==================== div_rem_unit_flat
### M1 wires, div_rem_unit_flat

Bar = 50 um.
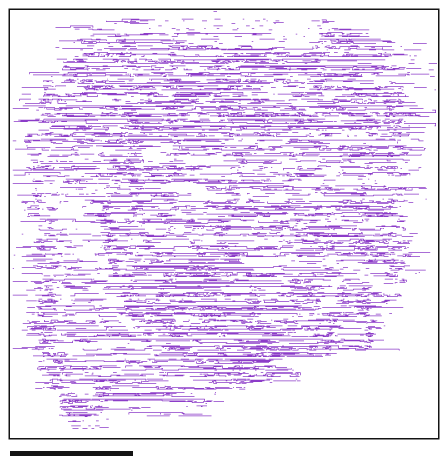
### Met2 routing, div_rem_unit_flat

Bar = 50 um.
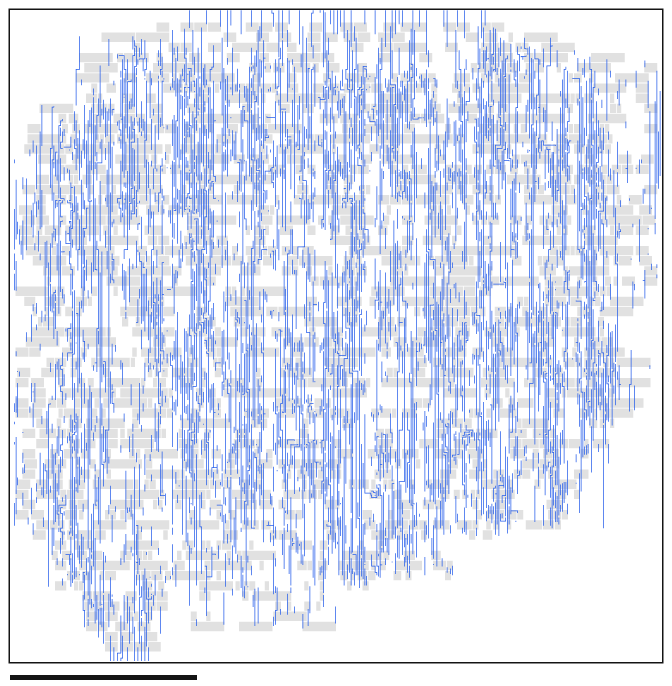
### Met3 routing, div_rem_unit_flat

Bar = 50 um.
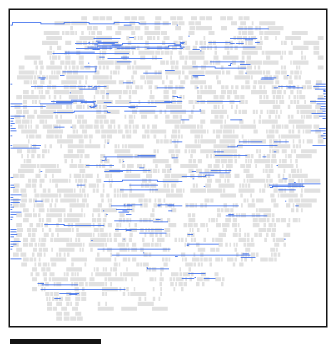
===== src/rtl/riscv_pkg.sv =====
// Shared core constants: ALU control codes, major opcodes and the divider FSM encoding.
package riscv_pkg;

  localparam logic [3:0] ALU_ADD = 4'b0000;
  localparam logic [3:0] ALU_SUB = 4'b0001;
  localparam logic [3:0] ALU_AND = 4'b0010;
  localparam logic [3:0] ALU_OR  = 4'b0011;
  localparam logic [3:0] ALU_DIV = 4'b0100;
  localparam logic [3:0] ALU_REM = 4'b0101;
  localparam logic [3:0] ALU_XOR = 4'b0110;
  localparam logic [3:0] ALU_SLT = 4'b0111;
  localparam logic [3:0] ALU_SLL = 4'b1000;
  localparam logic [3:0] ALU_SRL = 4'b1001;
  localparam logic [3:0] ALU_SRA = 4'b1010;
  localparam logic [3:0] ALU_GE  = 4'b1011;

  localparam logic [6:0] OP_RTYPE  = 7'b0110011;
  localparam logic [6:0] OP_ITYPE  = 7'b0010011;
  localparam logic [6:0] OP_LOAD   = 7'b0000011;
  localparam logic [6:0] OP_STORE  = 7'b0100011;
  localparam logic [6:0] OP_BRANCH = 7'b1100011;
  localparam logic [6:0] OP_JAL    = 7'b1101111;
  localparam logic [6:0] OP_JALR   = 7'b1100111;
  localparam logic [6:0] OP_LUI    = 7'b0110111;
  localparam logic [6:0] OP_AUIPC  = 7'b0010111;

  typedef enum logic [1:0] {
    ST_IDLE = 2'd0,
    ST_RUN  = 2'd1,
    ST_DONE = 2'd2
  } div_state_t;

endpackage


===== src/rtl/div_rem_unit_if.sv =====
// Core-side interface of the divide/remainder unit: request operands in, result and pipeline control out.
interface div_rem_unit_if #(parameter int XLEN = 32);
  logic            inst_valid;
  logic [3:0]      alu_control;
  logic [XLEN-1:0] op_a;
  logic [XLEN-1:0] op_b;
  logic [XLEN-1:0] result;
  logic            done;
  logic            stall;
  logic            busy;

  modport master (output inst_valid, alu_control, op_a, op_b,
                  input  result, done, stall, busy);
  modport slave  (input  inst_valid, alu_control, op_a, op_b,
                  output result, done, stall, busy);
endinterface


===== src/rtl/div_rem_unit_step.sv =====
// One restoring-division step on magnitudes: shift in a dividend bit, subtract divisor if it fits.
module div_step #(
  parameter int XLEN = 32
) (
  input  logic [XLEN-1:0] rem_i,
  input  logic            dividend_bit_i,
  input  logic [XLEN-1:0] divisor_i,
  output logic [XLEN-1:0] rem_o,
  output logic            q_bit_o
);
  logic [XLEN:0]   trial;
  logic [XLEN-1:0] diff;

  // Extra top bit keeps the compare exact when the divisor magnitude is 2^(XLEN-1).
  assign trial   = {rem_i, dividend_bit_i};
  assign q_bit_o = (trial >= {1'b0, divisor_i});
  assign diff    = trial[XLEN-1:0] - divisor_i;
  assign rem_o   = q_bit_o ? diff : trial[XLEN-1:0];
endmodule


===== src/rtl/div_rem_unit.sv =====
// Multi-cycle signed div/rem engine: fast paths for divide-by-zero and overflow, otherwise XLEN restoring steps.
module div_rem_unit
  import riscv_pkg::*;
#(
  parameter int XLEN  = 32,
  parameter int CNT_W = 6
) (
  input  logic          clk,
  input  logic          rst,
  div_rem_unit_if.slave bus
);
  div_state_t      state_q;
  logic [CNT_W-1:0] cnt_q;
  logic [XLEN-1:0] dvd_q, dvs_q, rem_q, result_q, result_d;
  logic            q_neg_q, r_neg_q, is_rem_q, done_q, busy_q;

  logic            req, is_rem_in, div_zero, ovf, fast;
  logic [XLEN-1:0] abs_a, abs_b, step_rem, quot_fin;
  logic            step_q;

  assign is_rem_in = (bus.alu_control == ALU_REM);
  assign req       = bus.inst_valid & ((bus.alu_control == ALU_DIV) | is_rem_in);
  assign div_zero  = (bus.op_b == '0);
  assign ovf       = (bus.op_a == {1'b1, {(XLEN-1){1'b0}}}) && (bus.op_b == '1);
  assign fast      = div_zero | ovf;
  assign abs_a     = bus.op_a[XLEN-1] ? -bus.op_a : bus.op_a;
  assign abs_b     = bus.op_b[XLEN-1] ? -bus.op_b : bus.op_b;

  div_step #(.XLEN(XLEN)) u_step (
    .rem_i          (rem_q),
    .dividend_bit_i (dvd_q[XLEN-1]),
    .divisor_i      (dvs_q),
    .rem_o          (step_rem),
    .q_bit_o        (step_q)
  );

  // Quotient bits shift into the low end of the dividend register as its MSBs are consumed.
  assign quot_fin = {dvd_q[XLEN-2:0], step_q};

  always_comb begin
    result_d = result_q;
    if (state_q == ST_IDLE) begin
      if (div_zero)  result_d = is_rem_in ? bus.op_a : '1;
      else if (ovf)  result_d = is_rem_in ? '0 : bus.op_a;
    end else if (state_q == ST_RUN) begin
      if (is_rem_q)  result_d = r_neg_q ? -step_rem : step_rem;
      else           result_d = q_neg_q ? -quot_fin : quot_fin;
    end
  end

  always_ff @(posedge clk or posedge rst) begin
    if (rst) begin
      state_q  <= ST_IDLE;
      cnt_q    <= '0;
      dvd_q    <= '0;
      dvs_q    <= '0;
      rem_q    <= '0;
      result_q <= '0;
      q_neg_q  <= 1'b0;
      r_neg_q  <= 1'b0;
      is_rem_q <= 1'b0;
      done_q   <= 1'b0;
      busy_q   <= 1'b0;
    end else begin
      done_q <= 1'b0;
      case (state_q)
        ST_IDLE: begin
          if (req) begin
            if (fast) begin
              result_q <= result_d;
              done_q   <= 1'b1;
              state_q  <= ST_DONE;
            end else begin
              dvd_q    <= abs_a;
              dvs_q    <= abs_b;
              rem_q    <= '0;
              q_neg_q  <= bus.op_a[XLEN-1] ^ bus.op_b[XLEN-1];
              r_neg_q  <= bus.op_a[XLEN-1];
              is_rem_q <= is_rem_in;
              cnt_q    <= CNT_W'(XLEN);
              busy_q   <= 1'b1;
              state_q  <= ST_RUN;
            end
          end
        end
        ST_RUN: begin
          if (!req) begin
            busy_q  <= 1'b0;
            state_q <= ST_IDLE;
          end else begin
            rem_q <= step_rem;
            dvd_q <= quot_fin;
            cnt_q <= cnt_q - CNT_W'(1);
            if (cnt_q == CNT_W'(1)) begin
              result_q <= result_d;
              done_q   <= 1'b1;
              busy_q   <= 1'b0;
              state_q  <= ST_DONE;
            end
          end
        end
        ST_DONE: state_q <= ST_IDLE;
        default: state_q <= ST_IDLE;
      endcase
    end
  end

  assign bus.stall  = req & (state_q != ST_DONE);
  assign bus.result = result_q;
  assign bus.done   = done_q;
  assign bus.busy   = busy_q;
endmodule

===== src/flat_wrapper.sv =====
// flat-port wrapper written by rule: the top's interface ports become plain ports
module div_rem_unit_flat import riscv_pkg::*;
#(
  parameter int XLEN  = 32,
  parameter int CNT_W = 6
)
  (clk, rst, bus_inst_valid, bus_alu_control, bus_op_a, bus_op_b, bus_result, bus_done, bus_stall, bus_busy);
  div_rem_unit_if #(.XLEN(XLEN)) bus_i ();
  input  logic clk;
  input  logic rst;
  input wire logic [$bits(bus_i.inst_valid)-1:0] bus_inst_valid;
  input wire logic [$bits(bus_i.alu_control)-1:0] bus_alu_control;
  input wire logic [$bits(bus_i.op_a)-1:0] bus_op_a;
  input wire logic [$bits(bus_i.op_b)-1:0] bus_op_b;
  output wire logic [$bits(bus_i.result)-1:0] bus_result;
  output wire logic [$bits(bus_i.done)-1:0] bus_done;
  output wire logic [$bits(bus_i.stall)-1:0] bus_stall;
  output wire logic [$bits(bus_i.busy)-1:0] bus_busy;
  assign bus_i.inst_valid = bus_inst_valid;
  assign bus_i.alu_control = bus_alu_control;
  assign bus_i.op_a = bus_op_a;
  assign bus_i.op_b = bus_op_b;
  assign bus_result = bus_i.result;
  assign bus_done = bus_i.done;
  assign bus_stall = bus_i.stall;
  assign bus_busy = bus_i.busy;
  div_rem_unit #(.XLEN(XLEN), .CNT_W(CNT_W)) u_core (.clk(clk), .rst(rst), .bus(bus_i));
endmodule

===== config.mk =====
export PLATFORM = sky130hd
export DESIGN_NAME = div_rem_unit_flat
export DESIGN_NICKNAME = d
export VERILOG_FILES = /design/src/rtl/riscv_pkg.sv /design/src/rtl/div_rem_unit_if.sv /design/src/rtl/div_rem_unit_step.sv /design/src/rtl/div_rem_unit.sv /design/src/flat_wrapper.sv
export SDC_FILE = /design/constraint.sdc
export NUM_CORES = 1
export LEC_CHECK = 0
export ABC_CLOCK_PERIOD_IN_PS = 11150
export CAP_MARGIN = 40
export CORE_UTILIZATION = 40
export CTS_CLUSTER_DIAMETER = 50
export CTS_CLUSTER_SIZE = 40
export DETAILED_ROUTE_END_ITERATION = 16
export MAX_ROUTING_LAYER = met4
export SKIP_LAST_GASP = 1
export SYNTH_ARGS = -nofsm -noshare
export SYNTH_HDL_FRONTEND = slang
export SYNTH_SLANG_ARGS = --single-unit

===== constraint.sdc =====
create_clock -name clk -period 11.15 [get_ports clk]
set_clock_uncertainty 0.1 [all_clocks]
set_input_delay 2.23 -clock clk [delete_from_list [all_inputs] [get_ports clk]]
set_output_delay 2.23 -clock clk [all_outputs]
set_load 0.05 [all_outputs]

==> qor.yml <==
final-clk-cell-share_pct: 4.62
status: "completed"
routabilityCongestion: 0.957
grt_most_used_layer: "met2"
io_pins: 106
crit_arrival_ns: 4.32
grt_pass1_vias: 11300
leakagePower_nw: 5.80
dpl_worst_slack_ns: 4.41
worstHoldStart: "u_core.bus.result[5]$_DFFE_PP0P_"
mappedNetlistNets: 1626
largest_cell_class: "multi-input combinational cells"
cp_num_buf_inv: 2
postLayoutCoreUtil_pct: 48.2
crit_start: "bus_alu_control[2]"
hold_path_end: "u_core.bus.result[5]$_DFFE_PP0P_"
warnings: 28
routed_via_density: 6.01
pg_comb_w: 0.000665
end_kind: "primary output"
## Picture notes: 'M1 wires' of div_rem_unit_flat
nets with wire on the layer: 1553
main direction: horizontal
wire length on this layer: 18300 um
share of all routed wire: 46%

## Picture notes: 'Met2 routing' of div_rem_unit_flat
main direction: vertical
share of all routed wire: 46%
wire length on this layer: 18500 um

## Picture notes: 'Met3 routing' of div_rem_unit_flat
longest straight run: 76.4 um
share of all routed wire: 5.2%
main direction: horizontal
wire length on this layer: 2090 um
nets with wire on the layer: 173


==================== plru_victim_select
### Met2 routing, plru_victim_select

Bar = 50 um.
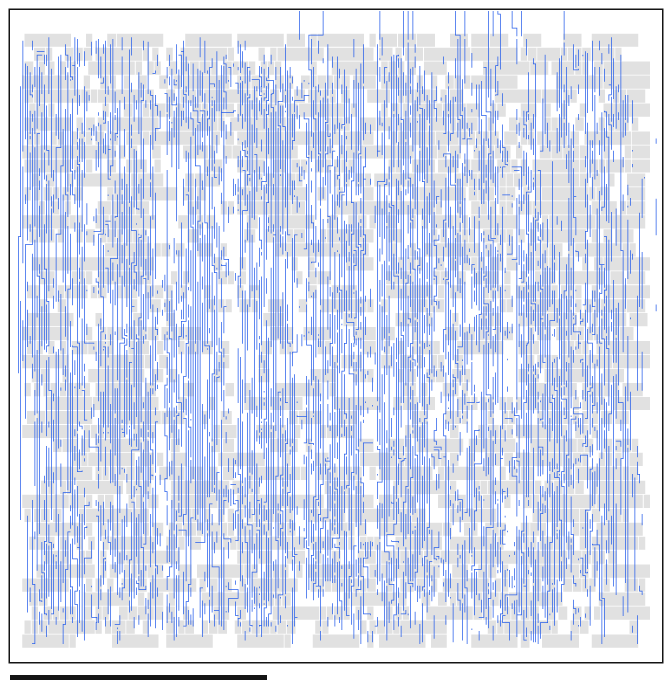
$ cat config.mk
export PLATFORM = sky130hd
export DESIGN_NAME = plru_victim_select
export DESIGN_NICKNAME = d
export VERILOG_FILES = /design/src/rtl/plru_victim_select.sv
export SDC_FILE = /design/constraint.sdc
export NUM_CORES = 1
export LEC_CHECK = 0
export ABC_AREA = 1
export ABC_CLOCK_PERIOD_IN_PS = 3300
export CAP_MARGIN = 20
export CORE_MARGIN = 2
export CORE_UTILIZATION = 60
export DETAILED_ROUTE_END_ITERATION = 6
export PLACE_DENSITY = 0.76
export RECOVER_POWER = 25
export SLEW_MARGIN = 20
export SYNTH_ARGS = -nofsm -noshare
export SYNTH_HDL_FRONTEND = slang
export SYNTH_SLANG_ARGS = --single-unit
$ cat constraint.sdc
create_clock -name clk -period 3.3 [get_ports clk]
set_clock_uncertainty 0.1 [all_clocks]
set_input_delay 0.66 -clock clk [delete_from_list [all_inputs] [get_ports clk]]
set_output_delay 0.66 -clock clk [all_outputs]
set_load 0.05 [all_outputs]
$ cat src/rtl/plru_victim_select.sv
// Tree pseudo-LRU replacement unit for an 8-way cache: per-set 7-bit trees updated on hits,
// plus a small FSM that picks a fill victim (invalid lines first) and makes it MRU.
module plru_victim_select #(
  parameter int WAYS     = 8,
  parameter int SET_BITS = 4
) (
  input  logic                    clk,
  input  logic                    rst_n,
  input  logic                    touch_valid,
  input  logic [SET_BITS-1:0]     touch_set,
  input  logic [$clog2(WAYS)-1:0] touch_way,
  input  logic                    victim_req,
  input  logic [SET_BITS-1:0]     victim_set,
  input  logic [WAYS-1:0]         victim_valid_mask,
  output logic                    victim_ready,
  output logic                    victim_done,
  output logic [$clog2(WAYS)-1:0] victim_way,
  output logic                    victim_was_invalid
);

  localparam int SETS = 1 << SET_BITS;

  typedef enum logic [1:0] {IDLE, CALC, DONE} state_t;

  state_t              state;
  logic [6:0]          tree [SETS];
  logic [SET_BITS-1:0] lat_set;
  logic [WAYS-1:0]     lat_mask;

  logic [6:0] calc_tree;
  logic [2:0] tree_way;
  logic [2:0] inv_way;
  logic       has_invalid;
  logic [6:0] done_base;

  // Point every node on the path of w away from w, so the walk avoids it.
  function automatic logic [6:0] touch_tree(input logic [6:0] t, input logic [2:0] w);
    logic [6:0] r;
    logic [2:0] leaf;
    r    = t;
    r[0] = ~w[2];
    if (w[2]) r[2] = ~w[1];
    else      r[1] = ~w[1];
    leaf    = 3'd3 + {1'b0, w[2:1]};
    r[leaf] = ~w[0];
    return r;
  endfunction

  always_comb begin
    logic       d2;
    logic       d1;
    logic [2:0] leaf;
    calc_tree = tree[lat_set];
    d2        = calc_tree[0];
    d1        = d2 ? calc_tree[2] : calc_tree[1];
    leaf      = 3'd3 + {1'b0, d2, d1};
    tree_way  = {d2, d1, calc_tree[leaf]};
  end

  // Scan downward so the lowest-index invalid way ends up selected.
  always_comb begin
    inv_way     = '0;
    has_invalid = ~&lat_mask;
    for (int i = WAYS - 1; i >= 0; i--) begin
      if (!lat_mask[i]) inv_way = i[2:0];
    end
  end

  // A same-cycle hit to the victim's set is folded in first so the victim path overrides it.
  always_comb begin
    done_base = tree[lat_set];
    if (touch_valid && touch_set == lat_set) done_base = touch_tree(tree[lat_set], touch_way);
  end

  always_ff @(posedge clk or negedge rst_n) begin
    if (!rst_n) begin
      for (int s = 0; s < SETS; s++) tree[s] <= '0;
    end else begin
      if (touch_valid) tree[touch_set] <= touch_tree(tree[touch_set], touch_way);
      if (state == DONE) tree[lat_set] <= touch_tree(done_base, victim_way);
    end
  end

  always_ff @(posedge clk or negedge rst_n) begin
    if (!rst_n) begin
      state              <= IDLE;
      lat_set            <= '0;
      lat_mask           <= '0;
      victim_ready       <= 1'b1;
      victim_done        <= 1'b0;
      victim_way         <= '0;
      victim_was_invalid <= 1'b0;
    end else begin
      case (state)
        IDLE: begin
          if (victim_req) begin
            lat_set      <= victim_set;
            lat_mask     <= victim_valid_mask;
            victim_ready <= 1'b0;
            state        <= CALC;
          end
        end
        CALC: begin
          victim_way         <= has_invalid ? inv_way : tree_way;
          victim_was_invalid <= has_invalid;
          victim_done        <= 1'b1;
          state              <= DONE;
        end
        DONE: begin
          victim_done  <= 1'b0;
          victim_ready <= 1'b1;
          state        <= IDLE;
        end
        default: state <= IDLE;
      endcase
    end
  end

endmodule
==> qor.yml <==
clk_latency_ns: 0.43
maxCapViolCount: 1
postLayoutCoreUtil_pct: 70.5
routabilityCongestion: 1.11
mappedNetlistNets: 1390
crit_path_frequent_cell: "nand2_1"
r2r_setup_slack_ns: 0.31
grt_usage_pct: 44.1
cp_num_buf_inv: 5
drt_first_iter_violations: 1221
maxPowerGroup: "combinational cells"
cts_buffers: 17
slew_violations: 60
required_ns: 3.53
post_cts_buffers: 0
layout_top_cells: "nand2_1 (438), inv_1 (152), dfrtp_1 (131), o21ai_0 (123), a21oi_1 (117)"
grt_max_degree: 61
status: "finished with violations"
ys_area_um2: 9070
highest_layer: "met4"
routed_via_density: 6.15
final-clk-cell-share_pct: 5.70
violations: "capacitance limit, slew limit"
wl_um: 34900
power_frac_comb_pct: 54.3
taps: 184
buffers_excl_clock: 83
Notes on 'Met2 routing' of plru_victim_select above:
share of all routed wire: 45%
nets with wire on the layer: 1078
longest straight run: 62.0 um
wire length on this layer: 15600 um


==================== input_conditioner
[src/rtl/input_conditioner_pkg.sv]
// input_conditioner_pkg
// Purpose : default build constants for the input conditioner and a helper
//           that sizes a counter so it can hold a given maximum value
//           without wrapping.
// Contents: NCH_DEF, DB_CYCLES_DEF, STRETCH_DEF, LP_CYCLES_DEF, cnt_width().
package input_conditioner_pkg;

  localparam int NCH_DEF       = 4;
  localparam int DB_CYCLES_DEF = 4;
  localparam int STRETCH_DEF   = 7;
  localparam int LP_CYCLES_DEF = 16;

  function automatic int cnt_width(input int max_val);
    return (max_val < 1) ? 1 : $clog2(max_val + 1);
  endfunction

endpackage

[src/rtl/input_conditioner_ch.sv]
// input_conditioner_ch
// Purpose : one conditioner channel. Synchronises, debounces, detects edges,
//           stretches rising edges and (optionally) flags a long press.
// Ports   : clk        - clock, rising edge
//           rst        - asynchronous reset, active low
//           clr        - synchronous clear of channel state (synchroniser kept)
//           in         - raw asynchronous input
//           level      - debounced level
//           rise/fall  - one-cycle pulses on accepted level changes
//           stretched  - rise held for STRETCH cycles, retriggerable
//           long_press - one-cycle pulse after LP_CYCLES of level high
// Macro   : INPUT_CONDITIONER_LONG_PRESS_EN builds the long-press logic/port.
module input_conditioner_ch
  import input_conditioner_pkg::*;
#(
  parameter int DB_CYCLES = DB_CYCLES_DEF,
  parameter int STRETCH   = STRETCH_DEF
`ifdef INPUT_CONDITIONER_LONG_PRESS_EN
  , parameter int LP_CYCLES = LP_CYCLES_DEF
`endif
) (
  input  logic clk,
  input  logic rst,
  input  logic clr,
  input  logic in,
  output logic level,
  output logic rise,
  output logic fall,
  output logic stretched
`ifdef INPUT_CONDITIONER_LONG_PRESS_EN
  , output logic long_press
`endif
);

  localparam int DB_W = cnt_width(DB_CYCLES);
  localparam int ST_W = cnt_width(STRETCH);
  localparam logic [DB_W-1:0] DB_LAST = DB_W'(DB_CYCLES - 1);
  localparam logic [ST_W-1:0] ST_LOAD = ST_W'(STRETCH);

  logic            sync1;
  logic            sync2;
  logic [DB_W-1:0] db_cnt;
  logic [ST_W-1:0] st_cnt;
  logic            accept;

  // The sample that would bring the count to DB_CYCLES is the accepting one,
  // so level flips on that same edge and the latency is exactly 2+DB_CYCLES.
  assign accept = (sync2 != level) && (db_cnt == DB_LAST);

  // Synchroniser survives clr so an input already high is seen again at once.
  always_ff @(posedge clk or negedge rst) begin
    if (!rst) begin
      sync1 <= 1'b0;
      sync2 <= 1'b0;
    end else begin
      sync1 <= in;
      sync2 <= sync1;
    end
  end

  always_ff @(posedge clk or negedge rst) begin
    if (!rst) begin
      level  <= 1'b0;
      rise   <= 1'b0;
      fall   <= 1'b0;
      db_cnt <= '0;
    end else if (clr) begin
      level  <= 1'b0;
      rise   <= 1'b0;
      fall   <= 1'b0;
      db_cnt <= '0;
    end else begin
      rise <= accept && !level;
      fall <= accept && level;
      if (sync2 == level) begin
        db_cnt <= '0;
      end else if (accept) begin
        db_cnt <= '0;
        level  <= ~level;
      end else begin
        db_cnt <= db_cnt + DB_W'(1);
      end
    end
  end

  // Loaded on the accepting edge so stretched rises together with rise;
  // a new rise reloads rather than extends.
  always_ff @(posedge clk or negedge rst) begin
    if (!rst) begin
      st_cnt <= '0;
    end else if (clr) begin
      st_cnt <= '0;
    end else if (accept && !level) begin
      st_cnt <= ST_LOAD;
    end else if (st_cnt != '0) begin
      st_cnt <= st_cnt - ST_W'(1);
    end
  end

  assign stretched = (st_cnt != '0);

`ifdef INPUT_CONDITIONER_LONG_PRESS_EN
  localparam int LP_W = cnt_width(LP_CYCLES);
  localparam logic [LP_W-1:0] LP_MAX  = LP_W'(LP_CYCLES);
  localparam logic [LP_W-1:0] LP_LAST = LP_W'(LP_CYCLES - 1);

  logic [LP_W-1:0] lp_cnt;

  // Saturates at LP_CYCLES so the pulse fires once per press.
  always_ff @(posedge clk or negedge rst) begin
    if (!rst) begin
      lp_cnt     <= '0;
      long_press <= 1'b0;
    end else if (clr || !level) begin
      lp_cnt     <= '0;
      long_press <= 1'b0;
    end else if (lp_cnt != LP_MAX) begin
      lp_cnt     <= lp_cnt + LP_W'(1);
      long_press <= (lp_cnt == LP_LAST);
    end else begin
      long_press <= 1'b0;
    end
  end
`endif

endmodule

[src/rtl/input_conditioner.sv]
// input_conditioner
// Purpose : NCH independent input conditioner channels (synchronise,
//           debounce, edge detect, pulse stretch, optional long press).
// Ports   : clk        - clock, rising edge
//           rst        - asynchronous reset, active low
//           clr        - synchronous clear of all channel state
//           in         - raw asynchronous inputs [NCH]
//           level      - debounced levels [NCH]
//           rise/fall  - accepted edge pulses [NCH]
//           stretched  - stretched rise pulses [NCH]
//           long_press - long-press pulses [NCH] (macro builds only)
// Macro   : INPUT_CONDITIONER_LONG_PRESS_EN adds long_press and LP_CYCLES.
module input_conditioner
  import input_conditioner_pkg::*;
#(
  parameter int NCH       = NCH_DEF,
  parameter int DB_CYCLES = DB_CYCLES_DEF,
  parameter int STRETCH   = STRETCH_DEF
`ifdef INPUT_CONDITIONER_LONG_PRESS_EN
  , parameter int LP_CYCLES = LP_CYCLES_DEF
`endif
) (
  input  logic           clk,
  input  logic           rst,
  input  logic           clr,
  input  logic [NCH-1:0] in,
  output logic [NCH-1:0] level,
  output logic [NCH-1:0] rise,
  output logic [NCH-1:0] fall,
  output logic [NCH-1:0] stretched
`ifdef INPUT_CONDITIONER_LONG_PRESS_EN
  , output logic [NCH-1:0] long_press
`endif
);

  for (genvar i = 0; i < NCH; i++) begin : g_ch
    input_conditioner_ch #(
      .DB_CYCLES (DB_CYCLES),
      .STRETCH   (STRETCH)
`ifdef INPUT_CONDITIONER_LONG_PRESS_EN
      , .LP_CYCLES (LP_CYCLES)
`endif
    ) u_ch (
      .clk        (clk),
      .rst        (rst),
      .clr        (clr),
      .in         (in[i]),
      .level      (level[i]),
      .rise       (rise[i]),
      .fall       (fall[i]),
      .stretched  (stretched[i])
`ifdef INPUT_CONDITIONER_LONG_PRESS_EN
      , .long_press (long_press[i])
`endif
    );
  end

endmodule
[config.mk]
export PLATFORM = sky130hd
export DESIGN_NAME = input_conditioner
export DESIGN_NICKNAME = d
export VERILOG_FILES = /design/src/rtl/input_conditioner_pkg.sv /design/src/rtl/input_conditioner_ch.sv /design/src/rtl/input_conditioner.sv
export SDC_FILE = /design/constraint.sdc
export NUM_CORES = 1
export LEC_CHECK = 0
export CAP_MARGIN = 10
export CORE_MARGIN = 2
export CORE_UTILIZATION = 45
export DETAILED_ROUTE_END_ITERATION = 10
export GPL_TIMING_DRIVEN = 0
export PLACE_DENSITY = 0.71
export SKIP_LAST_GASP = 1
export SLEW_MARGIN = 20
export SYNTH_ARGS = -nofsm -noshare
export SYNTH_HDL_FRONTEND = slang
export SYNTH_SLANG_ARGS = --single-unit
export TNS_END_PERCENT = 1
[constraint.sdc]
create_clock -name clk -period 1.42 [get_ports clk]
set_input_delay 0.355 -clock clk [delete_from_list [all_inputs] [get_ports clk]]
set_output_delay 0.355 -clock clk [all_outputs]
set_load 0.03 [all_outputs]
### M1 wires, input_conditioner

Bar = 20 um.
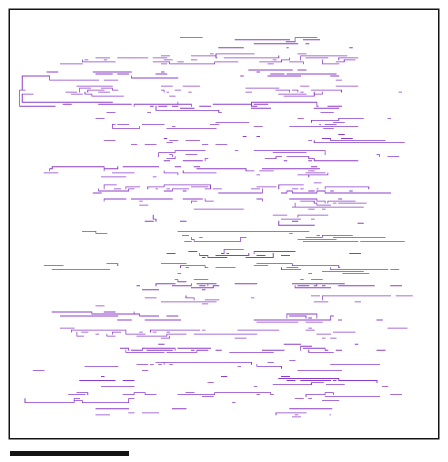
longest straight run: 22.1 um
share of all routed wire: 41%
nets with wire on the layer: 210

### Met2 routing, input_conditioner

Bar = 20 um.
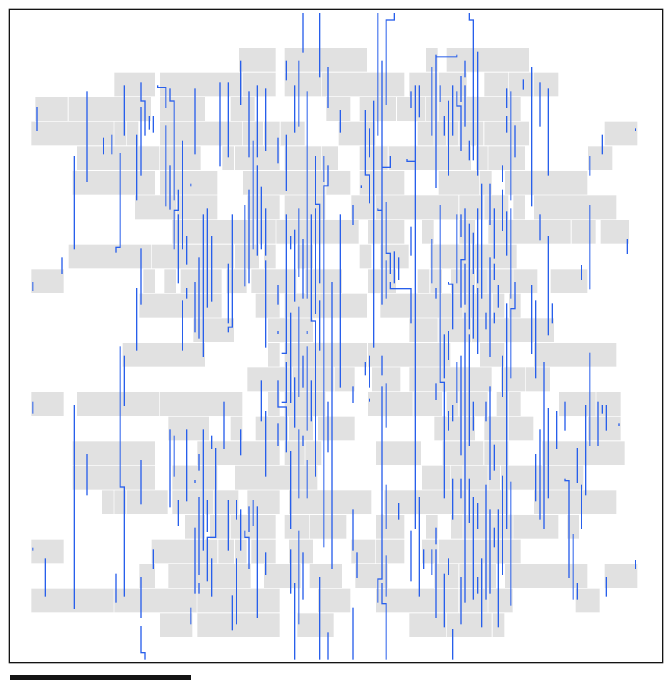
share of all routed wire: 54%
nets with wire on the layer: 210
longest straight run: 49.0 um
wire length on this layer: 1940 um
main direction: vertical
via count: 1308
wirelength, routed: 3580 um
GR Util met2: 28.2%

==> qor.yml <==
status: "finished with violations"
violations: "setup timing"
port_buffers: 22
highest_layer: "met4"
dieHeight_um: 72.2
setup_viol: 14
worst_slack_ns: -0.0545
path_depth: 4
simple_gate_share_pct: 18.8
top_cell_area_share_pct: 52.7
fill_cells: 353
synth.top_cells.by_count: "dfrtp_1 (44), inv_1 (18), buf_4 (17)"
layout_top_cells: "dfrtp_1 (44), buf_4 (31), nor2_1 (13), inv_1 (10), nand2b_4 (9)"
fin_cells: 272
clk_pin_slew_ns: 0.08
h-tree-depth: 2
post-route-min-period_ns: 1.47
fmax_mhz: 678
cts_buffers: 5
taps: 52
ys_area_um2: 2090
power_frac_comb_pct: 45.2

==================== prog_loader
### M1 wires, prog_loader

Bar = 20 um.
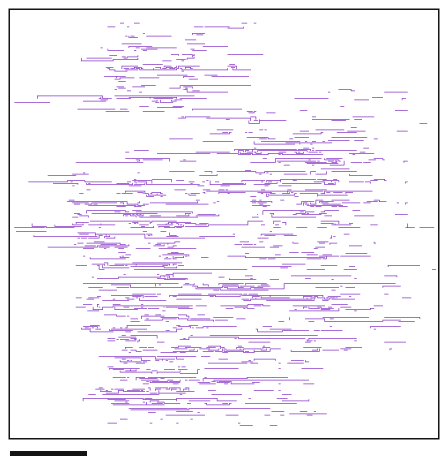
### Met2 routing, prog_loader

Bar = 20 um.
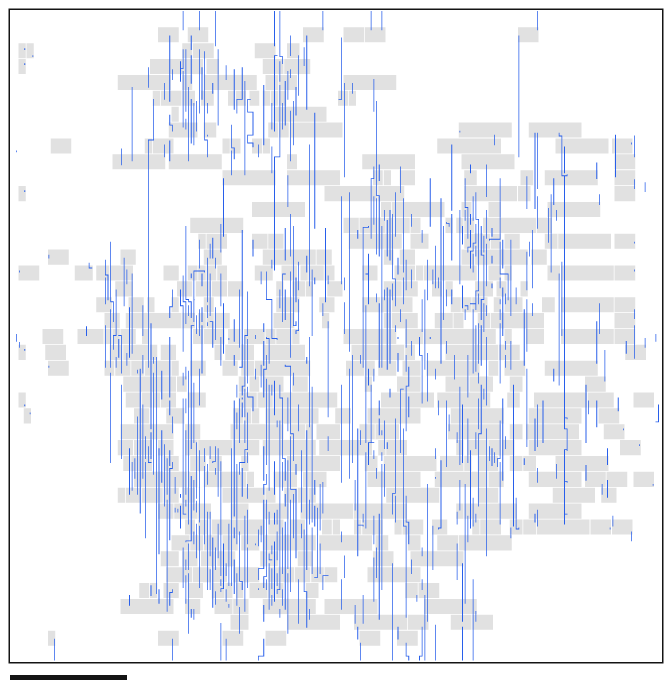
### Met3 routing, prog_loader

Bar = 20 um.
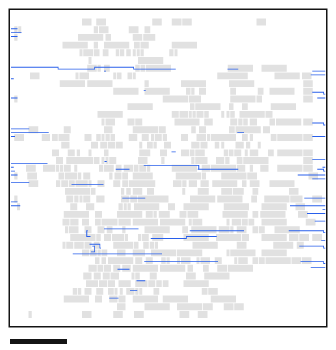
## config.mk

```make
export PLATFORM = sky130hd
export DESIGN_NAME = prog_loader
export DESIGN_NICKNAME = d
export VERILOG_FILES = /design/src/rtl/prog_loader.sv
export SDC_FILE = /design/constraint.sdc
export NUM_CORES = 1
export LEC_CHECK = 0
export ABC_CLOCK_PERIOD_IN_PS = 2000
export CORE_MARGIN = 1
export CORE_UTILIZATION = 30
export CTS_BUF_LIST = sky130_fd_sc_hd__clkbuf_8 sky130_fd_sc_hd__clkbuf_16
export DETAILED_ROUTE_END_ITERATION = 16
export GPL_ROUTABILITY_DRIVEN = 0
export SLEW_MARGIN = 0
export SYNTH_ARGS = -nofsm -noshare
export SYNTH_HDL_FRONTEND = slang
export SYNTH_SLANG_ARGS = --single-unit
```

## constraint.sdc

```tcl
create_clock -name clk -period 2 [get_ports clk]
set_input_delay 0.3 -clock clk [delete_from_list [all_inputs] [get_ports clk]]
set_output_delay 0.3 -clock clk [all_outputs]
set_load 0.005 [all_outputs]
```

## src/rtl/prog_loader.sv

```systemverilog
// ---------------------------------------------------------------------------
// prog_loader
//
// Byte-stream program loader sitting on the SoC shared bus. A start pulse
// takes the bus from the CPU (cpu_hold). The loader then accepts a
// length-prefixed, checksummed byte stream. The stream has this layout:
//     L, L*(WORD_W/8) payload bytes (little-endian per word), C
// where C = (L + sum of payload bytes) mod 256.
// Payload bytes are assembled into words and written to consecutive RAM
// addresses starting at BASE_ADDR. The address wraps modulo 2^ADDR_W.
// At the end of the transfer the loader releases the bus and pulses done
// (checksum matched) or err (checksum mismatch).
//
// Ports
//   clk, rst       : clock, asynchronous active-high reset
//   start          : one-cycle load request, honoured only when idle
//   in_valid/in_ready/in_data : byte source handshake
//   cpu_hold       : CPU must release the bus while high
//   addr_out/data_out/bus_oe/wr_en : registered RAM write port
//   done/err       : one-cycle completion pulses
//   words_loaded   : word count of the last load, held until next start
// ---------------------------------------------------------------------------
`ifndef ADDR_SIZE
`define ADDR_SIZE 16
`endif
`ifndef WORD_SIZE
`define WORD_SIZE 16
`endif

module prog_loader #(
    parameter int ADDR_W    = `ADDR_SIZE,
    parameter int WORD_W    = `WORD_SIZE,
    parameter int BASE_ADDR = 0
) (
    input  logic              clk,
    input  logic              rst,
    input  logic              start,
    input  logic              in_valid,
    input  logic [7:0]        in_data,
    output logic              in_ready,
    output logic              cpu_hold,
    output logic [ADDR_W-1:0] addr_out,
    output logic [WORD_W-1:0] data_out,
    output logic              bus_oe,
    output logic              wr_en,
    output logic              done,
    output logic              err,
    output logic [8:0]        words_loaded
);

    localparam int BPW    = WORD_W / 8;
    localparam int BIDX_W = (BPW > 1) ? $clog2(BPW) : 1;

    localparam logic [2:0] S_IDLE  = 3'd0;
    localparam logic [2:0] S_LEN   = 3'd1;
    localparam logic [2:0] S_DATA  = 3'd2;
    localparam logic [2:0] S_WRITE = 3'd3;
    localparam logic [2:0] S_CSUM  = 3'd4;
    localparam logic [2:0] S_FIN   = 3'd5;

    logic [2:0]        state_reg, state_next;
    logic [7:0]        len_reg, len_next;
    logic [7:0]        sum_reg, sum_next;
    logic [BIDX_W-1:0] bidx_reg, bidx_next;
    logic [7:0]        widx_reg, widx_next;
    logic [WORD_W-1:0] word_reg, word_next;
    logic [8:0]        words_loaded_reg, words_loaded_next;
    logic              match_reg, match_next;
    logic              bus_oe_reg, bus_oe_next;
    logic [ADDR_W-1:0] addr_out_reg, addr_out_next;
    logic [WORD_W-1:0] data_out_reg, data_out_next;

    logic              ready_w;
    logic              xfer;
    logic              last_byte;
    logic [WORD_W-1:0] word_merged;
    logic [ADDR_W-1:0] addr_calc;
    logic [8:0]        widx_inc;

    // Handshake readiness is a pure decode of the state register, so it never
    // combinationally depends on in_valid.
    assign ready_w   = (state_reg == S_LEN) || (state_reg == S_DATA) ||
                       (state_reg == S_CSUM);
    assign xfer      = in_valid && ready_w;
    assign last_byte = (bidx_reg == BIDX_W'(BPW - 1));
    assign widx_inc  = {1'b0, widx_reg} + 9'd1;

    // Address arithmetic is done directly in ADDR_W bits, which gives the
    // modulo-2^ADDR_W wrap for free.
    assign addr_calc = ADDR_W'(BASE_ADDR) + ADDR_W'(widx_reg);

    // Current word with the incoming byte dropped into lane bidx.
    generate
        for (genvar gi = 0; gi < BPW; gi++) begin : g_lane
            assign word_merged[gi*8 +: 8] = (bidx_reg == BIDX_W'(gi)) ?
                                            in_data : word_reg[gi*8 +: 8];
        end
    endgenerate

    always_comb begin
        state_next        = state_reg;
        len_next          = len_reg;
        sum_next          = sum_reg;
        bidx_next         = bidx_reg;
        widx_next         = widx_reg;
        word_next         = word_reg;
        words_loaded_next = words_loaded_reg;
        match_next        = match_reg;
        bus_oe_next       = 1'b0;
        addr_out_next     = '0;
        data_out_next     = '0;

        case (state_reg)
            S_IDLE: begin
                if (start) begin
                    state_next        = S_LEN;
                    sum_next          = '0;
                    bidx_next         = '0;
                    widx_next         = '0;
                    word_next         = '0;
                    words_loaded_next = '0;
                    match_next        = 1'b0;
                end
            end

            S_LEN: begin
                if (xfer) begin
                    len_next   = in_data;
                    sum_next   = in_data;
                    state_next = (in_data == 8'd0) ? S_CSUM : S_DATA;
                end
            end

            S_DATA: begin
                if (xfer) begin
                    word_next = word_merged;
                    sum_next  = sum_reg + in_data;
                    if (last_byte) begin
                        // Write port registers load together on entry to
                        // WRITE so address, data and strobes align.
                        bidx_next     = '0;
                        state_next    = S_WRITE;
                        bus_oe_next   = 1'b1;
                        addr_out_next = addr_calc;
                        data_out_next = word_merged;
                    end else begin
                        bidx_next = bidx_reg + BIDX_W'(1);
                    end
                end
            end

            S_WRITE: begin
                widx_next         = widx_inc[7:0];
                words_loaded_next = words_loaded_reg + 9'd1;
                state_next        = (widx_inc == {1'b0, len_reg}) ? S_CSUM : S_DATA;
            end

            S_CSUM: begin
                if (xfer) begin
                    match_next = (in_data == sum_reg);
                    state_next = S_FIN;
                end
            end

            S_FIN: begin
                state_next = S_IDLE;
            end

            default: begin
                state_next = S_IDLE;
            end
        endcase
    end

    always_ff @(posedge clk or posedge rst) begin
        if (rst) begin
            state_reg        <= S_IDLE;
            len_reg          <= '0;
            sum_reg          <= '0;
            bidx_reg         <= '0;
            widx_reg         <= '0;
            word_reg         <= '0;
            words_loaded_reg <= '0;
            match_reg        <= 1'b0;
            bus_oe_reg       <= 1'b0;
            addr_out_reg     <= '0;
            data_out_reg     <= '0;
        end else begin
            state_reg        <= state_next;
            len_reg          <= len_next;
            sum_reg          <= sum_next;
            bidx_reg         <= bidx_next;
            widx_reg         <= widx_next;
            word_reg         <= word_next;
            words_loaded_reg <= words_loaded_next;
            match_reg        <= match_next;
            bus_oe_reg       <= bus_oe_next;
            addr_out_reg     <= addr_out_next;
            data_out_reg     <= data_out_next;
        end
    end

    assign in_ready     = ready_w;
    assign cpu_hold     = (state_reg != S_IDLE);
    assign bus_oe       = bus_oe_reg;
    assign wr_en        = bus_oe_reg;
    assign addr_out     = addr_out_reg;
    assign data_out     = data_out_reg;
    assign done         = (state_reg == S_FIN) && match_reg;
    assign err          = (state_reg == S_FIN) && !match_reg;
    assign words_loaded = words_loaded_reg;

endmodule

```

==> qor.yml <==
grt_max_degree: 72
dp.final_hpwl_um: 6100
antenna_found_initial: 0
drcViolationCount: 6
path_depth: 8
crit_fanout: 4
most_common_cell: "dfrtp_1"
dpl_worst_slack_ns: -0.357
synth.largest_area_cell: "dfrtp_1"
grt_usage_pct: 14.7
clockRootBuffer: "clkbuf_16"
wl_met2_um: 4060
antenna_cells: 0
syn_inst: 351
rsz0062_at_grt: "yes"
syn_area_um2: 3610
cts_buffers: 9
setup_viol: 0
status: "finished with violations"
violations: "DRC"
comb_share_pct: 34.5
nClkBuffers: 9
p_int_w: 0.00457
fmax_mhz: 511
timing.rr.start: "sum_reg[3]$_DFFE_PP0P_"
largest_cell_class: "registers"
fp_util_pct: 31.2
flop_cell: "dfrtp_1"
grt_use_met1_pct: 19.5
dp_cells: 571
About 'M1 wires' of prog_loader:
nets with wire on the layer: 410
longest straight run: 30.4 um
main direction: horizontal
wire length on this layer: 3970 um
share of all routed wire: 46%

About 'Met2 routing' of prog_loader:
wire length on this layer: 4060 um
share of all routed wire: 47%
main direction: vertical
wirelength, routed: 8630 um
via count: 2859
GR Util met2: 22.8%

About 'Met3 routing' of prog_loader:
share of all routed wire: 5.1%
wire length on this layer: 436 um
longest straight run: 31.3 um
nets with wire on the layer: 49


==================== usb4_multigen_clk_rst_gen
### src/rtl/usb4_multigen_clk_rst_gen.sv
// Fractional-N clock-enable generator and reset sequencer for the USB4 logical layer.
// Each channel strobes when its phase accumulator carries; rst_out_n is released after RST_HOLD strobes of RST_CH.
module usb4_multigen_clk_rst_gen #(
  parameter int unsigned        NUM_CH   = 8,
  parameter int unsigned        ACC_W    = 32,
  parameter logic [ACC_W-1:0]   DEF_INC  = {ACC_W{1'b0}},
  parameter int unsigned        RST_CH   = 0,
  parameter int unsigned        RST_HOLD = 3,
  localparam int unsigned       CH_W     = (NUM_CH > 1) ? $clog2(NUM_CH) : 1
) (
  input  logic              local_clk,
  input  logic              rst,
  input  logic [NUM_CH-1:0] ch_en,
  input  logic              cfg_wr,
  input  logic [CH_W-1:0]   cfg_ch,
  input  logic [ACC_W-1:0]  cfg_inc,
  input  logic              sw_rst_req,
  output logic [NUM_CH-1:0] stb_o,
  output logic [NUM_CH-1:0] div_clk_o,
  output logic              rst_out_n,
  output logic              rst_done
);

  typedef enum logic [1:0] {
    ST_HOLD  = 2'd0,
    ST_COUNT = 2'd1,
    ST_RUN   = 2'd2
  } seq_state_e;

  localparam logic [7:0] RST_HOLD_C = 8'(RST_HOLD);

  logic [ACC_W-1:0]  acc_q [NUM_CH];
  logic [ACC_W-1:0]  acc_d [NUM_CH];
  logic [ACC_W-1:0]  inc_q [NUM_CH];
  logic [ACC_W-1:0]  inc_d [NUM_CH];
  logic [NUM_CH-1:0] stb_q;
  logic [NUM_CH-1:0] stb_d;
  logic [NUM_CH-1:0] div_q;
  logic [NUM_CH-1:0] div_d;
  seq_state_e        state_q;
  logic [7:0]        cnt_q;
  logic              rst_out_n_q;
  logic              rst_done_q;

  // Channel next state: a config write restarts the phase and beats the accumulate
  always_comb begin
    logic [ACC_W:0] sum;
    sum   = {(ACC_W+1){1'b0}};
    stb_d = {NUM_CH{1'b0}};
    for (int c = 0; c < NUM_CH; c++) begin
      acc_d[c] = acc_q[c];
      inc_d[c] = inc_q[c];
      sum      = {1'b0, acc_q[c]} + {1'b0, inc_q[c]};
      if (cfg_wr && (32'(cfg_ch) == 32'(c))) begin
        inc_d[c] = cfg_inc;
        acc_d[c] = {ACC_W{1'b0}};
      end else if (ch_en[c]) begin
        acc_d[c] = sum[ACC_W-1:0];
        stb_d[c] = sum[ACC_W];
      end else begin
        acc_d[c] = acc_q[c];
      end
    end
    div_d = div_q ^ stb_d;
  end

  // Channel registers
  always_ff @(posedge local_clk or negedge rst) begin
    if (!rst) begin
      for (int c = 0; c < NUM_CH; c++) begin
        acc_q[c] <= {ACC_W{1'b0}};
        inc_q[c] <= DEF_INC;
      end
      stb_q <= {NUM_CH{1'b0}};
      div_q <= {NUM_CH{1'b0}};
    end else begin
      acc_q <= acc_d;
      inc_q <= inc_d;
      stb_q <= stb_d;
      div_q <= div_d;
    end
  end

  // Reset sequencer; a software request restarts from HOLD and wins over count completion
  always_ff @(posedge local_clk or negedge rst) begin
    if (!rst) begin
      state_q     <= ST_HOLD;
      cnt_q       <= 8'd0;
      rst_out_n_q <= 1'b0;
      rst_done_q  <= 1'b0;
    end else if (sw_rst_req) begin
      state_q     <= ST_HOLD;
      cnt_q       <= 8'd0;
      rst_out_n_q <= 1'b0;
      rst_done_q  <= 1'b0;
    end else begin
      case (state_q)
        ST_HOLD: begin
          state_q     <= ST_COUNT;
          cnt_q       <= 8'd0;
          rst_out_n_q <= 1'b0;
          rst_done_q  <= 1'b0;
        end
        ST_COUNT: begin
          if (cnt_q == RST_HOLD_C) begin
            state_q     <= ST_RUN;
            rst_out_n_q <= 1'b1;
            rst_done_q  <= 1'b1;
          end else if (stb_q[RST_CH]) begin
            cnt_q <= cnt_q + 8'd1;
          end else begin
            cnt_q <= cnt_q;
          end
        end
        ST_RUN: begin
          rst_out_n_q <= 1'b1;
          rst_done_q  <= 1'b1;
        end
        default: begin
          state_q     <= ST_HOLD;
          cnt_q       <= 8'd0;
          rst_out_n_q <= 1'b0;
          rst_done_q  <= 1'b0;
        end
      endcase
    end
  end

  assign stb_o     = stb_q;
  assign div_clk_o = div_q;
  assign rst_out_n = rst_out_n_q;
  assign rst_done  = rst_done_q;

endmodule

### config.mk
export PLATFORM = sky130hd
export DESIGN_NAME = usb4_multigen_clk_rst_gen
export DESIGN_NICKNAME = d
export VERILOG_FILES = /design/src/rtl/usb4_multigen_clk_rst_gen.sv
export SDC_FILE = /design/constraint.sdc
export NUM_CORES = 1
export LEC_CHECK = 0
export ABC_AREA = 0
export CAP_MARGIN = 15
export CORE_ASPECT_RATIO = 1.75
export CORE_UTILIZATION = 50
export CTS_CLUSTER_SIZE = 14
export DETAILED_ROUTE_END_ITERATION = 12
export PLACE_DENSITY = 0.77
export SLEW_MARGIN = 20
export SYNTH_ARGS = -nofsm -noshare
export SYNTH_HDL_FRONTEND = slang
export SYNTH_SLANG_ARGS = --single-unit
### constraint.sdc
create_clock -name local_clk -period 3.4 [get_ports local_clk]
set_input_delay 0.68 -clock local_clk [delete_from_list [all_inputs] [get_ports local_clk]]
set_output_delay 0.68 -clock local_clk [all_outputs]
set_load 0.01 [all_outputs]
==> qor.yml <==
status: "completed"
fin_area_um2: 37700
largest_cell_class: "multi-input combinational cells"
maxCapViolCount: 0
p_int_w: 0.0196
worst_slack_ns: 0.232
nClkBuffers: 66
power_frac_comb_pct: 51.2
io_pins: 65
holdWs_ns: 0.00673
mux_share_pct: 4.78
setup_viol: 0
cts_buffers: 51
highest_layer: "met4"
inverters: 89
regArea_um2: 13500
pg_comb_w: 0.0170
routed_via_density: 5.82
wl_met2_um: 46000
mappedNetlistNets: 4283
ff2ff_path_depth: 12
warnings: 29
leakagePower_nw: 18.8
buffers_excl_clock: 155
reg.largest.list: "acc_q x256, inc_q x256"
layout_top_cells: "nand2_1 (931), dfrtp_1 (539), nor2_1 (344), a21oi_1 (263), ha_1 (261)"
### M1 wires, usb4_multigen_clk_rst_gen

Bar = 50 um.
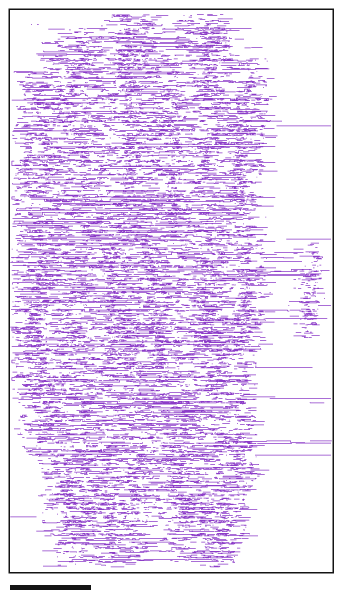
wire length on this layer: 35.4 mm
longest straight run: 47.4 um
main direction: horizontal
nets with wire on the layer: 4074
share of all routed wire: 38%

### Met2 routing, usb4_multigen_clk_rst_gen

Bar = 50 um.
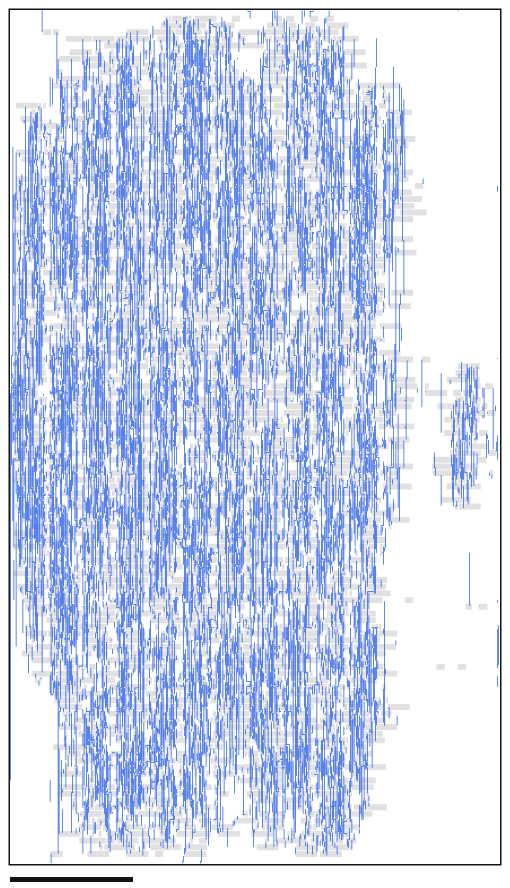
wire length on this layer: 46.0 mm
longest straight run: 157 um
share of all routed wire: 50%
via count: 28600
wirelength, routed: 92600 um
GR Util met2: 47.3%


==================== result_writeback_unit
### M1 wires, result_writeback_unit

Bar = 200 um.
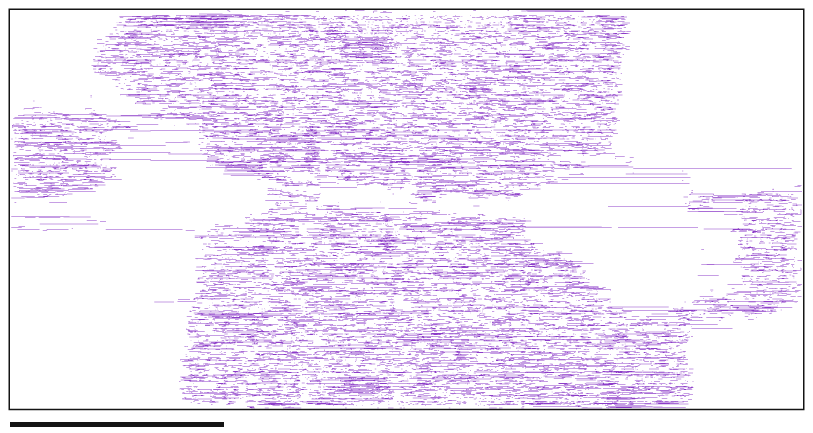
### Met2 routing, result_writeback_unit

Bar = 200 um.
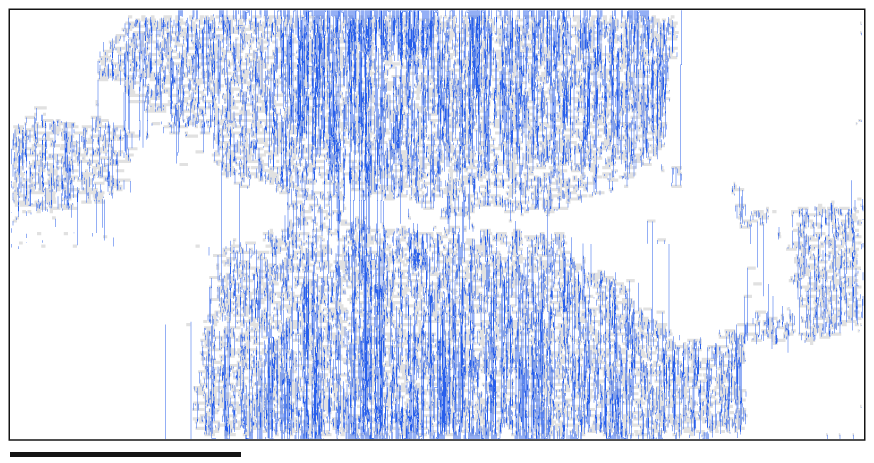
==> src/rtl/simd_wb_pkg.sv <==
// Shared definitions for the SIMD register-file writeback path: geometry
// constants, forwarding select codes, the pipeline entry record and the
// priority rule that turns per-pipe address hits into a bypass select.
package simd_wb_pkg;

  localparam int WB_WIDTH = 128;
  localparam int WB_ADDRW = 7;
  localparam int WB_DEPTH = 7;
  localparam int WB_LATW  = 3;

  localparam logic [4:0] FWD_NONE = 5'b00000;
  localparam logic [4:0] FWD_E    = 5'b01010;
  localparam logic [4:0] FWD_O    = 5'b11000;

  typedef struct packed {
    logic                valid;
    logic [WB_ADDRW-1:0] rt;
    logic [WB_WIDTH-1:0] data;
  } wb_entry_t;

  // Odd pipe has priority: it is the one that actually writes when both
  // pipes retire the same register.
  function automatic logic [4:0] fwd_select(input logic hit_e, input logic hit_o);
    logic [4:0] sel;
    if (hit_o) begin
      sel = FWD_O;
    end else if (hit_e) begin
      sel = FWD_E;
    end else begin
      sel = FWD_NONE;
    end
    return sel;
  endfunction

endpackage

==> src/rtl/result_shift_pipe.sv <==
// DEPTH-stage result delay line for one issue pipe. A result of latency L
// enters at stage DEPTH-L+1 and shifts one stage per cycle until it reaches
// stage DEPTH, which is presented as the retiring head entry.
//
// Insertion handshake: ins_v is a single-cycle strobe with no back-pressure;
// a strobed result is either accepted into its slot at that edge or dropped,
// and drop reports the drop combinationally in the same cycle.
module result_shift_pipe
  import simd_wb_pkg::*;
#(
  parameter int DEPTH = WB_DEPTH,
  parameter int LATW  = WB_LATW
) (
  input  logic                clk,
  input  logic                nReset,
  input  logic                flush,
  input  logic                ins_v,
  input  logic [WB_ADDRW-1:0] ins_rt,
  input  logic [LATW-1:0]     ins_lat,
  input  logic [WB_WIDTH-1:0] ins_data,
  output wb_entry_t           head,
  output logic                drop
);

  wb_entry_t stage_q [1:DEPTH];
  wb_entry_t stage_d [1:DEPTH];
  int        lat_i;
  logic      lat_ok;
  logic      conflict;
  logic      accept;

  // Decide whether the new result can take its slot. The slot it lands in
  // is filled at this edge by whatever sits one stage earlier, so an older
  // valid entry there wins and the new result is dropped.
  always_comb begin
    lat_i    = int'(ins_lat);
    lat_ok   = (lat_i >= 1) && (lat_i <= DEPTH);
    conflict = 1'b0;
    for (int k = 1; k < DEPTH; k++) begin
      if ((lat_i == DEPTH - k) && stage_q[k].valid) begin
        conflict = 1'b1;
      end
    end
    accept = ins_v && !flush && lat_ok && !conflict;
    drop   = ins_v && !flush && !accept;
  end

  // Next stage contents: shift by one, then either flush every valid bit or
  // drop the accepted result into stage DEPTH-L+1.
  always_comb begin
    stage_d[1] = '0;
    for (int k = 2; k <= DEPTH; k++) begin
      stage_d[k] = stage_q[k-1];
    end
    for (int k = 1; k <= DEPTH; k++) begin
      if (flush) begin
        stage_d[k].valid = 1'b0;
      end else if (accept && (k == DEPTH - lat_i + 1)) begin
        stage_d[k] = {1'b1, ins_rt, ins_data};
      end
    end
  end

  // Stage registers.
  always_ff @(posedge clk or negedge nReset) begin
    if (!nReset) begin
      for (int k = 1; k <= DEPTH; k++) begin
        stage_q[k] <= '0;
      end
    end else begin
      for (int k = 1; k <= DEPTH; k++) begin
        stage_q[k] <= stage_d[k];
      end
    end
  end

  assign head = stage_q[DEPTH];

endmodule

==> src/rtl/result_writeback_unit.sv <==
// Writer side of the SIMD register file. Each issue pipe's results are
// delayed by their unit latency in a result_shift_pipe; the retiring heads
// are registered onto the WB*/Address*/Data* write ports. In the same cycle
// the six read addresses are compared with the retiring heads so operand
// reads bypass registers written that cycle.
//
// Handshake: EvenV/OddV are single-cycle valid strobes with no ready; the
// unit never stalls the execution pipes and reports a rejected result with a
// one-cycle ErrE/ErrO pulse instead.
module result_writeback_unit
  import simd_wb_pkg::*;
#(
  parameter int WIDTH = WB_WIDTH,
  parameter int ADDRW = WB_ADDRW,
  parameter int DEPTH = WB_DEPTH,
  parameter int LATW  = WB_LATW
) (
  input  logic             clk,
  input  logic             nReset,
  input  logic             Flush,
  input  logic             EvenV,
  input  logic [ADDRW-1:0] EvenRT,
  input  logic [LATW-1:0]  EvenLat,
  input  logic [WIDTH-1:0] EvenRes,
  input  logic             OddV,
  input  logic [ADDRW-1:0] OddRT,
  input  logic [LATW-1:0]  OddLat,
  input  logic [WIDTH-1:0] OddRes,
  input  logic [ADDRW-1:0] RAE,
  input  logic [ADDRW-1:0] RBE,
  input  logic [ADDRW-1:0] RCE,
  input  logic [ADDRW-1:0] RAO,
  input  logic [ADDRW-1:0] RBO,
  input  logic [ADDRW-1:0] RCO,
  output logic             WBE,
  output logic             WBO,
  output logic [ADDRW-1:0] AddressEi,
  output logic [ADDRW-1:0] AddressOi,
  output logic [WIDTH-1:0] DataE,
  output logic [WIDTH-1:0] DataO,
  output logic [4:0]       ForwardE1,
  output logic [4:0]       ForwardE2,
  output logic [4:0]       ForwardE3,
  output logic [4:0]       ForwardO1,
  output logic [4:0]       ForwardO2,
  output logic [4:0]       ForwardO3,
  output logic             ErrE,
  output logic             ErrO
);

  // The entry record fixes the register-file geometry; WIDTH/ADDRW are
  // expected to match WB_WIDTH/WB_ADDRW.
  wb_entry_t        even_head;
  wb_entry_t        odd_head;
  logic             even_drop;
  logic             odd_drop;
  logic             collide;
  logic             we_d;
  logic             wo_d;
  logic [ADDRW-1:0] rd_addr [6];
  logic [4:0]       fwd_d   [6];
  logic [4:0]       fwd_q   [6];

  result_shift_pipe #(.DEPTH(DEPTH), .LATW(LATW)) u_even_pipe (
    .clk      (clk),
    .nReset   (nReset),
    .flush    (Flush),
    .ins_v    (EvenV),
    .ins_rt   (EvenRT),
    .ins_lat  (EvenLat),
    .ins_data (EvenRes),
    .head     (even_head),
    .drop     (even_drop)
  );

  result_shift_pipe #(.DEPTH(DEPTH), .LATW(LATW)) u_odd_pipe (
    .clk      (clk),
    .nReset   (nReset),
    .flush    (Flush),
    .ins_v    (OddV),
    .ins_rt   (OddRT),
    .ins_lat  (OddLat),
    .ins_data (OddRes),
    .head     (odd_head),
    .drop     (odd_drop)
  );

  // Both pipes retiring the same register: only the odd write goes out.
  always_comb begin
    collide = even_head.valid && odd_head.valid && (even_head.rt == odd_head.rt);
    we_d    = even_head.valid && !collide;
    wo_d    = odd_head.valid;
  end

  // Six bypass comparators against the heads retiring at this edge.
  always_comb begin
    rd_addr[0] = RAE;
    rd_addr[1] = RBE;
    rd_addr[2] = RCE;
    rd_addr[3] = RAO;
    rd_addr[4] = RBO;
    rd_addr[5] = RCO;
    for (int i = 0; i < 6; i++) begin
      fwd_d[i] = fwd_select(even_head.valid && (even_head.rt == rd_addr[i]),
                            odd_head.valid  && (odd_head.rt  == rd_addr[i]));
    end
  end

  // Write-port, error and forward registers. Flush does not touch these, so
  // an entry retiring at the flush edge still writes and keeps its forwards.
  always_ff @(posedge clk or negedge nReset) begin
    if (!nReset) begin
      WBE       <= 1'b0;
      WBO       <= 1'b0;
      AddressEi <= '0;
      AddressOi <= '0;
      DataE     <= '0;
      DataO     <= '0;
      ErrE      <= 1'b0;
      ErrO      <= 1'b0;
      for (int i = 0; i < 6; i++) begin
        fwd_q[i] <= FWD_NONE;
      end
    end else begin
      WBE  <= we_d;
      WBO  <= wo_d;
      ErrE <= even_drop;
      ErrO <= odd_drop;
      if (we_d) begin
        AddressEi <= even_head.rt;
        DataE     <= even_head.data;
      end
      if (wo_d) begin
        AddressOi <= odd_head.rt;
        DataO     <= odd_head.data;
      end
      for (int i = 0; i < 6; i++) begin
        fwd_q[i] <= fwd_d[i];
      end
    end
  end

  assign ForwardE1 = fwd_q[0];
  assign ForwardE2 = fwd_q[1];
  assign ForwardE3 = fwd_q[2];
  assign ForwardO1 = fwd_q[3];
  assign ForwardO2 = fwd_q[4];
  assign ForwardO3 = fwd_q[5];

endmodule

==> config.mk <==
export PLATFORM = sky130hd
export DESIGN_NAME = result_writeback_unit
export DESIGN_NICKNAME = d
export VERILOG_FILES = /design/src/rtl/simd_wb_pkg.sv /design/src/rtl/result_shift_pipe.sv /design/src/rtl/result_writeback_unit.sv
export SDC_FILE = /design/constraint.sdc
export NUM_CORES = 2
export LEC_CHECK = 0
export CAP_MARGIN = 25
export CORE_ASPECT_RATIO = 0.5
export CORE_MARGIN = 2
export CORE_UTILIZATION = 30
export CTS_BUF_LIST = sky130_fd_sc_hd__clkbuf_4
export DETAILED_ROUTE_END_ITERATION = 12
export SYNTH_ARGS = -nofsm -noshare
export SYNTH_HDL_FRONTEND = slang
export SYNTH_SLANG_ARGS = --single-unit
==> constraint.sdc <==
create_clock -name clk -period 2.85 [get_ports clk]
set_input_delay 0.57 -clock clk [delete_from_list [all_inputs] [get_ports clk]]
set_output_delay 0.57 -clock clk [all_outputs]
set_load 0.02 [all_outputs]
==> qor.yml <==
core-area_um2: 268000
grt_most_used_layer: "met2"
timing_hold_violations_final: 0
p_int_w: 0.0474
nonClkBufAreaFrac_pct: 10.8
rows: 134
leakagePower_nw: 52.5
routabilityCongestion: 0.776
power_w: 0.0624
dp.final_hpwl_um: 129000
worstHoldStart: "RCO[4]"
fmax_mhz: 380
ff_count: 2196
most_common_cell: "dfrtp_1"
status: "completed"
flop_cell: "dfrtp_1"
## Picture notes: 'M1 wires' of result_writeback_unit
longest straight run: 148 um
share of all routed wire: 40%
main direction: horizontal
nets with wire on the layer: 6073
wire length on this layer: 75.6 mm
via count: 43600
wirelength, routed: 190000 um
M1 GR Usage: 15.9%

## Picture notes: 'Met2 routing' of result_writeback_unit
main direction: vertical
nets with wire on the layer: 6161
wire length on this layer: 100 mm
share of all routed wire: 53%


==================== address_request_encoder_flat
### M1 wires, address_request_encoder_flat

Bar = 20 um.
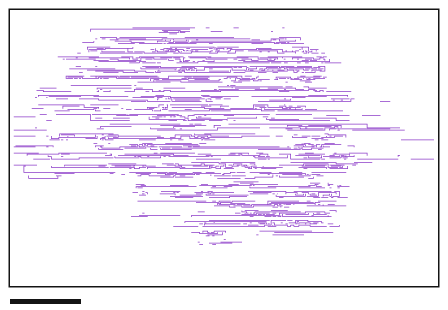
### Met2 routing, address_request_encoder_flat

Bar = 20 um.
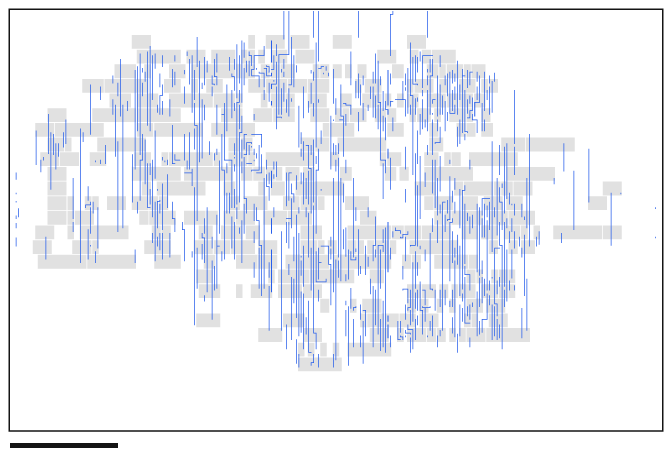
### Met3 routing, address_request_encoder_flat

Bar = 20 um.
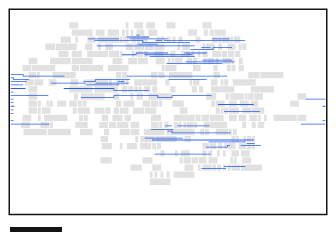
==> src/rtl/address_request_encoder_if.sv <==
// Request/grant bundle for address_request_encoder: multi-hot request side,
// binary-address valid/ready side, and status taps.
interface address_request_encoder_if #(
    parameter int P_RegWidth = 3
);
    localparam int N = 1 << P_RegWidth;

    logic [N-1:0]          In_Request;
    logic                  In_Enable;
    logic                  In_Ready;
    logic [P_RegWidth-1:0] Out_Address;
    logic                  Out_Valid;
    logic [N-1:0]          Out_Pending;
    logic                  Out_Busy;

    // Encoder side
    modport slave (
        input  In_Request, In_Enable, In_Ready,
        output Out_Address, Out_Valid, Out_Pending, Out_Busy
    );

    // Request source / address consumer side
    modport master (
        output In_Request, In_Enable, In_Ready,
        input  Out_Address, Out_Valid, Out_Pending, Out_Busy
    );
endinterface

==> src/rtl/address_request_encoder.sv <==
// Collects multi-hot per-register requests into a pending set and issues them
// one at a time as binary addresses over valid/ready, in round-robin order.
module address_request_encoder #(
    parameter int P_RegWidth = 3
) (
    input  logic                       In_Clock,
    input  logic                       In_Reset,
    address_request_encoder_if.slave   bus
);
    localparam int N = 1 << P_RegWidth;

    typedef enum logic {IDLE = 1'b0, OFFER = 1'b1} state_t;

    state_t                state_q, state_d;
    logic [N-1:0]          pending_q, pending_d;
    logic [P_RegWidth-1:0] rr_q, rr_d;
    logic [P_RegWidth-1:0] addr_q, addr_d;

    logic [N-1:0]          addr_oh;
    logic [N-1:0]          clr;
    logic [N-1:0]          remain;
    logic                  handshake;

    // First set bit of mask scanning upward from ptr, wrapping modulo N.
    function automatic logic [P_RegWidth-1:0] sel(input logic [N-1:0] mask,
                                                  input logic [P_RegWidth-1:0] ptr);
        logic [P_RegWidth-1:0] idx;
        logic                  hit;
        sel = '0;
        hit = 1'b0;
        for (int i = 0; i < N; i++) begin
            idx = ptr + P_RegWidth'(i);
            if (!hit && mask[idx]) begin
                sel = idx;
                hit = 1'b1;
            end
        end
    endfunction

    // Pending-set update: completed grant clears its bit, new requests set
    // bits, and a set in the same cycle overrides the clear.
    always_comb begin
        handshake = (state_q == OFFER) && bus.In_Ready;
        addr_oh   = {{(N-1){1'b0}}, 1'b1} << addr_q;
        clr       = handshake ? addr_oh : '0;
        remain    = pending_q & ~addr_oh;
        pending_d = (pending_q & ~clr) | (bus.In_Enable ? bus.In_Request : '0);
    end

    // Offer FSM: selection only looks at registered pending, so requests
    // captured this cycle are seen next cycle.
    always_comb begin
        state_d = state_q;
        addr_d  = addr_q;
        rr_d    = rr_q;
        case (state_q)
            IDLE: begin
                if (pending_q != '0) begin
                    addr_d  = sel(pending_q, rr_q);
                    state_d = OFFER;
                end
            end
            OFFER: begin
                if (bus.In_Ready) begin
                    rr_d = addr_q + 1'b1;
                    if (remain != '0) begin
                        addr_d = sel(remain, addr_q + 1'b1);
                    end else begin
                        state_d = IDLE;
                    end
                end
            end
            default: state_d = IDLE;
        endcase
    end

    // State registers; reset drops any in-flight offer.
    always_ff @(posedge In_Clock or posedge In_Reset) begin
        if (In_Reset) begin
            state_q   <= IDLE;
            pending_q <= '0;
            rr_q      <= '0;
            addr_q    <= '0;
        end else begin
            state_q   <= state_d;
            pending_q <= pending_d;
            rr_q      <= rr_d;
            addr_q    <= addr_d;
        end
    end

    assign bus.Out_Address = addr_q;
    assign bus.Out_Valid   = (state_q == OFFER);
    assign bus.Out_Pending = pending_q;
    assign bus.Out_Busy    = (pending_q != '0) || (state_q == OFFER);

endmodule

==> src/flat_wrapper.sv <==
// flat-port wrapper written by rule: the top's interface ports become plain ports
module address_request_encoder_flat 
#(
    parameter int P_RegWidth = 3
)
  (In_Clock, In_Reset, bus_In_Request, bus_In_Enable, bus_In_Ready, bus_Out_Address, bus_Out_Valid, bus_Out_Pending, bus_Out_Busy);
  address_request_encoder_if #(.P_RegWidth(P_RegWidth)) bus_i ();
  input  logic In_Clock;
  input  logic In_Reset;
  input wire logic [$bits(bus_i.In_Request)-1:0] bus_In_Request;
  input wire logic [$bits(bus_i.In_Enable)-1:0] bus_In_Enable;
  input wire logic [$bits(bus_i.In_Ready)-1:0] bus_In_Ready;
  output wire logic [$bits(bus_i.Out_Address)-1:0] bus_Out_Address;
  output wire logic [$bits(bus_i.Out_Valid)-1:0] bus_Out_Valid;
  output wire logic [$bits(bus_i.Out_Pending)-1:0] bus_Out_Pending;
  output wire logic [$bits(bus_i.Out_Busy)-1:0] bus_Out_Busy;
  assign bus_i.In_Request = bus_In_Request;
  assign bus_i.In_Enable = bus_In_Enable;
  assign bus_i.In_Ready = bus_In_Ready;
  assign bus_Out_Address = bus_i.Out_Address;
  assign bus_Out_Valid = bus_i.Out_Valid;
  assign bus_Out_Pending = bus_i.Out_Pending;
  assign bus_Out_Busy = bus_i.Out_Busy;
  address_request_encoder #(.P_RegWidth(P_RegWidth)) u_core (.In_Clock(In_Clock), .In_Reset(In_Reset), .bus(bus_i));
endmodule
==> config.mk <==
export PLATFORM = sky130hd
export DESIGN_NAME = address_request_encoder_flat
export DESIGN_NICKNAME = d
export VERILOG_FILES = /design/src/rtl/address_request_encoder_if.sv /design/src/rtl/address_request_encoder.sv /design/src/flat_wrapper.sv
export SDC_FILE = /design/constraint.sdc
export NUM_CORES = 1
export LEC_CHECK = 0
export CAP_MARGIN = 40
export CORE_AREA = 4 4 117 74
export CTS_CLUSTER_DIAMETER = 60
export DETAILED_ROUTE_END_ITERATION = 7
export DIE_AREA = 0 0 121 78
export HOLD_SLACK_MARGIN = 0.02
export SETUP_SLACK_MARGIN = 0.1
export SLEW_MARGIN = 20
export SYNTH_ARGS = -nofsm -noshare
export SYNTH_HDL_FRONTEND = slang
export SYNTH_SLANG_ARGS = --single-unit
==> constraint.sdc <==
create_clock -name In_Clock -period 6.95 [get_ports In_Clock]
set_input_delay 1.39 -clock In_Clock [delete_from_list [all_inputs] [get_ports In_Clock]]
set_output_delay 1.39 -clock In_Clock [all_outputs]
set_load 0.02 [all_outputs]
==> qor.yml <==
timing_hold_violations_final: 0
end_kind: "register"
h-tree-depth: 1
final-clk-cell-share_pct: 2.71
route.vias.total: 2576
ff2ff_path_depth: 10
status: "completed"
synth-edff-count: 0
clockRootBuffer: "clkbuf_16"
slew_headroom_pct: 53.9
dieHeight_um: 78
port_buffers: 24
routed_via_density: 6.12
clock-sinks: 15
top_cells_by_area: "dfrtp_1 (14%), mux4_2 (12%), mux2i_1 (6.6%), mux2_2 (5.2%), nand2_1 (4.9%)"
grt_most_used_layer: "met1"
final_common_cell: "nand2_1"
rows: 25
## Picture notes: 'M1 wires' of address_request_encoder_flat
main direction: horizontal
longest straight run: 39.1 um
nets with wire on the layer: 296
share of all routed wire: 52%
wire length on this layer: 4220 um

## Picture notes: 'Met2 routing' of address_request_encoder_flat
main direction: vertical
share of all routed wire: 38%
wire length on this layer: 3070 um
longest straight run: 25.5 um

## Picture notes: 'Met3 routing' of address_request_encoder_flat
nets with wire on the layer: 59
longest straight run: 38.6 um
met3 Track Usage GR: 5.39%
wirelength, routed: 8070 um


==================== sync_fifo_dist_param_flat
### M1 wires, sync_fifo_dist_param_flat

Bar = 50 um.
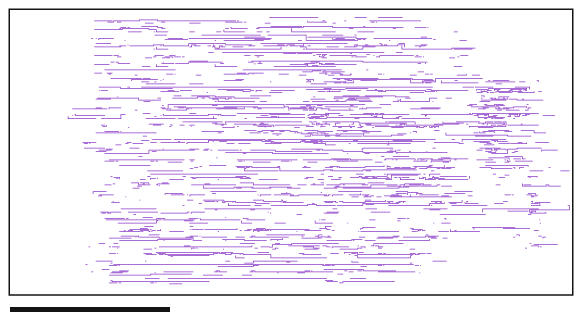
### Met2 routing, sync_fifo_dist_param_flat

Bar = 50 um.
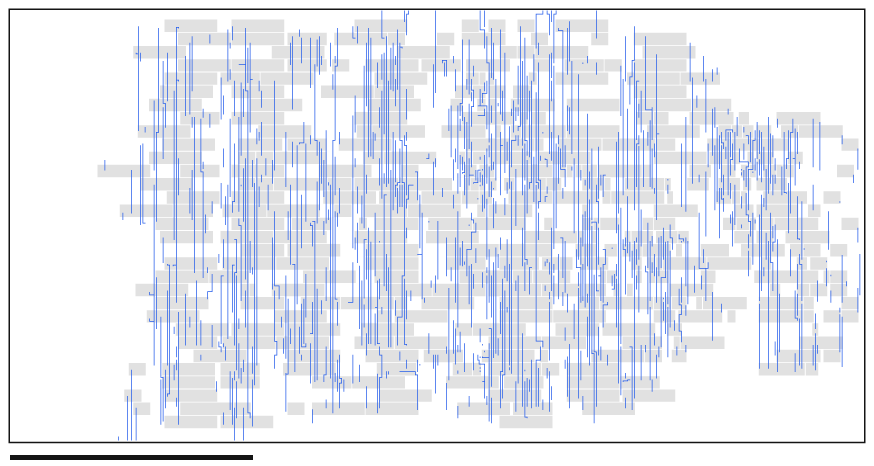
### Met3 routing, sync_fifo_dist_param_flat

Bar = 50 um.
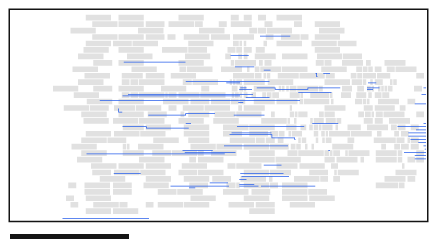
$ cat src/rtl/sync_fifo_dist_param_pkg.sv
// Shared constants and constant functions for the distributed-RAM FIFO family.
// Mode encodings and log2 helpers are reused by later FIFO variants.
package sync_fifo_dist_param_pkg;

    localparam int FIFO_MODE_STD  = 0;
    localparam int FIFO_MODE_FWFT = 1;

    // Ceiling log2 usable in parameter and localparam expressions.
    function automatic int clog2(input int value);
        int result;
        result = 0;
        for (int i = 0; i < 31; i++) begin
            if ((1 << i) < value) begin
                result = i + 1;
            end
        end
        return result;
    endfunction

    function automatic bit is_pow2(input int value);
        return (value > 0) && ((value & (value - 1)) == 0);
    endfunction

endpackage

$ cat src/rtl/sync_fifo_dist_param_if.sv
// Handshake/status bundle between a FIFO user (master) and the FIFO (slave).
interface sync_fifo_dist_param_if #(
    parameter int DATA_WIDTH = 8,
    parameter int DEPTH      = 16
);
    localparam int CW = sync_fifo_dist_param_pkg::clog2(DEPTH) + 1;

    logic [DATA_WIDTH-1:0] iv_din;
    logic                  i_wr;
    logic                  i_rd;
    logic [DATA_WIDTH-1:0] ov_dout;
    logic                  o_full;
    logic                  o_half_full;
    logic                  o_prog_full;
    logic                  o_empty;
    logic                  o_prog_empty;
    logic [CW-1:0]         ov_count;
    logic                  o_overflow;
    logic                  o_underflow;

    modport master (
        output iv_din, i_wr, i_rd,
        input  ov_dout, o_full, o_half_full, o_prog_full, o_empty, o_prog_empty,
        input  ov_count, o_overflow, o_underflow
    );

    modport slave (
        input  iv_din, i_wr, i_rd,
        output ov_dout, o_full, o_half_full, o_prog_full, o_empty, o_prog_empty,
        output ov_count, o_overflow, o_underflow
    );

endinterface

$ cat src/rtl/sync_fifo_dist_param_ram.sv
// Simple dual-port LUT RAM: synchronous write port, asynchronous read port.
module dist_ram_sdp #(
    parameter int DATA_WIDTH = 8,
    parameter int DEPTH      = 16
) (
    input  logic                             clk,
    input  logic                             we,
    input  logic [$clog2(DEPTH)-1:0]         waddr,
    input  logic [DATA_WIDTH-1:0]            wdata,
    input  logic [$clog2(DEPTH)-1:0]         raddr,
    output logic [DATA_WIDTH-1:0]            rdata
);

    // No reset on the array so it maps onto distributed RAM.
    logic [DATA_WIDTH-1:0] mem [DEPTH];

    always_ff @(posedge clk) begin
        if (we) begin
            mem[waddr] <= wdata;
        end
    end

    assign rdata = mem[raddr];

endmodule

$ cat src/rtl/sync_fifo_dist_param.sv
// Parametrised single-clock FIFO on distributed RAM with standard or FWFT read,
// occupancy count, programmable thresholds and sticky over/underflow flags.
module sync_fifo_dist_param
    import sync_fifo_dist_param_pkg::*;
#(
    parameter int DATA_WIDTH        = 8,
    parameter int DEPTH             = 16,
    parameter int FWFT              = FIFO_MODE_STD,
    parameter int PROG_FULL_THRESH  = 12,
    parameter int PROG_EMPTY_THRESH = 2
) (
    input  logic                  clk,
    input  logic                  reset,
    sync_fifo_dist_param_if.slave bus
);

    localparam int AW = clog2(DEPTH);
    localparam int CW = AW + 1;

    if (!is_pow2(DEPTH) || DEPTH < 4 || DEPTH > 256) begin : g_bad_depth
        $error("sync_fifo_dist_param: DEPTH must be a power of 2 in 4..256");
    end
    if (DATA_WIDTH < 1 || DATA_WIDTH > 64) begin : g_bad_width
        $error("sync_fifo_dist_param: DATA_WIDTH must be in 1..64");
    end
    if (PROG_FULL_THRESH < 1 || PROG_FULL_THRESH > DEPTH) begin : g_bad_pfull
        $error("sync_fifo_dist_param: PROG_FULL_THRESH must be in 1..DEPTH");
    end
    if (PROG_EMPTY_THRESH < 0 || PROG_EMPTY_THRESH > DEPTH - 1) begin : g_bad_pempty
        $error("sync_fifo_dist_param: PROG_EMPTY_THRESH must be in 0..DEPTH-1");
    end
    if (FWFT != FIFO_MODE_STD && FWFT != FIFO_MODE_FWFT) begin : g_bad_mode
        $error("sync_fifo_dist_param: FWFT must be 0 or 1");
    end

    function automatic logic [CW-1:0] count_step(
        input logic [CW-1:0] cnt,
        input logic          inc,
        input logic          dec
    );
        case ({inc, dec})
            2'b10:   return cnt + CW'(1);
            2'b01:   return cnt - CW'(1);
            default: return cnt;
        endcase
    endfunction

    logic [AW-1:0]         wr_ptr;
    logic [AW-1:0]         rd_ptr;
    logic [CW-1:0]         count;
    logic [CW-1:0]         count_nxt;
    logic                  full_r;
    logic                  half_full_r;
    logic                  prog_full_r;
    logic                  empty_r;
    logic                  prog_empty_r;
    logic                  overflow_r;
    logic                  underflow_r;
    logic                  wr_acc;
    logic                  rd_acc;
    logic [DATA_WIDTH-1:0] ram_rdata;

    // A write into a full FIFO is only legal when a read frees the slot that same cycle.
    assign wr_acc    = bus.i_wr & (~full_r | bus.i_rd);
    assign rd_acc    = bus.i_rd & ~empty_r;
    assign count_nxt = count_step(count, wr_acc, rd_acc);

    dist_ram_sdp #(
        .DATA_WIDTH (DATA_WIDTH),
        .DEPTH      (DEPTH)
    ) u_ram (
        .clk   (clk),
        .we    (wr_acc),
        .waddr (wr_ptr),
        .wdata (bus.iv_din),
        .raddr (rd_ptr),
        .rdata (ram_rdata)
    );

    always_ff @(posedge clk or posedge reset) begin
        if (reset) begin
            wr_ptr       <= '0;
            rd_ptr       <= '0;
            count        <= '0;
            full_r       <= 1'b0;
            half_full_r  <= 1'b0;
            prog_full_r  <= 1'b0;
            empty_r      <= 1'b1;
            prog_empty_r <= 1'b1;
            overflow_r   <= 1'b0;
            underflow_r  <= 1'b0;
        end else begin
            if (wr_acc) begin
                wr_ptr <= wr_ptr + AW'(1);
            end
            if (rd_acc) begin
                rd_ptr <= rd_ptr + AW'(1);
            end
            count <= count_nxt;
            // Flags decode the next-state count so they line up with ov_count.
            full_r       <= (count_nxt == CW'(DEPTH));
            half_full_r  <= (count_nxt >= CW'(DEPTH / 2));
            prog_full_r  <= (count_nxt >= CW'(PROG_FULL_THRESH));
            empty_r      <= (count_nxt == '0);
            prog_empty_r <= (count_nxt <= CW'(PROG_EMPTY_THRESH));
            if (bus.i_wr & full_r & ~bus.i_rd) begin
                overflow_r <= 1'b1;
            end
            if (bus.i_rd & empty_r) begin
                underflow_r <= 1'b1;
            end
        end
    end

    if (FWFT == FIFO_MODE_FWFT) begin : g_fwft
        // Head of queue is presented directly; i_rd acknowledges it.
        assign bus.ov_dout = ram_rdata;
    end else begin : g_std
        logic [DATA_WIDTH-1:0] dout_p1;

        // Stage p1: registered read data, one cycle after the accepted read.
        always_ff @(posedge clk or posedge reset) begin
            if (reset) begin
                dout_p1 <= '0;
            end else if (rd_acc) begin
                dout_p1 <= ram_rdata;
            end
        end

        assign bus.ov_dout = dout_p1;
    end

    assign bus.o_full       = full_r;
    assign bus.o_half_full  = half_full_r;
    assign bus.o_prog_full  = prog_full_r;
    assign bus.o_empty      = empty_r;
    assign bus.o_prog_empty = prog_empty_r;
    assign bus.ov_count     = count;
    assign bus.o_overflow   = overflow_r;
    assign bus.o_underflow  = underflow_r;

endmodule

$ cat src/flat_wrapper.sv
// flat-port wrapper written by rule: the top's interface ports become plain ports
module sync_fifo_dist_param_flat import sync_fifo_dist_param_pkg::*;
#(
    parameter int DATA_WIDTH        = 8,
    parameter int DEPTH             = 16,
    parameter int FWFT              = FIFO_MODE_STD,
    parameter int PROG_FULL_THRESH  = 12,
    parameter int PROG_EMPTY_THRESH = 2
)
  (clk, reset, bus_iv_din, bus_i_wr, bus_i_rd, bus_ov_dout, bus_o_full, bus_o_half_full, bus_o_prog_full, bus_o_empty, bus_o_prog_empty, bus_ov_count, bus_o_overflow, bus_o_underflow);
  sync_fifo_dist_param_if #(.DATA_WIDTH(DATA_WIDTH), .DEPTH(DEPTH)) bus_i ();
  input  logic clk;
  input  logic reset;
  input wire logic [$bits(bus_i.iv_din)-1:0] bus_iv_din;
  input wire logic [$bits(bus_i.i_wr)-1:0] bus_i_wr;
  input wire logic [$bits(bus_i.i_rd)-1:0] bus_i_rd;
  output wire logic [$bits(bus_i.ov_dout)-1:0] bus_ov_dout;
  output wire logic [$bits(bus_i.o_full)-1:0] bus_o_full;
  output wire logic [$bits(bus_i.o_half_full)-1:0] bus_o_half_full;
  output wire logic [$bits(bus_i.o_prog_full)-1:0] bus_o_prog_full;
  output wire logic [$bits(bus_i.o_empty)-1:0] bus_o_empty;
  output wire logic [$bits(bus_i.o_prog_empty)-1:0] bus_o_prog_empty;
  output wire logic [$bits(bus_i.ov_count)-1:0] bus_ov_count;
  output wire logic [$bits(bus_i.o_overflow)-1:0] bus_o_overflow;
  output wire logic [$bits(bus_i.o_underflow)-1:0] bus_o_underflow;
  assign bus_i.iv_din = bus_iv_din;
  assign bus_i.i_wr = bus_i_wr;
  assign bus_i.i_rd = bus_i_rd;
  assign bus_ov_dout = bus_i.ov_dout;
  assign bus_o_full = bus_i.o_full;
  assign bus_o_half_full = bus_i.o_half_full;
  assign bus_o_prog_full = bus_i.o_prog_full;
  assign bus_o_empty = bus_i.o_empty;
  assign bus_o_prog_empty = bus_i.o_prog_empty;
  assign bus_ov_count = bus_i.ov_count;
  assign bus_o_overflow = bus_i.o_overflow;
  assign bus_o_underflow = bus_i.o_underflow;
  sync_fifo_dist_param #(.DATA_WIDTH(DATA_WIDTH), .DEPTH(DEPTH), .FWFT(FWFT), .PROG_FULL_THRESH(PROG_FULL_THRESH), .PROG_EMPTY_THRESH(PROG_EMPTY_THRESH)) u_core (.clk(clk), .reset(reset), .bus(bus_i));
endmodule
$ cat config.mk
export PLATFORM = sky130hd
export DESIGN_NAME = sync_fifo_dist_param_flat
export DESIGN_NICKNAME = d
export VERILOG_FILES = /design/src/rtl/sync_fifo_dist_param_pkg.sv /design/src/rtl/sync_fifo_dist_param_if.sv /design/src/rtl/sync_fifo_dist_param_ram.sv /design/src/rtl/sync_fifo_dist_param.sv /design/src/flat_wrapper.sv
export SDC_FILE = /design/constraint.sdc
export NUM_CORES = 1
export LEC_CHECK = 0
export CORE_ASPECT_RATIO = 0.5
export CORE_UTILIZATION = 42
export CTS_CLUSTER_SIZE = 8
export DETAILED_ROUTE_END_ITERATION = 10
export GPL_TIMING_DRIVEN = 0
export PLACE_DENSITY = 0.61
export SLEW_MARGIN = 20
export SYNTH_ARGS = -nofsm -noshare
export SYNTH_HDL_FRONTEND = slang
export SYNTH_SLANG_ARGS = --single-unit
export TNS_END_PERCENT = 5
$ cat constraint.sdc
create_clock -name clk -period 4.97 [get_ports clk]
set_input_delay 0.497 -clock clk [delete_from_list [all_inputs] [get_ports clk]]
set_output_delay 0.497 -clock clk [all_outputs]
set_load 0.02 [all_outputs]
==> qor.yml <==
final_common_cell: "edfxtp_1"
syn_area_um2: 6350
endpoint: "u_core.bus.o_prog_empty$_DFF_PP1_"
status: "completed"
highest_layer: "met4"
slew_violations: 0
drive_gt1_share_pct: 23.1
seq-power_w: 0.00175
routed_via_density: 5.39
sh_seq_area_pct: 60.1
crit_fanout: 10
path_depth: 12
fin_area_um2: 7560
p_seq_share_pct: 37.8
clk_pin_slew_ns: 0.06
## Picture notes: 'M1 wires' of sync_fifo_dist_param_flat
main direction: horizontal
longest straight run: 91.1 um
nets with wire on the layer: 386
share of all routed wire: 44%
wirelength, routed: 13300 um
via count: 3285
M1 GR Usage: 24.7%

## Picture notes: 'Met2 routing' of sync_fifo_dist_param_flat
share of all routed wire: 48%
main direction: vertical
longest straight run: 66.3 um
wire length on this layer: 6420 um
nets with wire on the layer: 371

## Picture notes: 'Met3 routing' of sync_fifo_dist_param_flat
main direction: horizontal
wire length on this layer: 874 um
longest straight run: 84.2 um


==================== sub_chunked_seq
## config.mk

```make
export PLATFORM = sky130hd
export DESIGN_NAME = sub_chunked_seq
export DESIGN_NICKNAME = d
export VERILOG_FILES = /design/src/rtl/sub_pkg.sv /design/src/rtl/full_adder_1bit.sv /design/src/rtl/sub_chunked_seq.sv
export SDC_FILE = /design/constraint.sdc
export NUM_CORES = 1
export LEC_CHECK = 0
export CAP_MARGIN = 40
export CORE_UTILIZATION = 55
export CTS_CLUSTER_DIAMETER = 100
export DETAILED_ROUTE_END_ITERATION = 8
export PLACE_DENSITY = 0.84
export RECOVER_POWER = 50
export SYNTH_ARGS = -nofsm -noshare
export SYNTH_HDL_FRONTEND = slang
export SYNTH_SLANG_ARGS = --single-unit
```

## constraint.sdc

```tcl
create_clock -name clk -period 8.28 [get_ports clk]
set_input_delay 1.242 -clock clk [delete_from_list [all_inputs] [get_ports clk]]
set_output_delay 1.242 -clock clk [all_outputs]
set_load 0.05 [all_outputs]
```

## src/rtl/sub_pkg.sv

```systemverilog
// Shared types for the chunked subtractor: FSM state encoding and index-width helper.
package sub_pkg;

  typedef enum logic [1:0] {
    S_IDLE,
    S_RUN,
    S_DONE
  } sub_state_t;

  // Counter width able to hold 0..n-1, never narrower than one bit.
  function automatic int idx_width(input int n);
    return (n > 1) ? $clog2(n) : 1;
  endfunction

endpackage

```

## src/rtl/full_adder_1bit.sv

```systemverilog
// One-bit full adder cell; purely combinational, no handshake.
module full_adder_1bit (
  input  logic a,
  input  logic b,
  input  logic cin,
  output logic sum,
  output logic cout
);

  assign sum  = a ^ b ^ cin;
  assign cout = (a & b) | (a & cin) | (b & cin);

endmodule

```

## src/rtl/sub_chunked_seq.sv

```systemverilog
// Multi-cycle a - b - bin, K bits per clock; done pulses N/K cycles after an accepted start.
// start is only taken while ready is high; requests while busy are dropped, not queued.
module sub_chunked_seq
  import sub_pkg::*;
#(
  parameter int N = 64,
  parameter int K = 8
) (
  input  logic         clk,
  input  logic         rst_n,
  input  logic         start,
  input  logic [N-1:0] a,
  input  logic [N-1:0] b,
  input  logic         bin,
  output logic         ready,
  output logic         done,
  output logic [N-1:0] diff,
  output logic         bout,
  output logic         ovf
);

  localparam int NCHUNK = N / K;
  localparam int IW     = idx_width(NCHUNK);

  sub_state_t   r_state;
  sub_state_t   w_state_nxt;
  logic         w_ready;
  logic         w_done;
  logic         w_accept;
  logic         w_last;

  logic [N-1:0]  r_a_sh;
  logic [N-1:0]  r_b_sh;
  logic [N-1:0]  r_diff_sh;
  logic          r_carry;
  logic          r_a_sign;
  logic          r_b_sign;
  logic [IW-1:0] r_idx;
  logic [N-1:0]  r_diff;
  logic          r_bout;
  logic          r_ovf;

  logic [K:0]    w_c;
  logic [K-1:0]  w_sum;
  logic [N-1:0]  w_diff_nxt;

  // Chunk carry enters only from the registered carry, never combinationally across cycles.
  assign w_c[0] = r_carry;

  generate
    for (genvar gi = 0; gi < K; gi++) begin : g_fa
      full_adder_1bit u_fa (
        .a    (r_a_sh[gi]),
        .b    (r_b_sh[gi]),
        .cin  (w_c[gi]),
        .sum  (w_sum[gi]),
        .cout (w_c[gi+1])
      );
    end
    if (K == N) begin : g_single
      assign w_diff_nxt = w_sum;
    end else begin : g_multi
      assign w_diff_nxt = {w_sum, r_diff_sh[N-1:K]};
    end
  endgenerate

  assign w_last = (r_idx == IW'(NCHUNK - 1));

  always_ff @(posedge clk) begin
    if (!rst_n) begin
      r_state <= S_IDLE;
    end else begin
      r_state <= w_state_nxt;
    end
  end

  always_comb begin
    w_state_nxt = r_state;
    w_ready     = 1'b0;
    w_done      = 1'b0;
    w_accept    = 1'b0;
    unique case (r_state)
      S_IDLE: begin
        w_ready = 1'b1;
        if (start) begin
          w_accept    = 1'b1;
          w_state_nxt = S_RUN;
        end
      end
      S_RUN: begin
        if (w_last) begin
          w_state_nxt = S_DONE;
        end
      end
      S_DONE: begin
        w_done      = 1'b1;
        w_state_nxt = S_IDLE;
      end
      default: w_state_nxt = S_IDLE;
    endcase
  end

  always_ff @(posedge clk) begin
    if (!rst_n) begin
      r_a_sh    <= '0;
      r_b_sh    <= '0;
      r_diff_sh <= '0;
      r_carry   <= 1'b0;
      r_a_sign  <= 1'b0;
      r_b_sign  <= 1'b0;
      r_idx     <= '0;
      r_diff    <= '0;
      r_bout    <= 1'b0;
      r_ovf     <= 1'b0;
    end else if (w_accept) begin
      // Subtraction as a + ~b + ~bin.
      r_a_sh   <= a;
      r_b_sh   <= ~b;
      r_carry  <= ~bin;
      r_a_sign <= a[N-1];
      r_b_sign <= b[N-1];
      r_idx    <= '0;
    end else if (r_state == S_RUN) begin
      r_a_sh    <= r_a_sh >> K;
      r_b_sh    <= r_b_sh >> K;
      r_diff_sh <= w_diff_nxt;
      r_carry   <= w_c[K];
      r_idx     <= r_idx + IW'(1);
      if (w_last) begin
        r_diff <= w_diff_nxt;
        r_bout <= ~w_c[K];
        r_ovf  <= (r_a_sign != r_b_sign) && (w_diff_nxt[N-1] != r_a_sign);
      end
    end
  end

  assign ready = w_ready;
  assign done  = w_done;
  assign diff  = r_diff;
  assign bout  = r_bout;
  assign ovf   = r_ovf;

endmodule

```

==> qor.yml <==
avgSynthCellArea_um2: 8.14
status: "finished with violations"
hp-class: "register to register"
hold_path_end: "diff[38]$_SDFFE_PN0P_"
p_int_w: 0.00213
violations: "capacitance limit, slew limit"
power_frac_comb_pct: 10.7
slew_violations: 77
clockRootBuffer: "clkbuf_16"
endpoint: "r_b_sh[43]$_SDFFE_PN0P_"
final_common_cell: "nand2_1"
power_w: 0.00280
clk_pin_slew_ns: 0.06
grt_pass1_wl_um: 40200
wl_met2_um: 12700
post_cts_buffers: 0
mux_share_pct: 0
syn_area_um2: 10000
drt_first_iter_violations: 839
maxCapViolCount: 1
### M1 wires, sub_chunked_seq

Bar = 50 um.
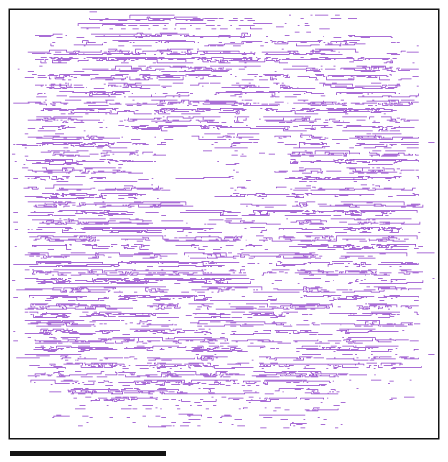
wire length on this layer: 10500 um
share of all routed wire: 41%
nets with wire on the layer: 1348
longest straight run: 34.0 um
main direction: horizontal

### Met2 routing, sub_chunked_seq

Bar = 50 um.
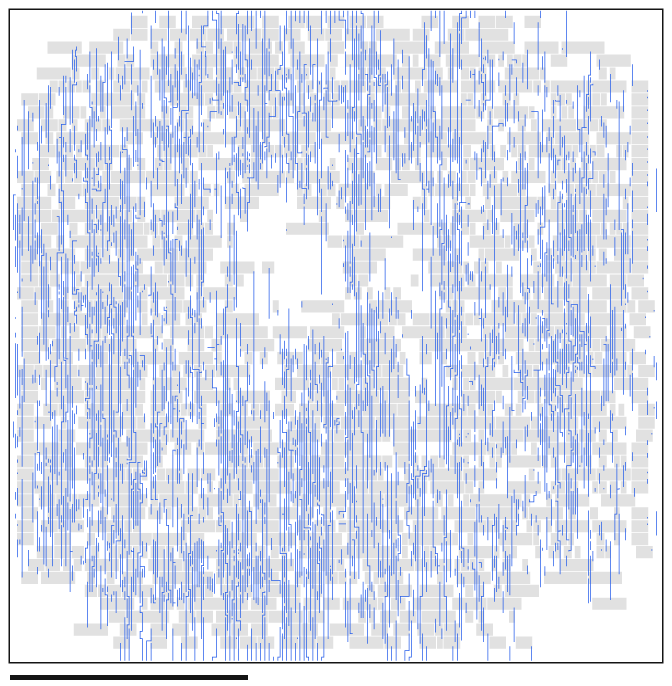
main direction: vertical
longest straight run: 38.6 um
wire length on this layer: 12700 um
GR Util met2: 45.8%
via count: 9170


==================== bg_pixel_fetch_flat
### M1 wires, bg_pixel_fetch_flat

Bar = 20 um.
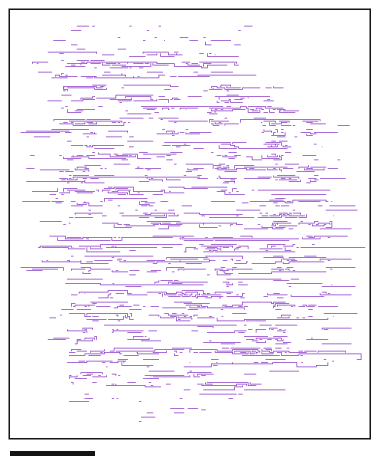
### Met2 routing, bg_pixel_fetch_flat

Bar = 20 um.
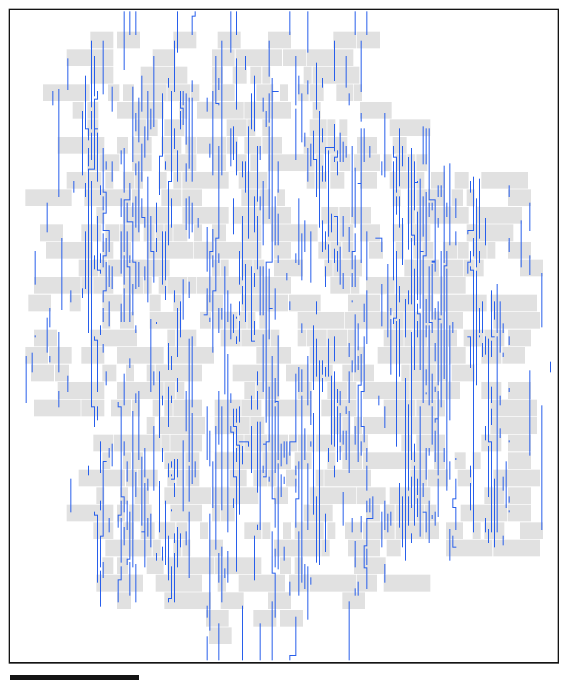
### Met3 routing, bg_pixel_fetch_flat

Bar = 20 um.
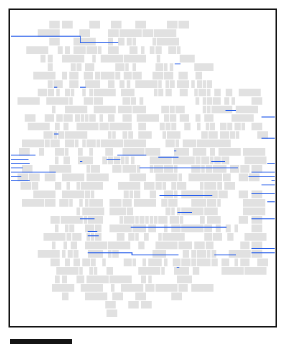
`config.mk`:
```
export PLATFORM = sky130hd
export DESIGN_NAME = bg_pixel_fetch_flat
export DESIGN_NICKNAME = d
export VERILOG_FILES = /design/src/rtl/bg_pixel_fetch_if.sv /design/src/rtl/bg_pixel_fetch.sv /design/src/flat_wrapper.sv
export SDC_FILE = /design/constraint.sdc
export NUM_CORES = 1
export LEC_CHECK = 0
export ABC_CLOCK_PERIOD_IN_PS = 8300
export CAP_MARGIN = 20
export CORE_ASPECT_RATIO = 1.2
export CORE_MARGIN = 2
export CORE_UTILIZATION = 45
export CTS_CLUSTER_SIZE = 30
export DETAILED_ROUTE_END_ITERATION = 16
export MAX_ROUTING_LAYER = met4
export PLACE_DENSITY = 0.7
export SYNTH_ARGS = -nofsm -noshare
export SYNTH_HDL_FRONTEND = slang
export SYNTH_SLANG_ARGS = --single-unit
```
`constraint.sdc`:
```
create_clock -name clk_vga -period 8.3 [get_ports clk_vga]
set_input_delay 2.075 -clock clk_vga [delete_from_list [all_inputs] [get_ports clk_vga]]
set_output_delay 2.075 -clock clk_vga [all_outputs]
set_load 0.005 [all_outputs]
```
`src/rtl/bg_pixel_fetch_if.sv`:
```
// Display-side and RAM-side signals of the background pixel fetcher.
// master = fetcher, slave = display/RAM environment.
interface bg_pixel_fetch_if #(
  parameter int unsigned ADDR_W = 19
);
  logic              y_valid;
  logic              addr_ena;
  logic [10:0]       h_off;
  logic [ADDR_W-1:0] ram_addr;
  logic              ram_rd_en;
  logic              line_done;
  logic              frame_done;
  logic              overrun;

  modport master (
    input  y_valid, addr_ena, h_off,
    output ram_addr, ram_rd_en, line_done, frame_done, overrun
  );

  modport slave (
    output y_valid, addr_ena, h_off,
    input  ram_addr, ram_rd_en, line_done, frame_done, overrun
  );
endinterface

```
`src/rtl/bg_pixel_fetch.sv`:
```
// Raster-order frame-buffer read-address generator with per-frame horizontal scroll.
// One registered read per enabled pixel cycle; RAM data lands two cycles after the enable.
module bg_pixel_fetch #(
  parameter int unsigned L      = 640,
  parameter int unsigned W      = 480,
  parameter int unsigned ADDR_W = 19
) (
  input logic             clk_vga,
  input logic             rst,
  bg_pixel_fetch_if.master bus
);

  localparam int unsigned ColW = (L > 1) ? $clog2(L) : 1;
  localparam int unsigned RowW = $clog2(W + 1);
  localparam logic [11:0] LW   = 12'(L);

  typedef enum logic [1:0] {StIdle, StActive, StHold} state_e;

  state_e              state_q, state_d;
  logic [ColW-1:0]     col_q, col_d;
  logic [RowW-1:0]     row_q, row_d;
  logic [ADDR_W-1:0]   line_base_q, line_base_d;
  logic [10:0]         h_off_q, h_off_d;
  logic [ADDR_W-1:0]   ram_addr_q, ram_addr_d;
  logic                ram_rd_en_q, ram_rd_en_d;
  logic                line_done_q, line_done_d;
  logic                frame_done_q, frame_done_d;
  logic                overrun_q, overrun_d;
  logic                y_valid_q, addr_ena_q;

  logic                frame_start, line_end;
  logic [11:0]         src_sum, src_col;

  assign frame_start = y_valid_q & ~bus.y_valid;
  assign line_end    = addr_ena_q & ~bus.addr_ena;

  // h_off_q < L, so a single conditional subtract wraps the source column.
  assign src_sum = 12'(col_q) + {1'b0, h_off_q};
  assign src_col = (src_sum >= LW) ? (src_sum - LW) : src_sum;

  always_comb begin
    state_d      = state_q;
    col_d        = col_q;
    row_d        = row_q;
    line_base_d  = line_base_q;
    h_off_d      = h_off_q;
    ram_addr_d   = ram_addr_q;
    ram_rd_en_d  = 1'b0;
    line_done_d  = 1'b0;
    frame_done_d = 1'b0;
    overrun_d    = overrun_q;

    if (frame_start) begin
      // Frame start overrides any coincident enable or line end.
      col_d       = '0;
      row_d       = '0;
      line_base_d = '0;
      overrun_d   = 1'b0;
      h_off_d     = ({1'b0, bus.h_off} < LW) ? bus.h_off : 11'd0;
      state_d     = StActive;
    end else begin
      case (state_q)
        StActive: begin
          if (bus.addr_ena) begin
            ram_addr_d  = line_base_q + ADDR_W'(src_col);
            ram_rd_en_d = 1'b1;
            if (col_q != ColW'(L - 1)) col_d = col_q + ColW'(1);
          end else if (line_end) begin
            col_d       = '0;
            line_base_d = line_base_q + ADDR_W'(L);
            row_d       = row_q + RowW'(1);
            line_done_d = 1'b1;
            if (row_q == RowW'(W - 1)) begin
              frame_done_d = 1'b1;
              state_d      = StHold;
            end
          end
        end
        StHold: begin
          if (bus.addr_ena) overrun_d = 1'b1;
        end
        default: ;
      endcase
    end
  end

  always_ff @(posedge clk_vga) begin
    if (!rst) begin
      state_q      <= StIdle;
      col_q        <= '0;
      row_q        <= '0;
      line_base_q  <= '0;
      h_off_q      <= '0;
      ram_addr_q   <= '0;
      ram_rd_en_q  <= 1'b0;
      line_done_q  <= 1'b0;
      frame_done_q <= 1'b0;
      overrun_q    <= 1'b0;
      y_valid_q    <= 1'b1;
      addr_ena_q   <= 1'b0;
    end else begin
      state_q      <= state_d;
      col_q        <= col_d;
      row_q        <= row_d;
      line_base_q  <= line_base_d;
      h_off_q      <= h_off_d;
      ram_addr_q   <= ram_addr_d;
      ram_rd_en_q  <= ram_rd_en_d;
      line_done_q  <= line_done_d;
      frame_done_q <= frame_done_d;
      overrun_q    <= overrun_d;
      y_valid_q    <= bus.y_valid;
      addr_ena_q   <= bus.addr_ena;
    end
  end

  assign bus.ram_addr   = ram_addr_q;
  assign bus.ram_rd_en  = ram_rd_en_q;
  assign bus.line_done  = line_done_q;
  assign bus.frame_done = frame_done_q;
  assign bus.overrun    = overrun_q;

endmodule

```
`src/flat_wrapper.sv`:
```
// flat-port wrapper written by rule: the top's interface ports become plain ports
module bg_pixel_fetch_flat 
#(
  parameter int unsigned L      = 640,
  parameter int unsigned W      = 480,
  parameter int unsigned ADDR_W = 19
)
  (clk_vga, rst, bus_y_valid, bus_addr_ena, bus_h_off, bus_ram_addr, bus_ram_rd_en, bus_line_done, bus_frame_done, bus_overrun);
  bg_pixel_fetch_if #(.ADDR_W(ADDR_W)) bus_i ();
  input logic clk_vga;
  input logic rst;
  input wire logic [$bits(bus_i.y_valid)-1:0] bus_y_valid;
  input wire logic [$bits(bus_i.addr_ena)-1:0] bus_addr_ena;
  input wire logic [$bits(bus_i.h_off)-1:0] bus_h_off;
  output wire logic [$bits(bus_i.ram_addr)-1:0] bus_ram_addr;
  output wire logic [$bits(bus_i.ram_rd_en)-1:0] bus_ram_rd_en;
  output wire logic [$bits(bus_i.line_done)-1:0] bus_line_done;
  output wire logic [$bits(bus_i.frame_done)-1:0] bus_frame_done;
  output wire logic [$bits(bus_i.overrun)-1:0] bus_overrun;
  assign bus_i.y_valid = bus_y_valid;
  assign bus_i.addr_ena = bus_addr_ena;
  assign bus_i.h_off = bus_h_off;
  assign bus_ram_addr = bus_i.ram_addr;
  assign bus_ram_rd_en = bus_i.ram_rd_en;
  assign bus_line_done = bus_i.line_done;
  assign bus_frame_done = bus_i.frame_done;
  assign bus_overrun = bus_i.overrun;
  bg_pixel_fetch #(.L(L), .W(W), .ADDR_W(ADDR_W)) u_core (.clk_vga(clk_vga), .rst(rst), .bus(bus_i));
endmodule
```
==> qor.yml <==
status: "completed"
cts_buffers: 9
wl_met2_um: 3730
drive_gt1_share_pct: 4.92
cts_tree: "built"
rows: 35
power_frac_comb_pct: 5.9
drcViolationCount: 0
crit_path_frequent_cell: "a21oi_1"
r2r_end: "u_core.bus.ram_addr[18]$_SDFFE_PN0P_"
crit_fanout: 4
highest_layer: "met4"
worstHoldStart: "u_core.bus.ram_addr[2]$_SDFFE_PN0P_"
dpl_worst_slack_ns: 3.65
finalClockPeriodUsage_pct: 52.5
synth_flops: 69
rsz0062_at_grt: "no"
inverters: 13
fmax_mhz: 229
ys.warnings.count: 0
die_w_um: 85.0
endpoint: "u_core.bus.ram_addr[18]$_SDFFE_PN0P_"
post_cts_buffers: 0
grt_usage_pct: 18.9
About 'M1 wires' of bg_pixel_fetch_flat:
main direction: horizontal
wire length on this layer: 3310 um
share of all routed wire: 44%
longest straight run: 31.3 um
nets with wire on the layer: 437
M1 GR Usage: 20.7%
via count: 2904
wirelength, routed: 7540 um

About 'Met2 routing' of bg_pixel_fetch_flat:
longest straight run: 40.6 um
main direction: vertical
wire length on this layer: 3730 um
GR Util met2: 32.9%

About 'Met3 routing' of bg_pixel_fetch_flat:
longest straight run: 31.3 um
wire length on this layer: 302 um


==================== sprite_blitter
### M1 wires, sprite_blitter

Bar = 50 um.
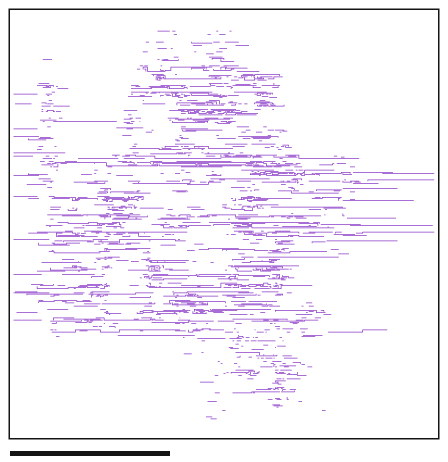
### Met2 routing, sprite_blitter

Bar = 50 um.
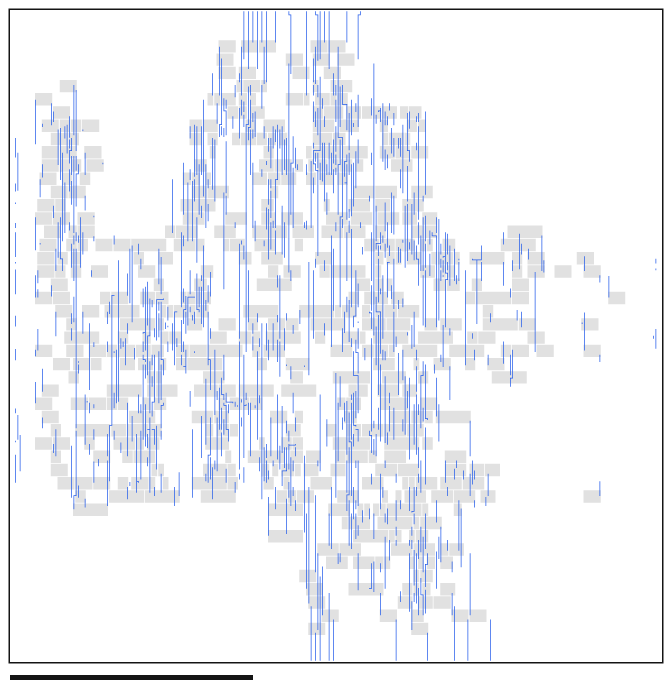
## config.mk

```make
export PLATFORM = sky130hd
export DESIGN_NAME = sprite_blitter
export DESIGN_NICKNAME = d
export VERILOG_FILES = /design/src/rtl/sprite_pkg.sv /design/src/rtl/sprite_addr_gen.sv /design/src/rtl/sprite_blitter.sv
export SDC_FILE = /design/constraint.sdc
export NUM_CORES = 1
export LEC_CHECK = 0
export ABC_AREA = 0
export CAP_MARGIN = 20
export CORE_MARGIN = 5
export CORE_UTILIZATION = 25
export CTS_BUF_LIST = sky130_fd_sc_hd__clkbuf_2 sky130_fd_sc_hd__clkbuf_4 sky130_fd_sc_hd__clkbuf_8
export DETAILED_ROUTE_END_ITERATION = 10
export GPL_ROUTABILITY_DRIVEN = 0
export PLACE_DENSITY = 0.55
export SLEW_MARGIN = 20
export SYNTH_ARGS = -nofsm -noshare
export SYNTH_HDL_FRONTEND = slang
export SYNTH_HIERARCHICAL = 1
export SYNTH_SLANG_ARGS = --single-unit
```

## constraint.sdc

```tcl
create_clock -name Clk -period 6 [get_ports Clk]
set_input_delay 0.9 -clock Clk [delete_from_list [all_inputs] [get_ports Clk]]
set_output_delay 0.9 -clock Clk [all_outputs]
set_load 0.02 [all_outputs]
```

## src/rtl/sprite_pkg.sv

```systemverilog
// Shared constants, widths and FSM state type for the sprite blitter.
package sprite_pkg;
  localparam int SPR_W_D = 21;
  localparam int SPR_H_D = 21;
  localparam int FB_W_D  = 640;
  localparam int FB_H_D  = 480;
  localparam logic [11:0] KEY_COLOR_D = 12'h808;

  localparam int ROM_AW  = 9;
  localparam int FB_AW   = 19;
  localparam int CNT_W   = 5;
  localparam int POS_W   = 10;
  localparam int COORD_W = 11;
  localparam int COLOR_W = 12;

  typedef enum logic [1:0] {IDLE, RUN, DONE} blit_state_t;
endpackage

```

## src/rtl/sprite_addr_gen.sv

```systemverilog
// Raster row/col walker: latches placement, mirrors columns, and produces the
// ROM address and screen coordinates of the current pixel.
module sprite_addr_gen
  import sprite_pkg::*;
#(
  parameter int SPR_W = SPR_W_D,
  parameter int SPR_H = SPR_H_D
) (
  input  logic               clk_i,
  input  logic               rst_n_i,
  input  logic               load_i,
  input  logic               advance_i,
  input  logic [POS_W-1:0]   x_pos_i,
  input  logic [POS_W-1:0]   y_pos_i,
  input  logic               flip_h_i,
  output logic [ROM_AW-1:0]  rom_addr_o,
  output logic [COORD_W-1:0] sx_o,
  output logic [COORD_W-1:0] sy_o,
  output logic               last_o
);
  localparam logic [CNT_W-1:0] COL_MAX = CNT_W'(SPR_W - 1);
  localparam logic [CNT_W-1:0] ROW_MAX = CNT_W'(SPR_H - 1);
  localparam logic [CNT_W-1:0] ONE     = CNT_W'(1);

  logic [CNT_W-1:0] row_q, row_d, col_q, col_d, col_m;
  logic [POS_W-1:0] x_q, x_d, y_q, y_d;
  logic             flip_q, flip_d;

  always_comb begin
    row_d  = row_q;
    col_d  = col_q;
    x_d    = x_q;
    y_d    = y_q;
    flip_d = flip_q;
    if (load_i) begin
      row_d  = '0;
      col_d  = '0;
      x_d    = x_pos_i;
      y_d    = y_pos_i;
      flip_d = flip_h_i;
    end else if (advance_i) begin
      if (col_q == COL_MAX) begin
        col_d = '0;
        row_d = (row_q == ROW_MAX) ? '0 : row_q + ONE;
      end else begin
        col_d = col_q + ONE;
      end
    end
  end

  always_ff @(posedge clk_i) begin
    if (!rst_n_i) begin
      row_q  <= '0;
      col_q  <= '0;
      x_q    <= '0;
      y_q    <= '0;
      flip_q <= 1'b0;
    end else begin
      row_q  <= row_d;
      col_q  <= col_d;
      x_q    <= x_d;
      y_q    <= y_d;
      flip_q <= flip_d;
    end
  end

  // Mirroring only changes which ROM column is read; the screen column is unchanged.
  assign col_m      = flip_q ? (COL_MAX - col_q) : col_q;
  assign rom_addr_o = ROM_AW'(row_q) * ROM_AW'(SPR_W) + ROM_AW'(col_m);
  assign sx_o       = COORD_W'(x_q) + COORD_W'(col_q);
  assign sy_o       = COORD_W'(y_q) + COORD_W'(row_q);
  assign last_o     = (row_q == ROW_MAX) && (col_q == COL_MAX);
endmodule

```

## src/rtl/sprite_blitter.sv

```systemverilog
// Copies one sprite from ROM into the frame buffer, one pixel per cycle,
// skipping transparent/off-screen pixels and holding writes under backpressure.
module sprite_blitter
  import sprite_pkg::*;
#(
  parameter int          SPR_W     = SPR_W_D,
  parameter int          SPR_H     = SPR_H_D,
  parameter int          FB_W      = FB_W_D,
  parameter int          FB_H      = FB_H_D,
  parameter logic [11:0] KEY_COLOR = KEY_COLOR_D
) (
  input  logic               Clk,
  input  logic               Reset_n,
  input  logic               start,
  input  logic [POS_W-1:0]   x_pos,
  input  logic [POS_W-1:0]   y_pos,
  input  logic               flip_h,
  output logic [ROM_AW-1:0]  rom_addr,
  input  logic [COLOR_W-1:0] rom_color,
  output logic [FB_AW-1:0]   fb_addr,
  output logic [COLOR_W-1:0] fb_data,
  output logic               fb_we,
  input  logic               fb_ready,
  output logic               busy,
  output logic               done
);
  blit_state_t        state_q, state_d;
  logic               busy_q, done_q;
  logic               load, advance, last, visible;
  logic [COORD_W-1:0] sx, sy;
  logic [FB_AW-1:0]   lin_addr;

  sprite_addr_gen #(
    .SPR_W(SPR_W),
    .SPR_H(SPR_H)
  ) u_addr (
    .clk_i     (Clk),
    .rst_n_i   (Reset_n),
    .load_i    (load),
    .advance_i (advance),
    .x_pos_i   (x_pos),
    .y_pos_i   (y_pos),
    .flip_h_i  (flip_h),
    .rom_addr_o(rom_addr),
    .sx_o      (sx),
    .sy_o      (sy),
    .last_o    (last)
  );

  assign visible  = (sx < COORD_W'(FB_W)) && (sy < COORD_W'(FB_H));
  assign fb_we    = (state_q == RUN) && visible && (rom_color != KEY_COLOR);
  // Address arithmetic may wrap for clipped pixels; those never reach the port.
  assign lin_addr = FB_AW'(sy) * FB_AW'(FB_W) + FB_AW'(sx);
  assign fb_addr  = fb_we ? lin_addr : '0;
  assign fb_data  = fb_we ? rom_color : '0;

  always_comb begin
    state_d = state_q;
    load    = 1'b0;
    advance = 1'b0;
    case (state_q)
      IDLE: begin
        if (start) begin
          load    = 1'b1;
          state_d = RUN;
        end
      end
      RUN: begin
        advance = !fb_we || fb_ready;
        if (advance && last) state_d = DONE;
      end
      DONE:    state_d = IDLE;
      default: state_d = IDLE;
    endcase
  end

  always_ff @(posedge Clk) begin
    if (!Reset_n) begin
      state_q <= IDLE;
      busy_q  <= 1'b0;
      done_q  <= 1'b0;
    end else begin
      state_q <= state_d;
      busy_q  <= (state_d != IDLE);
      done_q  <= (state_d == DONE);
    end
  end

  assign busy = busy_q;
  assign done = done_q;
endmodule

```

==> qor.yml <==
status: "completed"
wl_met2_um: 4430
antenna_cells: 0
holdPathStages: 1
reg.largest.list: "u_addr/x_q x10, u_addr/y_q x10"
post_cts_buffers: 0
leakagePower_nw: 2.08
sh_seq_area_pct: 14.3
synth.largest_area_cell: "ha_1"
worstHoldStart: "state_q[1]$_SDFF_PN0_"
end_kind: "primary output"
synth-edff-count: 0
fin_area_um2: 4910
rsz0062_at_grt: "no"
skew_ns: 0.00456
synth_seq_share_pct: 18.2
final_common_cell: "clkdlybuf4s50_1"
pwr-share-clk_pct: 25.8
compound_area_share_pct: 16.2
h-tree-depth: 2
About 'M1 wires' of sprite_blitter:
wire length on this layer: 4530 um
share of all routed wire: 47%
nets with wire on the layer: 571
longest straight run: 31.7 um
wirelength, routed: 9600 um
M1 GR Usage: 13.5%
via count: 3448

About 'Met2 routing' of sprite_blitter:
nets with wire on the layer: 521
longest straight run: 55.8 um
share of all routed wire: 46%


==================== muldiv_sequencer_flat
### M1 wires, muldiv_sequencer_flat

Bar = 50 um.
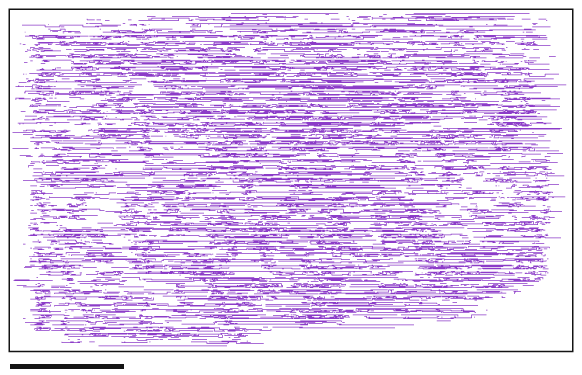
### Met2 routing, muldiv_sequencer_flat

Bar = 50 um.
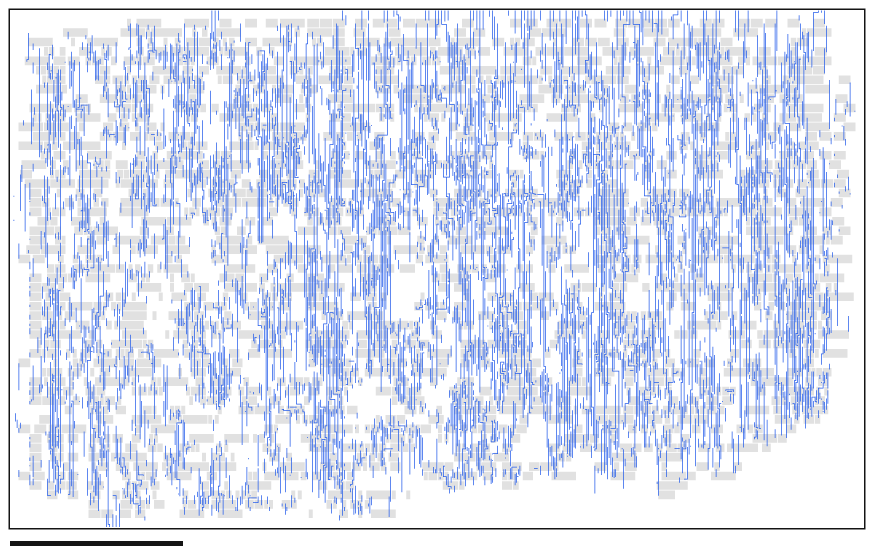
[config.mk]
export PLATFORM = sky130hd
export DESIGN_NAME = muldiv_sequencer_flat
export DESIGN_NICKNAME = d
export VERILOG_FILES = /design/src/rtl/muldiv_sequencer_if.sv /design/src/rtl/muldiv_sequencer.sv /design/src/flat_wrapper.sv
export SDC_FILE = /design/constraint.sdc
export NUM_CORES = 1
export LEC_CHECK = 0
export CAP_MARGIN = 40
export CORE_ASPECT_RATIO = 0.6
export CORE_MARGIN = 2
export CORE_UTILIZATION = 45
export CTS_CLUSTER_DIAMETER = 200
export DETAILED_ROUTE_END_ITERATION = 10
export MAX_ROUTING_LAYER = met4
export PLACE_DENSITY_LB_ADDON = 0.15
export SYNTH_ARGS = -nofsm -noshare
export SYNTH_HDL_FRONTEND = slang
export SYNTH_SLANG_ARGS = --single-unit
[constraint.sdc]
create_clock -name clk -period 6.7 [get_ports clk]
set_input_delay 1.005 -clock clk [delete_from_list [all_inputs] [get_ports clk]]
set_output_delay 1.005 -clock clk [all_outputs]
set_load 0.005 [all_outputs]
[src/rtl/muldiv_sequencer_if.sv]
// muldiv_sequencer_if: decode-to-sequencer mul/div request handshake and HI/LO readout
interface muldiv_sequencer_if #(parameter int XLEN = 32);
  logic start;
  logic [2:0] op;
  logic [XLEN-1:0] rs_val;
  logic [XLEN-1:0] rt_val;
  logic flush;
  logic busy;
  logic done;
  logic [XLEN-1:0] hi;
  logic [XLEN-1:0] lo;
  modport master(output start, op, rs_val, rt_val, flush, input busy, done, hi, lo);
  modport slave(input start, op, rs_val, rt_val, flush, output busy, done, hi, lo);
endinterface

[src/rtl/muldiv_sequencer.sv]
// muldiv_sequencer: iterative shift-add multiply / restoring divide owning the HI/LO registers
module muldiv_sequencer #(parameter int XLEN = 32) (
  input logic clk,
  input logic reset,
  muldiv_sequencer_if.slave bus
);
  localparam int CW = $clog2(XLEN);
  typedef enum logic [1:0] {IDLE, CALC, FIX} state_t;
  state_t state;
  logic [CW-1:0] cnt;
  logic [2*XLEN-1:0] acc, dnext, mres;
  logic [XLEN-1:0] a, b, mag_a, mag_b, quo, rem;
  logic [XLEN:0] msum, dtry;
  logic is_div, neg_a, neg_b, sa, sb;
  always_comb begin
    sa = bus.op[0] & bus.rs_val[XLEN-1];
    sb = bus.op[0] & bus.rt_val[XLEN-1];
    mag_a = sa ? -bus.rs_val : bus.rs_val;
    mag_b = sb ? -bus.rt_val : bus.rt_val;
    msum = {1'b0, acc[2*XLEN-1:XLEN]} + {1'b0, a & {XLEN{b[0]}}};
    // a doubles as the dividend shift register, feeding its MSB into the partial remainder
    dtry = {acc[2*XLEN-1:XLEN], a[XLEN-1]} - {1'b0, b};
    dnext = {dtry[XLEN] ? {acc[2*XLEN-2:XLEN], a[XLEN-1]} : dtry[XLEN-1:0], acc[XLEN-2:0], ~dtry[XLEN]};
    mres = (neg_a ^ neg_b) ? -acc : acc;
    quo = (neg_a ^ neg_b) ? -acc[XLEN-1:0] : acc[XLEN-1:0];
    rem = neg_a ? -acc[2*XLEN-1:XLEN] : acc[2*XLEN-1:XLEN];
  end
  always_ff @(posedge clk) begin
    if (reset) begin
      state <= IDLE;
      cnt <= '0;
      acc <= '0;
      a <= '0;
      b <= '0;
      is_div <= 1'b0;
      neg_a <= 1'b0;
      neg_b <= 1'b0;
      bus.busy <= 1'b0;
      bus.done <= 1'b0;
      bus.hi <= '0;
      bus.lo <= '0;
    end else if (bus.flush) begin
      state <= IDLE;
      bus.busy <= 1'b0;
      bus.done <= 1'b0;
    end else begin
      bus.done <= 1'b0;
      case (state)
        IDLE: begin
          if (bus.start && !bus.op[2]) begin
            a <= mag_a;
            b <= mag_b;
            neg_a <= sa;
            neg_b <= sb;
            is_div <= ~bus.op[1];
            acc <= '0;
            cnt <= '0;
            bus.busy <= 1'b1;
            state <= CALC;
          end else if (bus.start && bus.op[2:1] == 2'b10) begin
            if (bus.op[0]) bus.hi <= bus.rs_val;
            else bus.lo <= bus.rs_val;
          end
        end
        CALC: begin
          acc <= is_div ? dnext : {msum, acc[XLEN-1:1]};
          a <= is_div ? a << 1 : a;
          b <= is_div ? b : b >> 1;
          cnt <= cnt + CW'(1);
          state <= (cnt == CW'(XLEN-1)) ? FIX : CALC;
        end
        default: begin
          {bus.hi, bus.lo} <= is_div ? {rem, quo} : mres;
          bus.done <= 1'b1;
          bus.busy <= 1'b0;
          state <= IDLE;
        end
      endcase
    end
  end
endmodule
[src/flat_wrapper.sv]
// flat-port wrapper written by rule: the top's interface ports become plain ports
module muldiv_sequencer_flat 
#(parameter int XLEN = 32)
  (clk, reset, bus_start, bus_op, bus_rs_val, bus_rt_val, bus_flush, bus_busy, bus_done, bus_hi, bus_lo);
  muldiv_sequencer_if #(.XLEN(XLEN)) bus_i ();
  input logic clk;
  input logic reset;
  input wire logic [$bits(bus_i.start)-1:0] bus_start;
  input wire logic [$bits(bus_i.op)-1:0] bus_op;
  input wire logic [$bits(bus_i.rs_val)-1:0] bus_rs_val;
  input wire logic [$bits(bus_i.rt_val)-1:0] bus_rt_val;
  input wire logic [$bits(bus_i.flush)-1:0] bus_flush;
  output wire logic [$bits(bus_i.busy)-1:0] bus_busy;
  output wire logic [$bits(bus_i.done)-1:0] bus_done;
  output wire logic [$bits(bus_i.hi)-1:0] bus_hi;
  output wire logic [$bits(bus_i.lo)-1:0] bus_lo;
  assign bus_i.start = bus_start;
  assign bus_i.op = bus_op;
  assign bus_i.rs_val = bus_rs_val;
  assign bus_i.rt_val = bus_rt_val;
  assign bus_i.flush = bus_flush;
  assign bus_busy = bus_i.busy;
  assign bus_done = bus_i.done;
  assign bus_hi = bus_i.hi;
  assign bus_lo = bus_i.lo;
  muldiv_sequencer #(.XLEN(XLEN)) u_core (.clk(clk), .reset(reset), .bus(bus_i));
endmodule
==> qor.yml <==
status: "completed"
cts_tree: "built"
dieHeight_um: 149
top_cells_by_area: "dfxtp_1 (26%), a21oi_1 (8.7%), nor2_1 (7.6%), xnor2_1 (6.1%), ha_1 (5.6%)"
path_cells: "and2_1 -> ha_1 -> inv_1 -> fa_1 -> nor2b_1 -> o31a_1 -> o21ai_0 -> a311oi_1 -> a311oi_1 -> o311ai_0 -> a21oi_1 -> mux2i_1 -> a221o_1"
path_depth: 13
crit_arrival_ns: 4.66
simple_gate_share_pct: 21.2
antenna_found_initial: 1
most_common_cell: "nor2_1"
power_w: 0.00316
mappedNetlistNets: 2314
critPathTopFamily: "AND-OR/OR-AND gates"
synth.largest_area_cell: "dfxtp_1"
dieArea_um2: 36800
grt_remaining_overflow: 0
multiInputCombCellCount: 1738
p_per_area_nw_per_um2: 173
drcViolationCount: 0
layout_top_cells: "nor2_1 (319), a21oi_1 (275), dfxtp_1 (203), clkdlybuf4s50_1 (135), nand2_1 (125)"
placed_area_um2: 17500
antenna_cells: 1
comb_share_pct: 59.9
crit_start: "u_core.b[0]$_SDFFE_PP0P_"
## Picture notes: 'M1 wires' of muldiv_sequencer_flat
wire length on this layer: 30.4 mm
longest straight run: 84.2 um
wirelength, routed: 61700 um
M1 GR Usage: 52.6%

## Picture notes: 'Met2 routing' of muldiv_sequencer_flat
main direction: vertical
longest straight run: 56.9 um
share of all routed wire: 35%
nets with wire on the layer: 1890
via count: 16800
GR Util met2: 39.7%


==================== chunk_stream_loader
### M1 wires, chunk_stream_loader

Bar = 20 um.
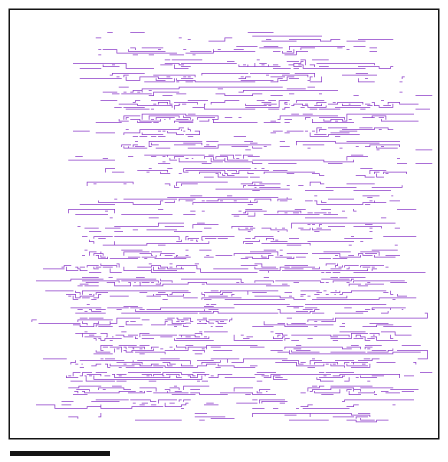
<file path="src/rtl/chunk_stream_loader.sv">
// chunk_stream_loader: turns the UART chunk byte stream (header, payload, XOR
// checksum) into addressed block writes for the cache, and keeps sticky frame
// status flags that downstream init logic gates on.
module chunk_stream_loader #(
    parameter int         LENGTH         = 64,
    parameter int         WIDTH          = 64,
    parameter int         HEIGHT         = 16,
    parameter logic [7:0] HEADER         = 8'hA5,
    parameter int         TIMEOUT_CYCLES = 100_000
) (
    input  logic                      clk_in,
    input  logic                      rst_n_in,
    input  logic [7:0]                byte_in,
    input  logic                      byte_valid_in,
    input  logic                      wr_ready_in,
    output logic                      wr_valid_out,
    output logic [$clog2(LENGTH)-1:0] wr_x_out,
    output logic [$clog2(HEIGHT)-1:0] wr_y_out,
    output logic [$clog2(WIDTH)-1:0]  wr_z_out,
    output logic [7:0]                wr_block_out,
    output logic                      busy_out,
    output logic                      done_out,
    output logic                      loaded_out,
    output logic                      crc_err_out,
    output logic                      overrun_err_out,
    output logic                      timeout_err_out
);

    localparam int XW = $clog2(LENGTH);
    localparam int YW = $clog2(HEIGHT);
    localparam int ZW = $clog2(WIDTH);
    localparam int TW = $clog2(TIMEOUT_CYCLES + 1);

    localparam logic [XW-1:0] X_MAX      = XW'(LENGTH - 1);
    localparam logic [YW-1:0] Y_MAX      = YW'(HEIGHT - 1);
    localparam logic [ZW-1:0] Z_MAX      = ZW'(WIDTH - 1);
    localparam logic [TW-1:0] IDLE_LIMIT = TW'(TIMEOUT_CYCLES - 1);

    typedef enum logic [1:0] {
        IDLE    = 2'd0,
        PAYLOAD = 2'd1,
        CHECK   = 2'd2
    } state_t;

    state_t        state_q, state_d;
    logic [XW-1:0] x_q;
    logic [YW-1:0] y_q;
    logic [ZW-1:0] z_q;
    logic [7:0]    sum_q;
    logic [TW-1:0] idle_q;

    logic in_frame;
    logic stall;
    logic take;
    logic overrun;
    logic timeout_hit;
    logic start;
    logic last_pos;

    // A byte can only be taken when no write is stuck waiting on the cache;
    // a byte that arrives during such a stall is an overrun and aborts the frame.
    assign in_frame    = (state_q != IDLE);
    assign stall       = wr_valid_out && !wr_ready_in;
    assign take        = in_frame && byte_valid_in && !stall;
    assign overrun     = in_frame && byte_valid_in && stall;
    assign timeout_hit = in_frame && !byte_valid_in && (idle_q == IDLE_LIMIT);
    assign start       = (state_q == IDLE) && byte_valid_in && (byte_in == HEADER);
    assign last_pos    = (x_q == X_MAX) && (y_q == Y_MAX) && (z_q == Z_MAX);
    assign busy_out    = in_frame;

    // State register.
    // NOTE: every register is cleared by the asynchronous reset so a mid-frame
    // reset leaves no partial address, checksum or flag behind.
    always_ff @(posedge clk_in or negedge rst_n_in) begin
        if (!rst_n_in) begin
            state_q <= IDLE;
        end else begin
            // NOTE: clocked state uses non-blocking assignments so every
            // register samples pre-edge values regardless of block order.
            state_q <= state_d;
        end
    end

    // Next-state logic: header starts a frame, last payload byte moves to
    // CHECK, checksum byte or any abort returns to IDLE.
    always_comb begin
        // NOTE: default first so no path through the case infers a latch.
        state_d = state_q;
        case (state_q)
            IDLE: begin
                if (start) state_d = PAYLOAD;
            end
            PAYLOAD: begin
                if (overrun || timeout_hit) state_d = IDLE;
                else if (take && last_pos)  state_d = CHECK;
            end
            CHECK: begin
                if (overrun || timeout_hit || take) state_d = IDLE;
            end
            default: state_d = IDLE;
        endcase
    end

    // Write channel: present each payload byte one cycle after it is taken,
    // hold it while the cache stalls, drop valid after the handshake.
    always_ff @(posedge clk_in or negedge rst_n_in) begin
        if (!rst_n_in) begin
            wr_valid_out <= 1'b0;
            wr_x_out     <= '0;
            wr_y_out     <= '0;
            wr_z_out     <= '0;
            wr_block_out <= '0;
        end else if (state_q == PAYLOAD && take) begin
            wr_valid_out <= 1'b1;
            wr_x_out     <= x_q;
            wr_y_out     <= y_q;
            wr_z_out     <= z_q;
            wr_block_out <= byte_in;
        end else if (wr_ready_in) begin
            wr_valid_out <= 1'b0;
        end
    end

    // Address walk (x fastest, then z, then y) and running payload checksum.
    always_ff @(posedge clk_in or negedge rst_n_in) begin
        if (!rst_n_in) begin
            x_q   <= '0;
            y_q   <= '0;
            z_q   <= '0;
            sum_q <= '0;
        end else if (start) begin
            x_q   <= '0;
            y_q   <= '0;
            z_q   <= '0;
            sum_q <= '0;
        end else if (state_q == PAYLOAD && take) begin
            sum_q <= sum_q ^ byte_in;
            if (x_q != X_MAX) begin
                x_q <= x_q + 1'b1;
            end else begin
                x_q <= '0;
                if (z_q != Z_MAX) begin
                    z_q <= z_q + 1'b1;
                end else begin
                    z_q <= '0;
                    y_q <= y_q + 1'b1;
                end
            end
        end
    end

    // Inter-byte idle counter; restarts on every byte while a frame is open.
    always_ff @(posedge clk_in or negedge rst_n_in) begin
        if (!rst_n_in) begin
            idle_q <= '0;
        end else if (start || (in_frame && byte_valid_in)) begin
            idle_q <= '0;
        end else if (in_frame) begin
            idle_q <= idle_q + 1'b1;
        end
    end

    // Frame status: done pulse on the checksum byte, sticky result and error
    // flags, all cleared when the next header opens a frame.
    always_ff @(posedge clk_in or negedge rst_n_in) begin
        if (!rst_n_in) begin
            done_out        <= 1'b0;
            loaded_out      <= 1'b0;
            crc_err_out     <= 1'b0;
            overrun_err_out <= 1'b0;
            timeout_err_out <= 1'b0;
        end else begin
            done_out <= 1'b0;
            if (start) begin
                loaded_out      <= 1'b0;
                crc_err_out     <= 1'b0;
                overrun_err_out <= 1'b0;
                timeout_err_out <= 1'b0;
            end else begin
                if (overrun)     overrun_err_out <= 1'b1;
                if (timeout_hit) timeout_err_out <= 1'b1;
                if (state_q == CHECK && take) begin
                    done_out <= 1'b1;
                    if (byte_in == sum_q) loaded_out  <= 1'b1;
                    else                  crc_err_out <= 1'b1;
                end
            end
        end
    end

endmodule
</file>
<file path="config.mk">
export PLATFORM = sky130hd
export DESIGN_NAME = chunk_stream_loader
export DESIGN_NICKNAME = d
export VERILOG_FILES = /design/src/rtl/chunk_stream_loader.sv
export SDC_FILE = /design/constraint.sdc
export NUM_CORES = 1
export LEC_CHECK = 0
export ABC_AREA = 1
export CORE_MARGIN = 2
export CORE_UTILIZATION = 56
export DETAILED_ROUTE_END_ITERATION = 7
export PLACE_DENSITY = 0.85
export SETUP_SLACK_MARGIN = 0.15
export SYNTH_ARGS = -nofsm -noshare
export SYNTH_HDL_FRONTEND = slang
export SYNTH_SLANG_ARGS = --single-unit
</file>
<file path="constraint.sdc">
create_clock -name clk_in -period 2.1 [get_ports clk_in]
set_input_delay 0.525 -clock clk_in [delete_from_list [all_inputs] [get_ports clk_in]]
set_output_delay 0.525 -clock clk_in [all_outputs]
set_load 0.02 [all_outputs]
</file>
==> qor.yml <==
critPathTopFamily: "buffers and inverters"
mux_share_pct: 0.268
route.antenna.remaining_nets: 0
end_kind: "primary output"
clockRootBuffer: "clkbuf_8"
power_switching_w: 0.000848
grt_pass1_wl_um: 15800
status: "completed"
grt_usage_pct: 27.2
dr_wl_met3_um: 566
dpl_worst_slack_ns: -0.0732
placed_area_um2: 4370
crit_start: "overrun_err_out$_DFFE_PN0P_"
route.vias.total: 3414
drive_gt1_share_pct: 11.1
dieHeight_um: 85.6
maxPowerGroup: "sequential cells"
hold_buffers: 0
path_class: "register to primary output"
grt_use_met1_pct: 34.7
firstDrtPassIters: 5
slew_headroom_pct: 58.1
post-route-min-period_ns: 1.87
met2_usage_pct: 44.8
About 'M1 wires' of chunk_stream_loader:
main direction: horizontal
longest straight run: 22.1 um
nets with wire on the layer: 504
wire length on this layer: 3860 um


==================== serial_rx
[config.mk]
export PLATFORM = sky130hd
export DESIGN_NAME = serial_rx
export DESIGN_NICKNAME = d
export VERILOG_FILES = /design/src/rtl/serial_pkg.sv /design/src/rtl/serial_baud_tick.sv /design/src/rtl/serial_rx.sv
export SDC_FILE = /design/constraint.sdc
export NUM_CORES = 1
export LEC_CHECK = 0
export CORE_ASPECT_RATIO = 1.75
export CORE_UTILIZATION = 38
export CTS_CLUSTER_DIAMETER = 150
export DETAILED_ROUTE_END_ITERATION = 12
export PLACE_DENSITY_LB_ADDON = 0.05
export SYNTH_ARGS = -nofsm -noshare
export SYNTH_HDL_FRONTEND = slang
export SYNTH_HIERARCHICAL = 1
export SYNTH_SLANG_ARGS = --single-unit
[constraint.sdc]
create_clock -name clk100 -period 6.6 [get_ports clk100]
set_input_delay 1.32 -clock clk100 [delete_from_list [all_inputs] [get_ports clk100]]
set_output_delay 1.32 -clock clk100 [all_outputs]
set_load 0.05 [all_outputs]
[src/rtl/serial_pkg.sv]
// Shared definitions for the serial test path: receiver state encoding,
// board-level default rates and the oversample tick divisor calculation.
package serial_pkg;

  localparam int DEFAULT_CLOCK_FREQUENCY = 100_000_000;
  localparam int DEFAULT_BAUD_RATE       = 9600;

  typedef enum logic [2:0] {
    IDLE,
    START,
    DATA,
    STOP,
    BREAK
  } rx_state_t;

  // Rounded clocks-per-tick so the tick rate lands as close as possible to baud*os
  function automatic int tick_div(input int clk, input int baud, input int os);
    longint denom;
    denom = longint'(baud) * longint'(os);
    return int'((longint'(clk) + denom / 2) / denom);
  endfunction

endpackage

[src/rtl/serial_baud_tick.sv]
// Free-running clock divider producing a one-cycle tick every DIV cycles;
// restart re-phases it so the first tick lands DIV cycles after the restart.
module serial_baud_tick #(
  parameter int DIV = 651
) (
  input  logic clk100,
  input  logic reset,
  input  logic restart,
  output logic tick
);

  localparam int W = (DIV > 1) ? $clog2(DIV) : 1;
  localparam logic [W-1:0] LAST = W'(DIV - 1);

  logic [W-1:0] count;

  always_ff @(posedge clk100) begin
    if (reset || restart) begin
      count <= '0;
    end else if (count == LAST) begin
      count <= '0;
    end else begin
      count <= count + W'(1);
    end
  end

  assign tick = (count == LAST);

endmodule

[src/rtl/serial_rx.sv]
// 8N1 UART receiver with mid-bit oversampled sampling, ready/ack byte handoff,
// and sticky framing/overrun flags.
module serial_rx
  import serial_pkg::*;
#(
  parameter int CLOCK_FREQUENCY = DEFAULT_CLOCK_FREQUENCY,
  parameter int BAUD_RATE       = DEFAULT_BAUD_RATE,
  parameter int OVERSAMPLE      = 16
) (
  input  logic       clk100,
  input  logic       reset,
  input  logic       rx,
  input  logic       rx_ack,
  output logic [7:0] rx_data,
  output logic       rx_ready,
  output logic       framing_error,
  output logic       overrun,
  output logic       busy
);

  localparam int TICK_DIV = tick_div(CLOCK_FREQUENCY, BAUD_RATE, OVERSAMPLE);
  localparam int SW       = $clog2(OVERSAMPLE);
  localparam logic [SW-1:0] MID_LAST = SW'(OVERSAMPLE / 2 - 1);
  localparam logic [SW-1:0] BIT_LAST = SW'(OVERSAMPLE - 1);

  logic            rx_meta;
  logic            rx_s;
  rx_state_t       state;
  logic [SW-1:0]   sample_cnt;
  logic [2:0]      bit_idx;
  logic [7:0]      shift_reg;
  logic            restart;
  logic            tick;

  // Two-flop synchroniser; resets to the idle-high line level
  always_ff @(posedge clk100) begin
    if (reset) begin
      rx_meta <= 1'b1;
      rx_s    <= 1'b1;
    end else begin
      rx_meta <= rx;
      rx_s    <= rx_meta;
    end
  end

  assign restart = (state == IDLE) && !rx_s;

  serial_baud_tick #(
    .DIV(TICK_DIV)
  ) u_baud_tick (
    .clk100 (clk100),
    .reset  (reset),
    .restart(restart),
    .tick   (tick)
  );

  // Frame FSM plus handshake; an ack and a new delivery in the same cycle leave rx_ready set
  always_ff @(posedge clk100) begin
    if (reset) begin
      state         <= IDLE;
      sample_cnt    <= '0;
      bit_idx       <= '0;
      shift_reg     <= '0;
      rx_data       <= '0;
      rx_ready      <= 1'b0;
      framing_error <= 1'b0;
      overrun       <= 1'b0;
    end else begin
      if (rx_ready && rx_ack) begin
        rx_ready <= 1'b0;
        overrun  <= 1'b0;
      end

      case (state)
        IDLE: begin
          if (!rx_s) begin
            sample_cnt <= '0;
            state      <= START;
          end
        end

        START: begin
          if (tick) begin
            if (sample_cnt == MID_LAST) begin
              sample_cnt <= '0;
              if (!rx_s) begin
                bit_idx <= '0;
                state   <= DATA;
              end else begin
                state <= IDLE;
              end
            end else begin
              sample_cnt <= sample_cnt + SW'(1);
            end
          end
        end

        DATA: begin
          if (tick) begin
            if (sample_cnt == BIT_LAST) begin
              sample_cnt <= '0;
              shift_reg  <= {rx_s, shift_reg[7:1]};
              if (bit_idx == 3'd7) begin
                state <= STOP;
              end else begin
                bit_idx <= bit_idx + 3'd1;
              end
            end else begin
              sample_cnt <= sample_cnt + SW'(1);
            end
          end
        end

        STOP: begin
          if (tick) begin
            if (sample_cnt == BIT_LAST) begin
              sample_cnt <= '0;
              if (rx_s) begin
                if (!rx_ready || rx_ack) begin
                  rx_data       <= shift_reg;
                  rx_ready      <= 1'b1;
                  framing_error <= 1'b0;
                end else begin
                  overrun <= 1'b1;
                end
                state <= IDLE;
              end else begin
                framing_error <= 1'b1;
                state         <= BREAK;
              end
            end else begin
              sample_cnt <= sample_cnt + SW'(1);
            end
          end
        end

        // Hold here until the line recovers so a stuck-low line is not read as 0x00 frames
        BREAK: begin
          if (rx_s) begin
            state <= IDLE;
          end
        end

        default: begin
          state <= IDLE;
        end
      endcase
    end
  end

  assign busy = (state != IDLE);

endmodule

==> qor.yml <==
status: "completed"
dieHeight_um: 96.0
m1WireLength_um: 1630
route.antenna.remaining_nets: 0
grt_remaining_overflow: 0
syn_inst: 210
comb_share_pct: 47.0
layout.nets: 230
sh_seq_area_pct: 37.6
top_cells_by_area: "dfxtp_1 (43%), mux2i_1 (8.3%), nor2_1 (5.9%), a21oi_1 (3.4%), ha_1 (3.3%)"
cts_tree: "built"
cts_buffers: 5
path_class: "register to primary output"
simple_gate_share_pct: 23.1
h-tree-depth: 2
compound_area_share_pct: 15.2
most_common_cell: "dfxtp_1"
dp.final_hpwl_um: 2830
placed_area_um2: 2090
timing_hold_violations_final: 0
synth-edff-count: 0
fill_cells: 461
logic_family: "simple AND/OR/NAND/NOR gates"
maxCapViolCount: 0
end_kind: "primary output"
tightest_slew_ns: 1.18
hp-class: "register to register"
crit_path_max_incr_delay_ns: 0.79
ys_area_um2: 1920
### M1 wires, serial_rx

Bar = 20 um.
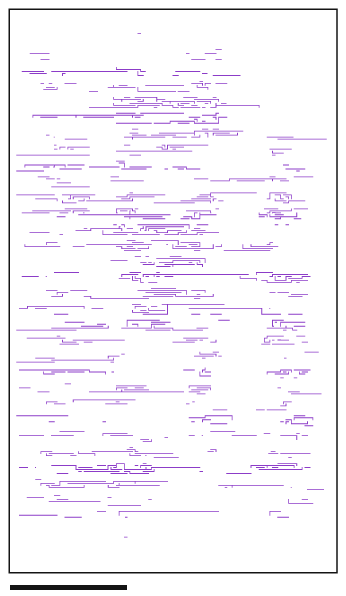
longest straight run: 18.9 um
wire length on this layer: 1630 um
share of all routed wire: 41%
main direction: horizontal

### Met2 routing, serial_rx

Bar = 20 um.
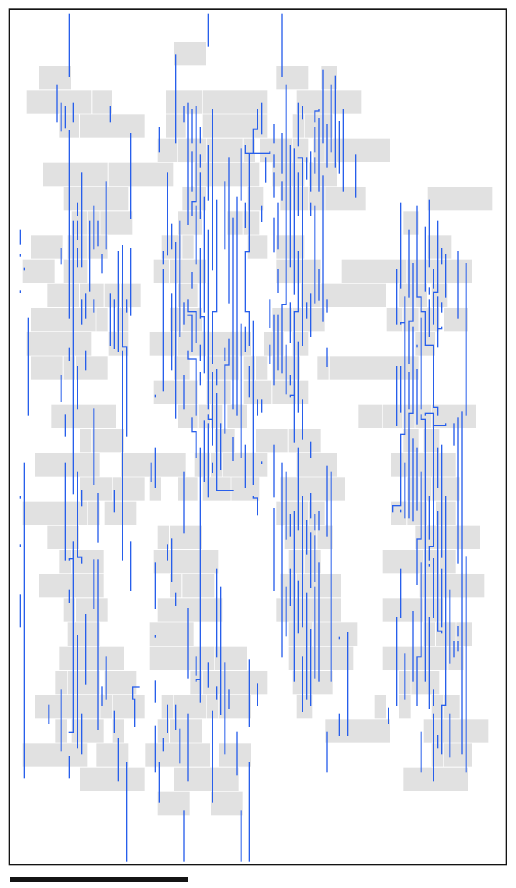
wire length on this layer: 2180 um
longest straight run: 38.4 um
main direction: vertical
nets with wire on the layer: 186
share of all routed wire: 54%
via count: 1547
wirelength, routed: 4010 um
GR Util met2: 31.8%


==================== fir_lite_regs_flat
`src/rtl/fir_lite_regs_if.sv`:
```
// rtl/fir_lite_regs_if.sv - AXI4-Lite register-port bundle for the FIR control registers
interface fir_lite_regs_if #(
  parameter int ADDR_W = 4
);
  logic              s_awvalid;
  logic              s_awready;
  logic [ADDR_W-1:0] s_awaddr;
  logic              s_wvalid;
  logic              s_wready;
  logic [31:0]       s_wdata;
  logic [3:0]        s_wstrb;
  logic              s_bvalid;
  logic              s_bready;
  logic [1:0]        s_bresp;
  logic              s_arvalid;
  logic              s_arready;
  logic [ADDR_W-1:0] s_araddr;
  logic              s_rvalid;
  logic              s_rready;
  logic [31:0]       s_rdata;
  logic [1:0]        s_rresp;

  modport slave (
    input  s_awvalid, s_awaddr, s_wvalid, s_wdata, s_wstrb, s_bready,
    input  s_arvalid, s_araddr, s_rready,
    output s_awready, s_wready, s_bvalid, s_bresp,
    output s_arready, s_rvalid, s_rdata, s_rresp
  );

  modport master (
    output s_awvalid, s_awaddr, s_wvalid, s_wdata, s_wstrb, s_bready,
    output s_arvalid, s_araddr, s_rready,
    input  s_awready, s_wready, s_bvalid, s_bresp,
    input  s_arready, s_rvalid, s_rdata, s_rresp
  );
endinterface

```
`src/rtl/fir_lite_regs.sv`:
```
// rtl/fir_lite_regs.sv - AXI4-Lite slave holding FIR config/command/tap words with one-cycle write events
module fir_lite_regs #(
  parameter int ADDR_W = 4
) (
  input  logic                clk,
  input  logic                rst_n,
  fir_lite_regs_if.slave      s_axi,
  input  logic                cont_ready,
  output logic [1:0]          config_valid,
  output logic [31:0]         input_config,
  output logic [31:0]         input_command,
  output logic [31:0]         config_tap
);

  typedef enum logic [1:0] {W_IDLE, W_ADDR, W_DATA, W_RESP} w_state_t;
  typedef enum logic {R_IDLE, R_DATA} r_state_t;

  w_state_t    r_wstate, w_wstate_nxt;
  r_state_t    r_rstate, w_rstate_nxt;

  logic [1:0]  r_awidx;
  logic [31:0] r_wdata;
  logic [3:0]  r_wstrb;
  logic        r_bvalid;
  logic [1:0]  r_bresp;
  logic        r_rvalid;
  logic [31:0] r_rdata;
  logic [1:0]  r_config_valid;
  logic [31:0] r_input_config;
  logic [31:0] r_input_command;
  logic [31:0] r_config_tap;

  logic        w_awready;
  logic        w_wready;
  logic        w_aw_hs;
  logic        w_w_hs;
  logic        w_wr_fire;
  logic [1:0]  w_wr_idx;
  logic [31:0] w_wr_data;
  logic [3:0]  w_wr_strb;
  logic        w_wr_err;
  logic        w_ar_hs;
  logic [31:0] w_rd_val;
  logic        w_unused_addr;

  assign w_awready = (r_wstate == W_IDLE) || (r_wstate == W_DATA);
  assign w_wready  = (r_wstate == W_IDLE) || (r_wstate == W_ADDR);
  assign w_aw_hs   = s_axi.s_awvalid && w_awready;
  assign w_w_hs    = s_axi.s_wvalid && w_wready;
  assign w_ar_hs   = s_axi.s_arvalid && (r_rstate == R_IDLE);

  // Low address bits only select bytes within a word, which this block ignores.
  assign w_unused_addr = ^{s_axi.s_awaddr, s_axi.s_araddr};

  // Completion may pair a held channel with a live one; pick each field from wherever it lives this cycle.
  always_comb begin
    w_wstate_nxt = r_wstate;
    w_wr_fire    = 1'b0;
    w_wr_idx     = r_awidx;
    w_wr_data    = r_wdata;
    w_wr_strb    = r_wstrb;
    case (r_wstate)
      W_IDLE: begin
        if (s_axi.s_awvalid && s_axi.s_wvalid) begin
          w_wr_fire    = 1'b1;
          w_wr_idx     = s_axi.s_awaddr[3:2];
          w_wr_data    = s_axi.s_wdata;
          w_wr_strb    = s_axi.s_wstrb;
          w_wstate_nxt = W_RESP;
        end else if (s_axi.s_awvalid) begin
          w_wstate_nxt = W_ADDR;
        end else if (s_axi.s_wvalid) begin
          w_wstate_nxt = W_DATA;
        end
      end
      W_ADDR: begin
        if (s_axi.s_wvalid) begin
          w_wr_fire    = 1'b1;
          w_wr_data    = s_axi.s_wdata;
          w_wr_strb    = s_axi.s_wstrb;
          w_wstate_nxt = W_RESP;
        end
      end
      W_DATA: begin
        if (s_axi.s_awvalid) begin
          w_wr_fire    = 1'b1;
          w_wr_idx     = s_axi.s_awaddr[3:2];
          w_wstate_nxt = W_RESP;
        end
      end
      W_RESP: begin
        if (s_axi.s_bready) w_wstate_nxt = W_IDLE;
      end
      default: w_wstate_nxt = W_IDLE;
    endcase
  end

  assign w_wr_err = (w_wr_idx == 2'd0) || (w_wr_strb != 4'hF);

  always_ff @(posedge clk or negedge rst_n) begin
    if (!rst_n) begin
      r_wstate        <= W_IDLE;
      r_awidx         <= 2'd0;
      r_wdata         <= 32'd0;
      r_wstrb         <= 4'd0;
      r_bvalid        <= 1'b0;
      r_bresp         <= 2'b00;
      r_config_valid  <= 2'd0;
      r_input_config  <= 32'd0;
      r_input_command <= 32'd0;
      r_config_tap    <= 32'd0;
    end else begin
      r_wstate       <= w_wstate_nxt;
      r_config_valid <= 2'd0;
      if (w_aw_hs) r_awidx <= s_axi.s_awaddr[3:2];
      if (w_w_hs) begin
        r_wdata <= s_axi.s_wdata;
        r_wstrb <= s_axi.s_wstrb;
      end
      if (w_wr_fire) begin
        r_bvalid <= 1'b1;
        r_bresp  <= w_wr_err ? 2'b10 : 2'b00;
        if (!w_wr_err) begin
          r_config_valid <= w_wr_idx;
          case (w_wr_idx)
            2'd1:    r_input_config  <= w_wr_data;
            2'd2:    r_input_command <= w_wr_data;
            2'd3:    r_config_tap    <= w_wr_data;
            default: ;
          endcase
        end
      end else if ((r_wstate == W_RESP) && s_axi.s_bready) begin
        r_bvalid <= 1'b0;
      end
    end
  end

  always_comb begin
    w_rstate_nxt = r_rstate;
    w_rd_val     = 32'd0;
    case (s_axi.s_araddr[3:2])
      2'd0:    w_rd_val = {31'd0, cont_ready};
      2'd1:    w_rd_val = r_input_config;
      2'd2:    w_rd_val = r_input_command;
      default: w_rd_val = r_config_tap;
    endcase
    case (r_rstate)
      R_IDLE:  if (s_axi.s_arvalid) w_rstate_nxt = R_DATA;
      R_DATA:  if (s_axi.s_rready) w_rstate_nxt = R_IDLE;
      default: w_rstate_nxt = R_IDLE;
    endcase
  end

  // Register contents are sampled pre-edge, so a same-cycle write completion yields the old word.
  always_ff @(posedge clk or negedge rst_n) begin
    if (!rst_n) begin
      r_rstate <= R_IDLE;
      r_rvalid <= 1'b0;
      r_rdata  <= 32'd0;
    end else begin
      r_rstate <= w_rstate_nxt;
      if (w_ar_hs) begin
        r_rvalid <= 1'b1;
        r_rdata  <= w_rd_val;
      end else if ((r_rstate == R_DATA) && s_axi.s_rready) begin
        r_rvalid <= 1'b0;
      end
    end
  end

  assign s_axi.s_awready = w_awready;
  assign s_axi.s_wready  = w_wready;
  assign s_axi.s_bvalid  = r_bvalid;
  assign s_axi.s_bresp   = r_bresp;
  assign s_axi.s_arready = (r_rstate == R_IDLE);
  assign s_axi.s_rvalid  = r_rvalid;
  assign s_axi.s_rdata   = r_rdata;
  assign s_axi.s_rresp   = 2'b00;
  assign config_valid    = r_config_valid;
  assign input_config    = r_input_config;
  assign input_command   = r_input_command;
  assign config_tap      = r_config_tap;

endmodule

```
`src/flat_wrapper.sv`:
```
// flat-port wrapper written by rule: the top's interface ports become plain ports
module fir_lite_regs_flat 
#(
  parameter int ADDR_W = 4
)
  (clk, rst_n, cont_ready, config_valid, input_config, input_command, config_tap, s_axi_s_awvalid, s_axi_s_awaddr, s_axi_s_wvalid, s_axi_s_wdata, s_axi_s_wstrb, s_axi_s_bready, s_axi_s_arvalid, s_axi_s_araddr, s_axi_s_rready, s_axi_s_awready, s_axi_s_wready, s_axi_s_bvalid, s_axi_s_bresp, s_axi_s_arready, s_axi_s_rvalid, s_axi_s_rdata, s_axi_s_rresp);
  fir_lite_regs_if #(.ADDR_W(ADDR_W)) s_axi_i ();
  input  logic clk;
  input  logic rst_n;
  input  logic cont_ready;
  output logic [1:0] config_valid;
  output logic [31:0] input_config;
  output logic [31:0] input_command;
  output logic [31:0] config_tap;
  input wire logic [$bits(s_axi_i.s_awvalid)-1:0] s_axi_s_awvalid;
  input wire logic [$bits(s_axi_i.s_awaddr)-1:0] s_axi_s_awaddr;
  input wire logic [$bits(s_axi_i.s_wvalid)-1:0] s_axi_s_wvalid;
  input wire logic [$bits(s_axi_i.s_wdata)-1:0] s_axi_s_wdata;
  input wire logic [$bits(s_axi_i.s_wstrb)-1:0] s_axi_s_wstrb;
  input wire logic [$bits(s_axi_i.s_bready)-1:0] s_axi_s_bready;
  input wire logic [$bits(s_axi_i.s_arvalid)-1:0] s_axi_s_arvalid;
  input wire logic [$bits(s_axi_i.s_araddr)-1:0] s_axi_s_araddr;
  input wire logic [$bits(s_axi_i.s_rready)-1:0] s_axi_s_rready;
  output wire logic [$bits(s_axi_i.s_awready)-1:0] s_axi_s_awready;
  output wire logic [$bits(s_axi_i.s_wready)-1:0] s_axi_s_wready;
  output wire logic [$bits(s_axi_i.s_bvalid)-1:0] s_axi_s_bvalid;
  output wire logic [$bits(s_axi_i.s_bresp)-1:0] s_axi_s_bresp;
  output wire logic [$bits(s_axi_i.s_arready)-1:0] s_axi_s_arready;
  output wire logic [$bits(s_axi_i.s_rvalid)-1:0] s_axi_s_rvalid;
  output wire logic [$bits(s_axi_i.s_rdata)-1:0] s_axi_s_rdata;
  output wire logic [$bits(s_axi_i.s_rresp)-1:0] s_axi_s_rresp;
  assign s_axi_i.s_awvalid = s_axi_s_awvalid;
  assign s_axi_i.s_awaddr = s_axi_s_awaddr;
  assign s_axi_i.s_wvalid = s_axi_s_wvalid;
  assign s_axi_i.s_wdata = s_axi_s_wdata;
  assign s_axi_i.s_wstrb = s_axi_s_wstrb;
  assign s_axi_i.s_bready = s_axi_s_bready;
  assign s_axi_i.s_arvalid = s_axi_s_arvalid;
  assign s_axi_i.s_araddr = s_axi_s_araddr;
  assign s_axi_i.s_rready = s_axi_s_rready;
  assign s_axi_s_awready = s_axi_i.s_awready;
  assign s_axi_s_wready = s_axi_i.s_wready;
  assign s_axi_s_bvalid = s_axi_i.s_bvalid;
  assign s_axi_s_bresp = s_axi_i.s_bresp;
  assign s_axi_s_arready = s_axi_i.s_arready;
  assign s_axi_s_rvalid = s_axi_i.s_rvalid;
  assign s_axi_s_rdata = s_axi_i.s_rdata;
  assign s_axi_s_rresp = s_axi_i.s_rresp;
  fir_lite_regs #(.ADDR_W(ADDR_W)) u_core (.clk(clk), .rst_n(rst_n), .s_axi(s_axi_i), .cont_ready(cont_ready), .config_valid(config_valid), .input_config(input_config), .input_command(input_command), .config_tap(config_tap));
endmodule
```
`config.mk`:
```
export PLATFORM = sky130hd
export DESIGN_NAME = fir_lite_regs_flat
export DESIGN_NICKNAME = d
export VERILOG_FILES = /design/src/rtl/fir_lite_regs_if.sv /design/src/rtl/fir_lite_regs.sv /design/src/flat_wrapper.sv
export SDC_FILE = /design/constraint.sdc
export NUM_CORES = 1
export LEC_CHECK = 0
export CAP_MARGIN = 40
export CORE_ASPECT_RATIO = 0.5
export CORE_MARGIN = 2
export CORE_UTILIZATION = 45
export DETAILED_ROUTE_END_ITERATION = 10
export PLACE_DENSITY = 0.76
export SLEW_MARGIN = 25
export SYNTH_ARGS = -nofsm -noshare
export SYNTH_HDL_FRONTEND = slang
export SYNTH_SLANG_ARGS = --single-unit
```
`constraint.sdc`:
```
create_clock -name clk -period 2.4 [get_ports clk]
set_input_delay 0.48 -clock clk [delete_from_list [all_inputs] [get_ports clk]]
set_output_delay 0.48 -clock clk [all_outputs]
set_load 0.1 [all_outputs]
```
### The metal 4 layer, fir_lite_regs_flat

Bar = 50 um.
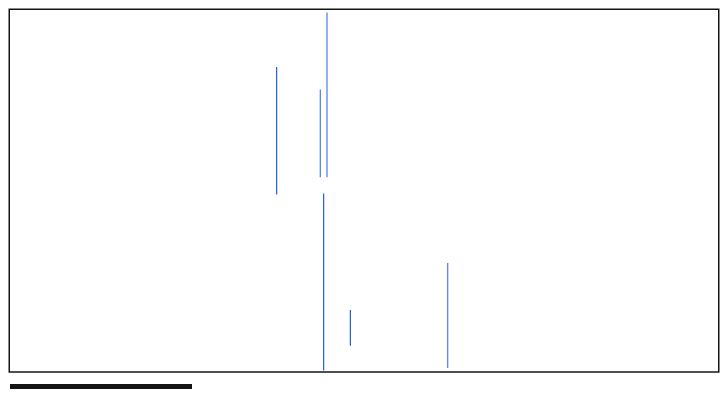
wire length on this layer: 190 um
share of all routed wire: 0.91%
main direction: vertical
longest straight run: 48.3 um
nets with wire on the layer: 6
via count: 5622
wirelength, routed: 20900 um

### Met2 routing, fir_lite_regs_flat

Bar = 50 um.
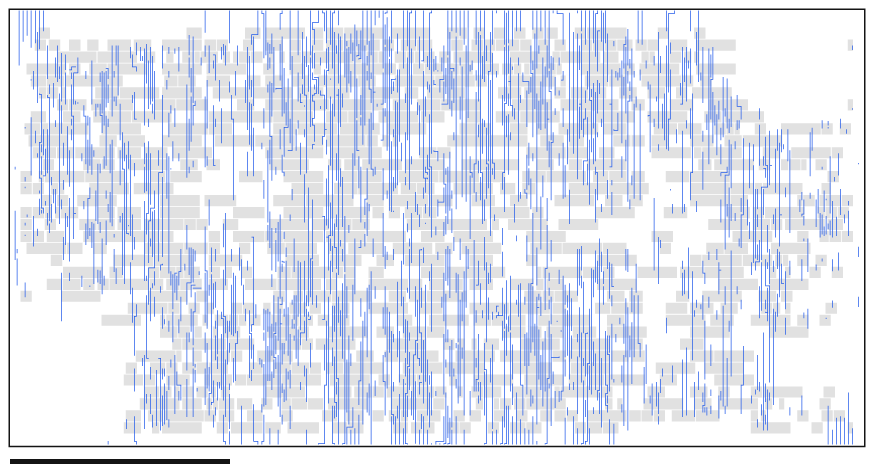
nets with wire on the layer: 776
main direction: vertical
longest straight run: 42.2 um
wire length on this layer: 10100 um
GR Util met2: 35.9%

==> qor.yml <==
status: "completed"
highest_layer: "met4"
post_cts_buffers: 0
sh_seq_area_pct: 40.2
final-clk-cell-share_pct: 5.41
grt_usage_pct: 21.9
hold_buffers: 1
maxCapViolCount: 0
core-area_um2: 17500
crit_path_frequent_cell: "buf_4"
wl_met2_um: 10100
synth.largest_area_cell: "dfrtp_1"
grt_most_used_layer: "met2"
warnings: 36
logic_area_um2: 3540
end_kind: "register"
dpl_worst_slack_ns: -0.377
post-route-min-period_ns: 2.35
timing.rr.start: "u_core.r_wstate[0]$_DFFE_PN0P_"
m1WireLength_um: 9920
final_common_cell: "dfrtp_1"
synth_flops: 174
regArea_um2: 4350
worstHoldStart: "u_core.r_rstate$_DFF_PN0_"
compound_area_share_pct: 11.7
clk_pin_slew_ns: 0.06

==================== inference_sequencer
### M1 wires, inference_sequencer

Bar = 20 um.
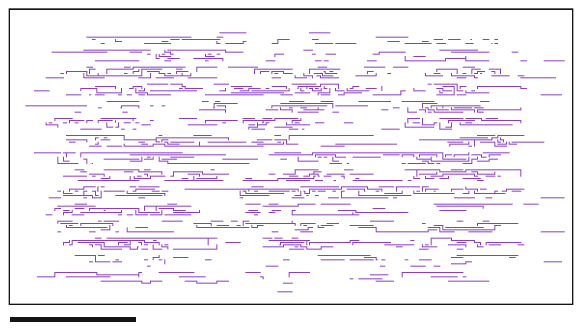
### Met2 routing, inference_sequencer

Bar = 20 um.
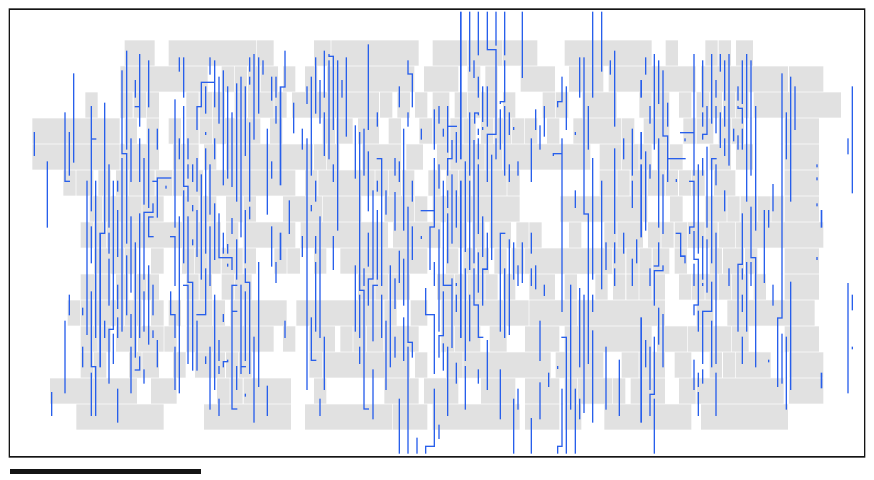
File: src/rtl/inference_sequencer.sv
// inference_sequencer: sequences one SNN inference per host request, from image launch to a latched classification.
module inference_sequencer #(
  parameter int IMAGE_SIZE = 526,
  parameter int IMAGE_SIZE_BITS = $clog2(IMAGE_SIZE),
  parameter int N_OUT = 10,
  parameter int N_OUT_BITS = $clog2(N_OUT),
  parameter int TIMEOUT_CYCLES = 4096,
  parameter int TO_BITS = $clog2(TIMEOUT_CYCLES + 1)
) (
  input  logic                     CLK,
  input  logic                     RST,
  input  logic                     START,
  output logic                     BUSY,
  output logic                     NEW_IMAGE,
  input  logic                     IMAGE_ENCODED,
  input  logic                     AERIN_REQ,
  input  logic                     AERIN_ACK,
  input  logic                     OUT_SPIKE,
  input  logic [N_OUT_BITS-1:0]    OUT_SPIKE_ID,
  output logic                     INFERENCE_DONE,
  output logic                     RESULT_VALID,
  output logic [N_OUT_BITS-1:0]    RESULT_ID,
  output logic                     RESULT_TIMEOUT,
  output logic [IMAGE_SIZE_BITS:0] EVENT_COUNT
);
  typedef enum logic [2:0] {IDLE, LOAD, ENCODE, WAIT_OUT, DONE} state_t;
  localparam logic [N_OUT_BITS:0] N_OUT_V = N_OUT[N_OUT_BITS:0];
  localparam logic [TO_BITS-1:0] TO_LAST = TO_BITS'(TIMEOUT_CYCLES - 1);
  state_t state;
  logic [TO_BITS-1:0] to_cnt;
  logic ack_d;
  logic spike;
  logic event_hit;
  assign spike = OUT_SPIKE && ({1'b0, OUT_SPIKE_ID} < N_OUT_V);
  assign event_hit = AERIN_REQ && AERIN_ACK && !ack_d && (state == ENCODE || state == WAIT_OUT);
  always_ff @(posedge CLK or posedge RST)
    if (RST) begin
      state <= IDLE;
      BUSY <= 1'b0;
      NEW_IMAGE <= 1'b0;
      INFERENCE_DONE <= 1'b0;
      RESULT_VALID <= 1'b0;
      RESULT_ID <= '0;
      RESULT_TIMEOUT <= 1'b0;
      EVENT_COUNT <= '0;
      to_cnt <= '0;
      ack_d <= 1'b0;
    end else begin
      ack_d <= AERIN_ACK;
      NEW_IMAGE <= 1'b0;
      INFERENCE_DONE <= 1'b0;
      if (event_hit && !(&EVENT_COUNT)) EVENT_COUNT <= EVENT_COUNT + 1'b1;
      case (state)
        IDLE:
          if (START) begin
            state <= LOAD;
            BUSY <= 1'b1;
            NEW_IMAGE <= 1'b1;
            RESULT_VALID <= 1'b0;
            RESULT_TIMEOUT <= 1'b0;
            RESULT_ID <= '0;
            EVENT_COUNT <= '0;
          end
        LOAD: state <= ENCODE;
        ENCODE:
          if (spike) begin
            state <= DONE;
            INFERENCE_DONE <= 1'b1;
            RESULT_VALID <= 1'b1;
            RESULT_ID <= OUT_SPIKE_ID;
          end else if (IMAGE_ENCODED) begin
            state <= WAIT_OUT;
            to_cnt <= '0;
          end
        WAIT_OUT:
          if (spike || to_cnt == TO_LAST) begin
            state <= DONE;
            INFERENCE_DONE <= 1'b1;
            RESULT_VALID <= 1'b1;
            RESULT_ID <= spike ? OUT_SPIKE_ID : '0;
            RESULT_TIMEOUT <= !spike;
          end else to_cnt <= to_cnt + 1'b1;
        DONE: begin
          state <= IDLE;
          BUSY <= 1'b0;
        end
        default: begin
          state <= IDLE;
          BUSY <= 1'b0;
        end
      endcase
    end
endmodule

File: config.mk
export PLATFORM = sky130hd
export DESIGN_NAME = inference_sequencer
export DESIGN_NICKNAME = d
export VERILOG_FILES = /design/src/rtl/inference_sequencer.sv
export SDC_FILE = /design/constraint.sdc
export NUM_CORES = 1
export LEC_CHECK = 0
export ABC_AREA = 1
export CORE_ASPECT_RATIO = 0.5
export CORE_MARGIN = 2
export CORE_UTILIZATION = 58
export DETAILED_ROUTE_END_ITERATION = 8
export GPL_TIMING_DRIVEN = 0
export PLACE_DENSITY_LB_ADDON = 0.15
export SLEW_MARGIN = 20
export SYNTH_ARGS = -nofsm -noshare
export SYNTH_HDL_FRONTEND = slang
export SYNTH_SLANG_ARGS = --single-unit
export TNS_END_PERCENT = 1
File: constraint.sdc
create_clock -name CLK -period 2.3 [get_ports CLK]
set_input_delay 0.575 -clock CLK [delete_from_list [all_inputs] [get_ports CLK]]
set_output_delay 0.575 -clock CLK [all_outputs]
set_load 0.01 [all_outputs]
==> qor.yml <==
path_class: "primary input to register"
placed_area_um2: 2470
logic_family: "simple AND/OR/NAND/NOR gates"
grt_pass1_wl_um: 7600
timing.rr.start: "to_cnt[1]$_DFFE_PP0P_"
leakagePower_nw: 1.27
adder_share_pct: 1.19
status: "completed"
path_cells: "clkdlybuf4s50_1 -> o21ai_1 -> nand2_1 -> inv_1 -> nand2_1 -> nand2_1 -> nand2_4 -> nand2_4 -> buf_8 -> nand2_1 -> nand2_1"
r2r_setup_slack_ns: 0.55
worst_slack_ns: 0.369
path_depth: 11
required_ns: 2.48
holdWs_ns: 0.474
postLayoutCoreUtil_pct: 74.2
cts_buffers: 5
About 'M1 wires' of inference_sequencer:
wire length on this layer: 2050 um
longest straight run: 20.7 um

About 'Met2 routing' of inference_sequencer:
wire length on this layer: 2350 um
share of all routed wire: 50%
via count: 1973
wirelength, routed: 4680 um
GR Util met2: 44.6%


==================== impulse_conditioner_flat
--- src/rtl/impulse_pkg.sv ---
// ---------------------------------------------------------------------------
// impulse_pkg
// Shared types and default constants for the impulse input-conditioning
// stage (impulse_conditioner and its per-channel filter).
//   chan_state_t     : per-channel qualification FSM states
//   *_DEF constants  : default parameter values used by the top and interface
//   level_of()       : filtered level seen by the counter core for a state
// ---------------------------------------------------------------------------
package impulse_pkg;

  typedef enum logic [1:0] {
    LOW    = 2'd0,
    QUAL_H = 2'd1,
    HIGH   = 2'd2,
    QUAL_L = 2'd3
  } chan_state_t;

  localparam int N_CH_DEF        = 8;
  localparam int SYNC_STAGES_DEF = 2;
  localparam int FILT_W_DEF      = 4;
  localparam int FILT_LEN_DEF    = 3;

  // A channel still reads high while a falling edge is being qualified.
  function automatic logic level_of(chan_state_t st);
    return (st == HIGH) || (st == QUAL_L);
  endfunction

endpackage

--- src/rtl/impulse_conditioner_if.sv ---
// ---------------------------------------------------------------------------
// impulse_conditioner_if
// Groups the raw impulse/RTC inputs and the conditioned outputs of the
// impulse_conditioner into one bundle.
//   ch_in     : raw asynchronous channel inputs          (master -> slave)
//   rtc_in    : raw asynchronous RTC reference input     (master -> slave)
//   ch_pulse  : one-cycle pulse per accepted edge        (slave -> master)
//   ch_level  : filtered channel levels                  (slave -> master)
//   rtc_tick  : one-cycle pulse per RTC rising edge      (slave -> master)
//   event_any : OR of all ch_pulse bits, same cycle      (slave -> master)
// The slave modport is used by the conditioner itself.
// ---------------------------------------------------------------------------
interface impulse_conditioner_if
  import impulse_pkg::*;
#(
  parameter int N_CH = N_CH_DEF
);

  logic [N_CH-1:0] ch_in;
  logic            rtc_in;
  logic [N_CH-1:0] ch_pulse;
  logic [N_CH-1:0] ch_level;
  logic            rtc_tick;
  logic            event_any;

  modport master (
    output ch_in,
    output rtc_in,
    input  ch_pulse,
    input  ch_level,
    input  rtc_tick,
    input  event_any
  );

  modport slave (
    input  ch_in,
    input  rtc_in,
    output ch_pulse,
    output ch_level,
    output rtc_tick,
    output event_any
  );

endinterface

--- src/rtl/impulse_chan_filter.sv ---
// ---------------------------------------------------------------------------
// impulse_chan_filter
// One impulse channel: synchroniser chain, glitch-qualification FSM with its
// run-length counter, and the registered level / pulse outputs.
//   clk, rst_n : clock and asynchronous active-low reset
//   raw_in     : raw asynchronous channel input
//   level      : registered filtered level (1 in HIGH / QUAL_L)
//   pulse      : registered one-cycle pulse per accepted edge
//   pulse_nxt  : value pulse takes at the next edge (feeds event_any)
// Build option IMPULSE_DUAL_EDGE_EN: when defined, the qualified falling edge
// (entry into LOW from the high side) also produces a pulse.
// ---------------------------------------------------------------------------
module impulse_chan_filter
  import impulse_pkg::*;
#(
  parameter int SYNC_STAGES = SYNC_STAGES_DEF,
  parameter int FILT_W      = FILT_W_DEF,
  parameter int FILT_LEN    = FILT_LEN_DEF
) (
  input  logic clk,
  input  logic rst_n,
  input  logic raw_in,
  output logic level,
  output logic pulse,
  output logic pulse_nxt
);

`ifdef IMPULSE_DUAL_EDGE_EN
  localparam logic DUAL_EDGE = 1'b1;
`else
  localparam logic DUAL_EDGE = 1'b0;
`endif

  localparam logic [FILT_W-1:0] CNT_ONE  = FILT_W'(1);
  localparam logic [FILT_W-1:0] CNT_LAST = FILT_W'(FILT_LEN - 1);

  logic [SYNC_STAGES-1:0] sync_q;
  logic                   s;
  chan_state_t            state_q, state_d;
  logic [FILT_W-1:0]      cnt_q, cnt_d;

  assign s = sync_q[SYNC_STAGES-1];

  always_ff @(posedge clk or negedge rst_n) begin
    if (!rst_n) begin
      sync_q <= '0;
    end else begin
      sync_q <= {sync_q[SYNC_STAGES-2:0], raw_in};
    end
  end

  always_ff @(posedge clk or negedge rst_n) begin
    if (!rst_n) begin
      state_q <= LOW;
      cnt_q   <= '0;
      level   <= 1'b0;
      pulse   <= 1'b0;
    end else begin
      state_q <= state_d;
      cnt_q   <= cnt_d;
      level   <= level_of(state_d);
      pulse   <= pulse_nxt;
    end
  end

  // The counter holds how many consecutive samples of the new level have
  // been seen; the edge is accepted on the sample that makes it FILT_LEN.
  // With FILT_LEN == 1 the QUAL states are skipped entirely.
  always_comb begin
    state_d   = state_q;
    cnt_d     = cnt_q;
    pulse_nxt = 1'b0;
    case (state_q)
      LOW: begin
        if (s) begin
          if (FILT_LEN == 1) begin
            state_d   = HIGH;
            pulse_nxt = 1'b1;
          end else begin
            state_d = QUAL_H;
            cnt_d   = CNT_ONE;
          end
        end
      end
      QUAL_H: begin
        if (!s) begin
          state_d = LOW;
          cnt_d   = '0;
        end else if (cnt_q == CNT_LAST) begin
          state_d   = HIGH;
          cnt_d     = '0;
          pulse_nxt = 1'b1;
        end else begin
          cnt_d = cnt_q + CNT_ONE;
        end
      end
      HIGH: begin
        if (!s) begin
          if (FILT_LEN == 1) begin
            state_d   = LOW;
            pulse_nxt = DUAL_EDGE;
          end else begin
            state_d = QUAL_L;
            cnt_d   = CNT_ONE;
          end
        end
      end
      QUAL_L: begin
        if (s) begin
          state_d = HIGH;
          cnt_d   = '0;
        end else if (cnt_q == CNT_LAST) begin
          state_d   = LOW;
          cnt_d     = '0;
          pulse_nxt = DUAL_EDGE;
        end else begin
          cnt_d = cnt_q + CNT_ONE;
        end
      end
      default: begin
        state_d = LOW;
        cnt_d   = '0;
      end
    endcase
  end

endmodule

--- src/rtl/impulse_conditioner.sv ---
// ---------------------------------------------------------------------------
// impulse_conditioner
// Input-conditioning stage in front of the multi-channel impulse counter.
// Synchronises the raw channel and RTC inputs into clk, glitch-filters each
// channel and emits single-cycle count-enable pulses.
//   clk   : sole clock
//   rst_n : asynchronous active-low reset
//   io    : impulse_conditioner_if.slave
//           ch_in/rtc_in in; ch_pulse/ch_level/rtc_tick/event_any out
// Build option IMPULSE_DUAL_EDGE_EN (handled in impulse_chan_filter): pulse on
// both qualified edges instead of rising edges only.
// ---------------------------------------------------------------------------
module impulse_conditioner
  import impulse_pkg::*;
#(
  parameter int N_CH        = N_CH_DEF,
  parameter int SYNC_STAGES = SYNC_STAGES_DEF,
  parameter int FILT_W      = FILT_W_DEF,
  parameter int FILT_LEN    = FILT_LEN_DEF
) (
  input  logic                  clk,
  input  logic                  rst_n,
  impulse_conditioner_if.slave  io
);

  logic [N_CH-1:0]        pulse_q;
  logic [N_CH-1:0]        pulse_nxt;
  logic [N_CH-1:0]        level_q;
  logic                   event_any_q;
  logic [SYNC_STAGES-1:0] rtc_sync_q;
  logic                   rtc_dly_q;
  logic                   rtc_tick_q;

  for (genvar g = 0; g < N_CH; g++) begin : g_chan
    impulse_chan_filter #(
      .SYNC_STAGES (SYNC_STAGES),
      .FILT_W      (FILT_W),
      .FILT_LEN    (FILT_LEN)
    ) u_chan (
      .clk       (clk),
      .rst_n     (rst_n),
      .raw_in    (io.ch_in[g]),
      .level     (level_q[g]),
      .pulse     (pulse_q[g]),
      .pulse_nxt (pulse_nxt[g])
    );
  end

  // event_any is registered from the next-state pulses so it lines up with
  // ch_pulse in the same cycle rather than trailing it.
  always_ff @(posedge clk or negedge rst_n) begin
    if (!rst_n) begin
      event_any_q <= 1'b0;
    end else begin
      event_any_q <= |pulse_nxt;
    end
  end

  // RTC has no filter: synchroniser, one delay flop, registered rising edge.
  always_ff @(posedge clk or negedge rst_n) begin
    if (!rst_n) begin
      rtc_sync_q <= '0;
      rtc_dly_q  <= 1'b0;
      rtc_tick_q <= 1'b0;
    end else begin
      rtc_sync_q <= {rtc_sync_q[SYNC_STAGES-2:0], io.rtc_in};
      rtc_dly_q  <= rtc_sync_q[SYNC_STAGES-1];
      rtc_tick_q <= rtc_sync_q[SYNC_STAGES-1] & ~rtc_dly_q;
    end
  end

  assign io.ch_pulse  = pulse_q;
  assign io.ch_level  = level_q;
  assign io.event_any = event_any_q;
  assign io.rtc_tick  = rtc_tick_q;

endmodule

--- src/flat_wrapper.sv ---
// flat-port wrapper written by rule: the top's interface ports become plain ports
module impulse_conditioner_flat import impulse_pkg::*;
#(
  parameter int N_CH        = N_CH_DEF,
  parameter int SYNC_STAGES = SYNC_STAGES_DEF,
  parameter int FILT_W      = FILT_W_DEF,
  parameter int FILT_LEN    = FILT_LEN_DEF
)
  (clk, rst_n, io_ch_in, io_rtc_in, io_ch_pulse, io_ch_level, io_rtc_tick, io_event_any);
  impulse_conditioner_if #(.N_CH(N_CH)) io_i ();
  input  logic clk;
  input  logic rst_n;
  input wire logic [$bits(io_i.ch_in)-1:0] io_ch_in;
  input wire logic [$bits(io_i.rtc_in)-1:0] io_rtc_in;
  output wire logic [$bits(io_i.ch_pulse)-1:0] io_ch_pulse;
  output wire logic [$bits(io_i.ch_level)-1:0] io_ch_level;
  output wire logic [$bits(io_i.rtc_tick)-1:0] io_rtc_tick;
  output wire logic [$bits(io_i.event_any)-1:0] io_event_any;
  assign io_i.ch_in = io_ch_in;
  assign io_i.rtc_in = io_rtc_in;
  assign io_ch_pulse = io_i.ch_pulse;
  assign io_ch_level = io_i.ch_level;
  assign io_rtc_tick = io_i.rtc_tick;
  assign io_event_any = io_i.event_any;
  impulse_conditioner #(.N_CH(N_CH), .SYNC_STAGES(SYNC_STAGES), .FILT_W(FILT_W), .FILT_LEN(FILT_LEN)) u_core (.clk(clk), .rst_n(rst_n), .io(io_i));
endmodule
--- config.mk ---
export PLATFORM = sky130hd
export DESIGN_NAME = impulse_conditioner_flat
export DESIGN_NICKNAME = d
export VERILOG_FILES = /design/src/rtl/impulse_pkg.sv /design/src/rtl/impulse_conditioner_if.sv /design/src/rtl/impulse_chan_filter.sv /design/src/rtl/impulse_conditioner.sv /design/src/flat_wrapper.sv
export SDC_FILE = /design/constraint.sdc
export NUM_CORES = 1
export LEC_CHECK = 0
export ABC_AREA = 1
export CAP_MARGIN = 20
export CORE_MARGIN = 2
export CORE_UTILIZATION = 30
export CTS_BUF_LIST = sky130_fd_sc_hd__clkbuf_16
export CTS_CLUSTER_DIAMETER = 80
export DETAILED_ROUTE_END_ITERATION = 7
export MAX_ROUTING_LAYER = met4
export PLACE_DENSITY = 0.48
export SKIP_LAST_GASP = 1
export SLEW_MARGIN = 20
export SYNTH_ARGS = -nofsm -noshare
export SYNTH_HDL_FRONTEND = slang
export SYNTH_SLANG_ARGS = --single-unit
--- constraint.sdc ---
create_clock -name clk -period 1.34 [get_ports clk]
set_clock_uncertainty 0.05 [all_clocks]
set_input_delay 0.268 -clock clk [delete_from_list [all_inputs] [get_ports clk]]
set_output_delay 0.268 -clock clk [all_outputs]
set_load 0.01 [all_outputs]
### M1 wires, impulse_conditioner_flat

Bar = 20 um.
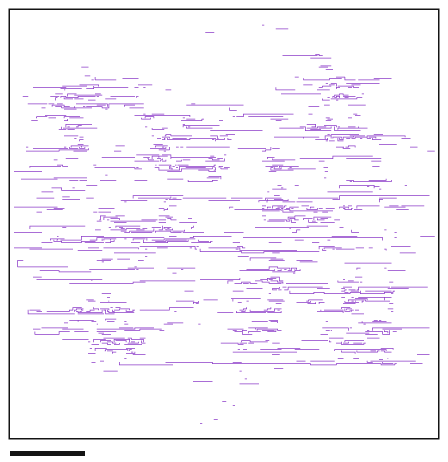
share of all routed wire: 49%
wire length on this layer: 3100 um
main direction: horizontal
longest straight run: 37.3 um
nets with wire on the layer: 401

==> qor.yml <==
wl_um: 6310
status: "completed"
taps: 147
mappedNetlistNets: 391
timing.rr.start: "u_core.g_chan[0].u_chan.cnt_q[0]$_DFFE_PN0P_"
synth.top_cells.by_count: "dfrtp_1 (80), nand2_1 (67), inv_1 (40)"
path_depth: 1
ys_sh_xor_pct: 7.74
nClkBuffers: 9
maxPowerGroup: "sequential cells"
power_w: 0.00875
cp_num_buf_inv: 1
largest-register: "u_core.g_chan.u_chan.cnt_q"
r2r_end: "u_core.io.event_any$_DFF_PN0_"
largest_cell_class: "registers"
finalClockPeriodUsage_pct: 96.7
maxCapViolCount: 0
antenna_cells: 0
hp-class: "register to register"
### Met2 routing, impulse_conditioner_flat

Bar = 20 um.
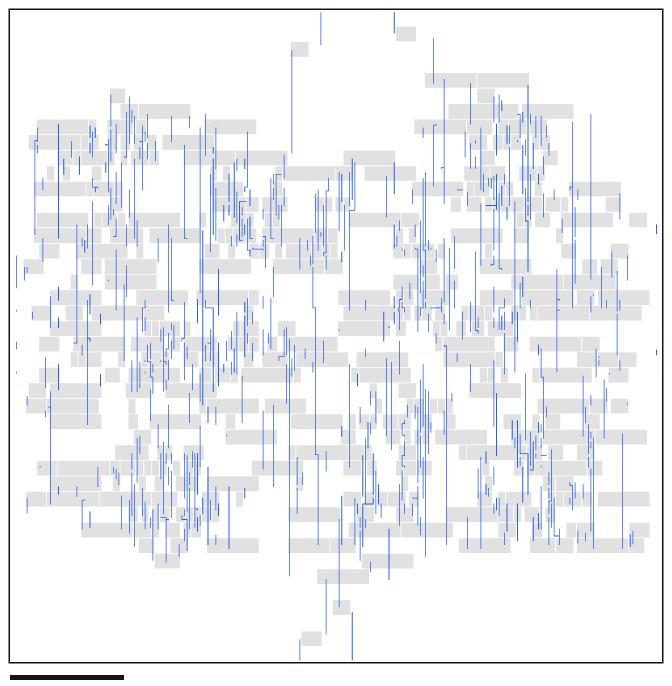
longest straight run: 41.5 um
main direction: vertical


==================== spi_controller
**config.mk**
```make
export PLATFORM = sky130hd
export DESIGN_NAME = spi_controller
export DESIGN_NICKNAME = d
export VERILOG_FILES = /design/src/rtl/spi_pkg.sv /design/src/rtl/spi_sclk_gen.sv /design/src/rtl/spi_controller.sv
export SDC_FILE = /design/constraint.sdc
export NUM_CORES = 1
export LEC_CHECK = 0
export CAP_MARGIN = 20
export CORE_ASPECT_RATIO = 1.5
export CORE_MARGIN = 3
export CORE_UTILIZATION = 30
export CTS_CLUSTER_DIAMETER = 150
export DETAILED_ROUTE_END_ITERATION = 8
export GPL_ROUTABILITY_DRIVEN = 1
export GPL_TIMING_DRIVEN = 0
export PLACE_DENSITY = 0.55
export SLEW_MARGIN = 5
export SYNTH_ARGS = -nofsm -noshare
export SYNTH_HDL_FRONTEND = slang
export SYNTH_SLANG_ARGS = --single-unit
```
**constraint.sdc**
```tcl
create_clock -name clk -period 4.8 [get_ports clk]
set_clock_uncertainty 0.15 [all_clocks]
set_input_delay 0.96 -clock clk [delete_from_list [all_inputs] [get_ports clk]]
set_output_delay 0.96 -clock clk [all_outputs]
set_load 0.01 [all_outputs]
```
**src/rtl/spi_pkg.sv**
```systemverilog
// spi_pkg: shared constants and FSM state encoding for the SPI controller
package spi_pkg;
  localparam int SPI_MODE = 0;
  localparam int BYTE_W = 8;
  localparam int EDGES_PER_BYTE = 16;
  typedef enum logic [2:0] {IDLE, LEAD, SHIFT, NEXT, TRAIL, GAP} state_t;
endpackage

```
**src/rtl/spi_sclk_gen.sv**
```systemverilog
// spi_sclk_gen: half-period and edge counters producing sclk rise/fall/done strobes
module spi_sclk_gen import spi_pkg::*; #(
  parameter int CLKS_PER_HALF_BIT = 2
) (
  input  logic clk,
  input  logic rst,
  input  logic clear,
  input  logic en,
  output logic rise,
  output logic fall,
  output logic done
);
  localparam int CW = $clog2(CLKS_PER_HALF_BIT + 1);
  logic [CW-1:0] cnt;
  logic [4:0] edges;
  logic tick;
  // an sclk edge is due once the half period has elapsed; edges stop at 16
  always_comb begin
    tick = en & (cnt == CW'(CLKS_PER_HALF_BIT - 1)) & (edges != 5'(EDGES_PER_BYTE));
    rise = tick & ~edges[0];
    fall = tick & edges[0];
    done = fall & (edges == 5'(EDGES_PER_BYTE - 1));
  end
  // clear restarts the byte so the first edge lands one half period after it
  always_ff @(posedge clk) begin
    if (rst || clear) begin
      cnt <= '0;
      edges <= '0;
    end else if (en) begin
      cnt <= tick ? '0 : cnt + CW'(1);
      if (tick) edges <= edges + 5'd1;
    end
  end
endmodule

```
**src/rtl/spi_controller.sv**
```systemverilog
// spi_controller: SPI mode-0 initiator with valid/ready byte stream and framed CS
module spi_controller import spi_pkg::*; #(
  parameter int CLKS_PER_HALF_BIT = 2,
  parameter int CS_INACTIVE_CLKS = 1
) (
  input  logic              clk,
  input  logic              rst,
  input  logic [BYTE_W-1:0] i_tx_byte,
  input  logic              i_tx_valid,
  input  logic              i_tx_last,
  output logic              o_tx_ready,
  output logic [BYTE_W-1:0] o_rx_byte,
  output logic              o_rx_dv,
  output logic              o_busy,
  output logic              o_sclk,
  output logic              o_mosi,
  input  logic              i_miso,
  output logic              o_cs_n
);
  localparam int WW = $clog2(CLKS_PER_HALF_BIT + CS_INACTIVE_CLKS + 1);
  state_t state;
  logic [BYTE_W-1:0] tx_sr, rx_sr;
  logic last;
  logic [WW-1:0] wcnt;
  logic accept, rise, fall, done;
  assign accept = i_tx_valid & o_tx_ready;
  spi_sclk_gen #(.CLKS_PER_HALF_BIT(CLKS_PER_HALF_BIT)) u_gen (
    .clk   (clk),
    .rst   (rst),
    .clear (accept),
    .en    (state == LEAD || state == SHIFT),
    .rise  (rise),
    .fall  (fall),
    .done  (done)
  );
  // transaction FSM: load byte, shift on sclk edges, hold CS through trail, then enforce gap
  always_ff @(posedge clk) begin
    if (rst) begin
      state <= IDLE;
      tx_sr <= '0;
      rx_sr <= '0;
      last <= 1'b0;
      wcnt <= '0;
      o_tx_ready <= 1'b0;
      o_rx_byte <= '0;
      o_rx_dv <= 1'b0;
      o_busy <= 1'b0;
      o_sclk <= 1'b0;
      o_mosi <= 1'b0;
      o_cs_n <= 1'b1;
    end else begin
      o_rx_dv <= 1'b0;
      case (state)
        IDLE, NEXT: begin
          if (accept) begin
            tx_sr <= i_tx_byte;
            last <= i_tx_last;
            o_mosi <= i_tx_byte[BYTE_W-1];
            o_cs_n <= 1'b0;
            o_tx_ready <= 1'b0;
            o_busy <= 1'b1;
            state <= LEAD;
          end else o_tx_ready <= 1'b1;
        end
        LEAD, SHIFT: begin
          if (rise) begin
            o_sclk <= 1'b1;
            rx_sr <= {rx_sr[BYTE_W-2:0], i_miso};
            state <= SHIFT;
          end
          if (fall) begin
            o_sclk <= 1'b0;
            if (done) begin
              o_rx_byte <= rx_sr;
              o_rx_dv <= 1'b1;
              wcnt <= '0;
              o_tx_ready <= ~last;
              state <= last ? TRAIL : NEXT;
            end else begin
              tx_sr <= {tx_sr[BYTE_W-2:0], 1'b0};
              o_mosi <= tx_sr[BYTE_W-2];
            end
          end
        end
        TRAIL: begin
          if (wcnt == WW'(CLKS_PER_HALF_BIT)) begin
            o_cs_n <= 1'b1;
            wcnt <= '0;
            state <= GAP;
          end else wcnt <= wcnt + WW'(1);
        end
        GAP: begin
          if (wcnt == WW'(CS_INACTIVE_CLKS - 1)) begin
            o_busy <= 1'b0;
            o_tx_ready <= 1'b1;
            state <= IDLE;
          end else wcnt <= wcnt + WW'(1);
        end
        default: state <= IDLE;
      endcase
    end
  end
endmodule

```
### Met2 routing, spi_controller

Bar = 20 um.
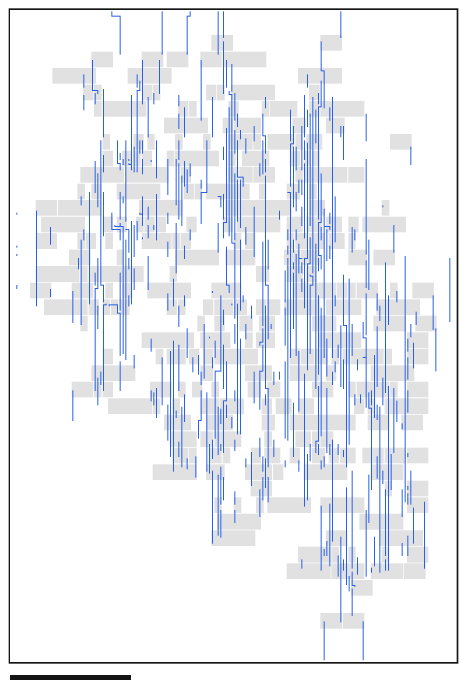
share of all routed wire: 50%
longest straight run: 42.8 um
main direction: vertical
via count: 1758
GR Util met2: 22.8%
wirelength, routed: 4810 um

### Placement density heat map, spi_controller

The die is cut into 7 by 11 equal tiles; white is low, dark blue is high, 0 to 100% covered.
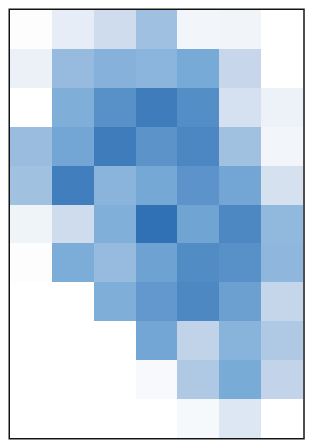
densest ninth of the die: center
emptiest ninth of the die: south-west
nearly empty tiles: 23%

==> qor.yml <==
p_int_w: 0.000613
worst_slack_ns: 2.07
status: "completed"
holdWs_ns: 0.309
ys_cells: 234
maxPowerGroup: "sequential cells"
dp_cells: 335
adder_share_pct: 4.87
grt_remaining_overflow: 0
cts_buffers: 5
pwr-share-clk_pct: 41.9
p_per_area_nw_per_um2: 317
grt_pass1_wl_um: 8350
p_seq_share_pct: 45.7
drcViolationCount: 0
firstDrtPassIters: 4
timing_hold_violations_final: 0
holdPathStages: 2
synth_seq_share_pct: 40.9
ys_types: 45
fp_util_pct: 31.3
crit_start: "u_gen.edges[0]$_SDFFE_PP0P_"
synth_flops: 42
synth-edff-count: 0
clk_latency_ns: 0.29
dp.final_hpwl_um: 3450
rsz0062_at_grt: "no"
leakagePower_nw: 0.856

==================== snn_spike_aer_tx
File: src/rtl/snn_spike_aer_tx.sv
// snn_spike_aer_tx: serializes one N-bit spike vector per timestep into an
// address-event stream. Each set bit becomes one beat, in ascending neuron
// order, and one end-of-tick (EOT) beat follows.
// Optional feature macro: SNN_AER_SPKCNT_EN adds aer_cnt, the spike total
// of the tick, which is presented on the EOT beat.
//
// Handshake semantics, used on both sides: a transfer happens on a posedge
// where valid && ready. A source that has raised valid keeps valid and its
// payload stable until that transfer; only reset may withdraw it.
module snn_spike_aer_tx #(
    parameter int N  = 96,
    parameter int TW = 16,
    localparam int IDW = $clog2(N)
) (
    input  logic           clk,
    input  logic           rstn,
    input  logic           spk_valid,
    output logic           spk_ready,
    input  logic [N-1:0]   spk_vec,
    output logic           aer_valid,
    input  logic           aer_ready,
    output logic [IDW-1:0] aer_id,
    output logic [TW-1:0]  aer_ts,
    output logic           aer_eot,
    output logic           busy,
    output logic [TW-1:0]  tick_cnt
`ifdef SNN_AER_SPKCNT_EN
    ,
    output logic [IDW:0]   aer_cnt
`endif
);

    typedef enum logic [1:0] {S_IDLE, S_SCAN, S_EOT} state_t;

    state_t         state, state_nxt;
    logic [N-1:0]   pending, pending_nxt, pending_clr, enc_in;
    logic [IDW-1:0] enc_idx, id_nxt;
    logic [TW-1:0]  ts_nxt, tick_nxt;
    logic           valid_nxt, eot_nxt;
    logic           accept, beat;

    // Returns the lowest set index. Zero input returns 0, but callers never use that case.
    function automatic logic [IDW-1:0] lowest_set(input logic [N-1:0] v);
        logic [IDW-1:0] idx;
        idx = '0;
        for (int i = N - 1; i >= 0; i--) begin
            if (v[i]) idx = IDW'(i);
        end
        return idx;
    endfunction

    assign spk_ready = rstn && (state == S_IDLE);
    assign busy      = (state != S_IDLE);
    assign accept    = spk_valid && spk_ready;
    assign beat      = aer_valid && aer_ready;

    // One shared priority encoder. In IDLE it sees the incoming vector.
    // Elsewhere it sees pending with the beat now on the bus already removed.
    always_comb begin
        pending_clr          = pending;
        pending_clr[aer_id]  = 1'b0;
        enc_in               = (state == S_IDLE) ? spk_vec : pending_clr;
        enc_idx              = lowest_set(enc_in);
    end

    // Next-state logic. It also computes the next registered AER beat, so the outputs stay glitch-free.
    always_comb begin
        state_nxt   = state;
        pending_nxt = pending;
        valid_nxt   = aer_valid;
        id_nxt      = aer_id;
        ts_nxt      = aer_ts;
        eot_nxt     = aer_eot;
        tick_nxt    = tick_cnt;
        case (state)
            S_IDLE: begin
                if (accept) begin
                    pending_nxt = spk_vec;
                    ts_nxt      = tick_cnt;
                    valid_nxt   = 1'b1;
                    if (|spk_vec) begin
                        state_nxt = S_SCAN;
                        id_nxt    = enc_idx;
                        eot_nxt   = 1'b0;
                    end else begin
                        state_nxt = S_EOT;
                        id_nxt    = '0;
                        eot_nxt   = 1'b1;
                    end
                end
            end
            S_SCAN: begin
                if (beat) begin
                    pending_nxt = pending_clr;
                    if (pending_clr == '0) begin
                        state_nxt = S_EOT;
                        id_nxt    = '0;
                        eot_nxt   = 1'b1;
                    end else begin
                        id_nxt    = enc_idx;
                    end
                end
            end
            S_EOT: begin
                if (beat) begin
                    state_nxt = S_IDLE;
                    tick_nxt  = tick_cnt + 1'b1;
                    valid_nxt = 1'b0;
                    id_nxt    = '0;
                    eot_nxt   = 1'b0;
                end
            end
            default: state_nxt = S_IDLE;
        endcase
    end

    // State register and the registered datapath/outputs.
    always_ff @(posedge clk) begin
        if (!rstn) begin
            state     <= S_IDLE;
            pending   <= '0;
            aer_valid <= 1'b0;
            aer_id    <= '0;
            aer_ts    <= '0;
            aer_eot   <= 1'b0;
            tick_cnt  <= '0;
        end else begin
            state     <= state_nxt;
            pending   <= pending_nxt;
            aer_valid <= valid_nxt;
            aer_id    <= id_nxt;
            aer_ts    <= ts_nxt;
            aer_eot   <= eot_nxt;
            tick_cnt  <= tick_nxt;
        end
    end

`ifdef SNN_AER_SPKCNT_EN
    logic [IDW:0] spk_cnt;

    // Counts the spike beats of the current tick. It restarts when a new vector is accepted.
    always_ff @(posedge clk) begin
        if (!rstn || accept) begin
            spk_cnt <= '0;
        end else if (state == S_SCAN && beat) begin
            spk_cnt <= spk_cnt + 1'b1;
        end
    end

    assign aer_cnt = aer_eot ? spk_cnt : '0;
`endif

endmodule

File: config.mk
export PLATFORM = sky130hd
export DESIGN_NAME = snn_spike_aer_tx
export DESIGN_NICKNAME = d
export VERILOG_FILES = /design/src/rtl/snn_spike_aer_tx.sv
export SDC_FILE = /design/constraint.sdc
export NUM_CORES = 1
export LEC_CHECK = 0
export ABC_AREA = 1
export CAP_MARGIN = 30
export CELL_PAD_IN_SITES_DETAIL_PLACEMENT = 1
export CELL_PAD_IN_SITES_GLOBAL_PLACEMENT = 1
export CORE_ASPECT_RATIO = 1.5
export CORE_MARGIN = 2
export CORE_UTILIZATION = 34
export DETAILED_ROUTE_END_ITERATION = 8
export PLACE_DENSITY = 0.75
export RECOVER_POWER = 100
export SLEW_MARGIN = 25
export SYNTH_ARGS = -nofsm -noshare
export SYNTH_HDL_FRONTEND = slang
export SYNTH_SLANG_ARGS = --single-unit
File: constraint.sdc
create_clock -name clk -period 5.9 [get_ports clk]
set_input_delay 1.18 -clock clk [delete_from_list [all_inputs] [get_ports clk]]
set_output_delay 1.18 -clock clk [all_outputs]
set_load 0.01 [all_outputs]
==> qor.yml <==
status: "finished with violations"
violations: "capacitance limit, slew limit, setup timing"
maxCapViolCount: 2
dpl_worst_slack_ns: -1.55
top_cell_area_share_pct: 30.4
worst_slack_ns: -0.779
p_per_area_nw_per_um2: 431
holdWs_ns: 0.443
post-route-min-period_ns: 6.68
slew_violations: 160
routed_via_density: 5.54
maxPowerGroup: "combinational cells"
start_kind: "primary input"
wl_per_cell_um: 19.1
setup_viol: 1
worstHoldStart: "aer_eot$_SDFFE_PN0P_"
dp.final_hpwl_um: 27500
### Met3 routing, snn_spike_aer_tx

Bar = 50 um.
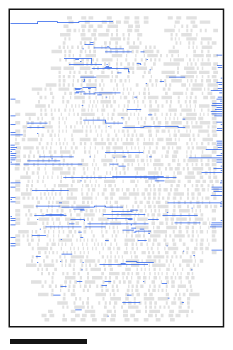
main direction: horizontal
nets with wire on the layer: 140
met3 Track Usage GR: 3.69%
wirelength, routed: 38600 um
via count: 11200

### M1 wires, snn_spike_aer_tx

Bar = 50 um.
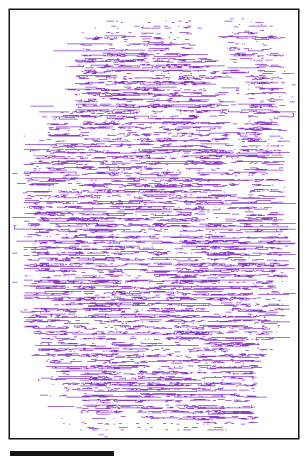
share of all routed wire: 41%
main direction: horizontal
M1 GR Usage: 31.3%


==================== scntr_flat
==> src/rtl/scntr_if.sv <==
// rtl/scntr_if.sv - Serial sample in / parallel history out bundle for scntr
//   i_in  : 1-bit serial sample, driven by the master (sampler side)
//   o_out : WIDTH-bit parallel history, driven by the slave (scntr)
interface scntr_if #(
    parameter int WIDTH = 512
);
    logic             i_in;
    logic [WIDTH-1:0] o_out;

    modport master (
        output i_in,
        input  o_out
    );

    modport slave (
        input  i_in,
        output o_out
    );
endinterface

==> src/rtl/scntr.sv <==
// rtl/scntr.sv - Serial-in parallel-out shift history register for the ADPLL datapath
//   i_clk     : system clock, every stage shifts on the rising edge
//   i_rst     : asynchronous active-high reset, forces every stage to RST_VAL
//   bus.i_in  : serial sample shifted into bit 0
//   bus.o_out : registered history, bit 0 newest, bit WIDTH-1 oldest
module scntr #(
    parameter int   WIDTH   = 512,
    parameter logic RST_VAL = 1'b0
) (
    input  logic   i_clk,
    input  logic   i_rst,
    scntr_if.slave bus
);

    // The declaration value gives a defined power-up state so the block
    // works even if reset is never pulsed.
    logic [WIDTH-1:0] r_shift = {WIDTH{RST_VAL}};

    always_ff @(posedge i_clk or posedge i_rst) begin
        if (i_rst) begin
            r_shift <= {WIDTH{RST_VAL}};
        end else begin
            r_shift <= {r_shift[WIDTH-2:0], bus.i_in};
        end
    end

    // Output comes straight from the flops: no combinational path from i_in.
    assign bus.o_out = r_shift;

endmodule

==> src/flat_wrapper.sv <==
// flat-port wrapper written by rule: the top's interface ports become plain ports
module scntr_flat 
#(
    parameter int   WIDTH   = 512,
    parameter logic RST_VAL = 1'b0
)
  (i_clk, i_rst, bus_i_in, bus_o_out);
  scntr_if #(.WIDTH(WIDTH)) bus_i ();
  input  logic i_clk;
  input  logic i_rst;
  input wire logic [$bits(bus_i.i_in)-1:0] bus_i_in;
  output wire logic [$bits(bus_i.o_out)-1:0] bus_o_out;
  assign bus_i.i_in = bus_i_in;
  assign bus_o_out = bus_i.o_out;
  scntr #(.WIDTH(WIDTH), .RST_VAL(RST_VAL)) u_core (.i_clk(i_clk), .i_rst(i_rst), .bus(bus_i));
endmodule
==> config.mk <==
export PLATFORM = sky130hd
export DESIGN_NAME = scntr_flat
export DESIGN_NICKNAME = d
export VERILOG_FILES = /design/src/rtl/scntr_if.sv /design/src/rtl/scntr.sv /design/src/flat_wrapper.sv
export SDC_FILE = /design/constraint.sdc
export NUM_CORES = 1
export LEC_CHECK = 0
export ABC_AREA = 1
export CORE_AREA = 3 3 201 203
export DETAILED_ROUTE_END_ITERATION = 10
export DIE_AREA = 0 0 204 206
export PLACE_DENSITY = 0.67
export SLEW_MARGIN = 15
export SYNTH_ARGS = -nofsm -noshare
export SYNTH_HDL_FRONTEND = slang
export SYNTH_SLANG_ARGS = --single-unit
==> constraint.sdc <==
create_clock -name i_clk -period 21 [get_ports i_clk]
set_input_delay 5.25 -clock i_clk [delete_from_list [all_inputs] [get_ports i_clk]]
set_output_delay 5.25 -clock i_clk [all_outputs]
set_load 0.005 [all_outputs]
### M1 wires, scntr_flat

Bar = 50 um.
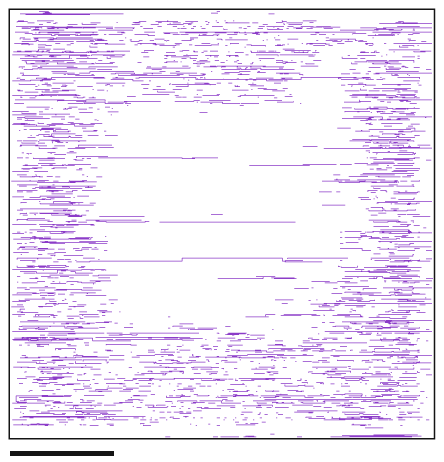
share of all routed wire: 37%
wire length on this layer: 12800 um
longest straight run: 73.6 um
main direction: horizontal
M1 GR Usage: 18.7%
via count: 6675

### Met2 routing, scntr_flat

Bar = 50 um.
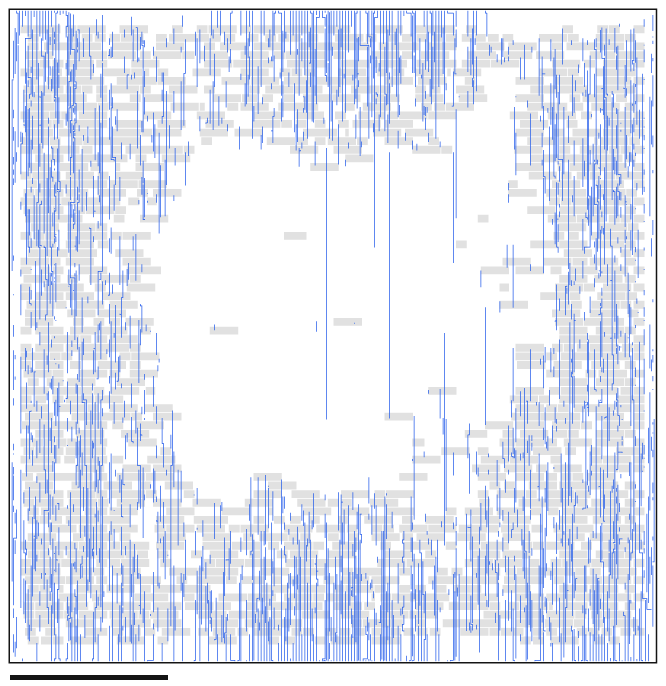
wire length on this layer: 16200 um
nets with wire on the layer: 1075
longest straight run: 85.7 um
share of all routed wire: 47%
main direction: vertical

==> qor.yml <==
nonClkBufAreaFrac_pct: 25.5
regArea_um2: 12800
status: "completed"
dp_cells: 1547
hold_path_end: "u_core.bus.o_out[266]$_DFF_PP0_"
antenna_cells: 0
avgSynthCellArea_um2: 25.0
fin_setup_tns_ns: 0
post_cts_buffers: 0
synth.top_cells.by_count: "dfrtp_1 (512), inv_1 (1)"
crit_arrival_ns: 1.64
ys.warnings.count: 0
simple_gate_share_pct: 0
grt_pass1_wl_um: 50400
fin_area_um2: 20400
fmax_mhz: 145
p_sw_share_pct: 19.8
power_frac_comb_pct: 1.6
end_kind: "primary output"
fin_cells: 1633
clk_pin_slew_ns: 0.06
post-route-min-period_ns: 6.89
core-area_um2: 38600
antenna_found_initial: 0
compound_area_share_pct: 0
met2_usage_pct: 25.7
r2r_end: "u_core.bus.o_out[210]$_DFF_PP0_"
clk_latency_ns: 0.57
maxCapViolCount: 0
dp.final_hpwl_um: 24500
### Met3 routing, scntr_flat

Bar = 50 um.
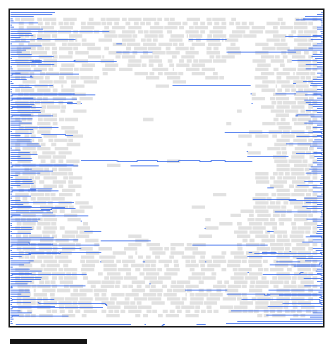
nets with wire on the layer: 310
share of all routed wire: 14%


==================== load_store_unit
### M1 wires, load_store_unit

Bar = 50 um.
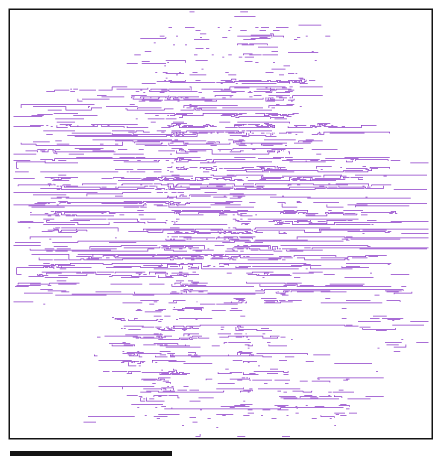
### Met2 routing, load_store_unit

Bar = 50 um.
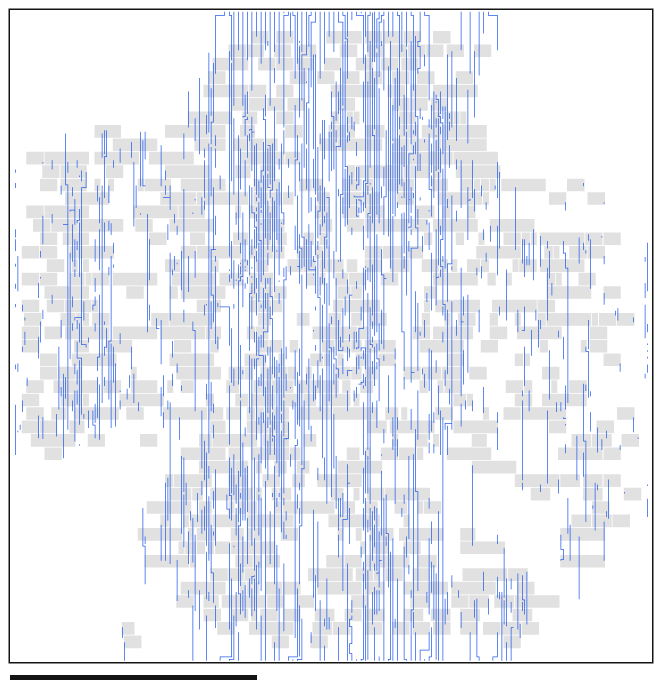
### src/rtl/load_store_unit.sv
// load_store_unit: converts RV32I loads/stores into whole-word memory accesses.
// Sub-word stores are read-modify-write: the merge happens in the accept cycle
// against mem_read_data, and the merged word is written one cycle later.
// Optional macro LSU_STATS_EN adds saturating load/store/fault counters.
module load_store_unit #(
    parameter int DATA_WIDTH           = 32,
    parameter int MEMORY_ADDRESS_WIDTH = 10
) (
    input  logic                            clk,
    input  logic                            rst,
    input  logic                            req_valid,
    output logic                            req_ready,
    input  logic                            req_we,
    input  logic [2:0]                      req_funct3,
    input  logic [MEMORY_ADDRESS_WIDTH+1:0] req_addr,
    input  logic [DATA_WIDTH-1:0]           req_wdata,
    output logic                            rsp_valid,
    output logic [DATA_WIDTH-1:0]           rsp_rdata,
    output logic                            rsp_misaligned,
    output logic                            rsp_illegal,
    output logic [MEMORY_ADDRESS_WIDTH+1:0] mem_address,
    output logic                            mem_write_en,
    output logic [DATA_WIDTH-1:0]           mem_write_data,
    input  logic [DATA_WIDTH-1:0]           mem_read_data
`ifdef LSU_STATS_EN
    ,
    output logic [31:0]                     stat_loads,
    output logic [31:0]                     stat_stores,
    output logic [31:0]                     stat_faults
`endif
);

    localparam int AW = MEMORY_ADDRESS_WIDTH + 2;

    typedef enum logic [1:0] {
        IDLE  = 2'd0,
        WRITE = 2'd1,
        RESP  = 2'd2
    } state_t;

    state_t          state;
    logic [AW-1:0]   addr_reg;
    logic [31:0]     wdata_reg;

    logic            accept;
    logic            is_illegal;
    logic            is_misaligned;
    logic [7:0]      load_byte;
    logic [15:0]     load_half;
    logic [31:0]     load_ext;
    logic [3:0]      lane_wr;
    logic [31:0]     merged;

    assign req_ready      = (state == IDLE);
    assign accept         = req_valid && (state == IDLE);
    // Combinational address in IDLE so the read data is usable in the accept cycle.
    assign mem_address    = (state == IDLE) ? req_addr : addr_reg;
    assign mem_write_data = wdata_reg;

    // Classify the request: illegal encodings first, then alignment faults.
    always_comb begin
        is_illegal    = 1'b0;
        is_misaligned = 1'b0;
        case (req_funct3)
            3'b000:  is_illegal = 1'b0;
            3'b001:  is_misaligned = req_addr[0];
            3'b010:  is_misaligned = (req_addr[1:0] != 2'b00);
            3'b100:  is_illegal = req_we;
            3'b101: begin
                is_illegal    = req_we;
                is_misaligned = req_addr[0];
            end
            default: is_illegal = 1'b1;
        endcase
        if (is_illegal) begin
            is_misaligned = 1'b0;
        end
    end

    // Select the addressed lane from the read word and extend it.
    always_comb begin
        load_byte = mem_read_data[{req_addr[1:0], 3'b000} +: 8];
        load_half = req_addr[1] ? mem_read_data[31:16] : mem_read_data[15:0];
        case (req_funct3)
            3'b000:  load_ext = {{24{load_byte[7]}}, load_byte};
            3'b001:  load_ext = {{16{load_half[15]}}, load_half};
            3'b100:  load_ext = {24'd0, load_byte};
            3'b101:  load_ext = {16'd0, load_half};
            default: load_ext = mem_read_data;
        endcase
    end

    // Which byte lanes a store overwrites.
    always_comb begin
        case (req_funct3[1:0])
            2'b00:   lane_wr = 4'b0001 << req_addr[1:0];
            2'b01:   lane_wr = req_addr[1] ? 4'b1100 : 4'b0011;
            default: lane_wr = 4'b1111;
        endcase
    end

    // Per-lane merge: written lanes take store data, the rest keep the old word.
    generate
        for (genvar gi = 0; gi < 4; gi++) begin : g_lane
            logic [7:0] src_byte;
            assign src_byte = req_funct3[1] ? req_wdata[8*gi +: 8]
                            : req_funct3[0] ? req_wdata[8*(gi%2) +: 8]
                            : req_wdata[7:0];
            assign merged[8*gi +: 8] = lane_wr[gi] ? src_byte : mem_read_data[8*gi +: 8];
        end
    endgenerate

    // Main FSM with registered response and write-strobe outputs.
    always_ff @(posedge clk or negedge rst) begin
        if (!rst) begin
            state          <= IDLE;
            addr_reg       <= '0;
            wdata_reg      <= '0;
            rsp_valid      <= 1'b0;
            rsp_rdata      <= '0;
            rsp_misaligned <= 1'b0;
            rsp_illegal    <= 1'b0;
            mem_write_en   <= 1'b0;
        end else begin
            case (state)
                IDLE: begin
                    if (accept) begin
                        if (is_illegal || is_misaligned) begin
                            rsp_valid      <= 1'b1;
                            rsp_rdata      <= '0;
                            rsp_illegal    <= is_illegal;
                            rsp_misaligned <= is_misaligned;
                            state          <= RESP;
                        end else if (req_we) begin
                            addr_reg     <= req_addr;
                            wdata_reg    <= merged;
                            mem_write_en <= 1'b1;
                            state        <= WRITE;
                        end else begin
                            rsp_valid <= 1'b1;
                            rsp_rdata <= load_ext;
                            state     <= RESP;
                        end
                    end
                end
                WRITE: begin
                    mem_write_en <= 1'b0;
                    rsp_valid    <= 1'b1;
                    rsp_rdata    <= '0;
                    state        <= RESP;
                end
                RESP: begin
                    rsp_valid      <= 1'b0;
                    rsp_rdata      <= '0;
                    rsp_misaligned <= 1'b0;
                    rsp_illegal    <= 1'b0;
                    state          <= IDLE;
                end
                default: begin
                    mem_write_en <= 1'b0;
                    rsp_valid    <= 1'b0;
                    state        <= IDLE;
                end
            endcase
        end
    end

`ifdef LSU_STATS_EN
    // Saturating activity counters.
    always_ff @(posedge clk or negedge rst) begin
        if (!rst) begin
            stat_loads  <= '0;
            stat_stores <= '0;
            stat_faults <= '0;
        end else begin
            if (accept && !req_we && !is_illegal && !is_misaligned && (stat_loads != 32'hFFFF_FFFF)) begin
                stat_loads <= stat_loads + 32'd1;
            end
            if ((state == WRITE) && (stat_stores != 32'hFFFF_FFFF)) begin
                stat_stores <= stat_stores + 32'd1;
            end
            if (accept && (is_illegal || is_misaligned) && (stat_faults != 32'hFFFF_FFFF)) begin
                stat_faults <= stat_faults + 32'd1;
            end
        end
    end
`endif

endmodule

### config.mk
export PLATFORM = sky130hd
export DESIGN_NAME = load_store_unit
export DESIGN_NICKNAME = d
export VERILOG_FILES = /design/src/rtl/load_store_unit.sv
export SDC_FILE = /design/constraint.sdc
export NUM_CORES = 1
export LEC_CHECK = 0
export ABC_CLOCK_PERIOD_IN_PS = 2300
export CAP_MARGIN = 20
export CORE_AREA = 2 2 128 130
export CTS_BUF_LIST = sky130_fd_sc_hd__clkbuf_16
export DETAILED_ROUTE_END_ITERATION = 12
export DIE_AREA = 0 0 130 132
export GPL_ROUTABILITY_DRIVEN = 0
export SYNTH_ARGS = -nofsm -noshare
export SYNTH_HDL_FRONTEND = slang
export SYNTH_SLANG_ARGS = --single-unit
### constraint.sdc
create_clock -name clk -period 2.3 [get_ports clk]
set_input_delay 0.23 -clock clk [delete_from_list [all_inputs] [get_ports clk]]
set_output_delay 0.23 -clock clk [all_outputs]
set_load 0.005 [all_outputs]
==> qor.yml <==
synth-async-reset-ratio_pct: 100
finalClockPeriodUsage_pct: 96.0
inverters: 6
die_w_um: 130
port_buffers: 163
regArea_um2: 2050
cts_tree: "built"
fin_cells: 832
r2r_end: "rsp_rdata[18]$_DFFE_PN0P_"
tightest_slew_ns: 0.944
top_cells_by_area: "dfrtp_1 (44%), mux2_2 (6.8%), o2bb2ai_1 (4.1%), mux2i_1 (3.9%), nand2_1 (3.3%)"
end_kind: "primary output"
pg_comb_w: 0.00268
p_seq_share_pct: 35.2
grt_pass1_vias: 4419
ys_types: 55
rows: 46
adder_share_pct: 0.808
clockBufferDepth: 2
rsz0062_at_grt: "no"
dp_cells: 813
syn_area_um2: 4640
cp_num_buf_inv: 3
status: "completed"
h-tree-depth: 3
About 'M1 wires' of load_store_unit:
nets with wire on the layer: 620
longest straight run: 46.9 um
share of all routed wire: 45%
wire length on this layer: 7370 um
M1 GR Usage: 25.7%
via count: 4263
wirelength, routed: 16300 um

About 'Met2 routing' of load_store_unit:
main direction: vertical
wire length on this layer: 7440 um
GR Util met2: 29.4%


==================== mem_port_arbiter_flat
## src/rtl/mollusc_mem_pkg.sv

```systemverilog
// Shared types and widths for the core's memory-port arbitration logic.
package mollusc_mem_pkg;

  localparam int unsigned XLEN     = 32;
  localparam int unsigned BE_W     = XLEN / 8;
  localparam int unsigned STARVE_W = 4;

  typedef enum logic [1:0] {
    S_IDLE  = 2'd0,
    S_ISSUE = 2'd1,
    S_WAIT  = 2'd2,
    S_RESP  = 2'd3
  } arb_state_e;

  typedef enum logic {
    OWN_I = 1'b0,
    OWN_D = 1'b1
  } owner_e;

endpackage

```

## src/rtl/mem_port_arbiter_if.sv

```systemverilog
// Single-outstanding req/gnt/rvalid memory bus between the arbiter and memory.
interface mem_port_arbiter_if;
  import mollusc_mem_pkg::*;

  logic            mem_req;
  logic            mem_we;
  logic [XLEN-1:0] mem_addr;
  logic [XLEN-1:0] mem_wdata;
  logic [BE_W-1:0] mem_be;
  logic            mem_gnt;
  logic            mem_rvalid;
  logic [XLEN-1:0] mem_rdata;

  modport master (
    output mem_req, mem_we, mem_addr, mem_wdata, mem_be,
    input  mem_gnt, mem_rvalid, mem_rdata
  );

  modport slave (
    input  mem_req, mem_we, mem_addr, mem_wdata, mem_be,
    output mem_gnt, mem_rvalid, mem_rdata
  );

endinterface

```

## src/rtl/mem_arb_pick.sv

```systemverilog
// Combinational winner select: data first, fetch forced once starvation limit is hit.
module mem_arb_pick
  import mollusc_mem_pkg::*;
#(
  parameter int unsigned STARVE_LIMIT = 4
) (
  input  logic                if_req,
  input  logic                d_req,
  input  logic [STARVE_W-1:0] starve_cnt,
  output logic                pick_valid_c,
  output owner_e              pick_owner_c
);

  always_comb begin
    pick_valid_c = if_req | d_req;
    pick_owner_c = OWN_I;
    if (d_req && !(if_req && (starve_cnt >= STARVE_W'(STARVE_LIMIT)))) begin
      pick_owner_c = OWN_D;
    end
  end

endmodule

```

## src/rtl/mem_port_arbiter.sv

```systemverilog
// Shares one memory port between instruction fetch and the load/store unit,
// one transaction at a time, with kill-squashing of stale fetch responses.
module mem_port_arbiter
  import mollusc_mem_pkg::*;
#(
  parameter int unsigned STARVE_LIMIT = 4
) (
  input  logic            clk,
  input  logic            rst_n,
  input  logic            if_req,
  input  logic [XLEN-1:0] if_addr,
  input  logic            if_kill,
  output logic            if_stall,
  output logic            if_rvalid,
  output logic [XLEN-1:0] if_rdata,
  input  logic            d_req,
  input  logic            d_we,
  input  logic [XLEN-1:0] d_addr,
  input  logic [XLEN-1:0] d_wdata,
  input  logic [BE_W-1:0] d_be,
  output logic            d_done,
  output logic [XLEN-1:0] d_rdata,
  mem_port_arbiter_if.master mem
);

  arb_state_e          state_q, state_d;
  owner_e              owner_q, owner_d;
  logic [STARVE_W-1:0] starve_q, starve_d;
  logic                discard_q, discard_d;
  logic                mem_req_q, mem_req_d;
  logic                mem_we_q, mem_we_d;
  logic [XLEN-1:0]     mem_addr_q, mem_addr_d;
  logic [XLEN-1:0]     mem_wdata_q, mem_wdata_d;
  logic [BE_W-1:0]     mem_be_q, mem_be_d;
  logic                if_rvalid_q, if_rvalid_d;
  logic                d_done_q, d_done_d;
  logic [XLEN-1:0]     if_rdata_q, if_rdata_d;
  logic [XLEN-1:0]     d_rdata_q, d_rdata_d;

  logic   pick_valid_c;
  owner_e pick_owner_c;
  logic   kill_hit_c;
  logic   rsp_take_c;

  mem_arb_pick #(.STARVE_LIMIT(STARVE_LIMIT)) u_pick (
    .if_req       (if_req),
    .d_req        (d_req),
    .starve_cnt   (starve_q),
    .pick_valid_c (pick_valid_c),
    .pick_owner_c (pick_owner_c)
  );

  always_comb begin
    state_d     = state_q;
    owner_d     = owner_q;
    starve_d    = starve_q;
    discard_d   = discard_q;
    mem_req_d   = mem_req_q;
    mem_we_d    = mem_we_q;
    mem_addr_d  = mem_addr_q;
    mem_wdata_d = mem_wdata_q;
    mem_be_d    = mem_be_q;
    if_rvalid_d = 1'b0;
    d_done_d    = 1'b0;
    if_rdata_d  = if_rdata_q;
    d_rdata_d   = d_rdata_q;
    kill_hit_c  = if_kill && (owner_q == OWN_I);
    rsp_take_c  = 1'b0;

    unique case (state_q)
      S_IDLE: begin
        discard_d = 1'b0;
        if (pick_valid_c) begin
          owner_d   = pick_owner_c;
          mem_req_d = 1'b1;
          state_d   = S_ISSUE;
          if (pick_owner_c == OWN_D) begin
            mem_we_d    = d_we;
            mem_addr_d  = d_addr;
            mem_wdata_d = d_wdata;
            mem_be_d    = d_be;
            if (!if_req) begin
              starve_d = '0;
            end else if (starve_q < STARVE_W'(STARVE_LIMIT)) begin
              starve_d = starve_q + STARVE_W'(1);
            end
          end else begin
            mem_we_d    = 1'b0;
            mem_addr_d  = if_addr;
            mem_wdata_d = '0;
            mem_be_d    = {BE_W{1'b1}};
            starve_d    = '0;
          end
        end
      end
      S_ISSUE: begin
        if (kill_hit_c) discard_d = 1'b1;
        if (mem.mem_gnt) begin
          mem_req_d  = 1'b0;
          rsp_take_c = mem.mem_rvalid;
          state_d    = mem.mem_rvalid ? S_RESP : S_WAIT;
        end
      end
      S_WAIT: begin
        if (kill_hit_c) discard_d = 1'b1;
        if (mem.mem_rvalid) begin
          rsp_take_c = 1'b1;
          state_d    = S_RESP;
        end
      end
      S_RESP: begin
        discard_d = 1'b0;
        state_d   = S_IDLE;
      end
      default: state_d = S_IDLE;
    endcase

    // A kill arriving on the response cycle itself must also squash the pulse.
    if (rsp_take_c) begin
      if (owner_q == OWN_D) begin
        d_rdata_d = mem.mem_rdata;
        d_done_d  = 1'b1;
      end else begin
        if_rdata_d  = mem.mem_rdata;
        if_rvalid_d = !(discard_q || kill_hit_c);
      end
    end
  end

  always_ff @(posedge clk) begin
    if (!rst_n) begin
      state_q     <= S_IDLE;
      owner_q     <= OWN_I;
      starve_q    <= '0;
      discard_q   <= 1'b0;
      mem_req_q   <= 1'b0;
      mem_we_q    <= 1'b0;
      mem_addr_q  <= '0;
      mem_wdata_q <= '0;
      mem_be_q    <= '0;
      if_rvalid_q <= 1'b0;
      d_done_q    <= 1'b0;
      if_rdata_q  <= '0;
      d_rdata_q   <= '0;
    end else begin
      state_q     <= state_d;
      owner_q     <= owner_d;
      starve_q    <= starve_d;
      discard_q   <= discard_d;
      mem_req_q   <= mem_req_d;
      mem_we_q    <= mem_we_d;
      mem_addr_q  <= mem_addr_d;
      mem_wdata_q <= mem_wdata_d;
      mem_be_q    <= mem_be_d;
      if_rvalid_q <= if_rvalid_d;
      d_done_q    <= d_done_d;
      if_rdata_q  <= if_rdata_d;
      d_rdata_q   <= d_rdata_d;
    end
  end

  assign if_stall      = if_req & ~if_rvalid_q;
  assign if_rvalid     = if_rvalid_q;
  assign if_rdata      = if_rdata_q;
  assign d_done        = d_done_q;
  assign d_rdata       = d_rdata_q;
  assign mem.mem_req   = mem_req_q;
  assign mem.mem_we    = mem_we_q;
  assign mem.mem_addr  = mem_addr_q;
  assign mem.mem_wdata = mem_wdata_q;
  assign mem.mem_be    = mem_be_q;

endmodule
```

## src/flat_wrapper.sv

```systemverilog
// flat-port wrapper written by rule: the top's interface ports become plain ports
module mem_port_arbiter_flat import mollusc_mem_pkg::*;
#(
  parameter int unsigned STARVE_LIMIT = 4
)
  (clk, rst_n, if_req, if_addr, if_kill, if_stall, if_rvalid, if_rdata, d_req, d_we, d_addr, d_wdata, d_be, d_done, d_rdata, mem_mem_req, mem_mem_we, mem_mem_addr, mem_mem_wdata, mem_mem_be, mem_mem_gnt, mem_mem_rvalid, mem_mem_rdata);
  mem_port_arbiter_if mem_i ();
  input  logic clk;
  input  logic rst_n;
  input  logic if_req;
  input  logic [XLEN-1:0] if_addr;
  input  logic if_kill;
  output logic if_stall;
  output logic if_rvalid;
  output logic [XLEN-1:0] if_rdata;
  input  logic d_req;
  input  logic d_we;
  input  logic [XLEN-1:0] d_addr;
  input  logic [XLEN-1:0] d_wdata;
  input  logic [BE_W-1:0] d_be;
  output logic d_done;
  output logic [XLEN-1:0] d_rdata;
  output wire logic [$bits(mem_i.mem_req)-1:0] mem_mem_req;
  output wire logic [$bits(mem_i.mem_we)-1:0] mem_mem_we;
  output wire logic [$bits(mem_i.mem_addr)-1:0] mem_mem_addr;
  output wire logic [$bits(mem_i.mem_wdata)-1:0] mem_mem_wdata;
  output wire logic [$bits(mem_i.mem_be)-1:0] mem_mem_be;
  input wire logic [$bits(mem_i.mem_gnt)-1:0] mem_mem_gnt;
  input wire logic [$bits(mem_i.mem_rvalid)-1:0] mem_mem_rvalid;
  input wire logic [$bits(mem_i.mem_rdata)-1:0] mem_mem_rdata;
  assign mem_mem_req = mem_i.mem_req;
  assign mem_mem_we = mem_i.mem_we;
  assign mem_mem_addr = mem_i.mem_addr;
  assign mem_mem_wdata = mem_i.mem_wdata;
  assign mem_mem_be = mem_i.mem_be;
  assign mem_i.mem_gnt = mem_mem_gnt;
  assign mem_i.mem_rvalid = mem_mem_rvalid;
  assign mem_i.mem_rdata = mem_mem_rdata;
  mem_port_arbiter #(.STARVE_LIMIT(STARVE_LIMIT)) u_core (.clk(clk), .rst_n(rst_n), .if_req(if_req), .if_addr(if_addr), .if_kill(if_kill), .if_stall(if_stall), .if_rvalid(if_rvalid), .if_rdata(if_rdata), .d_req(d_req), .d_we(d_we), .d_addr(d_addr), .d_wdata(d_wdata), .d_be(d_be), .d_done(d_done), .d_rdata(d_rdata), .mem(mem_i));
endmodule
```

## config.mk

```make
export PLATFORM = sky130hd
export DESIGN_NAME = mem_port_arbiter_flat
export DESIGN_NICKNAME = d
export VERILOG_FILES = /design/src/rtl/mollusc_mem_pkg.sv /design/src/rtl/mem_port_arbiter_if.sv /design/src/rtl/mem_arb_pick.sv /design/src/rtl/mem_port_arbiter.sv /design/src/flat_wrapper.sv
export SDC_FILE = /design/constraint.sdc
export NUM_CORES = 1
export LEC_CHECK = 0
export CAP_MARGIN = 20
export CORE_MARGIN = 4
export CORE_UTILIZATION = 40
export DETAILED_ROUTE_END_ITERATION = 7
export PLACE_DENSITY = 0.79
export SLEW_MARGIN = 0
export SYNTH_ARGS = -nofsm -noshare
export SYNTH_HDL_FRONTEND = slang
export SYNTH_HIERARCHICAL = 1
export SYNTH_SLANG_ARGS = --single-unit
```

## constraint.sdc

```tcl
create_clock -name clk -period 2.08 [get_ports clk]
set_input_delay 0.416 -clock clk [delete_from_list [all_inputs] [get_ports clk]]
set_output_delay 0.416 -clock clk [all_outputs]
set_load 0.005 [all_outputs]
```

### M1 wires, mem_port_arbiter_flat

Bar = 50 um.
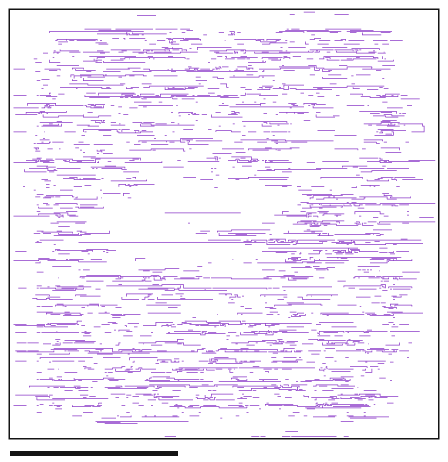
nets with wire on the layer: 895
longest straight run: 55.7 um
wire length on this layer: 6360 um
via count: 5207
wirelength, routed: 16500 um

### Met2 routing, mem_port_arbiter_flat

Bar = 50 um.
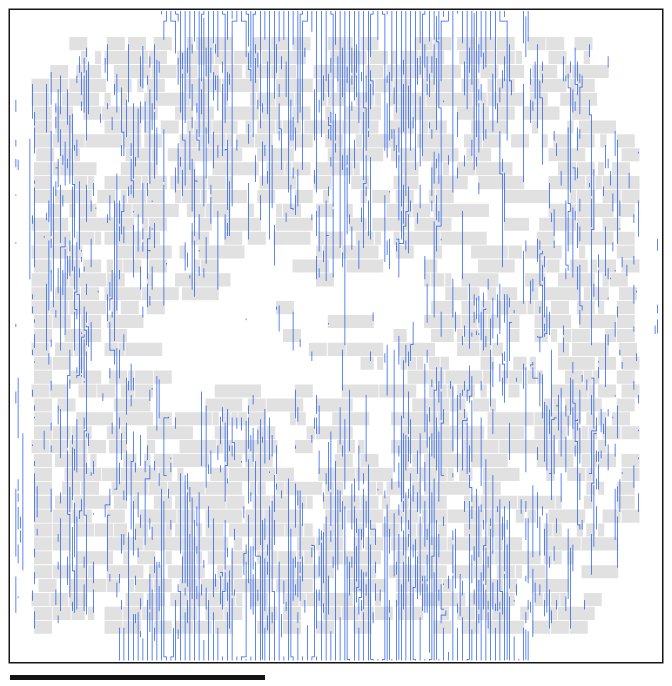
main direction: vertical
longest straight run: 65.3 um
wire length on this layer: 8390 um
share of all routed wire: 51%
nets with wire on the layer: 855

### Met3 routing, mem_port_arbiter_flat

Bar = 50 um.
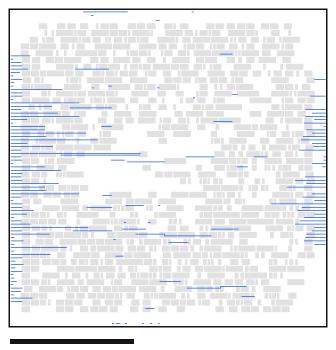
main direction: horizontal
share of all routed wire: 7.5%
longest straight run: 52.2 um
nets with wire on the layer: 131
wire length on this layer: 1230 um

==> qor.yml <==
crit_path_max_incr_delay_ns: 0.54
pwr-share-clk_pct: 32.9
rsz0062_at_grt: "no"
holdPathStages: 3
routed_via_density: 4.83
synth-async-reset-ratio_pct: 0
routabilityCongestion: 0.832
cp_num_buf_inv: 2
wl_met2_um: 8390
taps: 180
io_pins: 277
drive_gt1_share_pct: 6.13
post-route-min-period_ns: 2.02
synth.top_cells.by_count: "dfxtp_1 (144), nand2_1 (137), mux2i_1 (96)"
sh_seq_area_pct: 30.8
critPathTopFamily: "buffers and inverters"
port_buffers: 276
buffers_excl_clock: 294
postLayoutCoreUtil_pct: 67.1
fin_setup_tns_ns: 0
route.antenna.remaining_nets: 0
status: "completed"
synth_flops: 144
finalClockPeriodUsage_pct: 97.1
end_kind: "primary output"

==================== rt_ctrl_master
### M1 wires, rt_ctrl_master

Bar = 20 um.
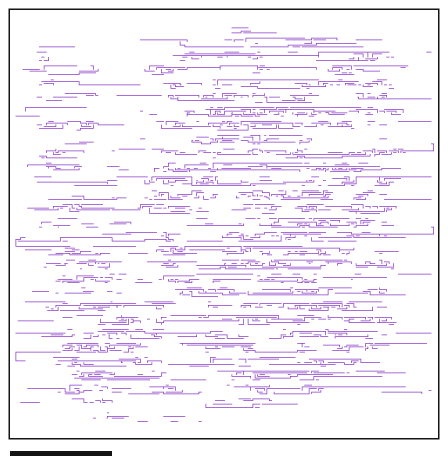
### Met2 routing, rt_ctrl_master

Bar = 20 um.
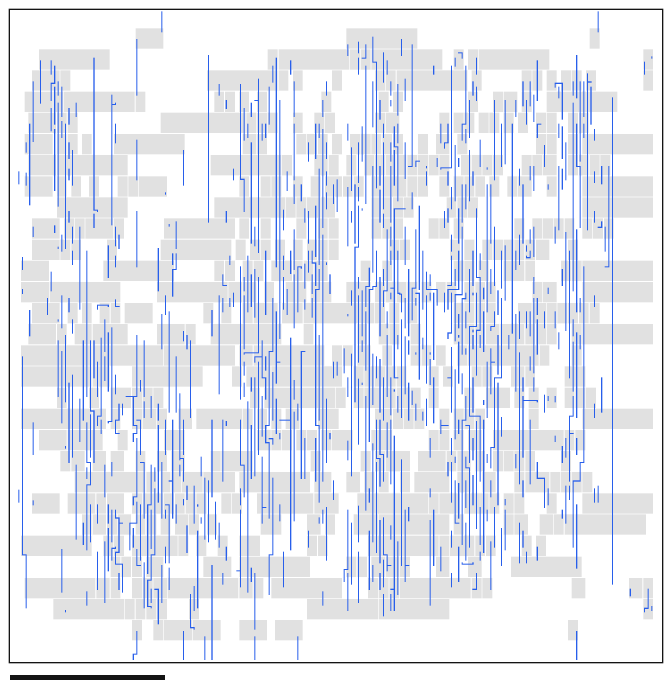
`config.mk`:
```
export PLATFORM = sky130hd
export DESIGN_NAME = rt_ctrl_master
export DESIGN_NICKNAME = d
export VERILOG_FILES = /design/src/rtl/rt_ctrl_master.sv
export SDC_FILE = /design/constraint.sdc
export NUM_CORES = 1
export LEC_CHECK = 0
export ABC_AREA = 1
export CAP_MARGIN = 0
export CORE_MARGIN = 1
export CORE_UTILIZATION = 50
export CTS_BUF_LIST = sky130_fd_sc_hd__clkbuf_16
export DETAILED_ROUTE_END_ITERATION = 16
export PLACE_DENSITY = 0.72
export RECOVER_POWER = 100
export SLEW_MARGIN = 20
export SYNTH_ARGS = -nofsm -noshare
export SYNTH_HDL_FRONTEND = slang
export SYNTH_SLANG_ARGS = --single-unit
```
`constraint.sdc`:
```
create_clock -name clk -period 2.2 [get_ports clk]
set_input_delay 0.44 -clock clk [delete_from_list [all_inputs] [get_ports clk]]
set_output_delay 0.44 -clock clk [all_outputs]
set_load 0.005 [all_outputs]
```
`src/rtl/rt_ctrl_master.sv`:
```
// rtl/rt_ctrl_master.sv - Avalon-MM master that starts a raytrace job, waits for irq, reads status
module rt_ctrl_master #(
    parameter logic [7:0]  CMD_WORD    = 8'h01,
    parameter int          RD_LATENCY  = 1,
    parameter logic [31:0] TIMEOUT_CYC = 32'd16777216
) (
    input  logic       clk,
    input  logic       reset_n,
    input  logic       go,
    output logic       busy,
    output logic       done,
    output logic [7:0] status,
    output logic       timed_out,
    output logic       avm_m0_write,
    output logic       avm_m0_read,
    output logic [7:0] avm_m0_writedata,
    input  logic [7:0] avm_m0_readdata,
    input  logic       avm_m0_waitrequest,
    input  logic       irq
);

    typedef enum logic [2:0] {
        IDLE,
        WRITE,
        WAIT_IRQ,
        READ,
        LAT,
        DONE
    } state_t;

    // Last LAT cycle index: readdata is valid RD_LATENCY cycles after the read is accepted (1..4).
    localparam logic [2:0] LAT_LAST = 3'(RD_LATENCY);

    state_t      r_state;
    logic [31:0] r_cnt;
    logic [2:0]  r_lat;
    logic        r_busy;
    logic        r_done;
    logic [7:0]  r_status;
    logic        r_timed_out;
    logic        r_write;
    logic        r_read;
    logic [7:0]  r_wdata;

    // Terminal count of the irq wait; a zero timeout disables abandoning the job.
    logic w_tc;
    assign w_tc = (TIMEOUT_CYC != 32'd0) && (r_cnt == (TIMEOUT_CYC - 32'd1));

    // Job sequencer: every output is produced directly from a register of this FSM.
    always_ff @(posedge clk or negedge reset_n) begin
        if (!reset_n) begin
            r_state     <= IDLE;
            r_cnt       <= 32'd0;
            r_lat       <= 3'd0;
            r_busy      <= 1'b0;
            r_done      <= 1'b0;
            r_status    <= 8'd0;
            r_timed_out <= 1'b0;
            r_write     <= 1'b0;
            r_read      <= 1'b0;
            r_wdata     <= 8'd0;
        end else begin
            case (r_state)
                IDLE: begin
                    if (go) begin
                        r_state <= WRITE;
                        r_busy  <= 1'b1;
                        r_write <= 1'b1;
                        r_wdata <= CMD_WORD;
                    end
                end
                WRITE: begin
                    // Strobe stays up until the slave takes it.
                    if (!avm_m0_waitrequest) begin
                        r_state <= WAIT_IRQ;
                        r_write <= 1'b0;
                        r_wdata <= 8'd0;
                        r_cnt   <= 32'd0;
                    end
                end
                WAIT_IRQ: begin
                    // irq wins over the terminal count; a stale high irq completes at once.
                    if (irq) begin
                        r_state <= READ;
                        r_read  <= 1'b1;
                    end else if (w_tc) begin
                        r_state     <= DONE;
                        r_busy      <= 1'b0;
                        r_done      <= 1'b1;
                        r_timed_out <= 1'b1;
                    end else begin
                        r_cnt <= r_cnt + 32'd1;
                    end
                end
                READ: begin
                    if (!avm_m0_waitrequest) begin
                        r_state <= LAT;
                        r_read  <= 1'b0;
                        r_lat   <= 3'd1;
                    end
                end
                LAT: begin
                    if (r_lat == LAT_LAST) begin
                        r_state     <= DONE;
                        r_status    <= avm_m0_readdata;
                        r_busy      <= 1'b0;
                        r_done      <= 1'b1;
                        r_timed_out <= 1'b0;
                    end else begin
                        r_lat <= r_lat + 3'd1;
                    end
                end
                DONE: begin
                    // go is deliberately ignored here; it is only taken in IDLE.
                    r_done  <= 1'b0;
                    r_state <= IDLE;
                end
                default: begin
                    r_state <= IDLE;
                end
            endcase
        end
    end

    assign busy             = r_busy;
    assign done             = r_done;
    assign status           = r_status;
    assign timed_out        = r_timed_out;
    assign avm_m0_write     = r_write;
    assign avm_m0_read      = r_read;
    assign avm_m0_writedata = r_wdata;

endmodule

```
==> qor.yml <==
crit_arrival_ns: 2.18
cp_slowest_cell: "dfrtp_1"
nonClkBufAreaFrac_pct: 7.96
m1WireLength_um: 3490
status: "finished with violations"
fin_area_um2: 3830
inverters: 42
critPathTopFamily: "simple AND/OR/NAND/NOR gates"
grt_usage_pct: 24.2
violations: "DRC"
rows: 29
dr_wl_met3_um: 440
dieHeight_um: 83.9
placed_area_um2: 3670
drcViolationCount: 3
avgSynthCellArea_um2: 6.39
dp.final_hpwl_um: 5540
power_frac_comb_pct: 37.8
cts_buffers: 5
dp_cells: 623
Notes on 'M1 wires' of rt_ctrl_master above:
main direction: horizontal
longest straight run: 28.5 um
wire length on this layer: 3490 um
M1 GR Usage: 29.9%
wirelength, routed: 7570 um
via count: 3167

Notes on 'Met2 routing' of rt_ctrl_master above:
wire length on this layer: 3440 um
share of all routed wire: 45%
nets with wire on the layer: 413
longest straight run: 62.6 um
main direction: vertical


==================== alu_op_sequencer
### M1 wires, alu_op_sequencer

Bar = 20 um.
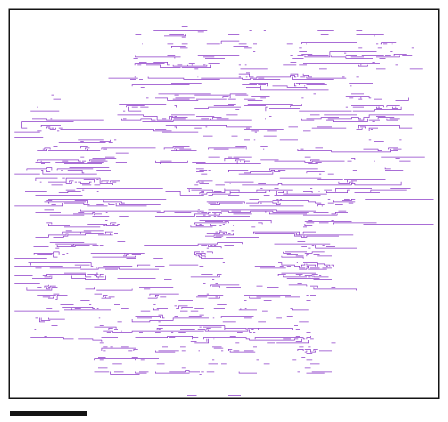
### Met2 routing, alu_op_sequencer

Bar = 20 um.
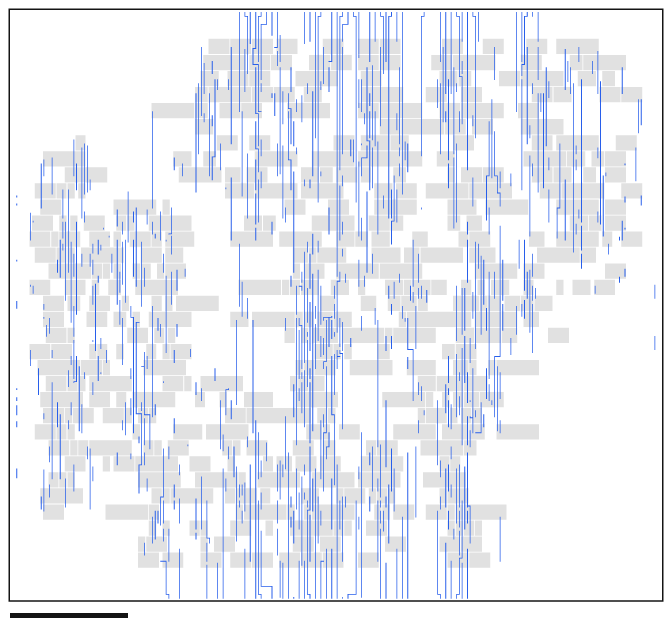
### Met3 routing, alu_op_sequencer

Bar = 20 um.
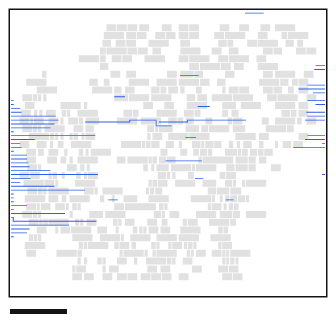
**src/rtl/alu_op_sequencer.sv**
```systemverilog
// Initiator-side sequencer for the 16-in/15-out combinational ALU: one request in, one combined response out.
// Optional build macro ALU_SEQ_PERF_CNT_EN adds a 16-bit op_count response counter port.
module alu_op_sequencer #(
  parameter int unsigned SETTLE_CYCLES = 1
) (
  input  logic        clk,
  input  logic        reset,
  input  logic        req_valid,
  output logic        req_ready,
  input  logic [2:0]  req_op,
  input  logic [15:0] req_a,
  input  logic [15:0] req_b,
  output logic [2:0]  alu_command,
  output logic [15:0] alu_a,
  output logic [15:0] alu_b,
  input  logic [14:0] alu_result,
  output logic        rsp_valid,
  input  logic        rsp_ready,
  output logic [14:0] rsp_hi,
  output logic [14:0] rsp_lo,
`ifdef ALU_SEQ_PERF_CNT_EN
  output logic [15:0] op_count,
`endif
  output logic        rsp_err
);

  localparam int unsigned DATA_W = 16;
  localparam int unsigned RES_W  = 15;
  localparam int unsigned CMD_W  = 3;
  localparam int unsigned CNT_W  = 4;

  localparam logic [CMD_W-1:0] OP_ADD = 3'd0;
  localparam logic [CMD_W-1:0] OP_SUB = 3'd1;
  localparam logic [CMD_W-1:0] OP_AND = 3'd2;
  localparam logic [CMD_W-1:0] OP_MUL = 3'd3;
  localparam logic [CMD_W-1:0] OP_DIV = 3'd4;

  localparam logic [CMD_W-1:0] CMD_IDLE   = 3'd0;
  localparam logic [CMD_W-1:0] CMD_MUL_HI = 3'd3;
  localparam logic [CMD_W-1:0] CMD_MUL_LO = 3'd4;
  localparam logic [CMD_W-1:0] CMD_DIV_Q  = 3'd5;
  localparam logic [CMD_W-1:0] CMD_DIV_R  = 3'd6;

  localparam logic [CNT_W-1:0] SETTLE_LAST = CNT_W'(SETTLE_CYCLES - 1);

  typedef enum logic [1:0] {
    IDLE   = 2'd0,
    ISSUE1 = 2'd1,
    ISSUE2 = 2'd2,
    RESP   = 2'd3
  } state_t;

  state_t             state_q, state_d;
  logic [CMD_W-1:0]   op_q, op_d;
  logic [CMD_W-1:0]   cmd_q, cmd_d;
  logic [DATA_W-1:0]  a_q, a_d;
  logic [DATA_W-1:0]  b_q, b_d;
  logic [RES_W-1:0]   hi_q, hi_d;
  logic [RES_W-1:0]   lo_q, lo_d;
  logic               err_q, err_d;
  logic [CNT_W-1:0]   cnt_q, cnt_d;
  logic               two_part;
  logic               settle_done;
`ifdef ALU_SEQ_PERF_CNT_EN
  logic [DATA_W-1:0]  op_cnt_q, op_cnt_d;
`endif

  assign two_part    = (op_q == OP_MUL) || (op_q == OP_DIV);
  assign settle_done = (cnt_q == SETTLE_LAST);

  // State and datapath registers
  always_ff @(posedge clk) begin
    if (reset) begin
      state_q  <= IDLE;
      op_q     <= '0;
      cmd_q    <= '0;
      a_q      <= '0;
      b_q      <= '0;
      hi_q     <= '0;
      lo_q     <= '0;
      err_q    <= 1'b0;
      cnt_q    <= '0;
`ifdef ALU_SEQ_PERF_CNT_EN
      op_cnt_q <= '0;
`endif
    end else begin
      state_q  <= state_d;
      op_q     <= op_d;
      cmd_q    <= cmd_d;
      a_q      <= a_d;
      b_q      <= b_d;
      hi_q     <= hi_d;
      lo_q     <= lo_d;
      err_q    <= err_d;
      cnt_q    <= cnt_d;
`ifdef ALU_SEQ_PERF_CNT_EN
      op_cnt_q <= op_cnt_d;
`endif
    end
  end

  // Next-state and datapath update
  always_comb begin
    state_d  = state_q;
    op_d     = op_q;
    cmd_d    = cmd_q;
    a_d      = a_q;
    b_d      = b_q;
    hi_d     = hi_q;
    lo_d     = lo_q;
    err_d    = err_q;
    cnt_d    = cnt_q;
`ifdef ALU_SEQ_PERF_CNT_EN
    op_cnt_d = op_cnt_q;
`endif

    unique case (state_q)
      IDLE: begin
        if (req_valid) begin
          op_d  = req_op;
          a_d   = req_a;
          b_d   = req_b;
          hi_d  = '0;
          lo_d  = '0;
          err_d = 1'b0;
          cnt_d = '0;
          unique case (req_op)
            OP_ADD, OP_SUB, OP_AND: begin
              cmd_d   = req_op;
              state_d = ISSUE1;
            end
            OP_MUL: begin
              cmd_d   = CMD_MUL_HI;
              state_d = ISSUE1;
            end
            OP_DIV: begin
              // Divisors 0 and 1 are rejected up front without touching the ALU
              if (req_b[DATA_W-1:1] == '0) begin
                cmd_d   = CMD_IDLE;
                err_d   = 1'b1;
                state_d = RESP;
              end else begin
                cmd_d   = CMD_DIV_Q;
                state_d = ISSUE1;
              end
            end
            default: begin
              cmd_d   = CMD_IDLE;
              err_d   = 1'b1;
              state_d = RESP;
            end
          endcase
        end
      end

      ISSUE1: begin
        if (settle_done) begin
          cnt_d = '0;
          if (two_part) begin
            hi_d    = alu_result;
            cmd_d   = (op_q == OP_MUL) ? CMD_MUL_LO : CMD_DIV_R;
            state_d = ISSUE2;
          end else begin
            lo_d    = alu_result;
            cmd_d   = CMD_IDLE;
            state_d = RESP;
          end
        end else begin
          cnt_d = cnt_q + CNT_W'(1);
        end
      end

      ISSUE2: begin
        if (settle_done) begin
          cnt_d   = '0;
          lo_d    = alu_result;
          cmd_d   = CMD_IDLE;
          state_d = RESP;
        end else begin
          cnt_d = cnt_q + CNT_W'(1);
        end
      end

      RESP: begin
        if (rsp_ready) begin
          state_d  = IDLE;
`ifdef ALU_SEQ_PERF_CNT_EN
          op_cnt_d = op_cnt_q + DATA_W'(1);
`endif
        end
      end

      default: state_d = IDLE;
    endcase
  end

  assign req_ready   = (state_q == IDLE);
  assign rsp_valid   = (state_q == RESP);
  assign alu_command = cmd_q;
  assign alu_a       = a_q;
  assign alu_b       = b_q;
  assign rsp_hi      = hi_q;
  assign rsp_lo      = lo_q;
  assign rsp_err     = err_q;
`ifdef ALU_SEQ_PERF_CNT_EN
  assign op_count    = op_cnt_q;
`endif

endmodule

```
**config.mk**
```make
export PLATFORM = sky130hd
export DESIGN_NAME = alu_op_sequencer
export DESIGN_NICKNAME = d
export VERILOG_FILES = /design/src/rtl/alu_op_sequencer.sv
export SDC_FILE = /design/constraint.sdc
export NUM_CORES = 1
export LEC_CHECK = 0
export CAP_MARGIN = 20
export CORE_ASPECT_RATIO = 0.9
export CORE_MARGIN = 3
export CORE_UTILIZATION = 30
export DETAILED_ROUTE_END_ITERATION = 7
export GPL_ROUTABILITY_DRIVEN = 0
export SYNTH_ARGS = -nofsm -noshare
export SYNTH_HDL_FRONTEND = slang
export SYNTH_SLANG_ARGS = --single-unit
```
**constraint.sdc**
```tcl
create_clock -name clk -period 2.3 [get_ports clk]
set_clock_uncertainty 0.2 [all_clocks]
set_input_delay 0.46 -clock clk [delete_from_list [all_inputs] [get_ports clk]]
set_output_delay 0.46 -clock clk [all_outputs]
set_load 0.02 [all_outputs]
```
==> qor.yml <==
status: "completed"
slew_headroom_pct: 72.1
logic_area_um2: 1320
rows: 33
slew_violations: 0
m1WireLength_um: 3630
pwr-share-clk_pct: 23.3
power_w: 0.00475
wl_per_cell_um: 14.2
firstDrtPassIters: 4
cp_slowest_cell: "dfxtp_1"
io_pins: 122
hold_path_end: "state_q[0]$_SDFFE_PP0P_"
maxPowerGroup: "combinational cells"
largest_cell_class: "registers"
dr_wl_met3_um: 503
nonClkBufAreaFrac_pct: 29.7
mux_share_pct: 0.679
rsz0062_at_grt: "no"
crit_arrival_ns: 2.19
drt_first_iter_violations: 111
die_w_um: 110
hp-class: "primary input to register"
leakagePower_nw: 1.68
fin_setup_tns_ns: 0
## Picture notes: 'M1 wires' of alu_op_sequencer
nets with wire on the layer: 444
longest straight run: 30.4 um
wire length on this layer: 3630 um
share of all routed wire: 44%

## Picture notes: 'Met2 routing' of alu_op_sequencer
longest straight run: 44.7 um
main direction: vertical
GR Util met2: 24.7%
wirelength, routed: 8160 um
via count: 2704

## Picture notes: 'Met3 routing' of alu_op_sequencer
nets with wire on the layer: 54
main direction: horizontal
wire length on this layer: 503 um
share of all routed wire: 6.2%
met3 Track Usage GR: 4.76%


==================== mdu_sched
**src/rtl/mdu_sched.sv**
```systemverilog
// Shared MULT/MULTU/DIV/DIVU sequencer for the c and p execute pipes.
// One operation at a time; c wins simultaneous requests, done pulses for the owner.
module mdu_sched #(
  parameter int unsigned MUL_LAT = 1
) (
  input  logic        clk,
  input  logic        rst,
  input  logic        flush,
  input  logic        c_req,
  input  logic [1:0]  c_op,
  input  logic [31:0] c_src_a,
  input  logic [31:0] c_src_b,
  output logic        c_done,
  output logic        c_stall_req,
  input  logic        p_req,
  input  logic [1:0]  p_op,
  input  logic [31:0] p_src_a,
  input  logic [31:0] p_src_b,
  output logic        p_done,
  output logic        p_stall_req,
  output logic [31:0] hi_res,
  output logic [31:0] lo_res,
  output logic        busy,
  output logic        owner
);

  typedef enum logic [1:0] {S_IDLE, S_MUL, S_DIV, S_DONE} state_t;

  localparam logic [5:0] MUL_LAST = 6'(MUL_LAT - 1);
  localparam logic [5:0] DIV_LAST = 6'd31;

  state_t      state_q, state_d;
  logic [1:0]  op_q;
  logic [31:0] a_q, b_q;
  logic [31:0] dvs_q, rem_q, dq_q;
  logic [5:0]  cnt_q;
  logic [31:0] hi_q, lo_q;
  logic        owner_q;

  logic        grant;
  logic [1:0]  sel_op;
  logic [31:0] sel_a, sel_b, abs_a, abs_b;
  logic        sel_sgn, sgn_q;
  logic [63:0] mul_a, mul_b, product;
  logic [32:0] rem_shift, diff;
  logic        q_bit;
  logic [31:0] rem_next, dq_next;
  logic        div_zero, neg_q, neg_r;
  logic [31:0] div_hi, div_lo;
  logic        mul_last, div_last;

  assign grant   = (state_q == S_IDLE) && !flush && (c_req || p_req);
  assign sel_op  = c_req ? c_op    : p_op;
  assign sel_a   = c_req ? c_src_a : p_src_a;
  assign sel_b   = c_req ? c_src_b : p_src_b;
  assign sel_sgn = ~sel_op[0];
  assign abs_a   = (sel_sgn && sel_a[31]) ? ('0 - sel_a) : sel_a;
  assign abs_b   = (sel_sgn && sel_b[31]) ? ('0 - sel_b) : sel_b;
  assign sgn_q   = ~op_q[0];

  // Sign-extending to 64 bits makes the truncated product correct for both signednesses.
  assign mul_a   = {{32{sgn_q & a_q[31]}}, a_q};
  assign mul_b   = {{32{sgn_q & b_q[31]}}, b_q};
  assign product = mul_a * mul_b;

  // Restoring step: dividend bits shift out of dq_q while quotient bits shift in.
  assign rem_shift = {rem_q, dq_q[31]};
  assign diff      = rem_shift - {1'b0, dvs_q};
  assign q_bit     = ~diff[32];
  assign rem_next  = q_bit ? diff[31:0] : rem_shift[31:0];
  assign dq_next   = {dq_q[30:0], q_bit};

  assign div_zero = (b_q == '0);
  assign neg_q    = sgn_q & (a_q[31] ^ b_q[31]);
  assign neg_r    = sgn_q & a_q[31];
  assign div_lo   = div_zero ? '1  : (neg_q ? ('0 - dq_next)  : dq_next);
  assign div_hi   = div_zero ? a_q : (neg_r ? ('0 - rem_next) : rem_next);

  assign mul_last = (cnt_q == MUL_LAST);
  assign div_last = (cnt_q == DIV_LAST);

  always_ff @(posedge clk or negedge rst) begin
    if (!rst) state_q <= S_IDLE;
    else      state_q <= state_d;
  end

  always_comb begin
    state_d = state_q;
    if (flush) begin
      state_d = S_IDLE;
    end else begin
      unique case (state_q)
        S_IDLE: if (c_req || p_req) state_d = sel_op[1] ? S_DIV : S_MUL;
        S_MUL:  if (mul_last) state_d = S_DONE;
        S_DIV:  if (div_last) state_d = S_DONE;
        S_DONE: state_d = S_IDLE;
        default: state_d = S_IDLE;
      endcase
    end
  end

  always_ff @(posedge clk or negedge rst) begin
    if (!rst) begin
      op_q    <= '0;
      a_q     <= '0;
      b_q     <= '0;
      dvs_q   <= '0;
      rem_q   <= '0;
      dq_q    <= '0;
      cnt_q   <= '0;
      hi_q    <= '0;
      lo_q    <= '0;
      owner_q <= 1'b0;
    end else if (grant) begin
      owner_q <= ~c_req;
      op_q    <= sel_op;
      a_q     <= sel_a;
      b_q     <= sel_b;
      dq_q    <= abs_a;
      dvs_q   <= abs_b;
      rem_q   <= '0;
      cnt_q   <= '0;
    end else if (!flush) begin
      if (state_q == S_MUL) begin
        cnt_q <= mul_last ? '0 : cnt_q + 6'd1;
        if (mul_last) begin
          hi_q <= product[63:32];
          lo_q <= product[31:0];
        end
      end else if (state_q == S_DIV) begin
        rem_q <= rem_next;
        dq_q  <= dq_next;
        cnt_q <= div_last ? '0 : cnt_q + 6'd1;
        if (div_last) begin
          hi_q <= div_hi;
          lo_q <= div_lo;
        end
      end
    end
  end

  always_comb begin
    busy        = (state_q != S_IDLE);
    c_done      = (state_q == S_DONE) && !owner_q;
    p_done      = (state_q == S_DONE) &&  owner_q;
    owner       = owner_q;
    hi_res      = hi_q;
    lo_res      = lo_q;
    c_stall_req = c_req & ~c_done;
    p_stall_req = p_req & ~p_done;
  end

endmodule

```
**config.mk**
```make
export PLATFORM = sky130hd
export DESIGN_NAME = mdu_sched
export DESIGN_NICKNAME = d
export VERILOG_FILES = /design/src/rtl/mdu_sched.sv
export SDC_FILE = /design/constraint.sdc
export NUM_CORES = 2
export LEC_CHECK = 0
export CAP_MARGIN = 20
export CORE_MARGIN = 2
export CORE_UTILIZATION = 40
export CTS_CLUSTER_DIAMETER = 120
export DETAILED_ROUTE_END_ITERATION = 12
export PLACE_DENSITY = 0.52
export SETUP_SLACK_MARGIN = 0.3
export SYNTH_ARGS = -nofsm -noshare
export SYNTH_HDL_FRONTEND = slang
export SYNTH_SLANG_ARGS = --single-unit
```
**constraint.sdc**
```tcl
create_clock -name clk -period 15.75 [get_ports clk]
set_input_delay 1.575 -clock clk [delete_from_list [all_inputs] [get_ports clk]]
set_output_delay 1.575 -clock clk [all_outputs]
set_load 0.01 [all_outputs]
```
### M1 wires, mdu_sched

Bar = 100 um.
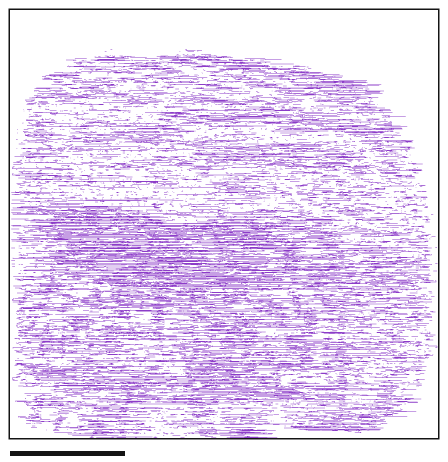
wire length on this layer: 73.5 mm
share of all routed wire: 43%
longest straight run: 82.8 um
main direction: horizontal
wirelength, routed: 172000 um
M1 GR Usage: 35.1%
via count: 41600

### Met2 routing, mdu_sched

Bar = 100 um.
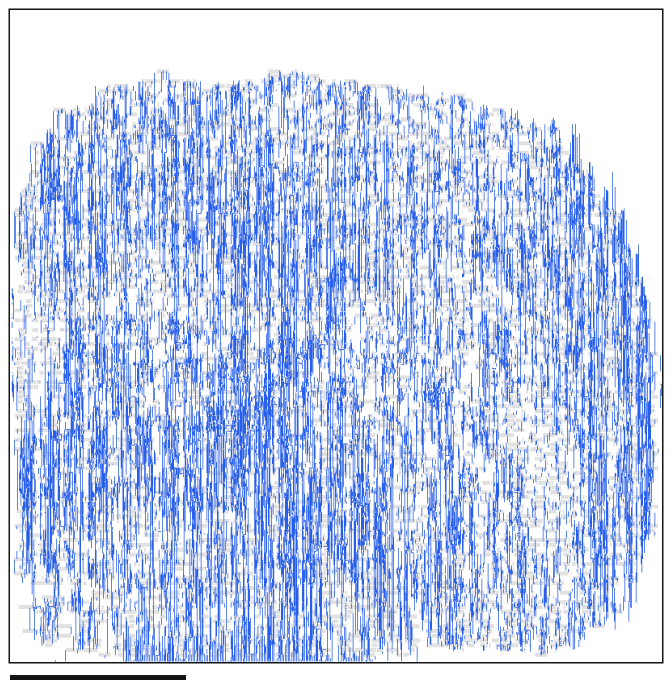
wire length on this layer: 83.0 mm
share of all routed wire: 48%
nets with wire on the layer: 6379
main direction: vertical
longest straight run: 117 um
GR Util met2: 43.4%

==> qor.yml <==
status: "completed"
ff_count: 233
synth-async-reset-ratio_pct: 100
skew_ns: 0.0315
clk_latency_ns: 0.58
port_buffers: 206
largest_cell_class: "multi-input combinational cells"
maxCapViolCount: 0
start_kind: "register"
setup_viol: 0
synth_flops: 233
final-clk-cell-share_pct: 1.65
endpoint: "hi_res[25]$_DFFE_PN0P_"
crit_fanout: 36
ff2ff_path_depth: 30
logic_family: "adder cells"
nClkBuffers: 37
worstHoldStart: "dvs_q[23]$_DFFE_PN0P_"
cp_slowest_cell: "o31ai_1"
layout.nets: 7586
ys_cells: 6097
fin_setup_tns_ns: 0
mux_share_pct: 1.97
dr_wl_met3_um: 9900
holdWs_ns: 0.482
clock-sinks: 233

==================== pwm_capture
**src/rtl/rover_pwm_pkg.sv**
```systemverilog
// Shared definitions for the rover PWM generator and capture blocks.
// Holds the capture FSM states and the default sizing constants.
package rover_pwm_pkg;

  localparam int PWM_SIZE    = 12;
  localparam int PWM_PERIOD  = 4000;
  localparam int PWM_TIMEOUT = 4095;

  typedef enum logic [1:0] {
    WAIT_FALL,
    WAIT_RISE,
    HIGH,
    LOW
  } capture_state_e;

endpackage

```
**src/rtl/pwm_sync_edge.sv**
```systemverilog
// Brings an asynchronous input into the clock domain with two flops and
// uses a third flop to detect rising and falling edges of the synchronized level.
module pwm_sync_edge (
  input  logic clock,
  input  logic reset,
  input  logic in,
  output logic level,
  output logic rise,
  output logic fall
);

  logic s1, s2, s3;

  always_ff @(posedge clock or negedge reset) begin
    if (!reset) begin
      s1 <= 1'b0;
      s2 <= 1'b0;
      s3 <= 1'b0;
    end else begin
      s1 <= in;
      s2 <= s1;
      s3 <= s2;
    end
  end

  assign level = s2;
  assign rise  = s2 & ~s3;
  assign fall  = ~s2 & s3;

endmodule

```
**src/rtl/pwm_capture.sv**
```systemverilog
// Measures high time and rising-to-rising period of a PWM input in clocks,
// with a stall timer that flags a stuck input as lost.
module pwm_capture
  import rover_pwm_pkg::*;
#(
  parameter int SIZE    = PWM_SIZE,
  parameter int PERIOD  = PWM_PERIOD,
  parameter int TIMEOUT = PWM_TIMEOUT
) (
  input  logic            clock,
  input  logic            reset,
  input  logic            pwm_in,
  output logic [SIZE-1:0] duty,
  output logic [SIZE-1:0] period,
  output logic            valid,
  output logic            lost
);

  localparam logic [SIZE-1:0] CNT_MAX    = '1;
  localparam logic [SIZE-1:0] CNT_ONE    = SIZE'(1);
  localparam logic [SIZE-1:0] STALL_LAST = SIZE'(TIMEOUT - 1);

  if (TIMEOUT < 1 || TIMEOUT > (2 ** SIZE) - 1 || PERIOD < 1) begin : g_param_check
    $error("pwm_capture: TIMEOUT must lie in 1 .. 2**SIZE-1");
  end

  function automatic logic [SIZE-1:0] sat_inc(input logic [SIZE-1:0] v);
    return (v == CNT_MAX) ? v : v + CNT_ONE;
  endfunction

  logic unused_level;
  logic rise, fall, edge_seen, timeout;

  capture_state_e  state, state_nxt;
  logic [SIZE-1:0] period_cnt, period_cnt_nxt;
  logic [SIZE-1:0] high_cnt, high_cnt_nxt;
  logic [SIZE-1:0] stall_cnt, stall_cnt_nxt;
  logic [SIZE-1:0] duty_nxt, period_nxt;
  logic            valid_nxt, lost_nxt;

  pwm_sync_edge u_sync (
    .clock (clock),
    .reset (reset),
    .in    (pwm_in),
    .level (unused_level),
    .rise  (rise),
    .fall  (fall)
  );

  // A detected edge in the same cycle always wins over the stall timeout.
  assign edge_seen = rise | fall;
  assign timeout   = ~edge_seen & (stall_cnt == STALL_LAST);

  always_ff @(posedge clock or negedge reset) begin
    if (!reset) state <= WAIT_FALL;
    else        state <= state_nxt;
  end

  always_comb begin
    state_nxt      = state;
    period_cnt_nxt = period_cnt;
    high_cnt_nxt   = high_cnt;
    stall_cnt_nxt  = edge_seen ? '0 : sat_inc(stall_cnt);
    duty_nxt       = duty;
    period_nxt     = period;
    valid_nxt      = 1'b0;
    lost_nxt       = lost;

    case (state)
      WAIT_FALL: begin
        if (fall) state_nxt = WAIT_RISE;
      end
      WAIT_RISE: begin
        if (rise) begin
          state_nxt      = HIGH;
          period_cnt_nxt = CNT_ONE;
          high_cnt_nxt   = CNT_ONE;
        end
      end
      HIGH: begin
        period_cnt_nxt = sat_inc(period_cnt);
        if (fall) state_nxt = LOW;
        else      high_cnt_nxt = sat_inc(high_cnt);
      end
      LOW: begin
        if (rise) begin
          duty_nxt       = high_cnt;
          period_nxt     = period_cnt;
          valid_nxt      = 1'b1;
          lost_nxt       = 1'b0;
          period_cnt_nxt = CNT_ONE;
          high_cnt_nxt   = CNT_ONE;
          state_nxt      = HIGH;
        end else begin
          period_cnt_nxt = sat_inc(period_cnt);
        end
      end
      default: state_nxt = WAIT_FALL;
    endcase

    if (timeout) begin
      state_nxt  = WAIT_FALL;
      duty_nxt   = '0;
      period_nxt = '0;
      valid_nxt  = 1'b0;
      lost_nxt   = 1'b1;
    end
  end

  always_ff @(posedge clock or negedge reset) begin
    if (!reset) begin
      period_cnt <= '0;
      high_cnt   <= '0;
      stall_cnt  <= '0;
      duty       <= '0;
      period     <= '0;
      valid      <= 1'b0;
      lost       <= 1'b0;
    end else begin
      period_cnt <= period_cnt_nxt;
      high_cnt   <= high_cnt_nxt;
      stall_cnt  <= stall_cnt_nxt;
      duty       <= duty_nxt;
      period     <= period_nxt;
      valid      <= valid_nxt;
      lost       <= lost_nxt;
    end
  end

endmodule

```
**config.mk**
```make
export PLATFORM = sky130hd
export DESIGN_NAME = pwm_capture
export DESIGN_NICKNAME = d
export VERILOG_FILES = /design/src/rtl/rover_pwm_pkg.sv /design/src/rtl/pwm_sync_edge.sv /design/src/rtl/pwm_capture.sv
export SDC_FILE = /design/constraint.sdc
export NUM_CORES = 1
export LEC_CHECK = 0
export ABC_AREA = 1
export CAP_MARGIN = 40
export CORE_MARGIN = 1
export CORE_UTILIZATION = 55
export CTS_CLUSTER_DIAMETER = 200
export CTS_CLUSTER_SIZE = 40
export DETAILED_ROUTE_END_ITERATION = 8
export HOLD_SLACK_MARGIN = 0.08
export PLACE_DENSITY = 0.8
export SLEW_MARGIN = 30
export SYNTH_ARGS = -nofsm -noshare
export SYNTH_HDL_FRONTEND = slang
export SYNTH_SLANG_ARGS = --single-unit
```
**constraint.sdc**
```tcl
create_clock -name clock -period 3 [get_ports clock]
set_input_delay 0.75 -clock clock [delete_from_list [all_inputs] [get_ports clock]]
set_output_delay 0.75 -clock clock [all_outputs]
set_load 0.01 [all_outputs]
```
==> qor.yml <==
status: "completed"
most_common_cell: "nand2_1"
crit_start: "period[5]$_DFFE_PN0P_"
wl_um: 7080
fin_area_um2: 3990
post_cts_resized: 0
simple_gate_share_pct: 28.7
postLayoutCoreUtil_pct: 66.6
grt_remaining_overflow: 0
grt_util_met3_pct: 5.11
highest_layer: "met4"
nonClkBufAreaFrac_pct: 7.27
cts_tree: "built"
power_switching_w: 0.000781
die_w_um: 81.5
compound_area_share_pct: 10.5
ff_count: 67
slew_headroom_pct: 58.8
dieArea_um2: 6640
flop_cell: "dfrtp_1"
### M1 wires, pwm_capture

Bar = 20 um.
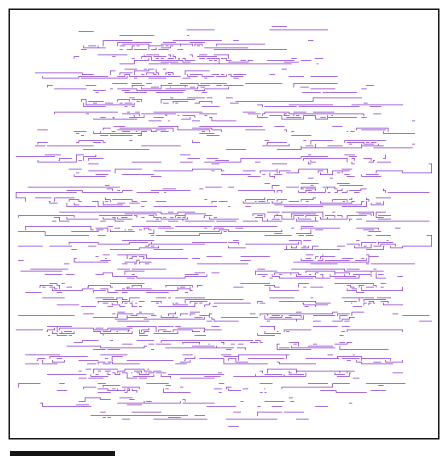
main direction: horizontal
longest straight run: 23.0 um
wire length on this layer: 3320 um

### Met2 routing, pwm_capture

Bar = 20 um.
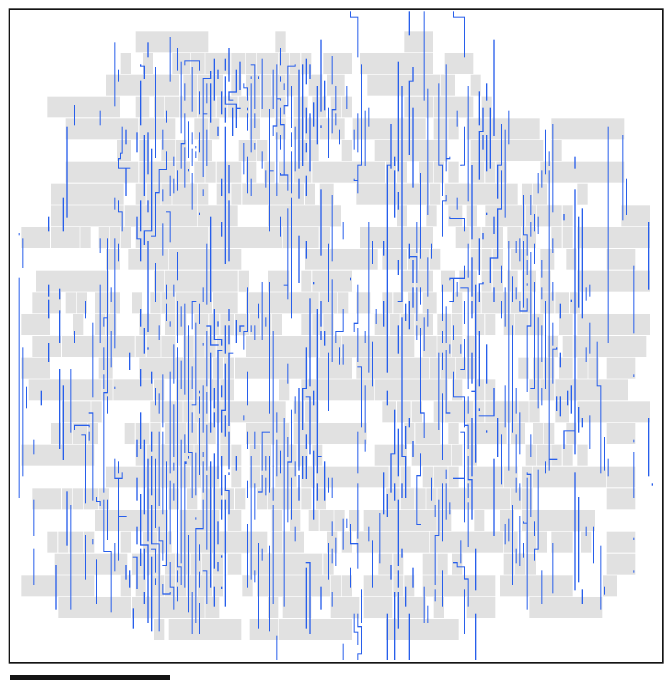
share of all routed wire: 47%
wire length on this layer: 3300 um
nets with wire on the layer: 391
main direction: vertical
longest straight run: 37.4 um



==> notes/layouts.md <==
Pictures saved along the way, in no particular order.

Track usage over the die.
shot_01.png
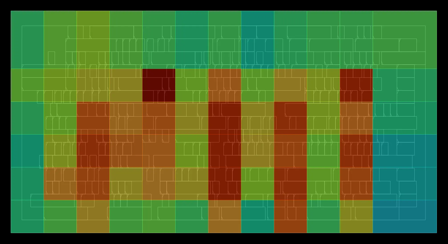
shot_02.png
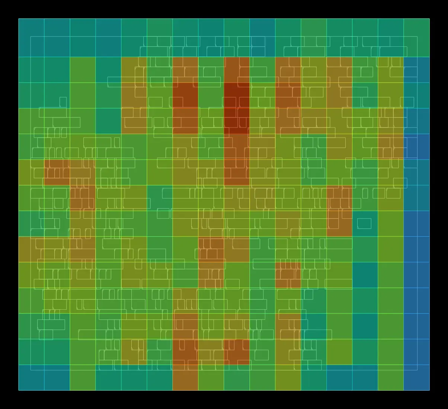
shot_03.png
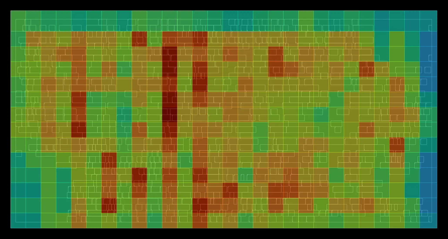
shot_04.png
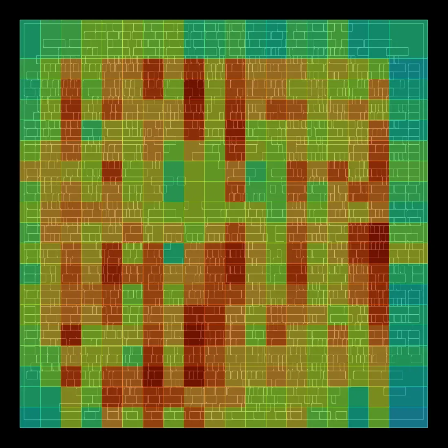
shot_05.png
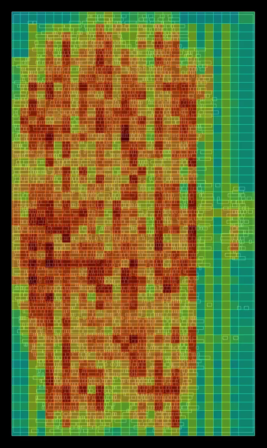
shot_06.png
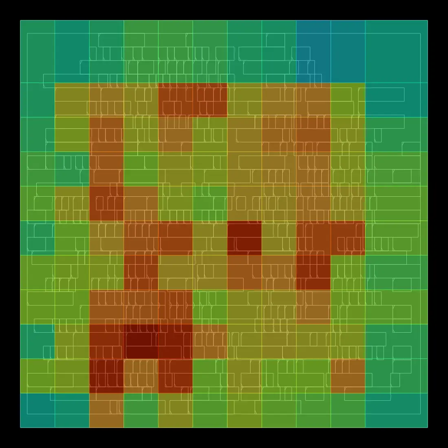
- lowest track usage: shot_02.png
sub_chunked_seq -> shot_04.png
fir_lite_regs_flat -> shot_03.png
inference_sequencer -> shot_01.png
alu_op_sequencer -> shot_02.png
pwm_capture -> shot_06.png
usb4_multigen_clk_rst_gen -> shot_05.png


==> screenshots <==
Track usage over the die.
Plate I
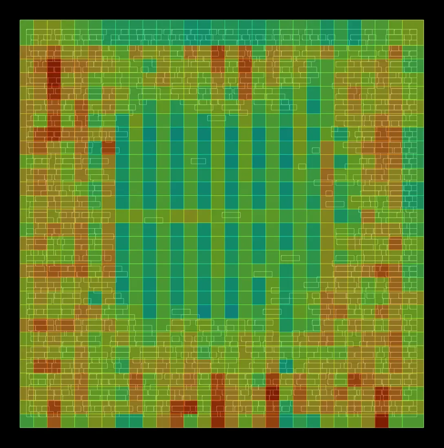
Plate II
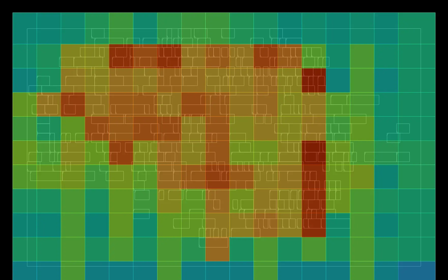
Plate III
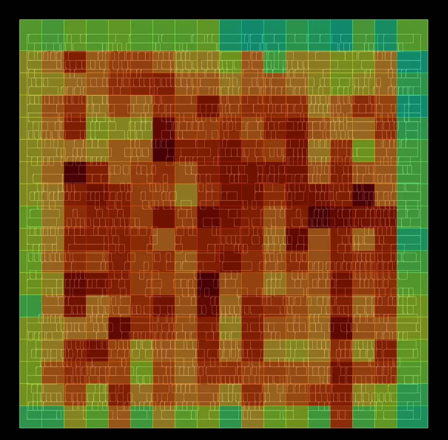
Plate IV
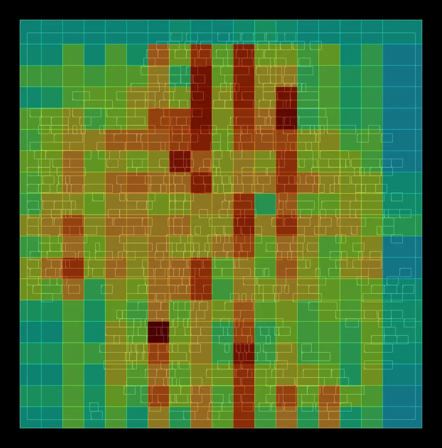
Plate V
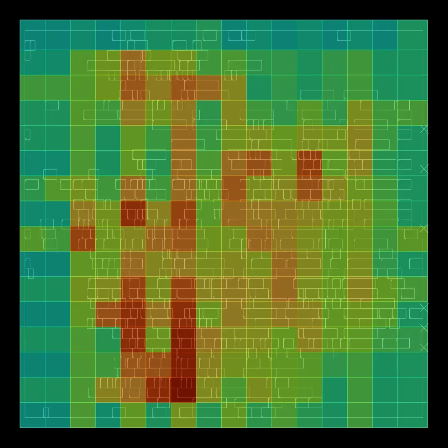
Plate VI
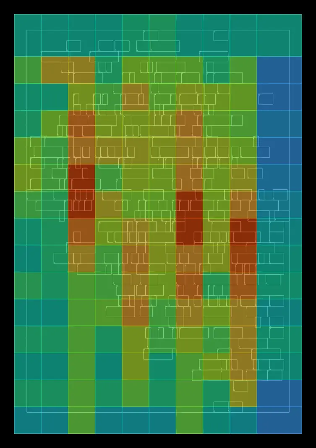
scntr_flat: Plate I
prog_loader: Plate V
plru_victim_select: Plate III
spi_controller: Plate VI
address_request_encoder_flat: Plate II
load_store_unit: Plate IV
Of these, highest utilization: Plate III
Of these, highest track usage: Plate III

Power and IR drop assume default switching activity.
